# ---- block 1 ----
### Sizing map, block 1

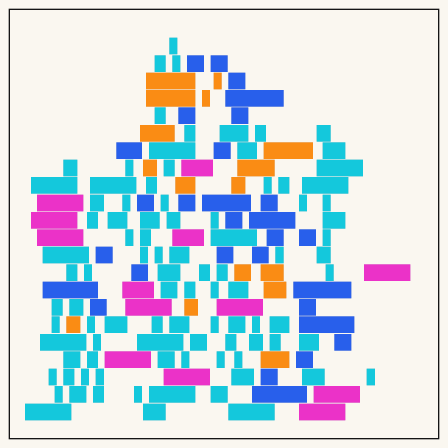

### src/rtl/mult_div_ctrl.sv
// Sequencer for the iterative multiply/divide unit: operand select, memory wait,
// divide-by-zero trap (enabled by macro MD_DIVZERO_TRAP_EN), latency count, HI/LO write.
module mult_div_ctrl #(
  parameter int LATENCY  = 32,
  parameter int MEM_WAIT = 1
) (
  input  logic        clk,
  input  logic        reset,
  input  logic        op_start,
  input  logic        op_is_div,
  input  logic        op_src_mem,
  input  logic [31:0] mdsrcb_value,
  output logic        mdsrcb_sel,
  output logic        mem_read,
  output logic        md_op,
  output logic        md_start,
  output logic        hilo_write,
  output logic        busy,
  output logic        done,
  output logic        div_zero,
  output logic [2:0]  dbg_state
);

  typedef enum logic [2:0] {
    IDLE  = 3'd0,
    FETCH = 3'd1,
    CHECK = 3'd2,
    RUN   = 3'd3,
    WRITE = 3'd4,
    DONE  = 3'd5,
    EXC   = 3'd6
  } state_t;

`ifdef MD_DIVZERO_TRAP_EN
  localparam bit TRAP_EN = 1'b1;
`else
  localparam bit TRAP_EN = 1'b0;
`endif

  localparam logic [7:0] LAT_LOAD = 8'(LATENCY - 1);
  localparam logic [7:0] MW_LOAD  = 8'(MEM_WAIT - 1);

  state_t     state;
  logic [7:0] cnt;
  logic       trap;

  // With the trap disabled, CHECK always proceeds to RUN and EXC is unreachable.
  assign trap      = TRAP_EN && md_op && (mdsrcb_value == 32'd0);
  assign dbg_state = state;

  always_ff @(posedge clk) begin
    if (reset) begin
      state      <= IDLE;
      cnt        <= 8'd0;
      mdsrcb_sel <= 1'b0;
      mem_read   <= 1'b0;
      md_op      <= 1'b0;
      md_start   <= 1'b0;
      hilo_write <= 1'b0;
      busy       <= 1'b0;
      done       <= 1'b0;
      div_zero   <= 1'b0;
    end else begin
      md_start   <= 1'b0;
      hilo_write <= 1'b0;
      done       <= 1'b0;
      div_zero   <= 1'b0;
      case (state)
        IDLE: begin
          if (op_start) begin
            md_op      <= op_is_div;
            mdsrcb_sel <= op_src_mem;
            busy       <= 1'b1;
            if (op_src_mem) begin
              state    <= FETCH;
              cnt      <= MW_LOAD;
              mem_read <= 1'b1;
            end else begin
              state <= CHECK;
            end
          end
        end
        FETCH: begin
          if (cnt == 8'd0) begin
            state    <= CHECK;
            mem_read <= 1'b0;
          end else begin
            cnt <= cnt - 8'd1;
          end
        end
        CHECK: begin
          if (trap) begin
            state    <= EXC;
            div_zero <= 1'b1;
          end else begin
            state    <= RUN;
            cnt      <= LAT_LOAD;
            md_start <= 1'b1;
          end
        end
        RUN: begin
          // Counter holds the remaining RUN cycles after the current one.
          if (cnt == 8'd0) begin
            state      <= WRITE;
            hilo_write <= 1'b1;
          end else begin
            cnt <= cnt - 8'd1;
          end
        end
        WRITE: begin
          state <= DONE;
          done  <= 1'b1;
        end
        DONE, EXC: begin
          state      <= IDLE;
          busy       <= 1'b0;
          md_op      <= 1'b0;
          mdsrcb_sel <= 1'b0;
        end
        default: begin
          state      <= IDLE;
          busy       <= 1'b0;
          md_op      <= 1'b0;
          mdsrcb_sel <= 1'b0;
          mem_read   <= 1'b0;
        end
      endcase
    end
  end

endmodule

### config.mk
export PLATFORM = sky130hd
export DESIGN_NAME = mult_div_ctrl
export DESIGN_NICKNAME = d
export VERILOG_FILES = /design/src/rtl/mult_div_ctrl.sv
export SDC_FILE = /design/constraint.sdc
export NUM_CORES = 1
export LEC_CHECK = 0
export CAP_MARGIN = 25
export CELL_PAD_IN_SITES_DETAIL_PLACEMENT = 1
export CELL_PAD_IN_SITES_GLOBAL_PLACEMENT = 1
export CORE_MARGIN = 2
export CORE_UTILIZATION = 25
export DETAILED_ROUTE_END_ITERATION = 16
export PLACE_DENSITY = 0.71
export SLEW_MARGIN = 20
export SYNTH_ARGS = -nofsm -noshare
export SYNTH_HDL_FRONTEND = slang
export SYNTH_SLANG_ARGS = --single-unit
### constraint.sdc
create_clock -name clk -period 1.55 [get_ports clk]
set_input_delay 0.2325 -clock clk [delete_from_list [all_inputs] [get_ports clk]]
set_output_delay 0.2325 -clock clk [all_outputs]
set_load 0.1 [all_outputs]
# ---- block 2 ----
**src/rtl/fwd_hazard_ctrl_pkg.sv**
```systemverilog
// Shared types, select encodings and the operand-select helper for the
// forwarding/hazard controller.
package fwd_hazard_ctrl_pkg;

  localparam int REG_W = 5;
  localparam int CNT_W = 4;

  typedef logic [1:0]       fwd_sel_t;
  typedef logic [REG_W-1:0] reg_num_t;

  localparam fwd_sel_t FWD_RF   = 2'b00;
  localparam fwd_sel_t FWD_EXR  = 2'b01;
  localparam fwd_sel_t FWD_MEMR = 2'b10;
  localparam fwd_sel_t FWD_MEMD = 2'b11;

  typedef struct packed {
    reg_num_t rn;
    logic     wreg;
    logic     m2reg;
    logic     mul;
  } ex_state_t;

  typedef struct packed {
    reg_num_t rn;
    logic     wreg;
    logic     m2reg;
  } mem_state_t;

  // A load sitting in EX has no data yet, so it falls through to the MEM check.
  function automatic fwd_sel_t fwd_select(
    input logic     use_src,
    input reg_num_t src,
    input reg_num_t e_rn,
    input logic     e_wreg,
    input logic     e_m2reg,
    input reg_num_t m_rn,
    input logic     m_wreg,
    input logic     m_m2reg
  );
    fwd_select = FWD_RF;
    if (use_src && (src != '0) && e_wreg && (e_rn == src) && !e_m2reg) begin
      fwd_select = FWD_EXR;
    end else if (m_wreg && (m_rn == src) && (src != '0)) begin
      fwd_select = m_m2reg ? FWD_MEMD : FWD_MEMR;
    end
  endfunction

endpackage

```
**src/rtl/fwd_hazard_ctrl_if.sv**
```systemverilog
// ID-stage side of the controller: decoded register fields in, mux selects
// and stall/bubble controls out.
interface fwd_hazard_ctrl_if;
  import fwd_hazard_ctrl_pkg::*;

  // No handshake: every output is a same-cycle combinational response to the
  // d_* fields, which the ID stage must hold steady while wpcir is 0.
  reg_num_t   d_rs;
  reg_num_t   d_rt;
  logic       d_use_rs;
  logic       d_use_rt;
  reg_num_t   d_rn;
  logic       d_wreg;
  logic       d_m2reg;
  logic       d_mul;

  fwd_sel_t   fwda;
  fwd_sel_t   fwdb;
  logic       wpcir;
  logic       e_hold;
  logic       e_bubble;
  logic       m_bubble;
  logic       mul_busy;
  logic [CNT_W-1:0] dbg_mul_cnt;

  modport master (
    output d_rs, d_rt, d_use_rs, d_use_rt, d_rn, d_wreg, d_m2reg, d_mul,
    input  fwda, fwdb, wpcir, e_hold, e_bubble, m_bubble, mul_busy, dbg_mul_cnt
  );

  modport slave (
    input  d_rs, d_rt, d_use_rs, d_use_rt, d_rn, d_wreg, d_m2reg, d_mul,
    output fwda, fwdb, wpcir, e_hold, e_bubble, m_bubble, mul_busy, dbg_mul_cnt
  );
endinterface

```
**src/rtl/fwd_hazard_ctrl_mul_seq.sv**
```systemverilog
// Counts the remaining EX cycles of a multiply; busy while a multiply sits
// in EX with cycles still to go.
module fwd_hazard_ctrl_mul_seq
  import fwd_hazard_ctrl_pkg::*;
#(
  parameter int MUL_LAT = 4
) (
  input  logic             clk,
  input  logic             clrn,
  input  logic             i_e_mul,
  input  logic             i_advance,
  input  logic             i_d_mul,
  output logic             o_mul_busy,
  output logic [CNT_W-1:0] o_mul_cnt
);

  localparam logic [CNT_W-1:0] CNT_LOAD = CNT_W'(MUL_LAT - 1);

  logic [CNT_W-1:0] r_mul_cnt;
  logic             w_busy;

  assign w_busy     = i_e_mul && (r_mul_cnt != '0);
  assign o_mul_busy = w_busy;
  assign o_mul_cnt  = r_mul_cnt;

  // On a load-use stall the count is left alone; it is already 0 there.
  always_ff @(posedge clk or negedge clrn) begin
    if (!clrn) begin
      r_mul_cnt <= '0;
    end else if (w_busy) begin
      r_mul_cnt <= r_mul_cnt - 1'b1;
    end else if (i_advance) begin
      r_mul_cnt <= i_d_mul ? CNT_LOAD : '0;
    end
  end

endmodule

```
**src/rtl/fwd_hazard_ctrl.sv**
```systemverilog
// Forwarding select, load-use stall and multiplier hold control for the
// 5-stage pipeline; tracks EX and MEM destination state.
module fwd_hazard_ctrl
  import fwd_hazard_ctrl_pkg::*;
#(
  parameter int MUL_LAT = 4
) (
  input  logic               clk,
  input  logic               clrn,
  fwd_hazard_ctrl_if.slave   bus
);

  ex_state_t  r_e;
  mem_state_t r_m;

  logic w_ld_stall;
  logic w_mul_busy;
  logic w_advance;

  assign w_ld_stall = r_e.wreg && r_e.m2reg && (r_e.rn != '0) &&
                      ((bus.d_use_rs && (r_e.rn == bus.d_rs)) ||
                       (bus.d_use_rt && (r_e.rn == bus.d_rt)));

  assign w_advance = !w_mul_busy && !w_ld_stall;

  fwd_hazard_ctrl_mul_seq #(
    .MUL_LAT (MUL_LAT)
  ) u_mul_seq (
    .clk        (clk),
    .clrn       (clrn),
    .i_e_mul    (r_e.mul),
    .i_advance  (w_advance),
    .i_d_mul    (bus.d_mul),
    .o_mul_busy (w_mul_busy),
    .o_mul_cnt  (bus.dbg_mul_cnt)
  );

  assign bus.fwda = fwd_select(bus.d_use_rs, bus.d_rs, r_e.rn, r_e.wreg, r_e.m2reg,
                               r_m.rn, r_m.wreg, r_m.m2reg);
  assign bus.fwdb = fwd_select(bus.d_use_rt, bus.d_rt, r_e.rn, r_e.wreg, r_e.m2reg,
                               r_m.rn, r_m.wreg, r_m.m2reg);

  // Multiplier busy dominates a load-use stall.
  assign bus.wpcir    = w_advance;
  assign bus.e_bubble = w_ld_stall && !w_mul_busy;
  assign bus.e_hold   = w_mul_busy;
  assign bus.m_bubble = w_mul_busy;
  assign bus.mul_busy = w_mul_busy;

  always_ff @(posedge clk or negedge clrn) begin
    if (!clrn) begin
      r_e <= '0;
      r_m <= '0;
    end else if (w_mul_busy) begin
      r_m <= '0;
    end else if (w_ld_stall) begin
      r_m <= '{rn: r_e.rn, wreg: r_e.wreg, m2reg: r_e.m2reg};
      r_e <= '0;
    end else begin
      r_m <= '{rn: r_e.rn, wreg: r_e.wreg, m2reg: r_e.m2reg};
      r_e <= '{rn: bus.d_rn, wreg: bus.d_wreg, m2reg: bus.d_m2reg, mul: bus.d_mul};
    end
  end

endmodule

```
**src/flat_wrapper.sv**
```systemverilog
// flat-port wrapper written by rule: the top's interface ports become plain ports
module fwd_hazard_ctrl_flat import fwd_hazard_ctrl_pkg::*;
#(
  parameter int MUL_LAT = 4
)
  (clk, clrn, bus_d_rs, bus_d_rt, bus_d_use_rs, bus_d_use_rt, bus_d_rn, bus_d_wreg, bus_d_m2reg, bus_d_mul, bus_fwda, bus_fwdb, bus_wpcir, bus_e_hold, bus_e_bubble, bus_m_bubble, bus_mul_busy, bus_dbg_mul_cnt);
  fwd_hazard_ctrl_if bus_i ();
  input  logic clk;
  input  logic clrn;
  input wire logic [$bits(bus_i.d_rs)-1:0] bus_d_rs;
  input wire logic [$bits(bus_i.d_rt)-1:0] bus_d_rt;
  input wire logic [$bits(bus_i.d_use_rs)-1:0] bus_d_use_rs;
  input wire logic [$bits(bus_i.d_use_rt)-1:0] bus_d_use_rt;
  input wire logic [$bits(bus_i.d_rn)-1:0] bus_d_rn;
  input wire logic [$bits(bus_i.d_wreg)-1:0] bus_d_wreg;
  input wire logic [$bits(bus_i.d_m2reg)-1:0] bus_d_m2reg;
  input wire logic [$bits(bus_i.d_mul)-1:0] bus_d_mul;
  output wire logic [$bits(bus_i.fwda)-1:0] bus_fwda;
  output wire logic [$bits(bus_i.fwdb)-1:0] bus_fwdb;
  output wire logic [$bits(bus_i.wpcir)-1:0] bus_wpcir;
  output wire logic [$bits(bus_i.e_hold)-1:0] bus_e_hold;
  output wire logic [$bits(bus_i.e_bubble)-1:0] bus_e_bubble;
  output wire logic [$bits(bus_i.m_bubble)-1:0] bus_m_bubble;
  output wire logic [$bits(bus_i.mul_busy)-1:0] bus_mul_busy;
  output wire logic [$bits(bus_i.dbg_mul_cnt)-1:0] bus_dbg_mul_cnt;
  assign bus_i.d_rs = bus_d_rs;
  assign bus_i.d_rt = bus_d_rt;
  assign bus_i.d_use_rs = bus_d_use_rs;
  assign bus_i.d_use_rt = bus_d_use_rt;
  assign bus_i.d_rn = bus_d_rn;
  assign bus_i.d_wreg = bus_d_wreg;
  assign bus_i.d_m2reg = bus_d_m2reg;
  assign bus_i.d_mul = bus_d_mul;
  assign bus_fwda = bus_i.fwda;
  assign bus_fwdb = bus_i.fwdb;
  assign bus_wpcir = bus_i.wpcir;
  assign bus_e_hold = bus_i.e_hold;
  assign bus_e_bubble = bus_i.e_bubble;
  assign bus_m_bubble = bus_i.m_bubble;
  assign bus_mul_busy = bus_i.mul_busy;
  assign bus_dbg_mul_cnt = bus_i.dbg_mul_cnt;
  fwd_hazard_ctrl #(.MUL_LAT(MUL_LAT)) u_core (.clk(clk), .clrn(clrn), .bus(bus_i));
endmodule
```
**config.mk**
```make
export PLATFORM = sky130hd
export DESIGN_NAME = fwd_hazard_ctrl_flat
export DESIGN_NICKNAME = d
export VERILOG_FILES = /design/src/rtl/fwd_hazard_ctrl_pkg.sv /design/src/rtl/fwd_hazard_ctrl_if.sv /design/src/rtl/fwd_hazard_ctrl_mul_seq.sv /design/src/rtl/fwd_hazard_ctrl.sv /design/src/flat_wrapper.sv
export SDC_FILE = /design/constraint.sdc
export NUM_CORES = 1
export LEC_CHECK = 0
export ABC_CLOCK_PERIOD_IN_PS = 1900
export CAP_MARGIN = 20
export CORE_UTILIZATION = 25
export DETAILED_ROUTE_END_ITERATION = 8
export HOLD_SLACK_MARGIN = 0.15
export PLACE_DENSITY = 0.59
export SETUP_SLACK_MARGIN = 0.02
export SLEW_MARGIN = 15
export SYNTH_ARGS = -nofsm -noshare
export SYNTH_HDL_FRONTEND = slang
export SYNTH_SLANG_ARGS = --single-unit
```
**constraint.sdc**
```tcl
create_clock -name clk -period 1.9 [get_ports clk]
set_input_delay 0.38 -clock clk [delete_from_list [all_inputs] [get_ports clk]]
set_output_delay 0.38 -clock clk [all_outputs]
set_load 0.02 [all_outputs]
```
# ---- block 3 ----
$ cat config.mk
export PLATFORM = sky130hd
export DESIGN_NAME = seq_generator
export DESIGN_NICKNAME = d
export VERILOG_FILES = /design/src/rtl/seq_generator_pkg.sv /design/src/rtl/seq_generator.sv
export SDC_FILE = /design/constraint.sdc
export NUM_CORES = 1
export LEC_CHECK = 0
export CORE_ASPECT_RATIO = 0.9
export CORE_MARGIN = 5
export CORE_UTILIZATION = 52
export CTS_CLUSTER_DIAMETER = 60
export CTS_CLUSTER_SIZE = 14
export DETAILED_ROUTE_END_ITERATION = 8
export GPL_TIMING_DRIVEN = 0
export PLACE_DENSITY_LB_ADDON = 0.12
export SETUP_SLACK_MARGIN = 0.1
export SLEW_MARGIN = 20
export SYNTH_ARGS = -nofsm -noshare
export SYNTH_HDL_FRONTEND = slang
export SYNTH_SLANG_ARGS = --single-unit
$ cat constraint.sdc
create_clock -name clk -period 2.7 [get_ports clk]
set_input_delay 0.27 -clock clk [delete_from_list [all_inputs] [get_ports clk]]
set_output_delay 0.27 -clock clk [all_outputs]
set_load 0.01 [all_outputs]
$ cat src/rtl/seq_generator_pkg.sv
// Shared constants for the Padovan-type sequence generator:
// default data width and the three seed terms a(0), a(1), a(2).
package seq_generator_pkg;

  localparam int unsigned DEFAULT_WIDTH = 32;

  localparam int unsigned SEED0 = 0;
  localparam int unsigned SEED1 = 1;
  localparam int unsigned SEED2 = 1;

endpackage : seq_generator_pkg

$ cat src/rtl/seq_generator.sv
// Free-running generator of a(n) = a(n-2) + a(n-3) modulo 2^WIDTH,
// seeded (0, 1, 1); the output is the newest term, straight from a register.
module seq_generator
  import seq_generator_pkg::*;
#(
  parameter int WIDTH = DEFAULT_WIDTH
) (
  input  logic             clk,
  input  logic             reset,
  output logic [WIDTH-1:0] seq_o
);

  logic [WIDTH-1:0] r_t0;
  logic [WIDTH-1:0] r_t1;
  logic [WIDTH-1:0] r_t2;
  logic [WIDTH-1:0] w_sum;

  // Truncating add: wrap-around is intended and feeds back into the recurrence.
  assign w_sum = r_t0 + r_t1;

  always_ff @(posedge clk or posedge reset) begin
    if (reset) begin
      r_t0 <= WIDTH'(SEED0);
      r_t1 <= WIDTH'(SEED1);
      r_t2 <= WIDTH'(SEED2);
    end else begin
      r_t0 <= r_t1;
      r_t1 <= r_t2;
      r_t2 <= w_sum;
    end
  end

  assign seq_o = r_t2;

endmodule : seq_generator

# ---- block 4 ----
--- src/rtl/decode_pkg.sv ---
// decode_pkg: shared opcode/imm_src constants and the decoded bundle type
// Contents: OP_* opcode codes, IMM_* immediate-select codes, decoded_t bundle
package decode_pkg;
  localparam logic [1:0] OP_DP = 2'd0;
  localparam logic [1:0] OP_MEM = 2'd1;
  localparam logic [1:0] OP_BR = 2'd2;
  localparam logic [1:0] OP_UND = 2'd3;
  localparam logic [1:0] IMM_DP8 = 2'd0;
  localparam logic [1:0] IMM_MEM12 = 2'd1;
  localparam logic [1:0] IMM_BR24 = 2'd2;
  localparam logic [1:0] IMM_UND = 2'd3;
  typedef struct packed {
    logic [3:0] cond;
    logic [1:0] op;
    logic [5:0] funct;
    logic [3:0] rn;
    logic [3:0] rd;
    logic [3:0] rm;
    logic [1:0] imm_src;
    logic [23:0] imm;
    logic reg_write;
    logic mem_write;
    logic alu_src;
    logic branch;
    logic illegal;
  } decoded_t;
endpackage

--- src/rtl/instr_field_decode.sv ---
// instr_field_decode: combinational decode of a 32-bit instruction into decoded_t
// Ports: instr (in, 32) instruction word; dec (out, decoded_t) decoded fields and controls
// Build option: DECODE_ILLEGAL_TRAP_EN flags op=11 as illegal with imm_src=3, else op=11 is a NOP
module instr_field_decode
  import decode_pkg::*;
(
  input  logic [31:0] instr,
  output decoded_t    dec
);
`ifdef DECODE_ILLEGAL_TRAP_EN
  localparam logic [1:0] UND_SRC = IMM_UND;
  localparam logic UND_ILL = 1'b1;
`else
  localparam logic [1:0] UND_SRC = IMM_DP8;
  localparam logic UND_ILL = 1'b0;
`endif
  logic [1:0] op;
  logic [5:0] funct;
  assign op = instr[27:26];
  assign funct = instr[25:20];
  always_comb begin
    dec.cond = instr[31:28];
    dec.op = op;
    dec.funct = funct;
    dec.rn = instr[19:16];
    dec.rd = instr[15:12];
    dec.rm = instr[3:0];
    dec.imm = instr[23:0];
    dec.imm_src = op == OP_DP ? IMM_DP8 : op == OP_MEM ? IMM_MEM12 : op == OP_BR ? IMM_BR24 : UND_SRC;
    dec.reg_write = op == OP_DP ? funct[4:3] != 2'b10 : op == OP_MEM ? funct[0] : op == OP_BR && instr[24];
    dec.mem_write = op == OP_MEM && !funct[0];
    dec.alu_src = op == OP_DP ? funct[5] : op != OP_UND;
    dec.branch = op == OP_BR;
    dec.illegal = op == OP_UND && UND_ILL;
  end
endmodule

--- src/rtl/instr_decode_stage.sv ---
// instr_decode_stage: decode stage with registered output and one skid entry, flushable
// Ports: clk, rst (async high), flush; in_valid/in_ready/in_instr/in_pc fetch side;
//        out_valid/out_ready plus out_pc, out_cond, out_op, out_funct, out_rn, out_rd, out_rm,
//        out_imm_src, out_imm, out_reg_write, out_mem_write, out_alu_src, out_branch, out_illegal
// Build option: DECODE_ILLEGAL_TRAP_EN (see instr_field_decode)
module instr_decode_stage
  import decode_pkg::*;
#(
  parameter int PC_W = 32
) (
  input  logic            clk,
  input  logic            rst,
  input  logic            flush,
  input  logic            in_valid,
  output logic            in_ready,
  input  logic [31:0]     in_instr,
  input  logic [PC_W-1:0] in_pc,
  output logic            out_valid,
  input  logic            out_ready,
  output logic [PC_W-1:0] out_pc,
  output logic [3:0]      out_cond,
  output logic [1:0]      out_op,
  output logic [5:0]      out_funct,
  output logic [3:0]      out_rn,
  output logic [3:0]      out_rd,
  output logic [3:0]      out_rm,
  output logic [1:0]      out_imm_src,
  output logic [23:0]     out_imm,
  output logic            out_reg_write,
  output logic            out_mem_write,
  output logic            out_alu_src,
  output logic            out_branch,
  output logic            out_illegal
);
  decoded_t dec, out_q, skid_q;
  logic [PC_W-1:0] skid_pc;
  logic skid_valid;
  instr_field_decode u_dec (.instr(in_instr), .dec(dec));
  // in_ready mirrors !skid_valid, so outside the skid branch every in_valid is a transfer
  always_ff @(posedge clk or posedge rst) begin
    if (rst) begin
      out_valid <= 1'b0;
      skid_valid <= 1'b0;
      in_ready <= 1'b1;
      out_q <= '0;
      skid_q <= '0;
      out_pc <= '0;
      skid_pc <= '0;
    end else if (flush) begin
      out_valid <= 1'b0;
      skid_valid <= 1'b0;
      in_ready <= 1'b1;
    end else if (skid_valid) begin
      if (out_ready) begin
        out_q <= skid_q;
        out_pc <= skid_pc;
        skid_valid <= 1'b0;
        in_ready <= 1'b1;
      end
    end else if (!out_valid || out_ready) begin
      out_valid <= in_valid;
      if (in_valid) begin
        out_q <= dec;
        out_pc <= in_pc;
      end
    end else if (in_valid) begin
      skid_q <= dec;
      skid_pc <= in_pc;
      skid_valid <= 1'b1;
      in_ready <= 1'b0;
    end
  end
  assign out_cond = out_q.cond;
  assign out_op = out_q.op;
  assign out_funct = out_q.funct;
  assign out_rn = out_q.rn;
  assign out_rd = out_q.rd;
  assign out_rm = out_q.rm;
  assign out_imm_src = out_q.imm_src;
  assign out_imm = out_q.imm;
  assign out_reg_write = out_q.reg_write;
  assign out_mem_write = out_q.mem_write;
  assign out_alu_src = out_q.alu_src;
  assign out_branch = out_q.branch;
  assign out_illegal = out_q.illegal;
endmodule

--- config.mk ---
export PLATFORM = sky130hd
export DESIGN_NAME = instr_decode_stage
export DESIGN_NICKNAME = d
export VERILOG_FILES = /design/src/rtl/decode_pkg.sv /design/src/rtl/instr_field_decode.sv /design/src/rtl/instr_decode_stage.sv
export SDC_FILE = /design/constraint.sdc
export NUM_CORES = 1
export LEC_CHECK = 0
export CAP_MARGIN = 20
export CORE_UTILIZATION = 45
export DETAILED_ROUTE_END_ITERATION = 12
export PLACE_DENSITY = 0.87
export SETUP_SLACK_MARGIN = 0.3
export SLEW_MARGIN = 20
export SYNTH_ARGS = -nofsm -noshare
export SYNTH_HDL_FRONTEND = slang
export SYNTH_SLANG_ARGS = --single-unit
--- constraint.sdc ---
create_clock -name clk -period 4.23 [get_ports clk]
set_input_delay 0.423 -clock clk [delete_from_list [all_inputs] [get_ports clk]]
set_output_delay 0.423 -clock clk [all_outputs]
set_load 0.01 [all_outputs]

==> screenshots <==
Close-up of the layout.
panel A
Region (80, 80) to (100, 100) um. Cells in grey, sequential cells in the stronger grey; small squares are vias.
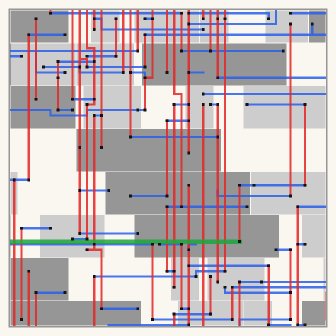
panel B
Region (71, 63) to (91, 83) um. Cells in grey, sequential cells in the stronger grey; small squares are vias.
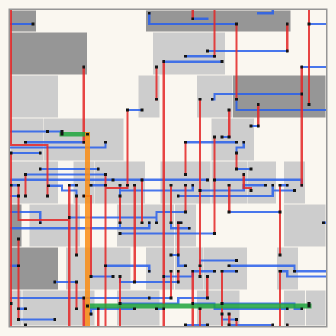
panel C
Region (43, 43) to (63, 63) um. Cells in grey, sequential cells in the stronger grey; small squares are vias.
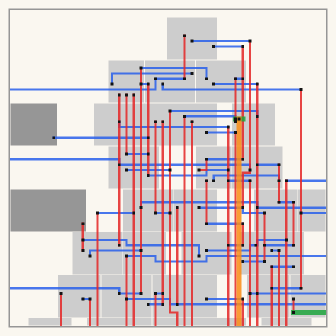
Panel C is block 2.
Panel A is block 4.
Panel B is block 3.

Key to panel B:
met1 -> blue
met2 -> red
met4 -> orange
met3 -> green
cells with their middle in the window = 29
sequential cells in the window = 3
netlist names of flops here include = r_t0 (2), seq_o (1)
most frequent = nor2_1 (4), dfrtp_1 (3)

### Cell area per tile, block 1

The die is cut into 7 by 7 equal tiles; white is low, dark blue is high, 0 to 100% covered.
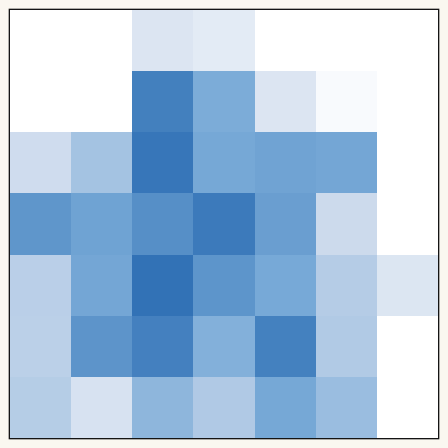
fullest tile = 74%
mean over tiles = 33%
nearly empty tiles = 25%
emptiest ninth of the die = upper right
densest ninth of the die = centre
final core occ: 40.8%
FP Core Util: 26.6%
Core Footprint: 0.00372 mm^2

## Picture notes: 'Sizing map' of block 1
drive 2 -> orange  # cells 16, share 11%, most used dfxtp_2
drive 3 to 4 -> blue  # cells 29, share 19%, most used buf_4
drive 6 and up -> magenta  # cells 13, share 8.6%, most used buf_12
drive 1 or less -> cyan  # cells 93, share 62%, most used nand2_1

==> deck_impl_summary.md, block 1 <==
Run Summary

Finish
  – Max-area cell class: combinational gates
  – Buffering overhead: roughly a quarter
  – Fraction of area in multi-input gates: 40.8%

Min path
  – Hold Crit Class: reg -> reg

Placed design
  – Port bufs: 14

GRT
  – Vias in the first global route: 990
  – First-pass GRT wire length: about 4600 um

Route
  – Drt via density: ~5.0

Status
  – Outcome: finished, final reports clean

Synth
  – Floorplan Nets: about 160
  – Yosys adder share: 2.53%

Floorplanning
  – Number of tap instances: roughly 48
  – Chip footprint: 0.00447 mm^2

Clock network
  – Skew-Pair Late Insertion Delay: around 0.26 ns
  – Root Buffer Master: clkbuf_8

Power and ir drop
  – NetSw: between 1.5 and 2 mW

STA
  – RSZ-0062 raised after global routing: yes

Critical path
  – R2R cell count: 7
==> block 1: per-stage QoR <==
| stage | TNS [ns] | cells | hold WS (ns) | utilization, % |
|---|---|---|---|---|
| 6_report | 0 | 199 | 0.515 | 40.8 |
| 5_1_grt | -0.216 | 199 | 0.534 | 40.8 |
| 4_1_cts | 0 | 197 | 0.537 | 39.8 |
| 3_5_place_dp | -1.97 | 193 | 0.526 | 38.0 |
| 3_3_place_gp | -1.55 | 193 | 0.506 | 38.0 |
| 2_1_floorplan | 0 | 119 | 0.393 | - |
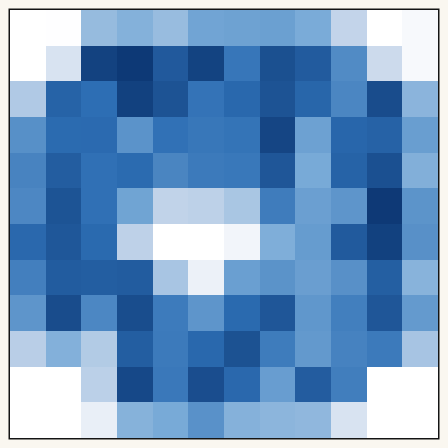
*Cell area per tile, block 4*
The die is cut into 12 by 12 equal tiles; white is low, dark blue is high, 0 to 100% covered.
nearly empty tiles = 9.7%
fullest tile = 96%
mean over tiles = 57%
tiles over 75% full = 33%

==> deck_impl_summary.md, block 4 <==
Run Summary

Clock network
  – Clock buffer depth: 2
  – Skew-Pair Late Insertion Delay: between 0.4 and 0.5 ns
  – # Post-CTS Setup Buffers: 0
  – H-Tree Depth: 4
  – Root Buffer Master: clkbuf_16
  – Num CTS Buffers: 17

Status
  – Outcome: finished, final reports clean

Finish
  – Commonest Layout Cell: clkdlybuf4s50_1
  – Fill cells: approximately 1000
  – Max-area cell class: flip-flops and latches
  – Logic Gate Count: 302
  – CLK BUF: 26
  – Number of non-clock buffers: approximately 160
  – Fin nets: 698
  – Layout cells sized above 1: between 20% and 30%
  – # diodes: 0
  – Finished Cell Area: about 0.0084 mm^2

Synth
  – XOR/XNOR Fraction of Synth Area: 0%
  – Simple-gate share of the synthesized area: about 1.8%
  – Synth area leaders: dfrtp_1 55%, mux2_2 11%, mux2i_1 10%
  – Synth area leader: dfrtp_1
  – Count of cell types in the netlist: 32
  – Seq share, synth: between 50% and 60%

Power and ir drop
  – Clk pwr share: 35.6%
  – Design Power: about 4.2 mW
  – Biggest consumer: sequential cells
  – Logic pwr share: 21.2%

Run
  – OpenROAD warnings: 26
  – Max Cap Viol: 0

Floorplanning
  – Chip footprint: between 0.01 and 0.015 mm^2
  – I/O pins: between 150 and 200

Critical path
  – Reg-to-Reg Start: skid_valid
  – Worst setup path endpoint: out_rm[2]

Route
  – Met1 WL: just over 6000 um
  – TritonRoute pass-1 iters: 5
  – WL met2: roughly 8000 um

STA
  – Final period utilization: approximately half
  – # setup viols final: 0

Placed design
  – Gpl congestion: between 0.8 and 0.9
==> block 4: flip-flops by register name, summed over array words and instances (netlist names) <==
register       cells
out_mem_write      1
out_branch         1
out_rm             3
out_alu_src        1
out_imm           11
out_reg_write      1
out_pc            32
out_op             2
out_rn             3
out_cond           4
skid_valid         1
skid_q            37
out_imm_src        1
out_funct          6
out_valid          1
out_rd             3
skid_pc           32
in_ready           1
==> block 4: critical path, cell delays in order <==
cell and delay (ns):
clkdlybuf4s50_1 0.47, o21ba_2 0.27, and2_4 0.53, buf_4 0.50
a21oi_1 0.14
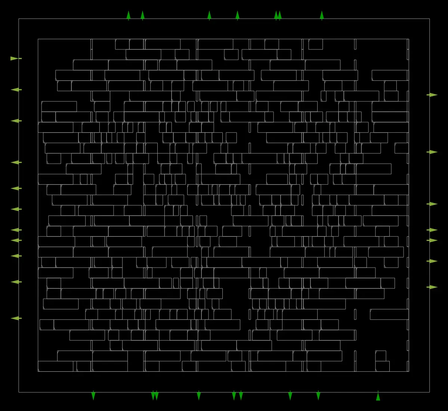
*Cell outlines without signal wires, block 3*
final core occ: 62.5%
Fill cells: 673
Seq area share: 45.5%

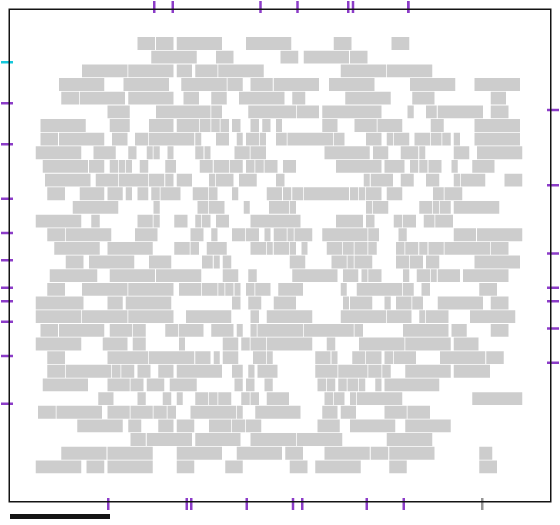
*I/O pins on the die edge, block 3*
The bar under the picture is 20 um long. Pins as bars across the die edge, other pins in grey.
seq_o -> purple  # pins 32, direction output, edge 10 left, 8 bottom, 7 right, 7 top
clk -> cyan  # pins 1, direction input, edge left
Die Y-Extent: 97.8 um
Die Span X: 108 um
port bufs: 33

==> deck_impl_summary.md, block 3 <==
Run Summary

Critical path
  – Crit path capture type: flip-flop
  – Crit path max-delay family: AND-OR/OR-AND gates
  – Delay of the slowest critical-path stage: between 0.5 and 0.6 ns
  – Worst path depth: 8
  – CP bufs+invs: 0

Clock network
  – Post-CTS Hold Buffers: 0
  – H-Tree Depth: 3
  – Clk slew on worst S/H paths: about 0.10 ns

Finish
  – Registers: between 90 and 100
  – Layout cells sized above 1: about 11%
  – # diodes: 0
  – ClkCell Share: under 10%
  – Logic Gate Count: around 250
  – Buffering overhead: 9.57%

STA
  – Setup TNS: 0 ns
  – Final Hold Vio Count: 0

Synth
  – Floorplan Nets: 406
  – Asr flop ratio synth: 100%
  – Yosys adder share: under 10%
  – Synth Cell Area: between 0.004 and 0.005 mm^2
  – Simple-gate share of the synthesized area: about a tenth
  – Syn. warnings: 0
  – Synth top cells by count: 94 x dfrtp_1, 31 x ha_1, 28 x a21oi_1
  – Yosys cell count: about 370

Power and ir drop
  – Design Power: between 2 and 3 mW
  – Switching share of power: roughly a fifth
  – NetSw: around 0.53 mW

Floorplanning
  – I/O pins: 34

Status
  – Outcome: finished, final reports clean

Route
  – Drt initial violations: 174
  – Post-Route WL: between 8000 and 9000 um
  – DRC Markers: 0
  – Post-DRT Antenna Nets: 0

GRT
  – Grt total ovfl: 0
  – Initial antenna violation count: 0
  – Vias in the first global route: roughly 3000
## block 3: layer usage
metal | GRT usage (%) | vias up | part of all wire [%]
li1 | - | 1470 | -
met5 | 0 | - | 0
met1 | 24.8 | 1453 | 50
met2 | 24.5 | 57 | 44
met4 | 6.12 | 0 | 1.9
met3 | 5.02 | 15 | 3.8
## block 3: path summary, 6_finish.rpt
check | endpoint | slack, ns
setup / recovery | seq_o[26] | 0.16
hold / removal | r_t1[9] | 0.29
setup reg to reg | seq_o[26] | 0.16
hold reg to reg | r_t1[29] | 0.38
max in group asynchronous | seq_o[0] | 1.46
min in group clk | r_t1[29] | 0.38
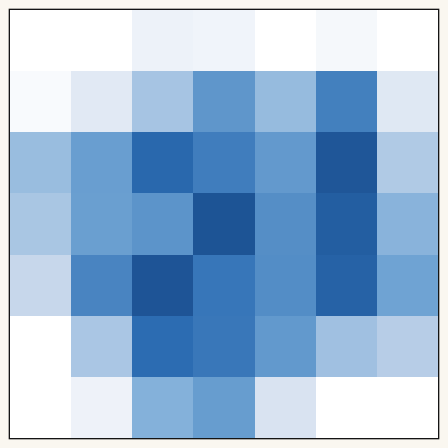
*Cell area per tile, block 2*
The die is cut into 7 by 7 equal tiles; white is low, dark blue is high, 0 to 100% covered.
nearly empty tiles = 16%
mean over tiles = 40%
densest ninth of the die = centre
emptiest ninth of the die = upper left

==> deck_impl_summary.md, block 2 <==
Run Summary

Status
  – Outcome: finished with violations
  – Failing checks: design-rule violations, negative setup slack

STA
  – Clock skew: between 0.002 and 0.0025 ns
  – Final setup margin: -0.416 ns
  – # setup viols final: 6
  – Max Freq: ~430 MHz

Synth
  – Synth area leader: dfrtp_1
  – Synth area leaders: dfrtp_1 40%, xor2_1 8.8%, o21ai_2 5.8%

Route
  – DRC Markers: 4
  – Drt initial violations: 20

Finish
  – Fill cells: between 400 and 500
  – Commonest Layout Cell: buf_4
  – Area Growth Syn to Fin: 75.3%
  – Logic Gate Count: approximately 90

Power and ir drop
  – Clk pwr share: 9.5%

Placed design
  – Number of placed instances, taps included: 235

Clock network
  – Clock sinks: 19
## block 2: state kept, by name (all words and copies together) (netlist names)
signal	count
u_core.r_e	8
u_core.r_m	7
u_core.u_mul_seq.o_mul_cnt	4
## block 2: worst paths after layout
kind | endpoint | from
max | bus_e_bubble | bus_d_rt[3]
max reg2reg | u_core.u_mul_seq.o_mul_cnt[1] | u_core.r_e[5]
min in group clk | u_core.r_e[2] | u_core.r_e[2]
min | u_core.u_mul_seq.o_mul_cnt[0] | clrn
min reg2reg | u_core.r_e[2] | u_core.r_e[2]
max in group asynchronous | u_core.r_e[5] | clrn

# ---- block 5 ----
### Cell area per tile, block 5

The die is cut into 18 by 18 equal tiles; white is low, dark blue is high, 0 to 100% covered.
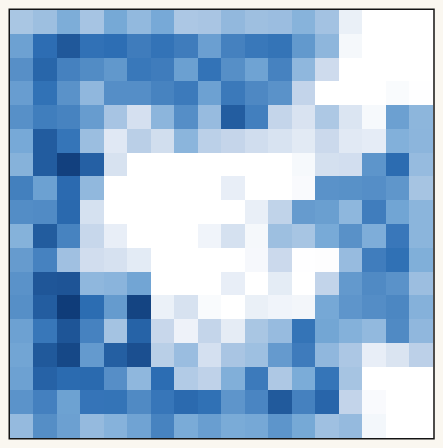

`config.mk`:
```
export PLATFORM = sky130hd
export DESIGN_NAME = pms_stage
export DESIGN_NICKNAME = d
export VERILOG_FILES = /design/src/rtl/cpu_defs.sv /design/src/rtl/mem_wgen.sv /design/src/rtl/pms_stage.sv
export SDC_FILE = /design/constraint.sdc
export NUM_CORES = 1
export LEC_CHECK = 0
export CAP_MARGIN = 20
export CORE_AREA = 2 2 174 176
export CTS_CLUSTER_DIAMETER = 60
export CTS_CLUSTER_SIZE = 20
export DETAILED_ROUTE_END_ITERATION = 6
export DIE_AREA = 0 0 176 178
export PLACE_DENSITY = 0.7
export REMOVE_ABC_BUFFERS = 1
export SLEW_MARGIN = 20
export SYNTH_ARGS = -nofsm -noshare
export SYNTH_HDL_FRONTEND = slang
export SYNTH_SLANG_ARGS = --single-unit
export TNS_END_PERCENT = 50
```
`constraint.sdc`:
```
create_clock -name clk -period 7 [get_ports clk]
set_input_delay 1.4 -clock clk [delete_from_list [all_inputs] [get_ports clk]]
set_output_delay 1.4 -clock clk [all_outputs]
set_load 0.02 [all_outputs]
```
`src/rtl/cpu_defs.sv`:
```
// Shared types and encodings for the pre-memory stage and its neighbours.
package cpu_defs;

    localparam int LOAD_OP_W  = 7;
    localparam int STORE_OP_W = 5;

    // load_op one-hot bit positions
    localparam int LD_LB  = 0;
    localparam int LD_LBU = 1;
    localparam int LD_LH  = 2;
    localparam int LD_LHU = 3;
    localparam int LD_LW  = 4;
    localparam int LD_LWL = 5;
    localparam int LD_LWR = 6;

    // store_op one-hot bit positions
    localparam int ST_SB  = 0;
    localparam int ST_SH  = 1;
    localparam int ST_SW  = 2;
    localparam int ST_SWL = 3;
    localparam int ST_SWR = 4;

    localparam logic [4:0] EXCCODE_ADEL = 5'h04;
    localparam logic [4:0] EXCCODE_ADES = 5'h05;

    typedef struct packed {
        logic        ex;
        logic [4:0]  exccode;
        logic [31:0] badvaddr;
    } exception_t;

    typedef struct packed {
        logic                  valid;
        logic [LOAD_OP_W-1:0]  load_op;
        logic [STORE_OP_W-1:0] store_op;
        logic [2:0]            c0_op;      // [2] mfc0, [1] mtc0, [0] eret
        logic [7:0]            c0_addr;
        logic                  res_from_mem;
        logic                  res_to_mem;
        logic                  rf_we;
        logic [31:0]           alu_result;
        logic [4:0]            dest;
        logic [31:0]           final_result;
        logic [31:0]           pc;
        exception_t            exception;
    } es_to_pms_bus_t;

    typedef struct packed {
        logic                  valid;
        logic                  cancel;
        logic [LOAD_OP_W-1:0]  load_op;
        logic [STORE_OP_W-1:0] store_op;
        logic [2:0]            c0_op;
        logic [7:0]            c0_addr;
        logic                  res_from_mem;
        logic                  res_to_mem;
        logic                  rf_we;
        logic [31:0]           alu_result;
        logic [4:0]            dest;
        logic [31:0]           final_result;
        logic [31:0]           pc;
        exception_t            exception;
    } pms_to_ms_bus_t;

    typedef struct packed {
        logic        op_mfc0;
        logic        res_from_mem;
        logic [4:0]  dest;
        logic [31:0] final_result;
    } pms_forward_bus_t;

    typedef struct packed {
        logic eret;
        logic ex;
    } pipeline_flush_t;

    typedef enum logic [1:0] {
        S_IDLE = 2'd0,
        S_WAIT = 2'd1,
        S_ACK  = 2'd2
    } pms_state_t;

endpackage

```
`src/rtl/mem_wgen.sv`:
```
// Combinational data-SRAM address-phase generator: size, word/byte address,
// byte strobes, lane-replicated write data and address-alignment exception.
module mem_wgen
    import cpu_defs::*;
(
    input  logic [LOAD_OP_W-1:0]  load_op,
    input  logic [STORE_OP_W-1:0] store_op,
    input  logic [31:0]           vaddr,
    input  logic [31:0]           rt,
    output logic [1:0]            size,
    output logic [31:0]           addr,
    output logic [3:0]            wstrb,
    output logic [31:0]           wdata,
    output exception_t            align_ex
);

    // Decode access width, strobes, shifted write data and misalignment.
    always_comb begin
        size     = 2'd2;
        addr     = {vaddr[31:2], 2'b00};
        wstrb    = 4'b0000;
        wdata    = rt;
        align_ex = '0;

        if (load_op[LD_LB] | load_op[LD_LBU] | store_op[ST_SB]) begin
            size = 2'd0;
            addr = vaddr;
        end else if (load_op[LD_LH] | load_op[LD_LHU] | store_op[ST_SH]) begin
            size = 2'd1;
            addr = vaddr;
        end

        if (store_op[ST_SB]) begin
            wstrb = 4'b0001 << vaddr[1:0];
            wdata = {4{rt[7:0]}};
        end else if (store_op[ST_SH]) begin
            wstrb = vaddr[1] ? 4'b1100 : 4'b0011;
            wdata = {2{rt[15:0]}};
        end else if (store_op[ST_SW]) begin
            wstrb = 4'b1111;
        end else if (store_op[ST_SWL]) begin
            case (vaddr[1:0])
                2'd0:    begin wstrb = 4'b0001; wdata = rt >> 24; end
                2'd1:    begin wstrb = 4'b0011; wdata = rt >> 16; end
                2'd2:    begin wstrb = 4'b0111; wdata = rt >> 8;  end
                default: begin wstrb = 4'b1111; wdata = rt;       end
            endcase
        end else if (store_op[ST_SWR]) begin
            case (vaddr[1:0])
                2'd0:    begin wstrb = 4'b1111; wdata = rt;       end
                2'd1:    begin wstrb = 4'b1110; wdata = rt << 8;  end
                2'd2:    begin wstrb = 4'b1100; wdata = rt << 16; end
                default: begin wstrb = 4'b1000; wdata = rt << 24; end
            endcase
        end

        // Unaligned LWL/LWR/SWL/SWR are legal and never trap.
        if ((load_op[LD_LH] | load_op[LD_LHU]) & vaddr[0]) begin
            align_ex = '{ex: 1'b1, exccode: EXCCODE_ADEL, badvaddr: vaddr};
        end else if (store_op[ST_SH] & vaddr[0]) begin
            align_ex = '{ex: 1'b1, exccode: EXCCODE_ADES, badvaddr: vaddr};
        end else if (load_op[LD_LW] & (|vaddr[1:0])) begin
            align_ex = '{ex: 1'b1, exccode: EXCCODE_ADEL, badvaddr: vaddr};
        end else if (store_op[ST_SW] & (|vaddr[1:0])) begin
            align_ex = '{ex: 1'b1, exccode: EXCCODE_ADES, badvaddr: vaddr};
        end
    end

endmodule

```
`src/rtl/pms_stage.sv`:
```
// Pre-memory stage: holds one instruction between EXE and MEM, issues the
// data-SRAM address phase, and keeps a request alive until it is accepted
// even when a flush arrives mid-handshake (the instruction then reaches MEM
// marked cancel so MEM can drop the matching data response).
module pms_stage
    import cpu_defs::*;
(
    input  logic             clk,
    input  logic             reset,
    input  es_to_pms_bus_t   es_to_pms_bus,
    output logic             pms_allowin,
    input  logic             ms_allowin,
    output pms_to_ms_bus_t   pms_to_ms_bus,
    input  logic             wr_disable,
    output logic             pms_wr_disable,
    output pms_forward_bus_t pms_forward_bus,
    input  pipeline_flush_t  pipeline_flush,
    output logic             data_sram_req,
    output logic             data_sram_wr,
    output logic [1:0]       data_sram_size,
    output logic [3:0]       data_sram_wstrb,
    output logic [31:0]      data_sram_addr,
    output logic [31:0]      data_sram_wdata,
    input  logic             data_sram_addr_ok
);

    es_to_pms_bus_t bus_r;
    logic           pms_valid;
    logic           cancel_r;
    pms_state_t     state;

    exception_t     align_ex;
    exception_t     ex_final;
    logic           mem_op;
    logic           need_req;
    logic           flush;
    logic           req;
    logic           hold_on_flush;
    logic           cancel_now;
    logic           ready_go;
    logic           leave;

    mem_wgen u_wgen (
        .load_op  (bus_r.load_op),
        .store_op (bus_r.store_op),
        .vaddr    (bus_r.alu_result),
        .rt       (bus_r.final_result),
        .size     (data_sram_size),
        .addr     (data_sram_addr),
        .wstrb    (data_sram_wstrb),
        .wdata    (data_sram_wdata),
        .align_ex (align_ex)
    );

    assign ex_final = bus_r.exception.ex ? bus_r.exception : align_ex;
    assign mem_op   = (|bus_r.load_op) | (|bus_r.store_op);
    assign need_req = pms_valid & mem_op & ~ex_final.ex;
    assign flush    = pipeline_flush.eret | pipeline_flush.ex;

    // Request generation: once raised, req stays high until addr_ok.
    always_comb begin
        req = 1'b0;
        case (state)
            S_IDLE:  req = need_req & ~wr_disable & ~flush;
            S_WAIT:  req = 1'b1;
            default: req = 1'b0;
        endcase
    end

    // A flush cannot abandon a request already presented and not yet accepted.
    assign hold_on_flush = (state == S_WAIT) | ((state == S_IDLE) & req & ~data_sram_addr_ok);
    assign cancel_now    = cancel_r | (flush & hold_on_flush);
    assign ready_go      = pms_valid & (~need_req | (state == S_ACK) | (req & data_sram_addr_ok));
    assign pms_allowin   = ~pms_valid | (ready_go & ms_allowin);
    assign leave         = ready_go & ms_allowin;

    assign data_sram_req  = req;
    assign data_sram_wr   = pms_valid & (|bus_r.store_op);
    assign pms_wr_disable = pms_valid & (ex_final.ex | bus_r.c0_op[0]);

    // Control state: valid bit, handshake FSM and cancel marker.
    always_ff @(posedge clk) begin
        if (reset) begin
            pms_valid <= 1'b0;
            state     <= S_IDLE;
            cancel_r  <= 1'b0;
        end else if (flush & ~hold_on_flush) begin
            pms_valid <= 1'b0;
            state     <= S_IDLE;
            cancel_r  <= 1'b0;
        end else begin
            if (pms_allowin) begin
                pms_valid <= es_to_pms_bus.valid & ~flush;
            end
            if (leave) begin
                cancel_r <= 1'b0;
            end else if (flush) begin
                cancel_r <= 1'b1;
            end
            case (state)
                S_IDLE, S_WAIT: begin
                    if (req & data_sram_addr_ok) begin
                        state <= ms_allowin ? S_IDLE : S_ACK;
                    end else if (req) begin
                        state <= S_WAIT;
                    end
                end
                S_ACK: begin
                    if (ms_allowin) begin
                        state <= S_IDLE;
                    end
                end
                default: state <= S_IDLE;
            endcase
        end
    end

    // Instruction payload register; data only, so no reset.
    always_ff @(posedge clk) begin
        if (es_to_pms_bus.valid & pms_allowin) begin
            bus_r <= es_to_pms_bus;
        end
    end

    // Assemble the MEM-bound bus; a cancelled instruction must not retire.
    always_comb begin
        pms_to_ms_bus              = '0;
        pms_to_ms_bus.valid        = pms_valid & ready_go;
        pms_to_ms_bus.cancel       = cancel_now;
        pms_to_ms_bus.load_op      = bus_r.load_op;
        pms_to_ms_bus.store_op     = bus_r.store_op;
        pms_to_ms_bus.c0_op        = bus_r.c0_op;
        pms_to_ms_bus.c0_addr      = bus_r.c0_addr;
        pms_to_ms_bus.res_from_mem = bus_r.res_from_mem;
        pms_to_ms_bus.res_to_mem   = bus_r.res_to_mem;
        pms_to_ms_bus.rf_we        = bus_r.rf_we & ~cancel_now;
        pms_to_ms_bus.alu_result   = bus_r.alu_result;
        pms_to_ms_bus.dest         = bus_r.dest;
        pms_to_ms_bus.final_result = bus_r.final_result;
        pms_to_ms_bus.pc           = bus_r.pc;
        pms_to_ms_bus.exception    = cancel_now ? '0 : ex_final;
    end

    // Bypass information for ID, suppressed when the stage is empty.
    always_comb begin
        pms_forward_bus              = '0;
        pms_forward_bus.op_mfc0      = pms_valid & bus_r.c0_op[2];
        pms_forward_bus.res_from_mem = pms_valid & bus_r.res_from_mem;
        pms_forward_bus.dest         = pms_valid ? bus_r.dest : 5'd0;
        pms_forward_bus.final_result = pms_valid ? bus_r.final_result : 32'd0;
    end

endmodule
```
# ---- block 6 ----
### config.mk
export PLATFORM = sky130hd
export DESIGN_NAME = phy_rx_unstripe
export DESIGN_NICKNAME = d
export VERILOG_FILES = /design/src/rtl/phy_pkg.sv /design/src/rtl/phy_rx_lane_fifo.sv /design/src/rtl/phy_rx_unstripe.sv
export SDC_FILE = /design/constraint.sdc
export NUM_CORES = 1
export LEC_CHECK = 0
export CORE_MARGIN = 2
export CORE_UTILIZATION = 55
export DETAILED_ROUTE_END_ITERATION = 8
export PLACE_DENSITY = 0.81
export SETUP_SLACK_MARGIN = 0.05
export SYNTH_ARGS = -nofsm -noshare
export SYNTH_HDL_FRONTEND = slang
export SYNTH_HIERARCHICAL = 1
export SYNTH_SLANG_ARGS = --single-unit
### constraint.sdc
create_clock -name clk_4f -period 2.4 [get_ports clk_4f]
set_input_delay 0.48 -clock clk_4f [delete_from_list [all_inputs] [get_ports clk_4f]]
set_output_delay 0.48 -clock clk_4f [all_outputs]
set_load 0.01 [all_outputs]
### src/rtl/phy_pkg.sv
// Shared PHY lane/word constants, RX unstripe FSM state type and striping byte positions.
package phy_pkg;

    localparam int unsigned LANE_W = 8;
    localparam int unsigned WORD_W = 32;

    typedef enum logic {
        COLLECT = 1'b0,
        EMIT    = 1'b1
    } rx_state_e;

    // Byte slot (in LANE_W units from the LSB) of each lane byte within a word.
    localparam int unsigned BYTE_L0_K  = 3;
    localparam int unsigned BYTE_L1_K  = 2;
    localparam int unsigned BYTE_L0_K1 = 1;
    localparam int unsigned BYTE_L1_K1 = 0;

endpackage

### src/rtl/phy_rx_lane_fifo.sv
// Per-lane deskew FIFO: one byte push per cycle, two-byte pop, drop flagged on push into a full FIFO.
module phy_rx_lane_fifo
    import phy_pkg::*;
#(
    parameter int unsigned FIFO_DEPTH = 4,
    parameter int unsigned PTR_W      = $clog2(FIFO_DEPTH)
) (
    input  logic              clk_i,
    input  logic              rst_ni,
    input  logic              push,
    input  logic [LANE_W-1:0] din,
    input  logic              pop2,
    output logic [LANE_W-1:0] dout_hi,
    output logic [LANE_W-1:0] dout_lo,
    output logic [PTR_W:0]    count,
    output logic              full,
    output logic              drop
);

    localparam logic [PTR_W:0] DEPTH_C = (PTR_W + 1)'(FIFO_DEPTH);

    logic [LANE_W-1:0] mem_q [FIFO_DEPTH];
    logic [PTR_W-1:0]  wr_ptr_q, wr_ptr_d;
    logic [PTR_W-1:0]  rd_ptr_q, rd_ptr_d;
    logic [PTR_W:0]    count_q, count_d;
    logic              do_push;

    assign full    = (count_q == DEPTH_C);
    // A pop in the same cycle frees room, so a full FIFO still accepts the byte.
    assign do_push = push & (~full | pop2);
    assign drop    = push & full & ~pop2;
    assign count   = count_q;
    assign dout_hi = mem_q[rd_ptr_q];
    assign dout_lo = mem_q[rd_ptr_q + PTR_W'(1)];

    always_comb begin
        wr_ptr_d = wr_ptr_q;
        rd_ptr_d = rd_ptr_q;
        count_d  = count_q;
        if (do_push) begin
            wr_ptr_d = wr_ptr_q + PTR_W'(1);
        end
        if (pop2) begin
            rd_ptr_d = rd_ptr_q + PTR_W'(2);
        end
        unique case ({do_push, pop2})
            2'b10:   count_d = count_q + (PTR_W + 1)'(1);
            2'b01:   count_d = count_q - (PTR_W + 1)'(2);
            2'b11:   count_d = count_q - (PTR_W + 1)'(1);
            default: count_d = count_q;
        endcase
    end

    always_ff @(posedge clk_i) begin
        if (!rst_ni) begin
            wr_ptr_q <= '0;
            rd_ptr_q <= '0;
            count_q  <= '0;
        end else begin
            wr_ptr_q <= wr_ptr_d;
            rd_ptr_q <= rd_ptr_d;
            count_q  <= count_d;
        end
    end

    always_ff @(posedge clk_i) begin
        if (do_push) begin
            mem_q[wr_ptr_q] <= din;
        end
    end

endmodule

### src/rtl/phy_rx_unstripe.sv
// Two-lane RX unstriper: deskews lane bytes and reassembles 32-bit words.
// Optional PHY_RX_WORD_CNT_EN adds a wrapping word_count output.
module phy_rx_unstripe
    import phy_pkg::*;
#(
    parameter int unsigned FIFO_DEPTH = 4,
    parameter int unsigned PTR_W      = $clog2(FIFO_DEPTH)
) (
    input  logic              clk_4f,
    input  logic              reset,
    input  logic [LANE_W-1:0] data_in_0,
    input  logic              valid_in_0,
    input  logic [LANE_W-1:0] data_in_1,
    input  logic              valid_in_1,
    output logic [WORD_W-1:0] data_out,
    output logic              valid_out,
    output logic              overflow_err
`ifdef PHY_RX_WORD_CNT_EN
    ,
    output logic [15:0]       word_count
`endif
);

    rx_state_e         state_q, state_d;
    logic [WORD_W-1:0] data_q, data_d;
    logic              valid_q, valid_d;
    logic              ovf_q, ovf_d;

    logic [LANE_W-1:0] hi_0, lo_0, hi_1, lo_1;
    logic [PTR_W:0]    count_0, count_1;
    logic              full_0, full_1;
    logic              drop_0, drop_1;
    logic              pop_ok;

    phy_rx_lane_fifo #(.FIFO_DEPTH(FIFO_DEPTH), .PTR_W(PTR_W)) u_lane0 (
        .clk_i(clk_4f), .rst_ni(reset), .push(valid_in_0), .din(data_in_0), .pop2(pop_ok),
        .dout_hi(hi_0), .dout_lo(lo_0), .count(count_0), .full(full_0), .drop(drop_0)
    );

    phy_rx_lane_fifo #(.FIFO_DEPTH(FIFO_DEPTH), .PTR_W(PTR_W)) u_lane1 (
        .clk_i(clk_4f), .rst_ni(reset), .push(valid_in_1), .din(data_in_1), .pop2(pop_ok),
        .dout_hi(hi_1), .dout_lo(lo_1), .count(count_1), .full(full_1), .drop(drop_1)
    );

    assign pop_ok = (count_0 >= (PTR_W + 1)'(2)) && (count_1 >= (PTR_W + 1)'(2));

    always_comb begin
        state_d = state_q;
        data_d  = data_q;
        valid_d = 1'b0;
        ovf_d   = ovf_q | drop_0 | drop_1;
        unique case (state_q)
            COLLECT: if (pop_ok)  state_d = EMIT;
            EMIT:    if (!pop_ok) state_d = COLLECT;
            default: state_d = COLLECT;
        endcase
        if (pop_ok) begin
            valid_d = 1'b1;
            data_d[BYTE_L0_K  * LANE_W +: LANE_W] = hi_0;
            data_d[BYTE_L1_K  * LANE_W +: LANE_W] = hi_1;
            data_d[BYTE_L0_K1 * LANE_W +: LANE_W] = lo_0;
            data_d[BYTE_L1_K1 * LANE_W +: LANE_W] = lo_1;
        end
    end

    always_ff @(posedge clk_4f) begin
        if (!reset) begin
            state_q <= COLLECT;
            data_q  <= '0;
            valid_q <= 1'b0;
            ovf_q   <= 1'b0;
        end else begin
            state_q <= state_d;
            data_q  <= data_d;
            valid_q <= valid_d;
            ovf_q   <= ovf_d;
        end
    end

    assign data_out     = data_q;
    assign valid_out    = valid_q;
    assign overflow_err = ovf_q;

`ifdef PHY_RX_WORD_CNT_EN
    logic [15:0] wcnt_q, wcnt_d;

    always_comb begin
        wcnt_d = wcnt_q;
        if (valid_q) begin
            wcnt_d = wcnt_q + 16'd1;
        end
    end

    always_ff @(posedge clk_4f) begin
        if (!reset) begin
            wcnt_q <= '0;
        end else begin
            wcnt_q <= wcnt_d;
        end
    end

    assign word_count = wcnt_q;
`endif

endmodule
# ---- block 7 ----
**config.mk**
```make
export PLATFORM = sky130hd
export DESIGN_NAME = core_boot_loader
export DESIGN_NICKNAME = d
export VERILOG_FILES = /design/src/rtl/core_boot_pkg.sv /design/src/rtl/boot_word_pack.sv /design/src/rtl/core_boot_loader.sv
export SDC_FILE = /design/constraint.sdc
export NUM_CORES = 1
export LEC_CHECK = 0
export CAP_MARGIN = 20
export CORE_ASPECT_RATIO = 0.8
export CORE_MARGIN = 2
export CORE_UTILIZATION = 56
export DETAILED_ROUTE_END_ITERATION = 16
export HOLD_SLACK_MARGIN = 0.15
export PLACE_DENSITY = 0.86
export SLEW_MARGIN = 40
export SYNTH_ARGS = -nofsm -noshare
export SYNTH_HDL_FRONTEND = slang
export SYNTH_SLANG_ARGS = --single-unit
```
**constraint.sdc**
```tcl
create_clock -name clk -period 4.6 [get_ports clk]
set_input_delay 0.46 -clock clk [delete_from_list [all_inputs] [get_ports clk]]
set_output_delay 0.46 -clock clk [all_outputs]
set_load 0.01 [all_outputs]
```
**src/rtl/core_boot_pkg.sv**
```systemverilog
// core_boot_pkg: boot loader FSM encoding and stream framing constants.
package core_boot_pkg;
  typedef enum logic [2:0] {LEN_LO, LEN_HI, DATA, CSUM, DONE, ERR} boot_state_t;
  localparam int HDR_BYTES = 2;
  localparam int BYTES_PER_WORD = 4;
endpackage

```
**src/rtl/boot_word_pack.sv**
```systemverilog
// boot_word_pack: assembles little-endian bytes into 32-bit words with a one-cycle word_valid.
module boot_word_pack
  import core_boot_pkg::*;
(
  input  logic        clk,
  input  logic        rst_n,
  input  logic        byte_en,
  input  logic [7:0]  byte_in,
  output logic [1:0]  lane,
  output logic [31:0] word,
  output logic        word_valid
);
  logic [23:0] part;
  logic        last;
  assign last = lane == 2'(BYTES_PER_WORD - 1);
  always_ff @(posedge clk or negedge rst_n) begin
    if (!rst_n) begin
      lane       <= '0;
      part       <= '0;
      word       <= '0;
      word_valid <= 1'b0;
    end else begin
      word_valid <= byte_en && last;
      if (byte_en) begin
        lane <= lane + 2'd1;
        part <= {byte_in, part[23:8]};
        if (last) word <= {byte_in, part};
      end
    end
  end
endmodule

```
**src/rtl/core_boot_loader.sv**
```systemverilog
// core_boot_loader: streams a length-prefixed image into instruction SRAM, then releases core reset.
// Define BOOT_CHECKSUM_EN to require a trailing mod-256 payload checksum byte.
module core_boot_loader
  import core_boot_pkg::*;
#(
  parameter int ADDR_W = 10
) (
  input  logic              clk,
  input  logic              rst_n,
  input  logic [7:0]        in_data,
  input  logic              in_valid,
  output logic              in_ready,
  output logic              sram_we,
  output logic [ADDR_W-1:0] sram_addr,
  output logic [31:0]       sram_wdata,
  output logic              core_rst_n,
  output logic              boot_done,
  output logic              boot_err
);
  localparam logic [ADDR_W:0] ONE = 1;
  boot_state_t     state;
  logic [7:0]      len_lo;
  logic [ADDR_W:0] n_words, word_cnt;
  logic [15:0]     len;
  logic [1:0]      lane;
  logic            accept, byte_en, last_word;
`ifdef BOOT_CHECKSUM_EN
  logic [7:0]      sum;
`endif
  assign accept    = in_valid & in_ready;
  assign byte_en   = accept & (state == DATA);
  assign len       = {in_data, len_lo};
  assign last_word = word_cnt == n_words - ONE;

  boot_word_pack u_pack (
    .clk        (clk),
    .rst_n      (rst_n),
    .byte_en    (byte_en),
    .byte_in    (in_data),
    .lane       (lane),
    .word       (sram_wdata),
    .word_valid (sram_we)
  );

  always_ff @(posedge clk or negedge rst_n) begin
    if (!rst_n) begin
      state      <= LEN_LO;
      len_lo     <= '0;
      n_words    <= '0;
      word_cnt   <= '0;
      sram_addr  <= '0;
      in_ready   <= 1'b0;
      core_rst_n <= 1'b0;
      boot_done  <= 1'b0;
      boot_err   <= 1'b0;
`ifdef BOOT_CHECKSUM_EN
      sum        <= '0;
`endif
    end else begin
      case (state)
        LEN_LO: begin
          in_ready <= 1'b1;
          if (accept) begin
            len_lo <= in_data;
            state  <= LEN_HI;
          end
        end
        LEN_HI: if (accept) begin
          n_words <= len[ADDR_W:0];
          if (len > 16'(2 ** ADDR_W)) begin
            state    <= ERR;
            in_ready <= 1'b0;
            boot_err <= 1'b1;
          end else if (len == 16'd0) begin
`ifdef BOOT_CHECKSUM_EN
            state      <= CSUM;
`else
            state      <= DONE;
            in_ready   <= 1'b0;
            boot_done  <= 1'b1;
            core_rst_n <= 1'b1;
`endif
          end else begin
            state <= DATA;
          end
        end
        DATA: begin
          if (byte_en) begin
`ifdef BOOT_CHECKSUM_EN
            sum <= sum + in_data;
`endif
            if (lane == 2'(BYTES_PER_WORD - 1)) begin
              sram_addr <= word_cnt[ADDR_W-1:0];
              word_cnt  <= word_cnt + ONE;
`ifdef BOOT_CHECKSUM_EN
              if (last_word) state <= CSUM;
`else
              if (last_word) in_ready <= 1'b0;
`endif
            end
          end
`ifndef BOOT_CHECKSUM_EN
          // Finish one edge after the final byte so DONE follows the last write
          if (word_cnt == n_words) begin
            state      <= DONE;
            boot_done  <= 1'b1;
            core_rst_n <= 1'b1;
          end
`endif
        end
`ifdef BOOT_CHECKSUM_EN
        CSUM: if (accept) begin
          in_ready <= 1'b0;
          if (in_data == sum) begin
            state      <= DONE;
            boot_done  <= 1'b1;
            core_rst_n <= 1'b1;
          end else begin
            state    <= ERR;
            boot_err <= 1'b1;
          end
        end
`endif
        default: in_ready <= 1'b0;
      endcase
    end
  end
endmodule

```
### Close-up of the layout, block 6

Region (62, 62) to (82, 82) um. Cells in grey, sequential cells in the stronger grey; small squares are vias.
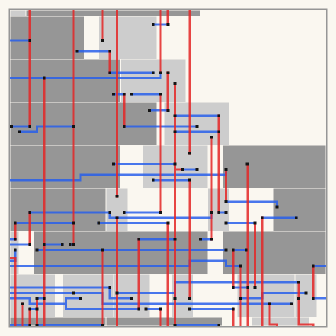
met2 -> red
met1 -> blue
most frequent = edfxtp_1 (5), nand2_1 (4), mux2_2 (4)
cells with their middle in the window = 19
netlist names of flops here include = u_lane1/mem_q (5), data_out (2)
sequential cells in the window = 7

==> deck_impl_summary.md, block 6 <==
Run Summary

Finish
  – Fin nets: approximately 430
  – Layout cells sized above 1: between 10% and 20%
  – Final core occ: between 60% and 70%
  – Fin cells: 513

Route
  – TritonRoute pass-1 iters: 4

Floorplanning
  – Die Y-Extent: between 90 and 100 um
  – FP Core Util: roughly 57%
  – Chip footprint: roughly 0.0092 mm^2

Min path
  – Hold Path Origin: data_out[17]
  – Worst Hold Path EP: data_out[17]

GRT
  – Met3 usage: around 3.6%
  – Vias in the first global route: 2575
  – First-pass GRT wire length: approximately 12000 um

Critical path
  – Worst setup path endpoint: u_lane1/mem_q[3][0]
  – Delay of the slowest critical-path stage: roughly 0.45 ns
  – Worst path depth: 4
  – Reg-to-Reg Start: u_lane0/count[1]
  – WP data arrival: between 2 and 2.5 ns
  – Crit path launch: u_lane0/count[1]
  – CP bufs+invs: 1
  – R2R cell count: 4
  – Worst path required time: ~2.4 ns

Synth
  – Syn_area_per_cell: about 13 um^2
  – Syn. warnings: 6
  – Floorplan Nets: about 380

STA
  – RSZ-0062 raised after global routing: no
  – Final setup margin: between 0.4 and 0.5 ns
  – Final Max Slew Viols: 0

Status
  – Outcome: finished, final reports clean

Power and ir drop
  – Pwr dens: a little under 800 mW/mm^2
  – Peak VDD IR: about 450 uV

Placed design
  – Port bufs: 53

Clock network
  – # Post-CTS Setup Buffers: 0
## block 6: where the power goes
group          switching (mW)  internal (mW)  leakage [nW]
combinational           0.388          0.447         0.822
sequential              0.129           2.22         0.978
clock                   0.599          0.410        0.0891
total                    1.12           3.07          1.89
## block 6: layout make-up
type / count / area (um^2) / area share [%]
timing repair buffer: 59 / 583 / 10.8
multi-input combinational: 213 / 1580 / 29.3
inverter: 8 / 30.0 / 0.557
sequential: 112 / 2880 / 53.5
clock inverter: 6 / 42.5 / 0.790
tap: 105 / 131 / 2.44
clock buffer: 10 / 138 / 2.56
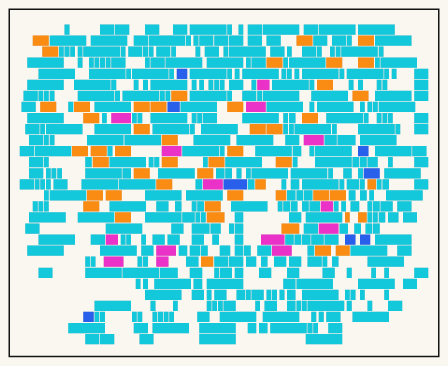
*Sizing map, block 7*
drive 6 and up -> magenta  # cells 14, share 2.8%, most used clkbuf_8
drive 3 to 4 -> blue  # cells 8, share 1.6%, most used buf_4
drive 1 or less -> cyan  # cells 425, share 86%, most used nand2_1
drive 2 -> orange  # cells 50, share 10%, most used mux2_2

==> deck_impl_summary.md, block 7 <==
Run Summary

Critical path
  – Worst setup path endpoint: in_ready
  – WP data arrival: between 2 and 3 ns
  – Slowest cell on the critical path: dfrtp_1
  – Crit path capture type: flip-flop
  – Worst flop-to-flop path endpoint: in_ready
  – CP bufs+invs: 1

STA
  – Clock skew: about 0.008 ns
  – Final Max Slew Viols: 0
  – Worst Tran Pin Value: 0.700 ns
  – Final min period: 2.24 ns
  – # setup viols final: 0

Placed design
  – Setup slack at placement: approximately 2.3 ns
  – Number of placed instances, taps included: between 500 and 600

Synth
  – Asr flop ratio synth: 100%
  – Top FF cell, synth: dfrtp_1
  – Aoi share: under 10%
  – XOR/XNOR Fraction of Synth Area: a little under 5%
  – Syn_area_per_cell: between 10 and 15 um^2
  – Max-area cell share: 57.1%
  – Synth Cell Area: between 0.004 and 0.005 mm^2

Finish
  – Final core occ: 68.3%
  – Non-clk invs: 7
  – Fin nets: 506
  – Comb area: between 0.0015 and 0.002 mm^2
  – # diodes: 0
  – ClkCell Share: roughly 3.5%
  – Area Growth Syn to Fin: 18.1%
  – Fill cells: 593
  – Layout cells sized above 1: between 10 and 15%

Route
  – Drt via density: between 5 and 6
  – Metal3 WL: approximately 390 um
  – WL met2: approximately 4600 um

Clock network
  – Skew-Pair Late Insertion Delay: between 0.3 and 0.4 ns
  – Clock buffer depth: 2
  – Post-CTS Hold Buffers: 1
  – # Post-CTS Setup Buffers: 0

Floorplanning
  – Core Footprint: roughly 0.0079 mm^2
  – FP Core Util: about 58%

GRT
  – Largest net degree at the start of global routing: around 57
  – Met2 Use GR: 36.4%
  – GR Util met1: between 30 and 40%

Status
  – Outcome: finished, final reports clean

Min path
  – Hold Path Origin: u_pack.part[1]
  – Worst hold path stage count: 2
[block 7: registers in the layout (all words and copies together), names as in the netlist]
| register | count |
|---|---|
| boot_done | 1 |
| state | 3 |
| n_words | 11 |
| word_cnt | 11 |
| u_pack.word_valid | 1 |
| u_pack.lane | 2 |
| u_pack.part | 24 |
| u_pack.word | 32 |
| in_ready | 1 |
| boot_err | 1 |
| len_lo | 8 |
| sram_addr | 10 |
[block 7: report_power, final]
part	internal (mW)	switching, mW	leakage (nW)
Sequential	1.13	0.142	1.32
Combinational	0.398	0.370	1.21
Clock	0.211	0.337	0.0950
Total	1.74	0.849	2.62
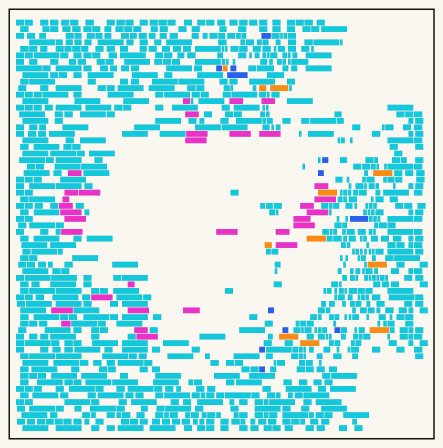
*Sizing map, block 5*
drive 6 and up -> magenta  # cells 33, share 3.3%, most used clkbuf_16
drive 1 or less -> cyan  # cells 948, share 94%, most used clkdlybuf4s50_1
drive 3 to 4 -> blue  # cells 12, share 1.2%, most used buf_4
drive 2 -> orange  # cells 11, share 1.1%, most used mux4_2

Notes on 'Cell area per tile' of block 5 above:
mean over tiles = 40%
nearly empty tiles = 17%
densest ninth of the die = lower left
tiles over 75% full = 9.6%
fullest tile = 95%
FP Core Util: 29.5%
Core Footprint: 0.0294 mm^2

==> deck_impl_summary.md, block 5 <==
Run Summary

Status
  – Outcome: finished, final reports clean

Clock network
  – Clk slew on worst S/H paths: ~0.080 ns
  – CTS tree: yes

Synth
  – Synth area leader: edfxtp_1
  – Seq share, synth: 58.0%
  – Cell count after synthesis: between 700 and 800

Floorplanning
  – Die Span X: about 180 um

Critical path
  – CP bufs+invs: 3
  – Reg-to-Reg Start: pms_to_ms_bus[153]

STA
  – Max Freq: about 190 MHz
  – Final Hold Vio Count: 0
  – WHS: ~0.50 ns

GRT
  – First-pass GRT wire length: about 44000 um
  – GR Util met1: between 20% and 30%

Finish
  – Area Growth Syn to Fin: 50.5%
  – Non-clk invs: 14

Min path
  – Worst Hold Path EP: state[0]

Route
  – TritonRoute pass-1 iters: 5
-- block 5: stage by stage --
step                power [mW]  instances
floorplan                 1.47        510
global placement          1.81       1362
detailed placement        1.81       1362
CTS                       2.85       1394
global route              2.91       1394
finish                    2.81       1395
-- block 5: registers in the layout (all words and copies together), names as in the netlist --
name           cells
bus_r             39
cancel_r           1
pms_to_ms_bus    126
pms_valid          1
state              2
-- block 5: report_power, final --
group / total, mW / switching [mW] / internal, mW
registers: 1.23 / 0.0579 / 1.18
clock network: 1.02 / 0.518 / 0.505
logic: 0.552 / 0.268 / 0.284
total: 2.81 / 0.843 / 1.96

==> notes/layouts.md <==
Pictures saved along the way, in no particular order.

Cell outlines without signal wires.
image #1
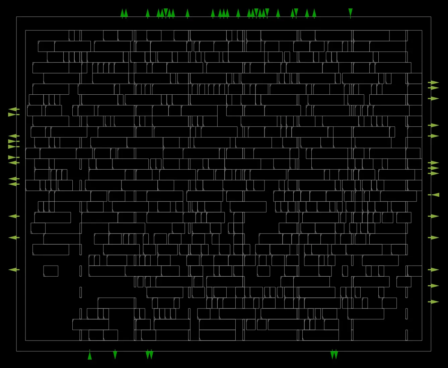
image #2
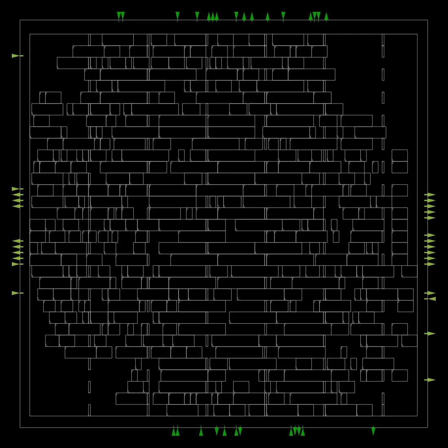
image #3
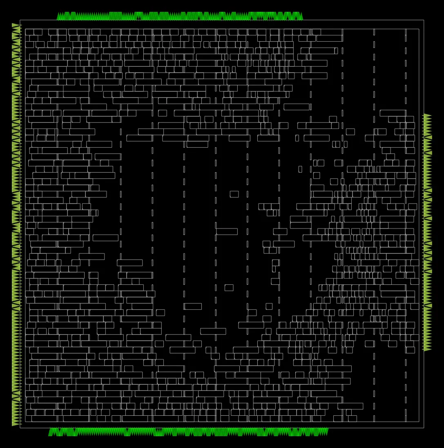
| picture | from |
|---|---|
| image #3 | block 5 |
| image #1 | block 7 |
| image #2 | block 6 |
Of these, fewest cells: image #2


# ---- block 8 ----
### Sizing map, block 8

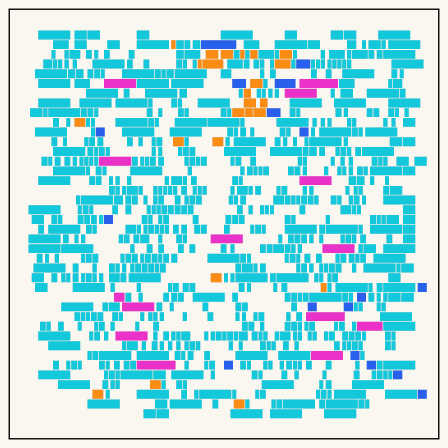

===== src/rtl/maze_pkg.sv =====
// Shared constants for the maze map loader: ROM layout, point-byte fields
// and FSM state encoding.
package maze_pkg;

    localparam int MAZE_ROWS       = 8;
    localparam int MAZE_COLS       = 8;
    localparam int MAZE_ADDR_W     = 4;
    localparam int MAZE_START_ADDR = 8;
    localparam int MAZE_END_ADDR   = 9;

    localparam int ROW_MSB  = 5;
    localparam int ROW_LSB  = 3;
    localparam int COL_MSB  = 2;
    localparam int COL_LSB  = 0;
    localparam int RSVD_MSB = 7;
    localparam int RSVD_LSB = 6;

    localparam logic [1:0] ST_IDLE   = 2'd0;
    localparam logic [1:0] ST_STREAM = 2'd1;
    localparam logic [1:0] ST_CHECK  = 2'd2;
    localparam logic [1:0] ST_DONE   = 2'd3;

endpackage


===== src/rtl/maze_map_loader.sv =====
// Streams the maze map ROM into a cell register array, validates start/end
// points and answers registered single-cell open/closed queries.
module maze_map_loader
    import maze_pkg::*;
#(
    parameter int NROWS      = MAZE_ROWS,
    parameter int ADDR_W     = MAZE_ADDR_W,
    parameter int START_ADDR = MAZE_START_ADDR,
    parameter int END_ADDR   = MAZE_END_ADDR
) (
    input  logic              clk,
    input  logic              rst_n,
    input  logic              load,
    output logic              rom_en,
    output logic [ADDR_W-1:0] rom_addr,
    input  logic [7:0]        rom_data,
    output logic              busy,
    output logic              ready,
    output logic              map_err,
    output logic [2:0]        start_row,
    output logic [2:0]        start_col,
    output logic [2:0]        end_row,
    output logic [2:0]        end_col,
    input  logic [2:0]        q_row,
    input  logic [2:0]        q_col,
    output logic              q_open
);

    localparam int CNT_W = ADDR_W + 1;
    localparam int ROW_W = $clog2(NROWS);

    logic [1:0]       state;
    logic [CNT_W-1:0] cnt;
    logic [CNT_W-1:0] cap_idx;
    logic [7:0]       map [NROWS];
    logic [1:0]       start_rsvd;
    logic [1:0]       end_rsvd;
    logic             load_go;
    logic             start_open;
    logic             end_open;
    logic             same_pt;
    logic             map_bad;
    logic             q_cell;

    assign load_go = load && ((state == ST_IDLE) || (state == ST_DONE));

    // ROM data arrives one edge after the address, so the word captured at
    // stream count n belongs to address n-1.
    assign cap_idx = cnt - CNT_W'(1);

    always_comb begin
        start_open = map[start_row][3'd7 - start_col];
        end_open   = map[end_row][3'd7 - end_col];
        same_pt    = ({start_row, start_col} == {end_row, end_col});
        map_bad    = (start_rsvd != 2'b00) || (end_rsvd != 2'b00) ||
                     !start_open || !end_open || same_pt;
        q_cell     = map[q_row][3'd7 - q_col];
    end

    always_ff @(posedge clk or negedge rst_n) begin
        if (!rst_n) begin
            state      <= ST_IDLE;
            cnt        <= '0;
            rom_en     <= 1'b0;
            rom_addr   <= '0;
            busy       <= 1'b0;
            ready      <= 1'b0;
            map_err    <= 1'b0;
            start_row  <= '0;
            start_col  <= '0;
            end_row    <= '0;
            end_col    <= '0;
            start_rsvd <= '0;
            end_rsvd   <= '0;
            q_open     <= 1'b0;
            for (int r = 0; r < NROWS; r++) map[r] <= '0;
        end else begin
            // A reload clears q_open at once so no stale answer escapes.
            q_open <= ready && !load_go && q_cell;
            case (state)
                ST_IDLE, ST_DONE: begin
                    if (load) begin
                        state    <= ST_STREAM;
                        cnt      <= '0;
                        busy     <= 1'b1;
                        ready    <= 1'b0;
                        map_err  <= 1'b0;
                        rom_en   <= 1'b1;
                        rom_addr <= '0;
                    end
                end
                ST_STREAM: begin
                    cnt <= cnt + CNT_W'(1);
                    if (rom_en) begin
                        if (rom_addr == ADDR_W'(END_ADDR)) begin
                            rom_en   <= 1'b0;
                            rom_addr <= '0;
                        end else begin
                            rom_addr <= rom_addr + ADDR_W'(1);
                        end
                    end
                    if (cnt != '0) begin
                        if (cap_idx < CNT_W'(NROWS)) begin
                            map[cap_idx[ROW_W-1:0]] <= rom_data;
                        end else if (cap_idx == CNT_W'(START_ADDR)) begin
                            start_rsvd <= rom_data[RSVD_MSB:RSVD_LSB];
                            start_row  <= rom_data[ROW_MSB:ROW_LSB];
                            start_col  <= rom_data[COL_MSB:COL_LSB];
                        end else if (cap_idx == CNT_W'(END_ADDR)) begin
                            end_rsvd <= rom_data[RSVD_MSB:RSVD_LSB];
                            end_row  <= rom_data[ROW_MSB:ROW_LSB];
                            end_col  <= rom_data[COL_MSB:COL_LSB];
                            state    <= ST_CHECK;
                        end
                    end
                end
                ST_CHECK: begin
                    state   <= ST_DONE;
                    busy    <= 1'b0;
                    ready   <= !map_bad;
                    map_err <= map_bad;
                end
                default: state <= ST_IDLE;
            endcase
        end
    end

endmodule


===== config.mk =====
export PLATFORM = sky130hd
export DESIGN_NAME = maze_map_loader
export DESIGN_NICKNAME = d
export VERILOG_FILES = /design/src/rtl/maze_pkg.sv /design/src/rtl/maze_map_loader.sv
export SDC_FILE = /design/constraint.sdc
export NUM_CORES = 1
export LEC_CHECK = 0
export ABC_AREA = 1
export CORE_MARGIN = 3
export CORE_UTILIZATION = 45
export CTS_CLUSTER_SIZE = 14
export DETAILED_ROUTE_END_ITERATION = 7
export SYNTH_ARGS = -nofsm -noshare
export SYNTH_HDL_FRONTEND = slang
export SYNTH_SLANG_ARGS = --single-unit
export TNS_END_PERCENT = 50

===== constraint.sdc =====
create_clock -name clk -period 3.3 [get_ports clk]
set_input_delay 0.33 -clock clk [delete_from_list [all_inputs] [get_ports clk]]
set_output_delay 0.33 -clock clk [all_outputs]
set_load 0.05 [all_outputs]

# ---- block 9 ----
`src/rtl/snn_mem_pkg.sv`:
```
// Shared types, default tile geometry and width helpers for the SNN tile memory.
package snn_mem_pkg;

    localparam int DEF_TIMESTEPS   = 10;
    localparam int DEF_F_ROWS      = 3;
    localparam int DEF_F_COLS      = 3;
    localparam int DEF_F_WIDTH     = 8;
    localparam int DEF_IF_ROWS     = 5;
    localparam int DEF_IF_COLS     = 5;
    localparam int DEF_OF_ROWS     = 3;
    localparam int DEF_OF_COLS     = 3;
    localparam int DEF_V_POT_WIDTH = 8;

    typedef enum logic [1:0] {
        LD_FILTER = 2'd0,
        LD_IFMAP  = 2'd1,
        LD_GOLDEN = 2'd2
    } ld_type_e;

    typedef enum logic [1:0] {
        RD_VPOT   = 2'd0,
        RD_IFMAP  = 2'd1,
        RD_FILTER = 2'd2
    } rd_type_e;

    typedef enum logic {
        WR_VPOT    = 1'b0,
        WR_OFSPIKE = 1'b1
    } wr_type_e;

    typedef enum logic [1:0] {
        CMP_IDLE = 2'd0,
        CMP_SCAN = 2'd1,
        CMP_DONE = 2'd2
    } cmp_state_e;

    function automatic int max_int(input int a, input int b);
        return (a > b) ? a : b;
    endfunction

    function automatic int addr_width(input int depth);
        return (depth > 1) ? $clog2(depth) : 1;
    endfunction

endpackage

```
`src/rtl/snn_golden_cmp.sv`:
```
// Walks the last-timestep output spikes against the golden map, one entry per cycle,
// and holds the mismatch count once the walk is finished.
//
//  state    | meaning
//  CMP_IDLE | waiting for start (rising edge of done)
//  CMP_SCAN | comparing entry idx, counting mismatches
//  CMP_DONE | result valid, held until reset
module snn_golden_cmp
    import snn_mem_pkg::*;
#(
    parameter int N  = DEF_OF_ROWS * DEF_OF_COLS,
    parameter int CW = $clog2(N + 1)
) (
    input  logic          clk,
    input  logic          reset,
    input  logic          start,
    input  logic [N-1:0]  observed,
    input  logic [N-1:0]  expected,
    output logic          cmp_done,
    output logic [CW-1:0] mismatch_cnt
);

    localparam int IW = addr_width(N);

    cmp_state_e    state;
    logic [IW-1:0] idx;

    always_ff @(posedge clk) begin
        if (reset) begin
            state        <= CMP_IDLE;
            idx          <= '0;
            cmp_done     <= 1'b0;
            mismatch_cnt <= '0;
        end else begin
            case (state)
                CMP_IDLE: begin
                    if (start) begin
                        state <= CMP_SCAN;
                        idx   <= '0;
                    end
                end
                CMP_SCAN: begin
                    if (observed[idx] != expected[idx])
                        mismatch_cnt <= mismatch_cnt + 1'b1;
                    if (idx == IW'(N - 1)) begin
                        state    <= CMP_DONE;
                        cmp_done <= 1'b1;
                    end else begin
                        idx <= idx + 1'b1;
                    end
                end
                default: ;
            endcase
        end
    end

endmodule

```
`src/rtl/snn_tile_mem.sv`:
```
// Clocked storage for one SNN conv tile: filter, per-timestep ifmap, V_pot and output spikes.
// Define SNN_TILE_MEM_GOLDEN_CMP_EN to add golden storage and the end-of-run comparison.
module snn_tile_mem
    import snn_mem_pkg::*;
#(
    parameter int TIMESTEPS   = DEF_TIMESTEPS,
    parameter int F_ROWS      = DEF_F_ROWS,
    parameter int F_COLS      = DEF_F_COLS,
    parameter int F_WIDTH     = DEF_F_WIDTH,
    parameter int IF_ROWS     = DEF_IF_ROWS,
    parameter int IF_COLS     = DEF_IF_COLS,
    parameter int OF_ROWS     = DEF_OF_ROWS,
    parameter int OF_COLS     = DEF_OF_COLS,
    parameter int V_POT_WIDTH = DEF_V_POT_WIDTH,
    parameter int DW   = max_int(F_WIDTH, V_POT_WIDTH),
    parameter int RC_W = $clog2(max_int(max_int(max_int(F_ROWS, F_COLS), max_int(IF_ROWS, IF_COLS)),
                                        max_int(OF_ROWS, OF_COLS))) + 1,
    parameter int TS_W = $clog2(TIMESTEPS + 1),
    parameter int MC_W = $clog2(OF_ROWS * OF_COLS + 1)
) (
    input  logic                   clk,
    input  logic                   reset,
    input  logic                   ld_valid,
    input  logic [1:0]             ld_type,
    input  logic [15:0]            ld_addr,
    input  logic [DW-1:0]          ld_data,
    input  logic                   rd_valid,
    output logic                   rd_ready,
    input  logic [1:0]             rd_type,
    input  logic [RC_W-1:0]        rd_row,
    input  logic [RC_W-1:0]        rd_col,
    output logic                   rd_data_valid,
    output logic [DW-1:0]          rd_data,
    input  logic                   wr_valid,
    output logic                   wr_ready,
    input  logic                   wr_type,
    input  logic [RC_W-1:0]        wr_row,
    input  logic [RC_W-1:0]        wr_col,
    input  logic [V_POT_WIDTH-1:0] wr_data,
    input  logic                   ts_valid,
    output logic                   ts_ready,
    output logic [TS_W-1:0]        ts_cur,
    output logic                   done,
    output logic                   err_oob,
    output logic                   err_type,
    output logic                   cmp_done,
    output logic [MC_W-1:0]        mismatch_cnt
);

    localparam int VP_N  = OF_ROWS * OF_COLS;
    localparam int F_N   = F_ROWS * F_COLS;
    localparam int IF_N  = TIMESTEPS * IF_ROWS * IF_COLS;
    localparam int OF_N  = TIMESTEPS * VP_N;
    localparam int VP_AW = addr_width(VP_N);
    localparam int F_AW  = addr_width(F_N);
    localparam int IF_AW = addr_width(IF_N);
    localparam int OF_AW = addr_width(OF_N);

    localparam logic [RC_W-1:0] OF_R = RC_W'(OF_ROWS);
    localparam logic [RC_W-1:0] OF_C = RC_W'(OF_COLS);
    localparam logic [RC_W-1:0] IF_R = RC_W'(IF_ROWS);
    localparam logic [RC_W-1:0] IF_C = RC_W'(IF_COLS);
    localparam logic [RC_W-1:0] F_R  = RC_W'(F_ROWS);
    localparam logic [RC_W-1:0] F_C  = RC_W'(F_COLS);
    localparam logic [TS_W-1:0] TS_LAST = TS_W'(TIMESTEPS - 1);

    logic [F_WIDTH-1:0]     filt_mem [F_N];
    logic                   if_mem   [IF_N];
    logic [V_POT_WIDTH-1:0] vpot     [VP_N];
    logic                   of_mem   [OF_N];

    logic run_started;
    logic rd_acc, wr_acc, ts_acc, ld_ok;
    logic vp_rd_in, if_rd_in, f_rd_in, wr_in;
    logic [VP_AW-1:0] vp_raddr, vp_waddr;
    logic [F_AW-1:0]  f_raddr;
    logic [IF_AW-1:0] if_raddr;
    logic [OF_AW-1:0] of_waddr;
    logic [DW-1:0]    rd_next;
    logic             rd_oob, rd_bad;

    assign rd_ready = ~done;
    assign wr_ready = ~done;
    assign ts_ready = ~done;
    assign rd_acc   = rd_valid & rd_ready;
    assign wr_acc   = wr_valid & wr_ready;
    assign ts_acc   = ts_valid & ts_ready;
    // Preload window closes permanently at the first datapath transfer.
    assign ld_ok    = ld_valid & (ts_cur == '0) & ~run_started;

    assign vp_rd_in = (rd_row < OF_R) && (rd_col < OF_C);
    assign if_rd_in = (rd_row < IF_R) && (rd_col < IF_C);
    assign f_rd_in  = (rd_row < F_R)  && (rd_col < F_C);
    assign wr_in    = (wr_row < OF_R) && (wr_col < OF_C);

    assign vp_raddr = VP_AW'(rd_row) * VP_AW'(OF_COLS) + VP_AW'(rd_col);
    assign vp_waddr = VP_AW'(wr_row) * VP_AW'(OF_COLS) + VP_AW'(wr_col);
    assign f_raddr  = F_AW'(rd_row) * F_AW'(F_COLS) + F_AW'(rd_col);
    assign if_raddr = IF_AW'(ts_cur) * IF_AW'(IF_ROWS * IF_COLS)
                    + IF_AW'(rd_row) * IF_AW'(IF_COLS) + IF_AW'(rd_col);
    assign of_waddr = OF_AW'(ts_cur) * OF_AW'(VP_N)
                    + OF_AW'(wr_row) * OF_AW'(OF_COLS) + OF_AW'(wr_col);

    always_comb begin
        rd_next = '0;
        rd_oob  = 1'b0;
        rd_bad  = 1'b0;
        case (rd_type)
            RD_VPOT:   if (vp_rd_in) rd_next = DW'(vpot[vp_raddr]);     else rd_oob = 1'b1;
            RD_IFMAP:  if (if_rd_in) rd_next = DW'(if_mem[if_raddr]);   else rd_oob = 1'b1;
            RD_FILTER: if (f_rd_in)  rd_next = DW'(filt_mem[f_raddr]);  else rd_oob = 1'b1;
            default:   rd_bad = 1'b1;
        endcase
    end

    // Filter and ifmap contents are preserved across reset.
    always_ff @(posedge clk) begin
        if (ld_ok) begin
            case (ld_type)
                LD_FILTER: if (ld_addr < 16'(F_N))  filt_mem[ld_addr[F_AW-1:0]] <= ld_data[F_WIDTH-1:0];
                LD_IFMAP:  if (ld_addr < 16'(IF_N)) if_mem[ld_addr[IF_AW-1:0]]  <= ld_data[0];
                default: ;
            endcase
        end
    end

    always_ff @(posedge clk) begin
        if (reset) begin
            ts_cur        <= '0;
            done          <= 1'b0;
            run_started   <= 1'b0;
            rd_data_valid <= 1'b0;
            rd_data       <= '0;
            err_oob       <= 1'b0;
            err_type      <= 1'b0;
            for (int i = 0; i < VP_N; i++) vpot[i]   <= '0;
            for (int i = 0; i < OF_N; i++) of_mem[i] <= 1'b0;
        end else begin
            rd_data_valid <= rd_acc;
            rd_data       <= rd_acc ? rd_next : '0;
            err_oob       <= (rd_acc & rd_oob) | (wr_acc & ~wr_in);
            err_type      <= rd_acc & rd_bad;
            if (rd_acc | wr_acc | ts_acc)
                run_started <= 1'b1;
            if (ts_acc) begin
                ts_cur <= ts_cur + 1'b1;
                if (ts_cur == TS_LAST)
                    done <= 1'b1;
            end
            if (wr_acc && wr_in) begin
                if (wr_type == WR_VPOT)
                    vpot[vp_waddr] <= wr_data;
                else
                    of_mem[of_waddr] <= 1'b1;
            end
        end
    end

`ifdef SNN_TILE_MEM_GOLDEN_CMP_EN
    logic [VP_N-1:0] golden_mem;
    logic [VP_N-1:0] of_last;
    logic            done_q;

    always_ff @(posedge clk) begin
        if (ld_ok && ld_type == LD_GOLDEN && ld_addr < 16'(VP_N))
            golden_mem[ld_addr[VP_AW-1:0]] <= ld_data[0];
    end

    always_ff @(posedge clk) begin
        if (reset) done_q <= 1'b0;
        else       done_q <= done;
    end

    always_comb begin
        of_last = '0;
        for (int i = 0; i < VP_N; i++) of_last[i] = of_mem[(TIMESTEPS - 1) * VP_N + i];
    end

    snn_golden_cmp #(
        .N  (VP_N),
        .CW (MC_W)
    ) u_golden_cmp (
        .clk          (clk),
        .reset        (reset),
        .start        (done & ~done_q),
        .observed     (of_last),
        .expected     (golden_mem),
        .cmp_done     (cmp_done),
        .mismatch_cnt (mismatch_cnt)
    );
`else
    assign cmp_done     = 1'b0;
    assign mismatch_cnt = '0;
`endif

endmodule

```
`config.mk`:
```
export PLATFORM = sky130hd
export DESIGN_NAME = snn_tile_mem
export DESIGN_NICKNAME = d
export VERILOG_FILES = /design/src/rtl/snn_mem_pkg.sv /design/src/rtl/snn_golden_cmp.sv /design/src/rtl/snn_tile_mem.sv
export SDC_FILE = /design/constraint.sdc
export NUM_CORES = 1
export LEC_CHECK = 0
export CAP_MARGIN = 30
export CORE_UTILIZATION = 38
export CTS_CLUSTER_DIAMETER = 30
export DETAILED_ROUTE_END_ITERATION = 8
export PLACE_DENSITY = 0.58
export SYNTH_ARGS = -nofsm -noshare
export SYNTH_HDL_FRONTEND = slang
export SYNTH_SLANG_ARGS = --single-unit
```
`constraint.sdc`:
```
create_clock -name clk -period 5.7 [get_ports clk]
set_clock_uncertainty 0.05 [all_clocks]
set_input_delay 1.425 -clock clk [delete_from_list [all_inputs] [get_ports clk]]
set_output_delay 1.425 -clock clk [all_outputs]
set_load 0.05 [all_outputs]
```
### Cell area per tile, block 8

The die is cut into 12 by 12 equal tiles; white is low, dark blue is high, 0 to 100% covered.
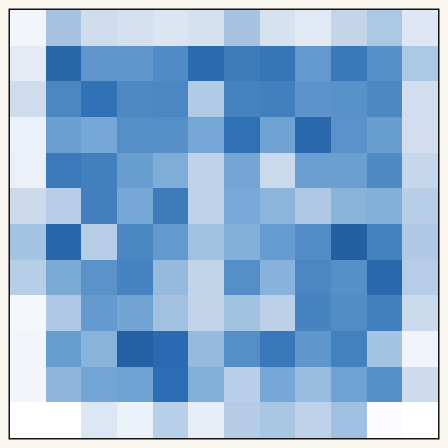
tiles over 75% full = 6.2%
fullest tile = 81%
nearly empty tiles = 2.8%
emptiest ninth of the die = lower left
mean over tiles = 45%
final core occ: 53.6%
Core Footprint: 0.0124 mm^2
FP Core Util: 47.2%

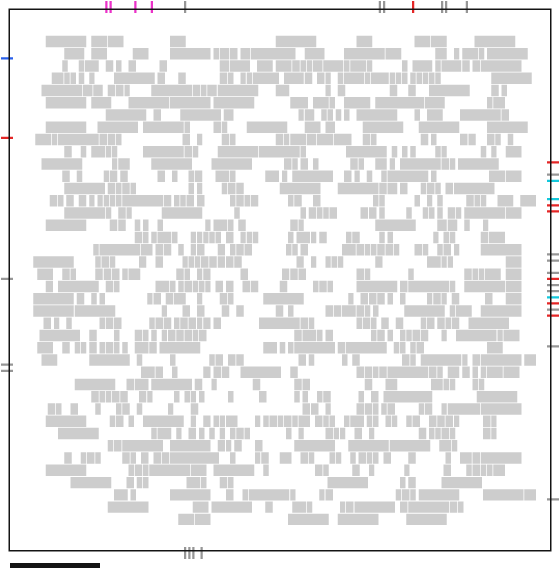
*I/O pins on the die edge, block 8*
The bar under the picture is 20 um long. Pins as bars across the die edge, other pins in grey.
rom_addr -> magenta  # pins 4, direction output, edge top
start_col -> cyan  # pins 3, direction output, edge right
rom_data -> red  # pins 8, direction input, edge 6 right, 1 top, 1 left
clk -> blue  # pins 1, direction input, edge left
all pins by edge = 18 right, 11 top, 5 left, 4 bottom
port bufs: 37
Die Span X: 120 um
Die Y-Extent: 120 um

Notes on 'Sizing map' of block 8 above:
drive 2 -> orange  # cells 24, share 2.9%
drive 1 or less -> cyan  # cells 774, share 93%, most used nand2_1
drive 6 and up -> magenta  # cells 14, share 1.7%, most used clkbuf_16
drive 3 to 4 -> blue  # cells 17, share 2.1%, most used buf_4

==> deck_impl_summary.md, block 8 <==
Run Summary

Critical path
  – R2R setup slack: 0.89 ns
  – Crit path launch: state[0]
  – Worst flop-to-flop path endpoint: rom_addr[3]

GRT
  – GRT busiest layer: met2
  – Met3 usage: ~3.9%
  – Largest net degree at the start of global routing: 53
  – Gr usage total: a little over a quarter

Clock network
  – Clock buffer depth: 2
  – Root Buffer Master: clkbuf_16
  – Clock sinks: 96
  – Cts repair resizes: 0

Floorplanning
  – I/O pins: 38

Synth
  – Most numerous cell in the Yosys netlist: nand2_1
  – Synth top cells by count: 248 x nand2_1, 139 x nand3_1, 96 x dfrtp_1
  – Mux share of post-synthesis cell area: 0%
  – Asr flop ratio synth: 100%
  – Cell count after synthesis: about 800

Power and ir drop
  – Pwr dens: about 970 mW/mm^2
  – Biggest consumer: combinational logic

Status
  – Outcome: finished with violations
  – Failing checks: negative hold slack

Finish
  – # diodes: 0
  – Comb area: between 0.003 and 0.004 mm^2
  – Fin cells: roughly 1000
  – Area Growth Syn to Fin: 13.5%
  – Layout cells sized above 1: 6.63%

STA
  – Final period utilization: roughly 73%
  – Final Hold Vio Count: 10
  – WHS: -0.0173 ns
  – Final setup margin: between 0.8 and 0.9 ns
  – Final min period: about 2.4 ns

Route
  – Metal3 WL: 1580 um
  – WL/cell: 18.9 um

Placed design
  – Setup slack at placement: 0.740 ns
  – Placed Area: roughly 0.0063 mm^2
  – Number of placed instances, taps included: 981
[block 8: worst max-delay path, delay by kind of cell, from the launching register on]
| family | cells | cell delay, ns |
|---|---|---|
| buf+inv | 4 | 0.53 |
| compound gates | 2 | 0.50 |
| flops | 1 | 0.41 |
| simple gates | 3 | 0.39 |
| fa+ha+maj | 1 | 0.30 |
| xor+xnor | 1 | 0.16 |
[block 8: state kept, by name, indices dropped and copies added (netlist names)]
name and flops:
state 2, cnt 5, end_rsvd 2, map 64, start_row 3, q_open 1
start_rsvd 2, end_col 3, busy 1, end_row 3, start_col 3, rom_addr 4
map_err 1, rom_en 1, ready 1
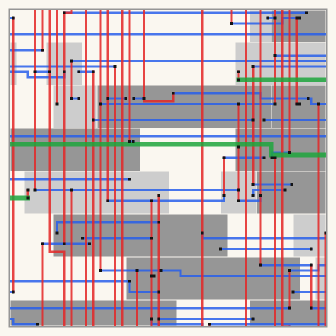
*Close-up of the layout, block 9*
Region (167, 167) to (187, 187) um. Cells in grey, sequential cells in the stronger grey; small squares are vias.
met2 -> red
met3 -> green
met1 -> blue
cells with their middle in the window = 12
netlist names of flops here include = vpot (6)
sequential cells in the window = 6
most frequent = edfxtp_1 (6), clkbuf_16 (2)

==> deck_impl_summary.md, block 9 <==
Run Summary

Status
  – Outcome: finished, final reports clean

Min path
  – Worst hold path stage count: 2
  – Hold Crit Class: reg -> reg
  – Hold Path Origin: run_started

Finish
  – Fin cells: 2326
  – Fill cells: approximately 4600
  – Final core occ: about 49%

Critical path
  – R2R setup slack: approximately 1.5 ns
  – Most used cell, CP: ha_1
  – Worst path depth: 15
  – Worst flop-to-flop path endpoint: rd_data[0]

Power and ir drop
  – NetSw: 2.88 mW
  – Seq. pwr: roughly 3.8 mW
  – Clk power: roughly 5.7 mW
  – Internal power: between 8 and 9 mW
  – Peak VDD IR: ~370 uV

GRT
  – Vias in the first global route: approximately 13000
  – GR Util met1: 24.6%

Floorplanning
  – I/O pins: slightly above 80

Synth
  – Synth area leader: edfxtp_1
  – Top FF cell, synth: edfxtp_1
  – XOR/XNOR Fraction of Synth Area: less than 1%
  – Synth area leaders: edfxtp_1 65%, mux4_2 12%, nor2_1 5.7%
  – Max-area cell share: ~65%
  – Aoi share: 2.11%
  – Synth top cells by count: 450 x edfxtp_1, 315 x nor2_1, 114 x mux4_2
  – Post-synth EDFFs: between 400 and 500
  – Count of cell types in the netlist: 57

Clock network
  – Clock buffer depth: 3
  – Skew-Pair Late Insertion Delay: between 0.6 and 0.7 ns
  – Num CTS Buffers: between 90 and 100
  – Clk slew on worst S/H paths: ~0.040 ns
  – CTS tree: yes
  – Cts repair resizes: 0

Placed design
  – Port bufs: between 70 and 80
  – Gpl congestion: just over 0.8
  – Setup slack at placement: between 0.015 and 0.02 ns

Route
  – Metal3 WL: 2540 um

Run
  – OpenROAD warnings: 37

STA
  – Max Freq: around 200 MHz
==> block 9: area by class of cell <==
class / count / area (um^2) / area share, %
Clock inverter: 78 / 838 / 3.19
Multi-Input combinational cell: 793 / 6610 / 25.1
Clock buffer: 109 / 2540 / 9.65
Tap cell: 696 / 871 / 3.31
Inverter: 30 / 113 / 0.428
Sequential cell: 467 / 13900 / 52.7
Timing Repair Buffer: 153 / 1470 / 5.60
==> block 9: sequential cells by signal, indices dropped and copies added (netlist names) <==
name / cells
filt_mem: 72
ts_cur: 4
run_started: 1
vpot: 128
if_mem: 250
err_type: 1
rd_data: 8
rd_data_valid: 1
done: 1
err_oob: 1

# ---- block 10 ----
<file path="src/rtl/enc8to3_q_if.sv">
// Event/code handshake bundle for the sequential 8-to-3 encoder.
// The slave side is the encoder; the master side is the event source and code consumer.
interface enc8to3_q_if;
    logic [7:0] din;
    logic       ready;
    logic [2:0] code;
    logic       valid;
    logic [7:0] pend;
    logic       ovf;

    modport master (
        output din,
        output ready,
        input  code,
        input  valid,
        input  pend,
        input  ovf
    );

    modport slave (
        input  din,
        input  ready,
        output code,
        output valid,
        output pend,
        output ovf
    );
endinterface

</file>
<file path="src/rtl/enc8to3_q.sv">
// Sequential 8-to-3 encoder: collects event strobes and serves them one code at a time.
// Define ENC_RR_EN for round-robin selection instead of fixed highest-index priority.
//
// state | meaning
// IDLE  | no code presented, valid=0
// SHOW  | code holds a pending event, valid=1
module enc8to3_q (
    input  logic        clk,
    input  logic        rst_n,
    enc8to3_q_if.slave  bus
);
    localparam logic [0:0] IDLE = 1'b0;
    localparam logic [0:0] SHOW = 1'b1;

    logic [0:0] state_q, state_d;
    logic [2:0] code_q, code_d;
    logic [7:0] pend_q, pend_d;
    logic       ovf_q, ovf_d;

    logic       valid;
    logic       take;
    logic [7:0] clr;
    logic [7:0] m;
    logic [2:0] sel;

    assign valid = (state_q == SHOW);
    assign take  = valid & bus.ready;
    assign clr   = take ? (8'b0000_0001 << code_q) : 8'h00;
    // Masking the served bit keeps a grant from repeating on the next cycle.
    assign m     = pend_q & ~clr;

    assign pend_d = m | bus.din;
    assign ovf_d  = ovf_q | (|(bus.din & m));

`ifdef ENC_RR_EN
    logic [2:0] last_q, last_d;

    assign last_d = take ? code_q : last_q;

    // Walk downward so the closest bit above last is the final assignment.
    always_comb begin
        sel = 3'd0;
        for (int k = 8; k >= 1; k--) begin
            if (m[last_q + 3'(k)]) begin
                sel = last_q + 3'(k);
            end
        end
    end

    always_ff @(posedge clk or negedge rst_n) begin
        if (!rst_n) begin
            last_q <= 3'b111;
        end else begin
            last_q <= last_d;
        end
    end
`else
    always_comb begin
        sel = 3'd0;
        for (int i = 0; i < 8; i++) begin
            if (m[i]) begin
                sel = 3'(i);
            end
        end
    end
`endif

    always_comb begin
        state_d = state_q;
        code_d  = code_q;
        case (state_q)
            IDLE: begin
                if (|m) begin
                    code_d  = sel;
                    state_d = SHOW;
                end
            end
            SHOW: begin
                if (bus.ready) begin
                    if (|m) begin
                        code_d = sel;
                    end else begin
                        state_d = IDLE;
                    end
                end
            end
            default: state_d = IDLE;
        endcase
    end

    always_ff @(posedge clk or negedge rst_n) begin
        if (!rst_n) begin
            state_q <= IDLE;
            code_q  <= 3'b000;
            pend_q  <= 8'h00;
            ovf_q   <= 1'b0;
        end else begin
            state_q <= state_d;
            code_q  <= code_d;
            pend_q  <= pend_d;
            ovf_q   <= ovf_d;
        end
    end

    assign bus.code  = code_q;
    assign bus.valid = valid;
    assign bus.pend  = pend_q;
    assign bus.ovf   = ovf_q;
endmodule

</file>
<file path="src/flat_wrapper.sv">
// flat-port wrapper written by rule: the top's interface ports become plain ports
module enc8to3_q_flat 
  (clk, rst_n, bus_din, bus_ready, bus_code, bus_valid, bus_pend, bus_ovf);
  enc8to3_q_if bus_i ();
  input  logic clk;
  input  logic rst_n;
  input wire logic [$bits(bus_i.din)-1:0] bus_din;
  input wire logic [$bits(bus_i.ready)-1:0] bus_ready;
  output wire logic [$bits(bus_i.code)-1:0] bus_code;
  output wire logic [$bits(bus_i.valid)-1:0] bus_valid;
  output wire logic [$bits(bus_i.pend)-1:0] bus_pend;
  output wire logic [$bits(bus_i.ovf)-1:0] bus_ovf;
  assign bus_i.din = bus_din;
  assign bus_i.ready = bus_ready;
  assign bus_code = bus_i.code;
  assign bus_valid = bus_i.valid;
  assign bus_pend = bus_i.pend;
  assign bus_ovf = bus_i.ovf;
  enc8to3_q u_core (.clk(clk), .rst_n(rst_n), .bus(bus_i));
endmodule
</file>
<file path="config.mk">
export PLATFORM = sky130hd
export DESIGN_NAME = enc8to3_q_flat
export DESIGN_NICKNAME = d
export VERILOG_FILES = /design/src/rtl/enc8to3_q_if.sv /design/src/rtl/enc8to3_q.sv /design/src/flat_wrapper.sv
export SDC_FILE = /design/constraint.sdc
export NUM_CORES = 1
export LEC_CHECK = 0
export CAP_MARGIN = 20
export CORE_MARGIN = 8
export CORE_UTILIZATION = 40
export DETAILED_ROUTE_END_ITERATION = 6
export HOLD_SLACK_MARGIN = 0.02
export PLACE_DENSITY = 0.8
export SLEW_MARGIN = 40
export SYNTH_ARGS = -nofsm -noshare
export SYNTH_HDL_FRONTEND = slang
export SYNTH_SLANG_ARGS = --single-unit
</file>
<file path="constraint.sdc">
create_clock -name clk -period 2.15 [get_ports clk]
set_input_delay 0.3225 -clock clk [delete_from_list [all_inputs] [get_ports clk]]
set_output_delay 0.3225 -clock clk [all_outputs]
set_load 0.1 [all_outputs]
</file>
# ---- block 11 ----
--- config.mk ---
export PLATFORM = sky130hd
export DESIGN_NAME = mem_stage_lsu
export DESIGN_NICKNAME = d
export VERILOG_FILES = /design/src/rtl/mips_pkg.sv /design/src/rtl/mem_wb_pipe_reg.sv /design/src/rtl/mem_stage_lsu.sv
export SDC_FILE = /design/constraint.sdc
export NUM_CORES = 1
export LEC_CHECK = 0
export CORE_AREA = 5 5 136 138
export DETAILED_ROUTE_END_ITERATION = 7
export DIE_AREA = 0 0 141 143
export GPL_TIMING_DRIVEN = 0
export HOLD_SLACK_MARGIN = 0.03
export PLACE_DENSITY = 0.78
export SLEW_MARGIN = 20
export SYNTH_ARGS = -nofsm -noshare
export SYNTH_HDL_FRONTEND = slang
export SYNTH_SLANG_ARGS = --single-unit
--- constraint.sdc ---
create_clock -name clk -period 4.9 [get_ports clk]
set_input_delay 0.98 -clock clk [delete_from_list [all_inputs] [get_ports clk]]
set_output_delay 0.98 -clock clk [all_outputs]
set_load 0.01 [all_outputs]
--- src/rtl/mips_pkg.sv ---
// Shared types and constants for the MIPS MEM stage: LSU state encoding and
// the MEM/WB register layout with its bubble value.
package mips_pkg;

   localparam int WORD_W     = 32;
   localparam int REG_ADDR_W = 5;

   typedef enum logic [1:0] {
      IDLE = 2'd0,
      REQ  = 2'd1,
      DONE = 2'd2
   } lsu_state_e;

   typedef struct packed {
      logic                  regwrite;
      logic                  memtoreg;
      logic [WORD_W-1:0]     read_data;
      logic [WORD_W-1:0]     result;
      logic [REG_ADDR_W-1:0] rd;
   } mem_wb_t;

   localparam int      MEM_WB_W      = $bits(mem_wb_t);
   localparam mem_wb_t MEM_WB_BUBBLE = '0;

endpackage

--- src/rtl/mem_wb_pipe_reg.sv ---
// MEM/WB pipeline register; bubble_i loads the all-zero bubble instead of d_i.
module mem_wb_pipe_reg
   import mips_pkg::*;
(
   input  logic                clk,
   input  logic                reset,
   input  logic                bubble_i,
   input  logic [MEM_WB_W-1:0] d_i,
   output logic [MEM_WB_W-1:0] q_o
);

   logic [MEM_WB_W-1:0] wb_q;

   always_ff @(posedge clk) begin
      if (reset || bubble_i) wb_q <= MEM_WB_BUBBLE;
      else                   wb_q <= d_i;
   end

   assign q_o = wb_q;

endmodule

--- src/rtl/mem_stage_lsu.sv ---
// MIPS MEM stage: branch resolve, word load/store over a req/ack bus with timeout.
// Optional MEM-stage forwarding is built when MEM_FWD_EN is defined.
module mem_stage_lsu
   import mips_pkg::*;
#(
   parameter int ACK_TIMEOUT = 64,
   parameter int TCNT_W      = 7
) (
   input  logic        clk,
   input  logic        reset,
   input  logic        branch_ex_mem,
   input  logic        memRead_ex_mem,
   input  logic        memWrite_ex_mem,
   input  logic        regwrite_ex_mem,
   input  logic        MemtoReg_ex_mem,
   input  logic [31:0] pc_branch_target_ex_mem,
   input  logic [31:0] result_ex_mem,
   input  logic [31:0] B_ex_mem,
   input  logic        zero_flag_ex_mem,
   input  logic [4:0]  Reg_dest_op_ex_mem,
   output logic        pcsrc,
   output logic [31:0] pc_branch_target_out,
   output logic        stall_mem,
   output logic        dmem_req,
   output logic        dmem_we,
   output logic [31:0] dmem_addr,
   output logic [31:0] dmem_wdata,
   input  logic [31:0] dmem_rdata,
   input  logic        dmem_ack,
   output logic        regwrite_mem_wb,
   output logic        MemtoReg_mem_wb,
   output logic [31:0] read_data_mem_wb,
   output logic [31:0] result_mem_wb,
   output logic [4:0]  Reg_dest_op_mem_wb,
   output logic        bus_err,
   output logic        misalign_err,
   output logic        fwd_valid,
   output logic [4:0]  fwd_rd,
   output logic [31:0] fwd_data
);

   lsu_state_e        state_q, state_d;
   logic [TCNT_W-1:0] tcnt_q, tcnt_d;
   logic              abort_q, abort_d;
   logic [31:0]       rdata_q, rdata_d;
   logic              req_q, req_d, we_q, we_d;
   logic [31:0]       addr_q, addr_d, wdata_q, wdata_d;
   logic              bus_err_q, bus_err_d, misalign_q, misalign_d;
   logic              wb_bubble;
   mem_wb_t           wb_d, wb_q;
   logic              mem_op;

   assign mem_op               = memRead_ex_mem | memWrite_ex_mem;
   assign pcsrc                = branch_ex_mem & zero_flag_ex_mem;
   assign pc_branch_target_out = pc_branch_target_ex_mem;

   always_ff @(posedge clk) begin
      if (reset) begin
         state_q    <= IDLE;
         tcnt_q     <= '0;
         abort_q    <= 1'b0;
         rdata_q    <= '0;
         req_q      <= 1'b0;
         we_q       <= 1'b0;
         addr_q     <= '0;
         wdata_q    <= '0;
         bus_err_q  <= 1'b0;
         misalign_q <= 1'b0;
      end else begin
         state_q    <= state_d;
         tcnt_q     <= tcnt_d;
         abort_q    <= abort_d;
         rdata_q    <= rdata_d;
         req_q      <= req_d;
         we_q       <= we_d;
         addr_q     <= addr_d;
         wdata_q    <= wdata_d;
         bus_err_q  <= bus_err_d;
         misalign_q <= misalign_d;
      end
   end

   always_comb begin
      state_d    = state_q;
      tcnt_d     = tcnt_q;
      abort_d    = abort_q;
      rdata_d    = rdata_q;
      req_d      = req_q;
      we_d       = we_q;
      addr_d     = addr_q;
      wdata_d    = wdata_q;
      bus_err_d  = 1'b0;
      misalign_d = 1'b0;
      stall_mem  = 1'b0;
      wb_bubble  = 1'b0;
      wb_d.regwrite  = regwrite_ex_mem;
      wb_d.memtoreg  = MemtoReg_ex_mem;
      wb_d.read_data = '0;
      wb_d.result    = result_ex_mem;
      wb_d.rd        = Reg_dest_op_ex_mem;
      case (state_q)
         IDLE: begin
            if (mem_op) begin
               wb_bubble = 1'b1;
               if (result_ex_mem[1:0] == 2'b00) begin
                  stall_mem = 1'b1;
                  req_d     = 1'b1;
                  we_d      = memWrite_ex_mem;
                  addr_d    = result_ex_mem;
                  wdata_d   = B_ex_mem;
                  tcnt_d    = '0;
                  abort_d   = 1'b0;
                  rdata_d   = '0;
                  state_d   = REQ;
               end else begin
                  misalign_d = 1'b1;
               end
            end
         end
         REQ: begin
            stall_mem = 1'b1;
            wb_bubble = 1'b1;
            if (dmem_ack) begin
               req_d   = 1'b0;
               rdata_d = dmem_rdata;
               state_d = DONE;
            end else if (tcnt_q == TCNT_W'(ACK_TIMEOUT - 1)) begin
               req_d     = 1'b0;
               bus_err_d = 1'b1;
               abort_d   = 1'b1;
               state_d   = DONE;
            end else begin
               tcnt_d = tcnt_q + 1'b1;
            end
         end
         DONE: begin
            // EX/MEM is still frozen on the access instruction here.
            wb_d.read_data = rdata_q;
            wb_d.regwrite  = regwrite_ex_mem & ~memWrite_ex_mem & ~abort_q;
            state_d        = IDLE;
         end
         default: state_d = IDLE;
      endcase
   end

   mem_wb_pipe_reg u_mem_wb (
      .clk      (clk),
      .reset    (reset),
      .bubble_i (wb_bubble),
      .d_i      (wb_d),
      .q_o      (wb_q)
   );

   assign regwrite_mem_wb    = wb_q.regwrite;
   assign MemtoReg_mem_wb    = wb_q.memtoreg;
   assign read_data_mem_wb   = wb_q.read_data;
   assign result_mem_wb      = wb_q.result;
   assign Reg_dest_op_mem_wb = wb_q.rd;
   assign dmem_req           = req_q;
   assign dmem_we            = we_q;
   assign dmem_addr          = addr_q;
   assign dmem_wdata         = wdata_q;
   assign bus_err            = bus_err_q;
   assign misalign_err       = misalign_q;

`ifdef MEM_FWD_EN
   assign fwd_valid = regwrite_ex_mem & ~MemtoReg_ex_mem & ~stall_mem;
   assign fwd_rd    = Reg_dest_op_ex_mem;
   assign fwd_data  = result_ex_mem;
`else
   assign fwd_valid = 1'b0;
   assign fwd_rd    = '0;
   assign fwd_data  = '0;
`endif

endmodule

# ---- block 12 ----
[config.mk]
export PLATFORM = sky130hd
export DESIGN_NAME = mem_port_arbiter
export DESIGN_NICKNAME = d
export VERILOG_FILES = /design/src/rtl/mem_port_arbiter.sv
export SDC_FILE = /design/constraint.sdc
export NUM_CORES = 1
export LEC_CHECK = 0
export ABC_AREA = 1
export CAP_MARGIN = 20
export CORE_MARGIN = 2
export CORE_UTILIZATION = 46
export DETAILED_ROUTE_END_ITERATION = 8
export PLACE_DENSITY = 0.86
export REMOVE_ABC_BUFFERS = 1
export SLEW_MARGIN = 20
export SYNTH_ARGS = -nofsm -noshare
export SYNTH_HDL_FRONTEND = slang
export SYNTH_SLANG_ARGS = --single-unit
[constraint.sdc]
create_clock -name clk -period 3.53 [get_ports clk]
set_input_delay 0.5295 -clock clk [delete_from_list [all_inputs] [get_ports clk]]
set_output_delay 0.5295 -clock clk [all_outputs]
set_load 0.005 [all_outputs]
[src/rtl/mem_port_arbiter.sv]
// rtl/mem_port_arbiter.sv - shared memory port arbiter for IF and MEM pipeline requesters
//
// Purpose: serialises instruction fetches and data accesses onto one memory
// port with a request/grant/response handshake. Data has fixed priority; with
// MEM_ARB_STARVE_GUARD_EN defined, fetch is forced through after MAX_DSTREAK
// consecutive data grants made while a fetch was waiting.
//
// Ports:
//   clk, rst                 clock (rising edge), async active-low reset
//   if_req/if_addr           fetch request level and address
//   if_rdata/if_valid        fetched word and one-cycle completion pulse
//   if_stall                 fetch pending and not completing this cycle
//   d_req/d_we/d_addr        data request level, direction, address
//   d_wdata/d_be             store data and byte enables
//   d_rdata/d_valid          load data and one-cycle completion pulse
//   d_stall                  data pending and not completing this cycle
//   m_req/m_we/m_addr        memory request, direction, address
//   m_wdata/m_be             memory write data and byte enables
//   m_gnt                    memory accepted the request this cycle
//   m_rvalid/m_rdata         memory response (read data or write ack)
//   err                      one-cycle pulse when a response timed out
//   owner                    requester of current/last grant (0 fetch, 1 data)

module mem_port_arbiter #(
  parameter int ADDR_W         = 32,
  parameter int DATA_W         = 32,
  parameter int TIMEOUT_CYCLES = 64,
  parameter int MAX_DSTREAK    = 4
) (
  input  logic              clk,
  input  logic              rst,
  input  logic              if_req,
  input  logic [ADDR_W-1:0] if_addr,
  output logic [DATA_W-1:0] if_rdata,
  output logic              if_valid,
  output logic              if_stall,
  input  logic              d_req,
  input  logic              d_we,
  input  logic [ADDR_W-1:0] d_addr,
  input  logic [DATA_W-1:0] d_wdata,
  input  logic [3:0]        d_be,
  output logic [DATA_W-1:0] d_rdata,
  output logic              d_valid,
  output logic              d_stall,
  output logic              m_req,
  output logic              m_we,
  output logic [ADDR_W-1:0] m_addr,
  output logic [DATA_W-1:0] m_wdata,
  output logic [3:0]        m_be,
  input  logic              m_gnt,
  input  logic              m_rvalid,
  input  logic [DATA_W-1:0] m_rdata,
  output logic              err,
  output logic              owner
);

  localparam int TCNT_W = $clog2(TIMEOUT_CYCLES + 1);
  localparam logic [TCNT_W-1:0] TCNT_LAST = TCNT_W'(TIMEOUT_CYCLES - 1);
  localparam logic [DATA_W-1:0] FETCH_NOP = DATA_W'(32'h0000_0013);

  // The streak counter is 3 bits wide, so the threshold must fit in it.
  if (MAX_DSTREAK < 1 || MAX_DSTREAK > 7) begin : g_bad_streak
    $error("MAX_DSTREAK must be in 1..7");
  end

  typedef enum logic [2:0] {IDLE, REQ_I, REQ_D, RESP_I, RESP_D} state_t;

  state_t            state, state_nx;
  logic [TCNT_W-1:0] tcnt;
  logic              accept, pick_d, pick_i, starve;
  logic              resp, timeout, finish;

`ifdef MEM_ARB_STARVE_GUARD_EN
  logic [2:0] streak;
  assign starve = (streak >= 3'(MAX_DSTREAK));
`else
  assign starve = 1'b0;
`endif

  // During a completion pulse the finishing requester still holds its
  // request; sampling then would reissue the same access, so IDLE skips it.
  assign accept  = (state == IDLE) && !(if_valid || d_valid);
  assign pick_d  = accept && d_req && !(starve && if_req);
  assign pick_i  = accept && if_req && !pick_d;
  assign resp    = (state == RESP_I) || (state == RESP_D);
  assign timeout = resp && !m_rvalid && (tcnt == TCNT_LAST);
  assign finish  = resp && (m_rvalid || timeout);

  assign if_stall = if_req & ~if_valid;
  assign d_stall  = d_req & ~d_valid;

  always_ff @(posedge clk or negedge rst) begin
    if (!rst) state <= IDLE;
    else      state <= state_nx;
  end

  always_comb begin
    state_nx = state;
    m_req    = 1'b0;
    case (state)
      IDLE: begin
        if (pick_d)      state_nx = REQ_D;
        else if (pick_i) state_nx = REQ_I;
      end
      REQ_I: begin
        m_req = 1'b1;
        if (m_gnt) state_nx = RESP_I;
      end
      REQ_D: begin
        m_req = 1'b1;
        if (m_gnt) state_nx = RESP_D;
      end
      RESP_I, RESP_D: begin
        if (finish) state_nx = IDLE;
      end
      default: state_nx = IDLE;
    endcase
  end

  always_ff @(posedge clk or negedge rst) begin
    if (!rst) begin
      m_we     <= 1'b0;
      m_addr   <= '0;
      m_wdata  <= '0;
      m_be     <= 4'h0;
      owner    <= 1'b0;
      tcnt     <= '0;
      if_rdata <= '0;
      d_rdata  <= '0;
      if_valid <= 1'b0;
      d_valid  <= 1'b0;
      err      <= 1'b0;
    end else begin
      if_valid <= 1'b0;
      d_valid  <= 1'b0;
      err      <= 1'b0;

      // Memory-side fields are loaded only on a grant decision, which keeps
      // them stable for the whole request phase.
      if (pick_d) begin
        m_we    <= d_we;
        m_addr  <= d_addr;
        m_wdata <= d_wdata;
        m_be    <= d_be;
        owner   <= 1'b1;
      end else if (pick_i) begin
        m_we    <= 1'b0;
        m_addr  <= if_addr;
        m_wdata <= '0;
        m_be    <= 4'hF;
        owner   <= 1'b0;
      end

      if (m_req && m_gnt)                 tcnt <= '0;
      else if (resp && !m_rvalid && !timeout) tcnt <= tcnt + 1'b1;

      if (finish) begin
        err <= timeout;
        if (state == RESP_I) begin
          if_valid <= 1'b1;
          if_rdata <= m_rvalid ? m_rdata : FETCH_NOP;
        end else begin
          d_valid <= 1'b1;
          // A store ack carries no data; the last load result is kept.
          if (!m_we) d_rdata <= m_rvalid ? m_rdata : '0;
        end
      end
    end
  end

`ifdef MEM_ARB_STARVE_GUARD_EN
  always_ff @(posedge clk or negedge rst) begin
    if (!rst)                             streak <= 3'd0;
    else if (!if_req || pick_i)           streak <= 3'd0;
    else if (pick_d && streak != 3'd7)    streak <= streak + 3'd1;
  end
`endif

endmodule

# ---- block 13 ----
<file path="src/rtl/rgb_cmd_fifo_if.sv">
// Command handshake between the colour FIFO and the MTL draw engine.
// The master presents the head command and the slave accepts it with ready.
interface rgb_cmd_fifo_if;
    logic        cmd_valid;
    logic        cmd_ready;
    logic [7:0]  cmd_img;
    logic [23:0] cmd_rgb;

    modport master (output cmd_valid, output cmd_img, output cmd_rgb, input cmd_ready);
    modport slave  (input cmd_valid, input cmd_img, input cmd_rgb, output cmd_ready);
endinterface

</file>
<file path="src/rtl/rgb_cmd_fifo.sv">
// Buffers {ImgNum, Red, Green, Blue} commands captured on Trigger and hands them
// to the draw engine; reports fill level and sticky overflow as a status byte.
module rgb_cmd_fifo #(
    parameter int DEPTH = 16,
    parameter int AW    = 4
) (
    input  logic             theClock,
    input  logic             theReset_n,
    input  logic [7:0]       Red,
    input  logic [7:0]       Green,
    input  logic [7:0]       Blue,
    input  logic [7:0]       ImgNum,
    input  logic             Trigger,
    input  logic             Clear,
    rgb_cmd_fifo_if.master   cmd,
    output logic [AW:0]      level,
    output logic [7:0]       Status
);

    logic [31:0]   mem [DEPTH];
    logic [AW-1:0] wr_ptr, rd_ptr, wr_ptr_n, rd_ptr_n;
    logic [AW:0]   level_n;
    logic          overflow, overflow_n;
    logic          pop, push_ok, full;
    logic [7:0]    status_n;
    logic [3:0]    level_sat;

    assign full          = (level == (AW+1)'(DEPTH));
    assign pop           = (level != '0) && cmd.cmd_ready;
    // a full FIFO still accepts a push when the head leaves in the same cycle
    assign push_ok       = Trigger && (!full || pop);

    assign cmd.cmd_valid = (level != '0);
    assign cmd.cmd_img   = mem[rd_ptr][31:24];
    assign cmd.cmd_rgb   = mem[rd_ptr][23:0];

    always_comb begin
        wr_ptr_n   = wr_ptr;
        rd_ptr_n   = rd_ptr;
        level_n    = level;
        overflow_n = overflow;
        if (Clear) begin
            wr_ptr_n   = '0;
            rd_ptr_n   = '0;
            level_n    = '0;
            overflow_n = 1'b0;
        end else begin
            if (push_ok) wr_ptr_n = wr_ptr + 1'b1;
            if (pop)     rd_ptr_n = rd_ptr + 1'b1;
            case ({push_ok, pop})
                2'b10:   level_n = level + 1'b1;
                2'b01:   level_n = level - 1'b1;
                default: level_n = level;
            endcase
            if (Trigger && !push_ok) overflow_n = 1'b1;
        end
    end

    // status is built from next-state values so it lines up with level
    always_comb begin
        level_sat = (int'(level_n) > 15) ? 4'hF : 4'(level_n);
        status_n  = {level_sat,
                     (int'(level_n) >= DEPTH/2),
                     overflow_n,
                     (level_n == (AW+1)'(DEPTH)),
                     (level_n == '0)};
    end

    always_ff @(posedge theClock or negedge theReset_n) begin
        if (!theReset_n) begin
            wr_ptr   <= '0;
            rd_ptr   <= '0;
            level    <= '0;
            overflow <= 1'b0;
            Status   <= 8'h01;
        end else begin
            wr_ptr   <= wr_ptr_n;
            rd_ptr   <= rd_ptr_n;
            level    <= level_n;
            overflow <= overflow_n;
            Status   <= status_n;
        end
    end

    always_ff @(posedge theClock) begin
        if (push_ok && !Clear) mem[wr_ptr] <= {ImgNum, Red, Green, Blue};
    end

endmodule

</file>
<file path="src/flat_wrapper.sv">
// flat-port wrapper written by rule: the top's interface ports become plain ports
module rgb_cmd_fifo_flat 
#(
    parameter int DEPTH = 16,
    parameter int AW    = 4
)
  (theClock, theReset_n, Red, Green, Blue, ImgNum, Trigger, Clear, level, Status, cmd_cmd_valid, cmd_cmd_img, cmd_cmd_rgb, cmd_cmd_ready);
  rgb_cmd_fifo_if cmd_i ();
  input  logic theClock;
  input  logic theReset_n;
  input  logic [7:0] Red;
  input  logic [7:0] Green;
  input  logic [7:0] Blue;
  input  logic [7:0] ImgNum;
  input  logic Trigger;
  input  logic Clear;
  output logic [AW:0] level;
  output logic [7:0] Status;
  output wire logic [$bits(cmd_i.cmd_valid)-1:0] cmd_cmd_valid;
  output wire logic [$bits(cmd_i.cmd_img)-1:0] cmd_cmd_img;
  output wire logic [$bits(cmd_i.cmd_rgb)-1:0] cmd_cmd_rgb;
  input wire logic [$bits(cmd_i.cmd_ready)-1:0] cmd_cmd_ready;
  assign cmd_cmd_valid = cmd_i.cmd_valid;
  assign cmd_cmd_img = cmd_i.cmd_img;
  assign cmd_cmd_rgb = cmd_i.cmd_rgb;
  assign cmd_i.cmd_ready = cmd_cmd_ready;
  rgb_cmd_fifo #(.DEPTH(DEPTH), .AW(AW)) u_core (.theClock(theClock), .theReset_n(theReset_n), .Red(Red), .Green(Green), .Blue(Blue), .ImgNum(ImgNum), .Trigger(Trigger), .Clear(Clear), .cmd(cmd_i), .level(level), .Status(Status));
endmodule
</file>
<file path="config.mk">
export PLATFORM = sky130hd
export DESIGN_NAME = rgb_cmd_fifo_flat
export DESIGN_NICKNAME = d
export VERILOG_FILES = /design/src/rtl/rgb_cmd_fifo_if.sv /design/src/rtl/rgb_cmd_fifo.sv /design/src/flat_wrapper.sv
export SDC_FILE = /design/constraint.sdc
export NUM_CORES = 1
export LEC_CHECK = 0
export CORE_MARGIN = 10
export CORE_UTILIZATION = 34
export DETAILED_ROUTE_END_ITERATION = 8
export GPL_ROUTABILITY_DRIVEN = 0
export SYNTH_ARGS = -nofsm -noshare
export SYNTH_HDL_FRONTEND = slang
export SYNTH_SLANG_ARGS = --single-unit
</file>
<file path="constraint.sdc">
create_clock -name theClock -period 3.9 [get_ports theClock]
set_input_delay 0.585 -clock theClock [delete_from_list [all_inputs] [get_ports theClock]]
set_output_delay 0.585 -clock theClock [all_outputs]
set_load 0.1 [all_outputs]
</file>
### Sizing map, block 11

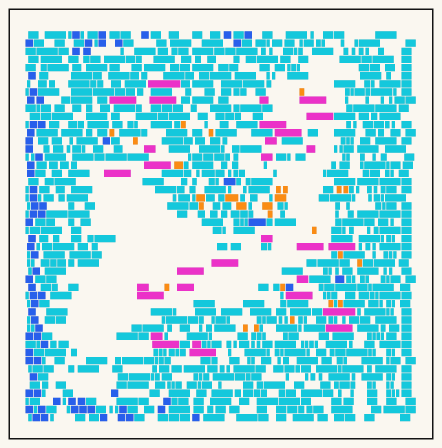
drive 2 -> orange  # cells 27, share 2.7%, most used buf_2
drive 1 or less -> cyan  # cells 868, share 87%, most used clkdlybuf4s50_1
drive 6 and up -> magenta  # cells 30, share 3.0%, most used clkbuf_16
drive 3 to 4 -> blue  # cells 75, share 7.5%, most used buf_4
Finished Cell Area: 0.0102 mm^2
final setup margin: 1.21 ns
number of non-clock buffers: 390
Area Growth Syn to Fin: 61.2%

==> deck_impl_summary.md, block 11 <==
Run Summary

Finish
  – Registers: approximately 180
  – Fin nets: 1130
  – Comb area: around 0.0021 mm^2

Synth
  – Synth Cell Area: ~0.0063 mm^2
  – Synth area leader: dfxtp_1
  – Cell count after synthesis: ~650
  – Yosys stat area: approximately 0.0063 mm^2
  – Yosys cell count: 649
  – Post-synth EDFFs: 0

Clock network
  – Skew-Pair Late Insertion Delay: 0.41 ns

Route
  – Drt initial violations: between 150 and 200

GRT
  – Gr usage total: approximately 18%

Placed design
  – Hpwl dp: 14600 um

STA
  – Max Freq: between 200 and 300 MHz
  – Final Max Slew Viols: 0

Power and ir drop
  – Design Power: 3.37 mW
  – Clk pwr share: 41.8%
  – Flop pwr share: between 40% and 50%

Status
  – Outcome: finished, final reports clean

Floorplanning
  – I/O pins: ~350
==> block 11: layer usage <==
metal / vias up / GRT usage (%) / share of wire, % / wire length (um)
li1: 2717 / - / - / -
met1: 2466 / 19.9 / 39 / 7290
met2: 228 / 31.5 / 51 / 9540
met3: 19 / 6.06 / 8.2 / 1530
met4: 0 / 6.94 / 1.8 / 334
met5: - / 0 / 0 / 0
==> block 11: critical path, stage by stage <==
cell             delay (ns)
clkdlybuf4s50_1        0.45
or2_1                  0.23
buf_6                  0.13
o21ba_2                0.22
nor2_1                 0.09
clkdlybuf4s50_1        0.60
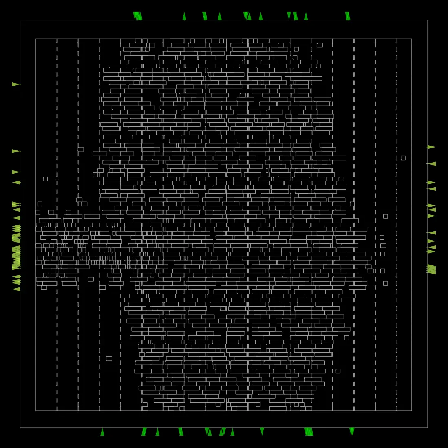
*Cell outlines without signal wires, block 13*
row count: 89
Seq area share: 65.7%

==> deck_impl_summary.md, block 13 <==
Run Summary

Route
  – Post-Route WL: 43700 um
  – Highest metal used: met5
  – Met1 WL: about 19000 um
  – TritonRoute pass-1 iters: 5

Finish
  – Max reg flops: between 500 and 600
  – Fraction of area in multi-input gates: between 10% and 20%
  – # diodes: 1
  – Final core occ: 40.9%
  – Area Growth Syn to Fin: 18.4%
  – Fin nets: approximately 1000

Critical path
  – Delay of the slowest critical-path stage: roughly 0.67 ns
  – Worst path required time: 3.31 ns
  – R2R setup slack: about 0.63 ns
  – Worst flop-to-flop path endpoint: u_core.Status[1]
  – Most used cell, CP: mux4_2
  – Crit path max-delay family: multiplexers

Synth
  – Yosys cell count: between 800 and 900
  – Aoi share: less than 1%
  – Seq share, synth: 77.8%
  – Synth area leaders: edfxtp_1 75%, mux4_2 18%, dfrtp_1 2.4%

Floorplanning
  – Die Span X: about 270 um

Status
  – Outcome: finished, final reports clean

Clock network
  – H-Tree Depth: 2
  – Clock buffer depth: 3

GRT
  – Met2 Use GR: around a fifth

Power and ir drop
  – Clk power: 4.89 mW

STA
  – Setup TNS: 0 ns

Placed design
  – Hpwl dp: between 20000 and 25000 um
block 13: cell usage after synthesis (all sizes together) (2+ instances only):
cell	number
xnor2	3
a21oi	11
nand2b	5
xor2	4
nor3	5
nor2b	2
ha	8
or3	2
o21ai	8
mux4	160
nand3b	3
mux2i	6
nor2	23
clkbuf	21
buf	24
nand3	6
dfrtp	20
a21o	2
nand2	12
inv	7
edfxtp	512
block 13: cell families after synthesis:
group	count (synthesis)
AOI/OAI and AO/OA	25
buffers and inverters	52
muxes	166
adders and majority gates	9
xor gates and xnor gates	7
DFF	533
and+or+nand+nor	62
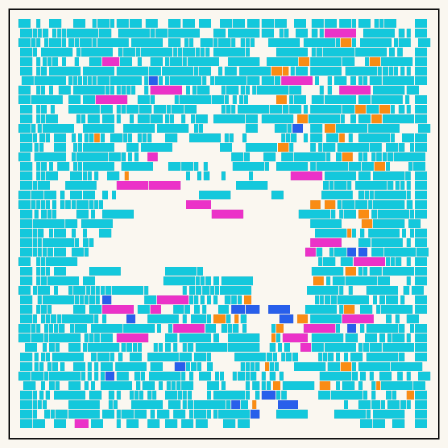
*Sizing map, block 12*
drive 1 or less -> cyan  # cells 949, share 92%, most used nand2_1
drive 6 and up -> magenta  # cells 25, share 2.4%, most used clkbuf_16
drive 3 to 4 -> blue  # cells 17, share 1.7%, most used clkinvlp_4
drive 2 -> orange  # cells 38, share 3.7%, most used o21ai_2
number of non-clock buffers: 284
Area Growth Syn to Fin: 52.1%
final setup margin: 1.29 ns
Finished Cell Area: 0.00977 mm^2

==> deck_impl_summary.md, block 12 <==
Run Summary

Status
  – Outcome: finished, final reports clean

Clock network
  – Post-CTS Hold Buffers: 0

Power and ir drop
  – Clk pwr share: 21.4%
  – Seq. pwr: about 2.8 mW
  – Peak VDD IR: 411 uV

STA
  – Setup TNS: 0 ns
  – # setup viols final: 0
  – RSZ-0062 raised after global routing: no
  – Final min period: about 2.2 ns

Finish
  – Commonest Layout Cell: nand2_1
  – CLK BUF: 18
  – Fin cells: about 1200

Route
  – Routed via count: slightly below 6000
  – Post-Route WL: about 18000 um

GRT
  – Largest net degree at the start of global routing: between 80 and 90

Synth
  – Synth top cells by count: 322 x nand2_1, 147 x dfrtp_1, 73 x o21ai_1
  – Top FF cell, synth: dfrtp_1
  – Most numerous cell in the Yosys netlist: nand2_1

Floorplanning
  – Row count: 43
  – Number of tap instances: roughly 180
==> block 12: metal layers <==
layer  global-route usage (%)  routed length, um  vias to the layer above
li1                         -                  -                     2863
met1                     28.4               6660                     2726
met2                     39.9               8790                      261
met3                     9.08               1700                       38
met4                     10.5                512                        0
met5                        0                  0                        -
==> block 12: logic make-up after synthesis <==
group           Yosys count  share of synthesized area [%]
flops                   147                           57.3
simple gates            408                           25.4
compound gates          100                           9.19
xor+xnor                  3                          0.409
buf+inv                  94                           7.54
fa+ha+maj                 1                          0.195
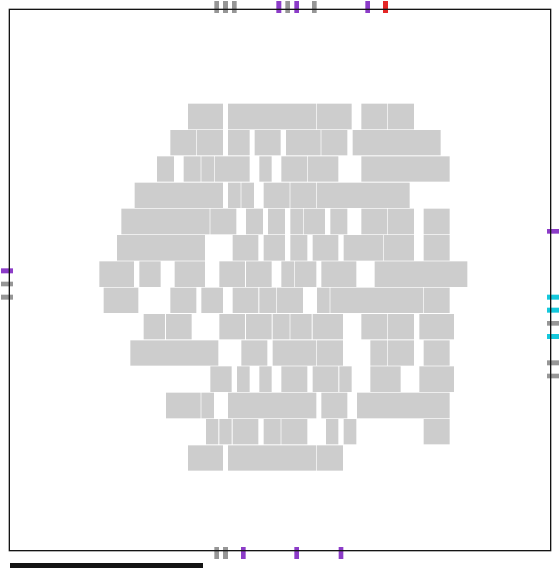
*I/O pins on the die edge, block 10*
The bar under the picture is 20 um long. Pins as bars across the die edge, other pins in grey.
clk -> red  # pins 1, direction input, edge top
bus_pend -> purple  # pins 8, direction output, edge 3 bottom, 3 top, 1 left, 1 right
bus_code -> cyan  # pins 3, direction output, edge right
Die Y-Extent: 55.9 um
port bufs: 23
Die Span X: 55.9 um

==> deck_impl_summary.md, block 10 <==
Run Summary

Status
  – Outcome: finished, final reports clean

Finish
  – Fill cells: 139
  – Fraction of area in multi-input gates: 30.0%
  – Comb area: 293 um^2
  – ClkCell Share: under 10%
  – Area Growth Syn to Fin: 53.2%
  – Buffering overhead: 29.5%
  – Registers: 13
  – Number of non-clock buffers: 35
  – Most frequent logic cells in the routed design: 25 x buf_4, 10 x clkdlybuf4s50_1, 9 x dfrtp_1

Floorplanning
  – I/O pins: 24
  – Number of tap instances: 16

STA
  – Final Hold Vio Count: 0
  – Setup TNS: 0 ns

Synth
  – Synth Cell Area: 637 um^2
  – Simple-gate share of the synthesized area: 19.3%
  – Yosys cell count: between 60 and 70
  – Max-area cell share: about 51%
  – Synth area leaders: dfrtp_1 51%, nand2b_1 4.9%, nand2_1 4.1%
  – Yosys adder share: 0%

Critical path
  – Reg-to-Reg Start: u_core.bus.code[2]
  – Worst path depth: 6
  – CP bufs+invs: 1
  – Worst flop-to-flop path endpoint: u_core.bus.code[1]

Run
  – Max Cap Viol: 0
  – OpenROAD warnings: 26

Power and ir drop
  – Pwr dens: 869 mW/mm^2

Clock network
  – Cts repair resizes: 0

GRT
  – Initial antenna violation count: 0
  – Met3 usage: between 5 and 6%
  – Grt total ovfl: 0

Route
  – DRC Markers: 0
block 10: state kept, by name (all words and copies together) (netlist names):
signal	count
u_core.bus.code	3
u_core.bus.ovf	1
u_core.bus.pend	8
u_core.bus.valid	1
block 10: power by group through the flow:
stage,combinational (mW),sequential (mW),clock [mW]
global placement,0.383,0.308,0
finish,0.389,0.305,0.154
floorplan,0.0902,0.475,0
CTS,0.388,0.304,0.157
global route,0.410,0.310,0.171
detailed placement,0.387,0.308,0

==> gallery <==
Cell area per tile.
(a)
The die is cut into 11 by 11 equal tiles; white is low, dark blue is high, 0 to 100% covered.
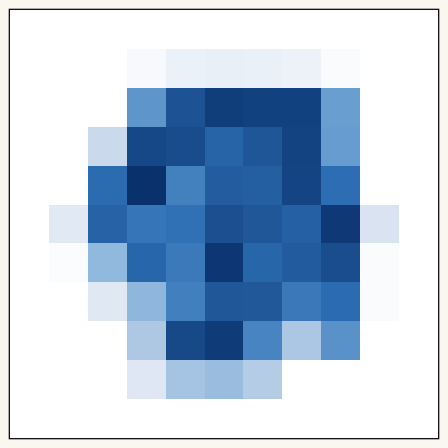
(b)
The die is cut into 14 by 14 equal tiles; white is low, dark blue is high, 0 to 100% covered.
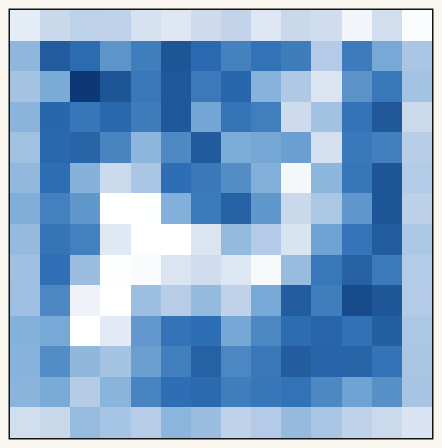
(c)
The die is cut into 27 by 27 equal tiles; white is low, dark blue is high, 0 to 100% covered.
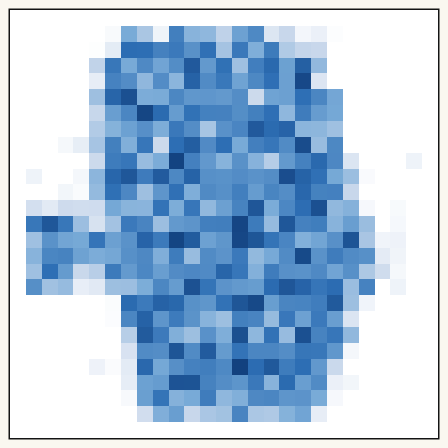
(d)
The die is cut into 12 by 12 equal tiles; white is low, dark blue is high, 0 to 100% covered.
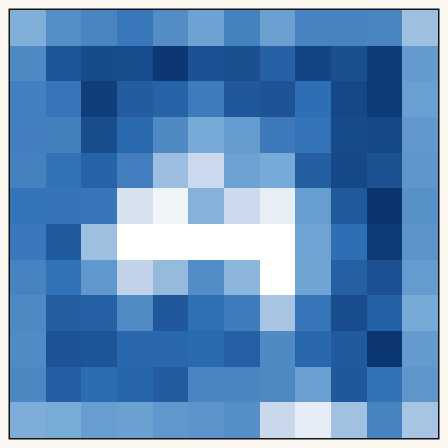
(a) -> block 10
(c) -> block 13
(d) -> block 12
(b) -> block 11
Of these, lowest utilization: (c)


# ---- block 14 ----
### Sizing map, block 14

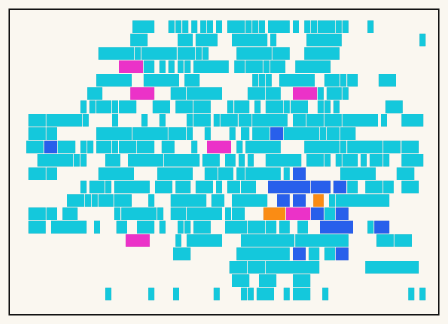

File: src/rtl/ahb_irq_pkg.sv
// Shared constants for the AHB interrupt aggregator: register offsets and ID sizing.
package ahb_irq_pkg;

  localparam int ID_W    = 5;
  localparam int MAX_SRC = 32;

  localparam logic [4:0] OFF_PEND   = 5'h00;
  localparam logic [4:0] OFF_ENABLE = 5'h04;
  localparam logic [4:0] OFF_MODE   = 5'h08;
  localparam logic [4:0] OFF_CLEAR  = 5'h0C;
  localparam logic [4:0] OFF_STATUS = 5'h10;
  localparam logic [4:0] OFF_SWSET  = 5'h14;

endpackage

File: src/rtl/ahb_irq_ctrl_prio_enc.sv
// Fixed-priority encoder over the masked pending vector; the lowest index wins.
module irq_prio_enc
  import ahb_irq_pkg::*;
#(
  parameter int N_SRC = 8
) (
  input  logic [N_SRC-1:0] req,
  output logic             any,
  output logic [ID_W-1:0]  idx
);

  // Scan from the top down so the last hit, the lowest index, is the one kept.
  always_comb begin
    any = |req;
    idx = {ID_W{1'b0}};
    for (int i = N_SRC - 1; i >= 0; i--) begin
      if (req[i]) begin
        idx = ID_W'(i);
      end else begin
        idx = idx;
      end
    end
  end

endmodule

File: src/rtl/ahb_irq_ctrl.sv
// AHB-Lite interrupt aggregator: per-source pending/enable/mode with one registered vectored request.
module ahb_irq_ctrl
  import ahb_irq_pkg::*;
#(
  parameter int N_SRC = 8
) (
  input  logic              HCLK,
  input  logic              HRESETn,
  input  logic [31:0]       HADDR,
  input  logic [31:0]       HWDATA,
  input  logic [1:0]        HTRANS,
  input  logic              HWRITE,
  input  logic              HSEL,
  input  logic              HREADY,
  output logic [31:0]       HRDATA,
  output logic              HREADYOUT,
  input  logic [N_SRC-1:0]  irq_in,
  output logic              irq_out,
  output logic [ID_W-1:0]   irq_id
);

  logic [4:0]       last_addr_r;
  logic             last_write_r;
  logic [N_SRC-1:0] pend_r;
  logic [N_SRC-1:0] enable_r;
  logic [N_SRC-1:0] mode_r;
  logic [N_SRC-1:0] irq_prev_r;
  logic             irq_out_r;
  logic [ID_W-1:0]  irq_id_r;

  logic             wr_en_s;
  logic [N_SRC-1:0] sw_set_s;
  logic [N_SRC-1:0] clr_s;
  logic [N_SRC-1:0] set_s;
  logic [N_SRC-1:0] pend_next_s;
  logic             any_s;
  logic [ID_W-1:0]  idx_s;
  logic             unused_s;

  function automatic logic [31:0] zext(input logic [N_SRC-1:0] v);
    logic [31:0] w;
    w = 32'd0;
    w[N_SRC-1:0] = v;
    return w;
  endfunction

  assign HREADYOUT = 1'b1;
  assign irq_out   = irq_out_r;
  assign irq_id    = irq_id_r;
  assign unused_s  = ^{HADDR[31:5], HTRANS[0], HWDATA};

  // Address-phase capture; deliberately unreset, it is only ever used qualified.
  always_ff @(posedge HCLK) begin
    if (HREADY) begin
      last_addr_r  <= HADDR[4:0];
      last_write_r <= HSEL & HWRITE & HTRANS[1];
    end
  end

  // Write strobes; a stalled data phase only completes once HREADY returns high.
  always_comb begin
    wr_en_s = last_write_r & HREADY;
    if (wr_en_s && (last_addr_r == OFF_SWSET)) begin
      sw_set_s = HWDATA[N_SRC-1:0];
    end else begin
      sw_set_s = {N_SRC{1'b0}};
    end
    if (wr_en_s && (last_addr_r == OFF_CLEAR)) begin
      clr_s = HWDATA[N_SRC-1:0];
    end else begin
      clr_s = {N_SRC{1'b0}};
    end
    // Edge sources: set beats clear. Level sources simply follow the line.
    set_s       = (irq_in & ~irq_prev_r) | sw_set_s;
    pend_next_s = (mode_r & ((pend_r & ~clr_s) | set_s)) | (~mode_r & irq_in);
  end

  irq_prio_enc #(.N_SRC(N_SRC)) u_prio (
    .req (pend_r & enable_r),
    .any (any_s),
    .idx (idx_s)
  );

  // Interrupt state and control registers; reset dominates any concurrent write.
  always_ff @(posedge HCLK) begin
    if (!HRESETn) begin
      pend_r     <= {N_SRC{1'b0}};
      enable_r   <= {N_SRC{1'b0}};
      mode_r     <= {N_SRC{1'b0}};
      irq_prev_r <= {N_SRC{1'b0}};
      irq_out_r  <= 1'b0;
      irq_id_r   <= {ID_W{1'b0}};
    end else begin
      pend_r     <= pend_next_s;
      irq_prev_r <= irq_in;
      irq_out_r  <= any_s;
      irq_id_r   <= idx_s;
      if (wr_en_s && (last_addr_r == OFF_ENABLE)) begin
        enable_r <= HWDATA[N_SRC-1:0];
      end
      if (wr_en_s && (last_addr_r == OFF_MODE)) begin
        mode_r <= HWDATA[N_SRC-1:0];
      end
    end
  end

  // Read mux works from the captured address and the live register contents.
  always_comb begin
    case (last_addr_r)
      OFF_PEND:   HRDATA = zext(pend_r);
      OFF_ENABLE: HRDATA = zext(enable_r);
      OFF_MODE:   HRDATA = zext(mode_r);
      OFF_STATUS: HRDATA = {irq_out_r, 26'd0, irq_id_r};
      default:    HRDATA = 32'd0;
    endcase
  end

endmodule

File: config.mk
export PLATFORM = sky130hd
export DESIGN_NAME = ahb_irq_ctrl
export DESIGN_NICKNAME = d
export VERILOG_FILES = /design/src/rtl/ahb_irq_pkg.sv /design/src/rtl/ahb_irq_ctrl_prio_enc.sv /design/src/rtl/ahb_irq_ctrl.sv
export SDC_FILE = /design/constraint.sdc
export NUM_CORES = 1
export LEC_CHECK = 0
export CORE_ASPECT_RATIO = 0.7
export CORE_MARGIN = 1.5
export CORE_UTILIZATION = 41
export DETAILED_ROUTE_END_ITERATION = 7
export PLACE_DENSITY = 0.86
export SLEW_MARGIN = 40
export SYNTH_ARGS = -nofsm -noshare
export SYNTH_HDL_FRONTEND = slang
export SYNTH_SLANG_ARGS = --single-unit
File: constraint.sdc
create_clock -name HCLK -period 2.85 [get_ports HCLK]
set_input_delay 0.57 -clock HCLK [delete_from_list [all_inputs] [get_ports HCLK]]
set_output_delay 0.57 -clock HCLK [all_outputs]
set_load 0.02 [all_outputs]
# ---- block 15 ----
`config.mk`:
```
export PLATFORM = sky130hd
export DESIGN_NAME = load_store_unit
export DESIGN_NICKNAME = d
export VERILOG_FILES = /design/src/rtl/load_store_unit.sv
export SDC_FILE = /design/constraint.sdc
export NUM_CORES = 1
export LEC_CHECK = 0
export ABC_AREA = 1
export CAP_MARGIN = 15
export CORE_MARGIN = 10
export CORE_UTILIZATION = 50
export CTS_CLUSTER_SIZE = 40
export DETAILED_ROUTE_END_ITERATION = 16
export GPL_ROUTABILITY_DRIVEN = 0
export GPL_TIMING_DRIVEN = 0
export PLACE_DENSITY = 0.86
export REMOVE_ABC_BUFFERS = 1
export SLEW_MARGIN = 10
export SYNTH_ARGS = -nofsm -noshare
export SYNTH_HDL_FRONTEND = slang
export SYNTH_SLANG_ARGS = --single-unit
export TNS_END_PERCENT = 100
```
`constraint.sdc`:
```
create_clock -name clk -period 16.4 [get_ports clk]
set_input_delay 4.92 -clock clk [delete_from_list [all_inputs] [get_ports clk]]
set_output_delay 4.92 -clock clk [all_outputs]
set_load 0.05 [all_outputs]
```
`src/rtl/load_store_unit.sv`:
```
`default_nettype none
//============================================================================
// Module      : load_store_unit
// Description : Single-outstanding load/store unit between the memory pipeline
//               stage and a byte-addressed data memory. Drives 2-bit read/write
//               strobes, absorbs the memory's one-cycle read latency, formats
//               load data (LB/LBU/LW), bounds-checks every access and keeps
//               saturating load/store counters.
// Options     : ALIGN_CHECK_EN - when defined, LW/SW with addr[1:0] != 0
//               fault exactly like out-of-range accesses.
// Revision    : 1.0 - initial release
//============================================================================
module load_store_unit #(
    parameter int MEM_BYTES = 64,
    parameter int CNT_W     = 16
) (
    input  logic             clk,
    input  logic             rst,
    input  logic             req_valid,
    output logic             req_ready,
    input  logic [2:0]       req_op,
    input  logic [31:0]      req_addr,
    input  logic [31:0]      req_wdata,
    input  logic [4:0]       req_rd,
    output logic             resp_valid,
    output logic [31:0]      resp_data,
    output logic [4:0]       resp_rd,
    output logic             resp_fault,
    output logic             illegal_op,
    output logic [1:0]       mem_read,
    output logic [1:0]       mem_write,
    output logic [31:0]      mem_address,
    output logic [31:0]      mem_word_in,
    input  logic [31:0]      mem_word_out,
    output logic [CNT_W-1:0] load_count,
    output logic [CNT_W-1:0] store_count
);

    typedef enum logic [1:0] {
        ST_IDLE  = 2'd0,
        ST_ISSUE = 2'd1,
        ST_WAIT  = 2'd2,
        ST_RESP  = 2'd3
    } state_t;

    localparam logic [1:0]       c_STROBE_IDLE = 2'b00;
    localparam logic [1:0]       c_STROBE_BYTE = 2'b01;
    localparam logic [1:0]       c_STROBE_WORD = 2'b11;
    localparam logic [32:0]      c_MEM_LIMIT   = 33'(MEM_BYTES);
    localparam logic [CNT_W-1:0] c_CNT_ONE     = CNT_W'(1);
    localparam logic [CNT_W-1:0] c_CNT_MAX     = '1;

    state_t      r_state;
    state_t      w_state_nxt;
    logic [2:0]  r_op;
    logic [4:0]  r_rd;

    logic        w_accept;
    logic        w_is_store;
    logic        w_is_word;
    logic        w_legal;
    logic        w_fault;
    logic [32:0] w_last_byte;
    logic [31:0] w_load_fmt;

    logic [1:0]  w_mem_read_nxt;
    logic [1:0]  w_mem_write_nxt;
    logic [31:0] w_mem_address_nxt;
    logic [31:0] w_mem_word_in_nxt;
    logic        w_resp_valid_nxt;
    logic        w_resp_fault_nxt;
    logic [31:0] w_resp_data_nxt;
    logic [4:0]  w_resp_rd_nxt;
    logic        w_illegal_nxt;
    logic        w_load_inc;
    logic        w_store_inc;

    assign req_ready = (r_state == ST_IDLE);
    assign w_accept  = req_valid && (r_state == ST_IDLE);

    // Decode the incoming request; the last-byte address is formed in 33 bits
    // so addresses near 2^32 cannot wrap back into range.
    always_comb begin
        w_is_store  = req_op[2];
        w_is_word   = (req_op[1:0] == 2'b11);
        w_legal     = (req_op[1:0] != 2'b00) && (req_op != 3'b110);
        w_last_byte = {1'b0, req_addr} + (w_is_word ? 33'd3 : 33'd0);
`ifdef ALIGN_CHECK_EN
        w_fault     = (w_last_byte >= c_MEM_LIMIT) ||
                      (w_is_word && (req_addr[1:0] != 2'b00));
`else
        w_fault     = (w_last_byte >= c_MEM_LIMIT);
`endif
    end

    // Sign- or zero-extend the returned memory word according to the latched op.
    always_comb begin
        w_load_fmt = mem_word_out;
        case (r_op[1:0])
            2'b01:   w_load_fmt = {{24{mem_word_out[7]}}, mem_word_out[7:0]};
            2'b10:   w_load_fmt = {24'b0, mem_word_out[7:0]};
            default: w_load_fmt = mem_word_out;
        endcase
    end

    // Next-state and next-output logic; strobes default to idle so they last
    // exactly one cycle.
    always_comb begin
        w_state_nxt       = r_state;
        w_mem_read_nxt    = c_STROBE_IDLE;
        w_mem_write_nxt   = c_STROBE_IDLE;
        w_mem_address_nxt = mem_address;
        w_mem_word_in_nxt = mem_word_in;
        w_resp_valid_nxt  = 1'b0;
        w_resp_fault_nxt  = 1'b0;
        w_resp_data_nxt   = resp_data;
        w_resp_rd_nxt     = resp_rd;
        w_illegal_nxt     = 1'b0;
        w_load_inc        = 1'b0;
        w_store_inc       = 1'b0;
        case (r_state)
            ST_IDLE: begin
                if (req_valid) begin
                    if (!w_legal) begin
                        w_illegal_nxt = 1'b1;
                    end else if (w_fault) begin
                        // Faulting stores vanish; faulting loads still answer.
                        if (!w_is_store) begin
                            w_state_nxt      = ST_RESP;
                            w_resp_valid_nxt = 1'b1;
                            w_resp_fault_nxt = 1'b1;
                            w_resp_data_nxt  = 32'd0;
                            w_resp_rd_nxt    = req_rd;
                        end
                    end else begin
                        w_state_nxt       = ST_ISSUE;
                        w_mem_address_nxt = req_addr;
                        w_mem_word_in_nxt = req_wdata;
                        if (w_is_store) begin
                            w_mem_write_nxt = w_is_word ? c_STROBE_WORD : c_STROBE_BYTE;
                        end else begin
                            w_mem_read_nxt  = w_is_word ? c_STROBE_WORD : c_STROBE_BYTE;
                        end
                    end
                end
            end
            ST_ISSUE: begin
                if (r_op[2]) begin
                    w_store_inc = 1'b1;
                    w_state_nxt = ST_IDLE;
                end else begin
                    w_state_nxt = ST_WAIT;
                end
            end
            ST_WAIT: begin
                w_state_nxt      = ST_RESP;
                w_resp_valid_nxt = 1'b1;
                w_resp_data_nxt  = w_load_fmt;
                w_resp_rd_nxt    = r_rd;
                w_load_inc       = 1'b1;
            end
            default: begin
                w_state_nxt = ST_IDLE;
            end
        endcase
    end

    // State register.
    always_ff @(posedge clk or posedge rst) begin
        if (rst) begin
            r_state <= ST_IDLE;
        end else begin
            r_state <= w_state_nxt;
        end
    end

    // Registered outputs and request fields captured at acceptance.
    always_ff @(posedge clk or posedge rst) begin
        if (rst) begin
            mem_read    <= c_STROBE_IDLE;
            mem_write   <= c_STROBE_IDLE;
            mem_address <= 32'd0;
            mem_word_in <= 32'd0;
            resp_valid  <= 1'b0;
            resp_fault  <= 1'b0;
            resp_data   <= 32'd0;
            resp_rd     <= 5'd0;
            illegal_op  <= 1'b0;
            r_op        <= 3'd0;
            r_rd        <= 5'd0;
        end else begin
            mem_read    <= w_mem_read_nxt;
            mem_write   <= w_mem_write_nxt;
            mem_address <= w_mem_address_nxt;
            mem_word_in <= w_mem_word_in_nxt;
            resp_valid  <= w_resp_valid_nxt;
            resp_fault  <= w_resp_fault_nxt;
            resp_data   <= w_resp_data_nxt;
            resp_rd     <= w_resp_rd_nxt;
            illegal_op  <= w_illegal_nxt;
            if (w_accept) begin
                r_op <= req_op;
                r_rd <= req_rd;
            end
        end
    end

    // Saturating event counters for completed, non-faulting accesses.
    always_ff @(posedge clk or posedge rst) begin
        if (rst) begin
            load_count  <= '0;
            store_count <= '0;
        end else begin
            if (w_load_inc && (load_count != c_CNT_MAX)) begin
                load_count <= load_count + c_CNT_ONE;
            end
            if (w_store_inc && (store_count != c_CNT_MAX)) begin
                store_count <= store_count + c_CNT_ONE;
            end
        end
    end

endmodule
`default_nettype wire

```
# ---- block 16 ----
===== config.mk =====
export PLATFORM = sky130hd
export DESIGN_NAME = challenge_scrambler
export DESIGN_NICKNAME = d
export VERILOG_FILES = /design/src/rtl/scrambler_pkg.sv /design/src/rtl/lfsr_galois.sv /design/src/rtl/challenge_scrambler.sv
export SDC_FILE = /design/constraint.sdc
export NUM_CORES = 1
export LEC_CHECK = 0
export CORE_MARGIN = 2
export CORE_UTILIZATION = 45
export DETAILED_ROUTE_END_ITERATION = 12
export GPL_TIMING_DRIVEN = 0
export PLACE_DENSITY_LB_ADDON = 0.2
export SYNTH_ARGS = -nofsm -noshare
export SYNTH_HDL_FRONTEND = slang
export SYNTH_SLANG_ARGS = --single-unit

===== constraint.sdc =====
create_clock -name clock -period 2.74 [get_ports clock]
set_input_delay 0.548 -clock clock [delete_from_list [all_inputs] [get_ports clock]]
set_output_delay 0.548 -clock clock [all_outputs]
set_load 0.02 [all_outputs]

===== src/rtl/scrambler_pkg.sv =====
// Shared types, default Galois tap masks and the nonlinear mix round for the
// PUF challenge scrambler family.
package scrambler_pkg;

    typedef enum logic [1:0] {
        ST_IDLE = 2'd0,
        ST_STEP = 2'd1,
        ST_MIX  = 2'd2,
        ST_HOLD = 2'd3
    } state_t;

    // Maximal-length masks for a right-shifting Galois LFSR.
    localparam logic [5:0]  TAPS_W6  = 6'h30;
    localparam logic [7:0]  TAPS_W8  = 8'hB8;
    localparam logic [15:0] TAPS_W16 = 16'hB400;
    localparam logic [31:0] TAPS_W32 = 32'h8020_0003;

    localparam int MAX_W = 32;

    function automatic logic [MAX_W-1:0] width_mask(input int w);
        logic [MAX_W-1:0] m;
        if (w >= MAX_W) m = '1;
        else            m = (32'h1 << w) - 32'h1;
        return m;
    endfunction

    // Rotate left within the low w bits; n is always smaller than w here.
    function automatic logic [MAX_W-1:0] rotl(input logic [MAX_W-1:0] x,
                                              input int w, input int n);
        logic [MAX_W-1:0] xm;
        xm = x & width_mask(w);
        return ((xm << n) | (xm >> (w - n))) & width_mask(w);
    endfunction

    function automatic logic [MAX_W-1:0] mix_round(input logic [MAX_W-1:0] x,
                                                   input logic [MAX_W-1:0] k,
                                                   input int w);
        return rotl(x, w, 1) ^ (rotl(x, w, 3) & rotl(x, w, 5)) ^ (k & width_mask(w));
    endfunction

endpackage


===== src/rtl/lfsr_galois.sv =====
// Right-shifting Galois LFSR with synchronous load and advance enables;
// load wins over advance.
module lfsr_galois #(
    parameter int               WIDTH    = 8,
    parameter logic [WIDTH-1:0] TAPS     = WIDTH'(8'hB8),
    parameter logic [WIDTH-1:0] SEED_RST = WIDTH'(1)
) (
    input  logic             clock,
    input  logic             reset,
    input  logic             load,
    input  logic [WIDTH-1:0] load_val,
    input  logic             advance,
    output logic [WIDTH-1:0] state,
    output logic [WIDTH-1:0] next_state
);

    assign next_state = (state >> 1) ^ (state[0] ? TAPS : '0);

    always_ff @(posedge clock or posedge reset) begin
        if (reset) begin
            state <= SEED_RST;
        end else if (load) begin
            state <= load_val;
        end else if (advance) begin
            state <= next_state;
        end
    end

endmodule


===== src/rtl/challenge_scrambler.sv =====
// Burst challenge scrambler: LFSR-whitened base challenge, ROUNDS nonlinear
// mix rounds, one registered result per valid/ready handshake.
//
//   state   | meaning
//   IDLE    | waiting for start; seed_load honoured here only
//   STEP    | advance LFSR, acc = new lfsr ^ base
//   MIX     | ROUNDS cycles of acc = f(acc, lfsr)
//   HOLD    | publish acc on chall_out, wait for out_ready
module challenge_scrambler
    import scrambler_pkg::*;
#(
    parameter int               WIDTH    = 8,
    parameter logic [WIDTH-1:0] TAPS     = WIDTH'(TAPS_W8),
    parameter int               ROUNDS   = 2,
    parameter logic [WIDTH-1:0] SEED_RST = WIDTH'(1),
    parameter int               CNT_W    = 8
) (
    input  logic             clock,
    input  logic             reset,
    input  logic [WIDTH-1:0] seed_in,
    input  logic             seed_load,
    input  logic [WIDTH-1:0] chall_in,
    input  logic             start,
    input  logic [CNT_W-1:0] burst_len,
    output logic [WIDTH-1:0] chall_out,
    output logic             out_valid,
    input  logic             out_ready,
    output logic             busy,
    output logic             done,
    output logic             seed_zero
);

    localparam int               RND_W    = (ROUNDS > 1) ? $clog2(ROUNDS) : 1;
    localparam logic [RND_W-1:0] RND_LAST = RND_W'((ROUNDS > 0) ? ROUNDS - 1 : 0);

    state_t           state, state_next;
    logic [WIDTH-1:0] base, acc;
    logic [CNT_W-1:0] remaining;
    logic [RND_W-1:0] rnd;
    logic [WIDTH-1:0] lfsr_q, lfsr_nxt, load_val;
    logic             lfsr_load, lfsr_adv;
    logic             handshake, last_item;

    assign load_val  = (seed_in == '0) ? WIDTH'(1) : seed_in;
    assign handshake = out_valid & out_ready;
    assign last_item = (remaining == CNT_W'(1));
    assign busy      = (state != ST_IDLE);

    lfsr_galois #(
        .WIDTH    (WIDTH),
        .TAPS     (TAPS),
        .SEED_RST (SEED_RST)
    ) u_lfsr (
        .clock      (clock),
        .reset      (reset),
        .load       (lfsr_load),
        .load_val   (load_val),
        .advance    (lfsr_adv),
        .state      (lfsr_q),
        .next_state (lfsr_nxt)
    );

    always_ff @(posedge clock or posedge reset) begin
        if (reset) state <= ST_IDLE;
        else       state <= state_next;
    end

    always_comb begin
        state_next = state;
        lfsr_load  = 1'b0;
        lfsr_adv   = 1'b0;
        case (state)
            ST_IDLE: begin
                lfsr_load = seed_load;
                if (start && (burst_len != '0)) state_next = ST_STEP;
            end
            ST_STEP: begin
                lfsr_adv   = 1'b1;
                state_next = (ROUNDS == 0) ? ST_HOLD : ST_MIX;
            end
            ST_MIX: begin
                if (rnd == RND_LAST) state_next = ST_HOLD;
            end
            ST_HOLD: begin
                if (handshake) state_next = last_item ? ST_IDLE : ST_STEP;
            end
            default: state_next = ST_IDLE;
        endcase
    end

    always_ff @(posedge clock or posedge reset) begin
        if (reset) begin
            base      <= '0;
            acc       <= '0;
            remaining <= '0;
            rnd       <= '0;
            chall_out <= '0;
            out_valid <= 1'b0;
            done      <= 1'b0;
            seed_zero <= 1'b0;
        end else begin
            done <= 1'b0;
            case (state)
                ST_IDLE: begin
                    if (seed_load) seed_zero <= (seed_in == '0);
                    if (start) begin
                        if (burst_len != '0) begin
                            base      <= chall_in;
                            remaining <= burst_len;
                        end else begin
                            done <= 1'b1;
                        end
                    end
                end
                ST_STEP: begin
                    acc <= lfsr_nxt ^ base;
                    rnd <= '0;
                end
                ST_MIX: begin
                    acc <= WIDTH'(mix_round(MAX_W'(acc), MAX_W'(lfsr_q), WIDTH));
                    rnd <= rnd + 1'b1;
                end
                ST_HOLD: begin
                    // First HOLD cycle publishes; later cycles wait for the consumer.
                    if (!out_valid) begin
                        chall_out <= acc;
                        out_valid <= 1'b1;
                    end else if (out_ready) begin
                        out_valid <= 1'b0;
                        remaining <= remaining - 1'b1;
                        if (last_item) done <= 1'b1;
                    end
                end
                default: ;
            endcase
        end
    end

endmodule


# ---- block 17 ----
$ cat src/rtl/trace_capture_pkg.sv
// Shared types for the trace capture buffer.
// Latency: n/a (types only).
// Backpressure: n/a (types only).
package trace_capture_pkg;

    typedef enum logic [2:0] {
        IDLE,
        PRE,
        WAIT,
        POST,
        READ
    } state_t;

endpackage

$ cat src/rtl/trace_ram.sv
// DEPTH x WIDTH sample store with one synchronous write port and one asynchronous read port.
// Latency: write lands on the rising edge; read data follows raddr combinationally.
// Backpressure: none; the owner decides when to write and what to read.
module trace_ram #(
    parameter int WIDTH = 8,
    parameter int DEPTH = 16
) (
    input  logic                     clock,
    input  logic                     we,
    input  logic [$clog2(DEPTH)-1:0] waddr,
    input  logic [WIDTH-1:0]         wdata,
    input  logic [$clog2(DEPTH)-1:0] raddr,
    output logic [WIDTH-1:0]         rdata
);

    logic [WIDTH-1:0] mem [DEPTH];

    // Sample storage; contents are don't-care until written, so no reset.
    always_ff @(posedge clock) begin
        if (we) begin
            mem[waddr] <= wdata;
        end
    end

    assign rdata = mem[raddr];

endmodule

$ cat src/rtl/trace_capture.sv
// Circular capture of a probe bus around a masked trigger, streamed out oldest-first.
// Latency: first sample written one edge after arm; READ entered on the edge of the last post-trigger write.
// Backpressure: rd_data/rd_last hold while rd_valid & !rd_ready; one beat per cycle when rd_ready stays high.
module trace_capture
    import trace_capture_pkg::*;
#(
    parameter int WIDTH = 8,
    parameter int DEPTH = 16
) (
    input  logic                     clock,
    input  logic                     reset_n,
    input  logic                     arm,
    input  logic [$clog2(DEPTH)-1:0] pre_count,
    input  logic [WIDTH-1:0]         trig_mask,
    input  logic [WIDTH-1:0]         trig_value,
    input  logic [WIDTH-1:0]         probe,
    output logic                     armed,
    output logic                     triggered,
    output logic                     rd_valid,
    input  logic                     rd_ready,
    output logic [WIDTH-1:0]         rd_data,
    output logic                     rd_last
);

    localparam int            AW       = $clog2(DEPTH);
    localparam logic [AW-1:0] PTR_ONE  = AW'(1);
    localparam logic [AW:0]   LAST_IDX = (AW + 1)'(DEPTH - 1);

    state_t          state;
    state_t          state_nxt;
    logic [AW-1:0]   pre_q;
    logic [AW-1:0]   post_n;
    logic [AW-1:0]   wr_ptr;
    logic [AW-1:0]   trig_ptr;
    logic [AW-1:0]   rd_ptr;
    logic [AW-1:0]   cnt;
    logic [AW:0]     rd_cnt;
    logic [WIDTH-1:0] mask_q;
    logic [WIDTH-1:0] value_q;
    logic [WIDTH-1:0] ram_rdata;
    logic            hit;
    logic            wr_en;
    logic            last_beat;

    // DEPTH-1 is all ones, so the post-trigger count is simply the complement.
    assign post_n    = ~pre_q;
    assign hit       = ((probe ^ value_q) & mask_q) == '0;
    assign wr_en     = (state == PRE) || (state == WAIT) || (state == POST);
    assign last_beat = (rd_cnt == LAST_IDX);

    trace_ram #(
        .WIDTH (WIDTH),
        .DEPTH (DEPTH)
    ) u_ram (
        .clock (clock),
        .we    (wr_en),
        .waddr (wr_ptr),
        .wdata (probe),
        .raddr (rd_ptr),
        .rdata (ram_rdata)
    );

    // State register.
    always_ff @(posedge clock or negedge reset_n) begin
        if (!reset_n) begin
            state <= IDLE;
        end else begin
            state <= state_nxt;
        end
    end

    // Next-state decode: pre-fill, trigger wait, post-fill, drain.
    always_comb begin
        state_nxt = state;
        unique case (state)
            IDLE: if (arm) state_nxt = (pre_count == '0) ? WAIT : PRE;
            PRE:  if (cnt == pre_q - PTR_ONE) state_nxt = WAIT;
            WAIT: if (hit) state_nxt = (post_n == '0) ? READ : POST;
            POST: if (cnt == post_n - PTR_ONE) state_nxt = READ;
            READ: if (rd_ready && last_beat) state_nxt = IDLE;
            default: state_nxt = IDLE;
        endcase
    end

    // Pointers, counters and latched trigger setup.
    always_ff @(posedge clock or negedge reset_n) begin
        if (!reset_n) begin
            pre_q    <= '0;
            mask_q   <= '0;
            value_q  <= '0;
            wr_ptr   <= '0;
            trig_ptr <= '0;
            rd_ptr   <= '0;
            cnt      <= '0;
            rd_cnt   <= '0;
        end else begin
            unique case (state)
                IDLE: begin
                    if (arm) begin
                        pre_q   <= pre_count;
                        mask_q  <= trig_mask;
                        value_q <= trig_value;
                        wr_ptr  <= '0;
                        cnt     <= '0;
                    end
                end
                PRE: begin
                    wr_ptr <= wr_ptr + PTR_ONE;
                    cnt    <= cnt + PTR_ONE;
                end
                WAIT: begin
                    wr_ptr <= wr_ptr + PTR_ONE;
                    if (hit) begin
                        trig_ptr <= wr_ptr;
                        cnt      <= '0;
                        rd_cnt   <= '0;
                        // With no post-trigger samples the readout starts right away.
                        rd_ptr   <= wr_ptr - pre_q;
                    end
                end
                POST: begin
                    wr_ptr <= wr_ptr + PTR_ONE;
                    cnt    <= cnt + PTR_ONE;
                    rd_ptr <= trig_ptr - pre_q;
                end
                READ: begin
                    if (rd_ready) begin
                        rd_ptr <= rd_ptr + PTR_ONE;
                        rd_cnt <= rd_cnt + 1'b1;
                    end
                end
                default: ;
            endcase
        end
    end

    // Status and readout outputs, all zero outside their states.
    always_comb begin
        armed     = 1'b0;
        triggered = 1'b0;
        rd_valid  = 1'b0;
        rd_data   = '0;
        rd_last   = 1'b0;
        unique case (state)
            PRE, WAIT: armed = 1'b1;
            POST:      triggered = 1'b1;
            READ: begin
                triggered = 1'b1;
                rd_valid  = 1'b1;
                rd_data   = ram_rdata;
                rd_last   = last_beat;
            end
            default: ;
        endcase
    end

endmodule

$ cat config.mk
export PLATFORM = sky130hd
export DESIGN_NAME = trace_capture
export DESIGN_NICKNAME = d
export VERILOG_FILES = /design/src/rtl/trace_capture_pkg.sv /design/src/rtl/trace_ram.sv /design/src/rtl/trace_capture.sv
export SDC_FILE = /design/constraint.sdc
export NUM_CORES = 1
export LEC_CHECK = 0
export CORE_MARGIN = 4
export CORE_UTILIZATION = 40
export CTS_BUF_LIST = sky130_fd_sc_hd__clkbuf_8
export DETAILED_ROUTE_END_ITERATION = 10
export PLACE_DENSITY = 0.56
export REMOVE_ABC_BUFFERS = 1
export SYNTH_ARGS = -nofsm -noshare
export SYNTH_HDL_FRONTEND = slang
export SYNTH_SLANG_ARGS = --single-unit
$ cat constraint.sdc
create_clock -name clock -period 4.4 [get_ports clock]
set_clock_uncertainty 0.05 [all_clocks]
set_input_delay 0.66 -clock clock [delete_from_list [all_inputs] [get_ports clock]]
set_output_delay 0.66 -clock clock [all_outputs]
set_load 0.03 [all_outputs]

## Gallery

I/O pins on the die edge.
picture 1
The bar under the picture is 20 um long. Pins as bars across the die edge, other pins in grey.
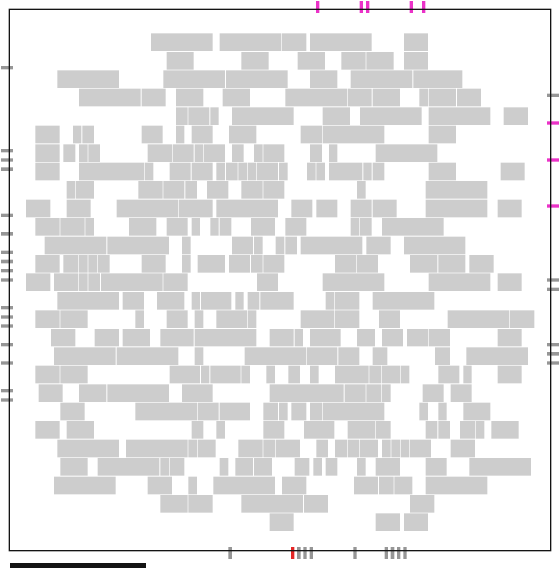
picture 2
The bar under the picture is 20 um long. Pins as bars across the die edge, other pins in grey.
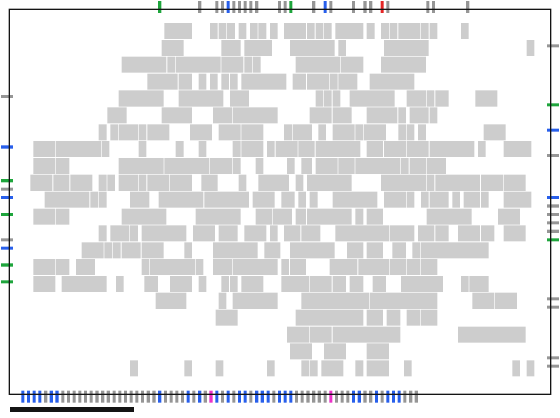
picture 3
The bar under the picture is 50 um long. Pins as bars across the die edge, other pins in grey.
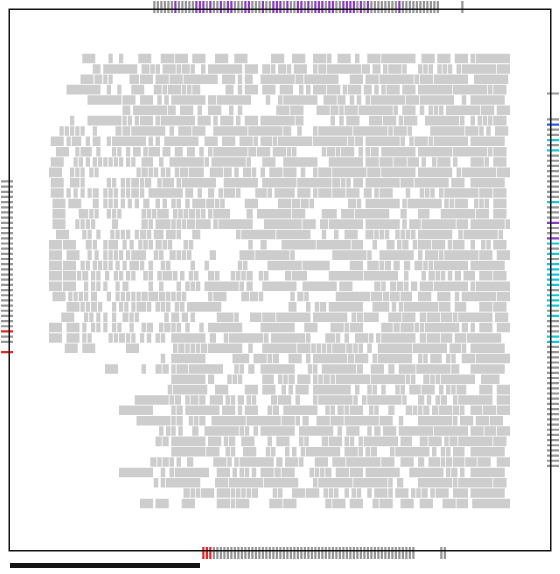
picture 4
The bar under the picture is 50 um long. Pins as bars across the die edge, other pins in grey.
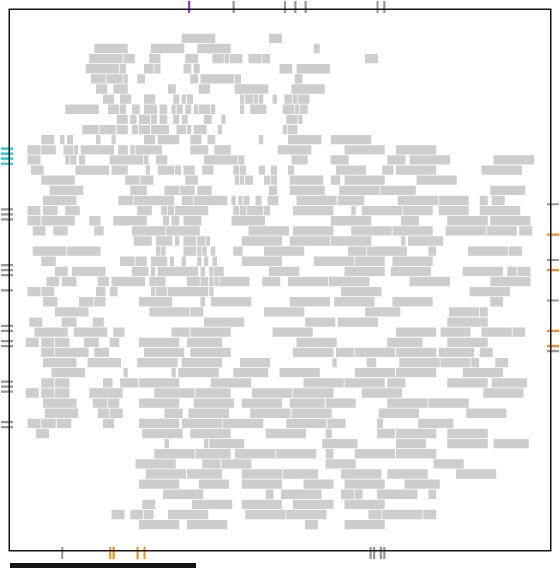
- smallest die: picture 2
- most pins: picture 3
block 17: picture 4
block 14: picture 2
block 15: picture 3
block 16: picture 1

Key to picture 2:
HREADYOUT -> red  # pins 1, direction output, edge top
HWDATA -> blue  # pins 32, direction input, edge 25 bottom, 3 left, 2 right, 2 top
irq_in -> green  # pins 8, direction input, edge 4 left, 2 right, 2 top
HTRANS -> magenta  # pins 2, direction input, edge bottom
all pins by edge = 70 bottom, 24 top, 14 right, 10 left

### Close-up of the layout, block 16

Region (50, 50) to (70, 70) um. Cells in grey, sequential cells in the stronger grey; small squares are vias.
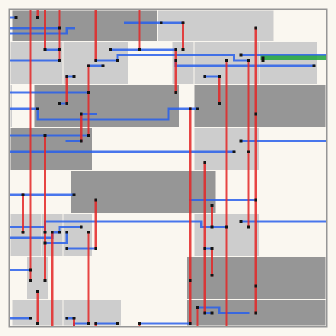
met1 -> blue
met2 -> red
met3 -> green
sequential cells in the window = 7
cells with their middle in the window = 20
most frequent = dfrtp_1 (7), mux2_2 (4), clkdlybuf4s50_1 (2)
netlist names of flops here include = chall_out (5), acc (2)

==> deck_impl_summary.md, block 16 <==
Run Summary

GRT
  – Vias in the first global route: between 1500 and 2000

Clock network
  – # Post-CTS Setup Buffers: 0
  – Cts repair resizes: 0
  – Post-CTS Hold Buffers: 0
  – CTS tree: yes

Synth
  – Synth area leaders: dfrtp_1 44%, mux2_2 11%, xnor2_1 6.5%
  – Yosys cell count: 241
  – Syn. warnings: 0
  – Max-area cell share: 43.8%
  – Count of cell types in the netlist: 42

Status
  – Outcome: finished, final reports clean

STA
  – Max Freq: ~420 MHz
  – Final period utilization: between 80 and 90%
  – Final min period: 2.36 ns
  – # setup viols final: 0
  – Final Max Slew Viols: 0
  – RSZ-0062 raised after global routing: no
  – WHS: approximately 0.51 ns
  – Final setup margin: around 0.38 ns
  – Final Hold Vio Count: 0

Min path
  – Worst Hold Path EP: seed_zero
  – Hold Crit Class: reg -> reg
  – Hold Path Origin: seed_zero

Critical path
  – Crit path launch: state[0]
  – CP bufs+invs: 3
  – Crit Path Class: reg -> out
  – Crit path capture type: output port
  – Critical-path cell list: inv_1, ha_1, inv_1, clkdlybuf4s50_1
  – WP data arrival: 1.81 ns
  – Worst path required time: 2.19 ns

Run
  – Max Cap Viol: 0

Power and ir drop
  – Internal power: roughly 2.4 mW
  – Leak: between 1 and 1.5 nW

Route
  – Drt via density: roughly 5.4
  – Met1 WL: between 2000 and 3000 um
  – Routed via count: 1961

Floorplanning
  – Row count: 27
  – Die Y-Extent: about 80 um

Finish
  – Logic Gate Count: between 150 and 200
  – Buffering overhead: about 14%
  – Fill cells: 493
  – Area Growth Syn to Fin: 24.0%
block 16: stage by stage:
stage          instances  area, um^2
2_1_floorplan        241        2570
3_3_place_gp         353        3060
3_5_place_dp         354        3080
4_1_cts              362        3190
5_1_grt              362        3190
6_report             362        3190
block 16: kinds of logic (layout without fill, tap and decap cells):
logic type,Yosys count,in the layout
AND-OR/OR-AND,47,47
XOR/XNOR,27,27
adder cells (fa/ha/maj),7,7
buffers and inverters,17,66
flip-flops,46,46
multiplexers,38,38
AND/OR/NAND/NOR,59,59
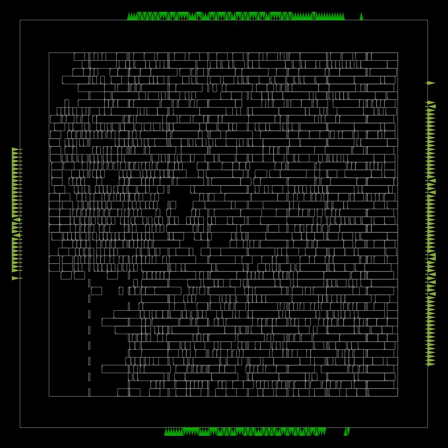
*Cell outlines without signal wires, block 15*
registers: 150
number of tap instances: 184
final core occ: 73.5%
Core Footprint: 0.0145 mm^2

==> deck_impl_summary.md, block 15 <==
Run Summary

GRT
  – Initial antenna violation count: 3
  – Gr usage total: 23.2%
  – GRT busiest layer: met2

Synth
  – Seq share, synth: 50.5%
  – XOR/XNOR Fraction of Synth Area: 3.77%
  – Syn_area_per_cell: about 7.6 um^2
  – Synth Cell Area: between 0.007 and 0.008 mm^2
  – Cell count after synthesis: 975

Clock network
  – Root Buffer Master: clkbuf_16
  – CTS tree: yes
  – H-Tree Depth: 4
  – Num CTS Buffers: 17
  – Clock sinks: about 150

Finish
  – Fraction of area in multi-input gates: between 20% and 30%
  – Seq area share: between 30% and 40%
  – Finished Cell Area: 0.0107 mm^2
  – Max-area cell class: flip-flops and latches
  – # diodes: 1
  – Area Growth Syn to Fin: 43.6%

Critical path
  – Worst-path maximum fanout: 20
  – R2R cell count: 10
  – Worst path required time: around 17 ns
  – WP data arrival: 8.44 ns

Status
  – Outcome: finished, final reports clean

Power and ir drop
  – Design Power: 1.43 mW

Placed design
  – Hpwl dp: about 18000 um

Route
  – DRC Markers: 0

Run
  – OpenROAD warnings: 30
## block 15: report_power, final
part | switching, mW | total, mW | internal [mW]
logic | 0.403 | 0.594 | 0.191
registers | 0.0421 | 0.475 | 0.433
clock network | 0.158 | 0.357 | 0.199
total | 0.603 | 1.43 | 0.823
## block 15: worst max-delay path by stage
stage,from,to,slack [ns],cells after the start
floorplan,rst,illegal_op,7.44,1
global placement,req_op[1],mem_address[10],4.81,6
detailed placement,req_op[1],mem_address[21],7.89,20
CTS,req_op[1],mem_address[18],8.31,20
global route,req_op[1],mem_address[18],7.98,22
finish,req_op[1],mem_address[18],8.28,20
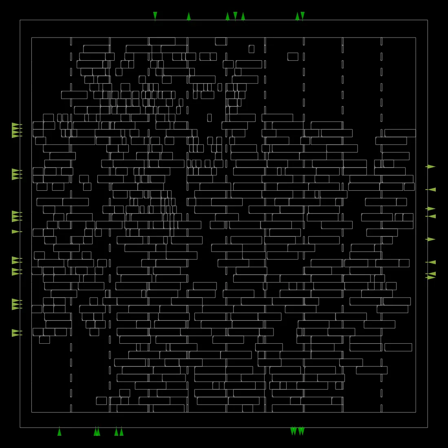
*Cell outlines without signal wires, block 17*
fin cells: 726
final core occ: 46.8%
Core Footprint: 0.0182 mm^2
registers: 172

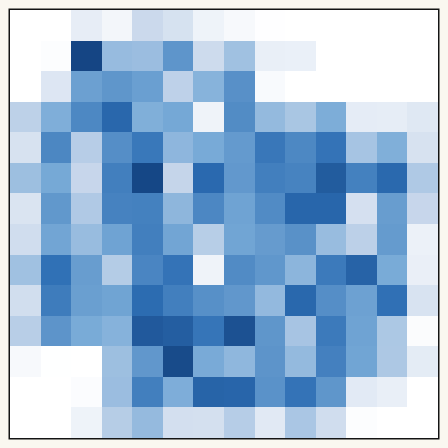
*Cell area per tile, block 17*
The die is cut into 14 by 14 equal tiles; white is low, dark blue is high, 0 to 100% covered.
tiles over 75% full = 8.7%
mean over tiles = 39%
emptiest ninth of the die = upper right
fullest tile = 91%
FP Core Util: 41.2%

==> deck_impl_summary.md, block 17 <==
Run Summary

Finish
  – # diodes: 0
  – Area Growth Syn to Fin: 13.5%
  – Layout cells sized above 1: 18.1%
  – Most frequent logic cells in the routed design: 128 x edfxtp_1, 43 x dfrtp_1, 42 x clkdlybuf4s50_1
  – Buffering overhead: between 5 and 6%
  – Max-area cell class: flip-flops and latches

Power and ir drop
  – Flop pwr share: a little under half
  – Logic pwr share: 35.0%

Route
  – WL met2: between 7000 and 8000 um
  – Met1 WL: approximately 6700 um
  – Metal3 WL: about 900 um

Synth
  – Synth area leader: edfxtp_1
  – Yosys adder share: 2.43%
  – Synth Cell Area: around 0.0075 mm^2
  – Seq share, synth: 65.9%
  – Synth top cells by count: 128 x edfxtp_1, 44 x dfrtp_1, 26 x mux2_2
  – Syn. warnings: 0
  – Yosys stat area: 0.00750 mm^2
  – XOR/XNOR Fraction of Synth Area: 2.68%

GRT
  – GR Util met1: about a fifth
  – Gr usage total: between 10% and 20%
  – Grt total ovfl: 0
  – Largest net degree at the start of global routing: between 40 and 50

Critical path
  – R2R cell count: 7
  – WP data arrival: 3.28 ns
  – Crit path launch: rd_ptr[0]
  – Crit Path Class: reg -> out
  – Worst-path maximum fanout: 20
  – Worst setup path endpoint: rd_data[5]
  – CP Launch Type: flip-flop
  – Worst path depth: 5

STA
  – Setup TNS: 0 ns
  – Final Hold Vio Count: 0
  – Worst slew margin: approximately a quarter

Clock network
  – Cts repair resizes: 0
  – Clock buffer depth: 2
  – Clk slew on worst S/H paths: 0.08 ns

Floorplanning
  – Chip footprint: ~0.021 mm^2
  – Die Span X: roughly 140 um
  – Row count: 49
  – I/O pins: about 44

Run
  – Max Cap Viol: 0

Placed design
  – Setup slack at placement: a little over 0.8 ns
  – Number of placed instances, taps included: about 700

Status
  – Outcome: finished, final reports clean
[block 17: through the flow]
stage / total power, mW / cell area, um^2
after global placement: 4.30 / 8160
after detailed placement: 4.36 / 8160
final: 5.31 / 8520
after floorplan: 3.73 / 7350
after CTS: 5.40 / 8520
after global routing: 5.68 / 8520
[block 17: state kept, by name, indices dropped and copies added, names as in the netlist]
register	flops
mask_q	8
pre_q	4
value_q	8
cnt	4
trig_ptr	4
rd_cnt	5
state	3
u_ram.mem	128
wr_ptr	4
rd_ptr	4
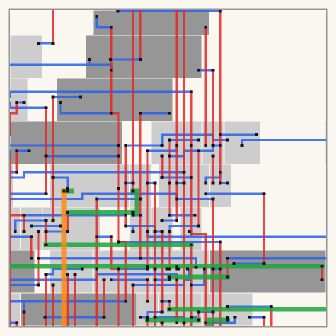
*Close-up of the layout, block 14*
Region (55, 36) to (75, 56) um. Cells in grey, sequential cells in the stronger grey; small squares are vias.
met4 -> orange
met2 -> red
met3 -> green
met1 -> blue
netlist names of flops here include = enable_r (2), pend_r (2)
cells with their middle in the window = 25
most frequent = nand2_1 (7), dfxtp_1 (6)
sequential cells in the window = 6

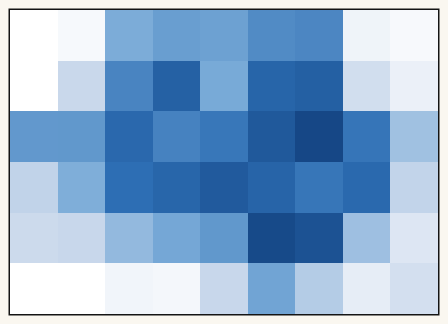
*Cell area per tile, block 14*
The die is cut into 9 by 6 equal tiles; white is low, dark blue is high, 0 to 100% covered.
nearly empty tiles = 7.4%
fullest tile = 91%
tiles over 75% full = 22%
densest ninth of the die = centre
mean over tiles = 46%
Core Footprint: 0.00478 mm^2
FP Core Util: 42.5%
final core occ: 53.4%

Notes on 'Sizing map' of block 14 above:
drive 2 -> orange  # cells 2, share 0.75%
drive 6 and up -> magenta  # cells 6, share 2.3%, most used clkbuf_8
drive 3 to 4 -> blue  # cells 14, share 5.3%, most used buf_4
drive 1 or less -> cyan  # cells 243, share 92%, most used nand2_1

==> deck_impl_summary.md, block 14 <==
Run Summary

Synth
  – Most numerous cell in the Yosys netlist: nand2_1
  – Simple-gate share of the synthesized area: between 10% and 20%
  – Count of cell types in the netlist: 31
  – Aoi share: roughly 14%
  – Syn. warnings: 0
  – Logic family by area: simple AND/OR/NAND/NOR gates
  – Cell count after synthesis: 216

Clock network
  – # Post-CTS Setup Buffers: 2
  – Clock sinks: 42
  – Post-CTS Hold Buffers: 0
  – Clock buffer depth: 2

Floorplanning
  – I/O pins: between 100 and 150
  – Die Y-Extent: just over 60 um

Min path
  – Hold Path Origin: enable_r[4]
  – Hold Crit Class: reg -> reg

Power and ir drop
  – Design Power: 1.16 mW
  – Seq. pwr: 0.638 mW
  – Clk pwr share: roughly a third
  – Leak: about 1.3 nW
  – Internal power: approximately 0.87 mW
  – Biggest consumer: sequential cells

Finish
  – Fill cells: about 440
  – Layout cells sized above 1: slightly above 8%
  – Fin cells: roughly 330
  – Non-clk invs: 14
  – Commonest Layout Cell: nand2_1
  – Fin nets: between 300 and 400

STA
  – Final setup margin: between 0.1 and 0.15 ns
  – WHS: between 0.4 and 0.5 ns

Critical path
  – Crit path capture type: output port
  – CP Launch Type: flip-flop
  – Worst-path maximum fanout: 4

Run
  – Max Cap Viol: 0

Status
  – Outcome: finished, final reports clean

GRT
  – GR Util met1: 24.2%
  – Grt total ovfl: 0

Route
  – Met1 WL: approximately 2200 um
  – Metal3 WL: about 350 um
  – Post-DRT Antenna Nets: 0
block 14: worst max path at each step:
stage | start | endpoint | cells after the start
2_1_floorplan | last_addr_r[1] | HRDATA[3] | 5
3_3_place_gp | last_addr_r[1] | HRDATA[3] | 6
3_5_place_dp | last_addr_r[1] | HRDATA[3] | 6
4_1_cts | last_addr_r[1] | HRDATA[4] | 6
5_1_grt | last_addr_r[3] | HRDATA[31] | 5
6_report | last_addr_r[3] | HRDATA[31] | 5


==> layout pictures side by side <==
Cell area per tile.
shot_01.png
The die is cut into 24 by 24 equal tiles; white is low, dark blue is high, 0 to 100% covered.
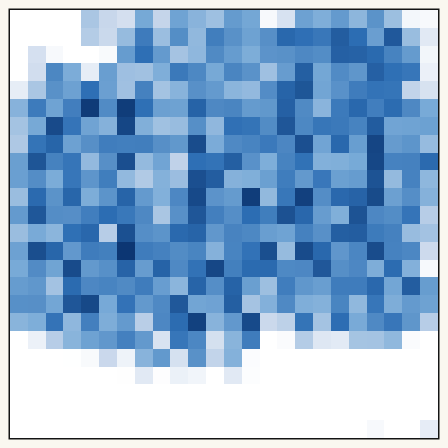
shot_02.png
The die is cut into 14 by 14 equal tiles; white is low, dark blue is high, 0 to 100% covered.
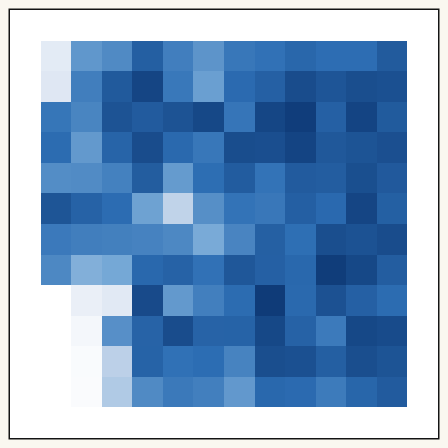
shot_03.png
The die is cut into 10 by 10 equal tiles; white is low, dark blue is high, 0 to 100% covered.
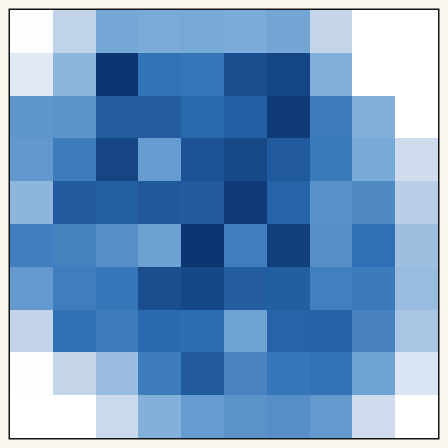
shot_04.png
The die is cut into 11 by 9 equal tiles; white is low, dark blue is high, 0 to 100% covered.
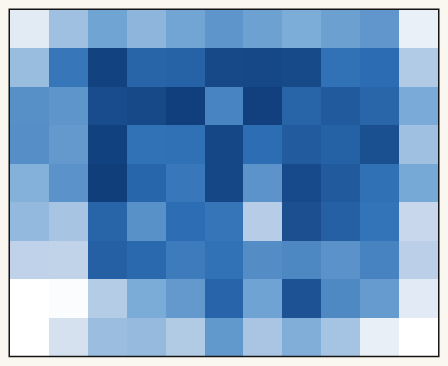
shot_05.png
The die is cut into 11 by 10 equal tiles; white is low, dark blue is high, 0 to 100% covered.
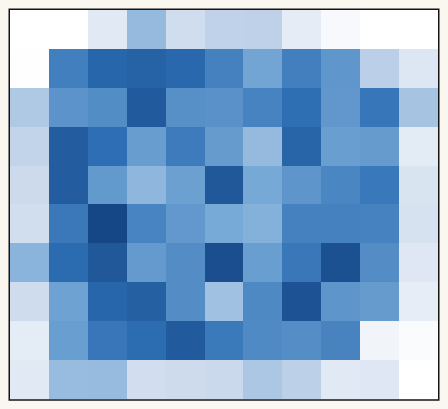
shot_06.png
The die is cut into 8 by 8 equal tiles; white is low, dark blue is high, 0 to 100% covered.
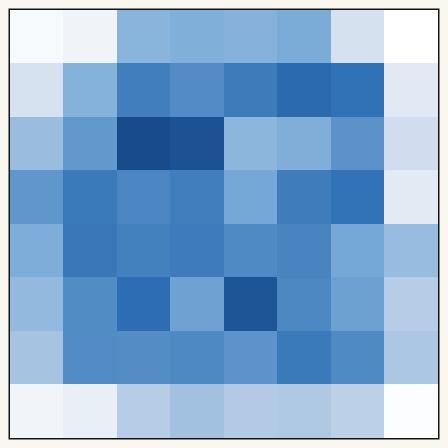
- lowest utilization: shot_01.png
shot_01.png: block 9
shot_02.png: block 15
shot_06.png: block 16
shot_03.png: block 6
shot_04.png: block 7
shot_05.png: block 3


==> layout pictures side by side <==
Cell outlines without signal wires.
Plate I
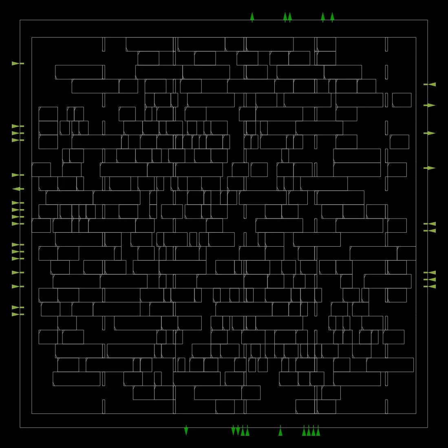
Plate II
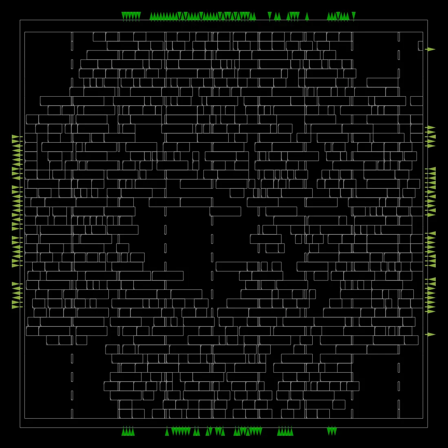
Plate III
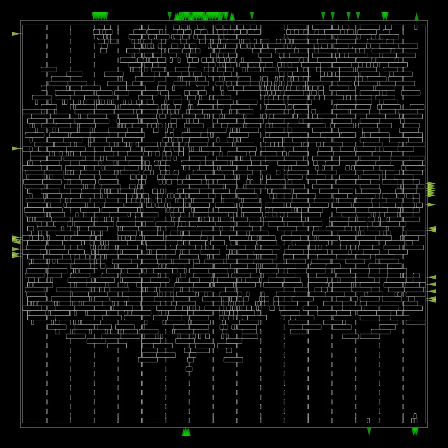
Plate IV
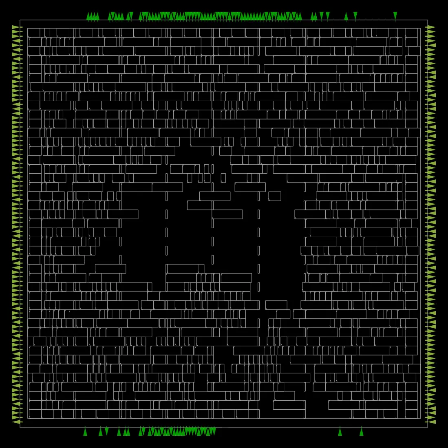
Plate V
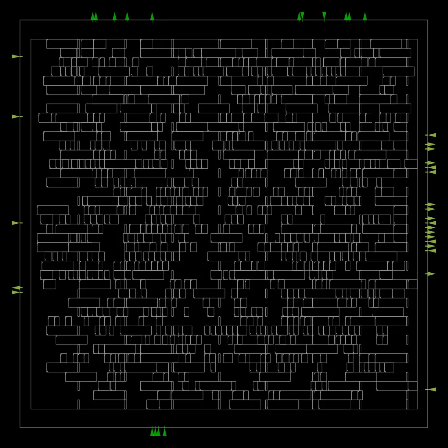
Plate VI
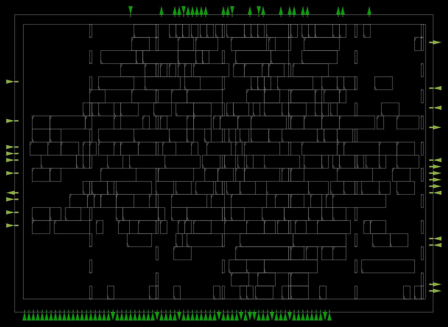
Of these, most sequential cells: Plate III
block 14 -> Plate VI
block 12 -> Plate IV
block 16 -> Plate I
block 8 -> Plate V
block 9 -> Plate III
block 4 -> Plate II

Power and IR drop assume default switching activity.
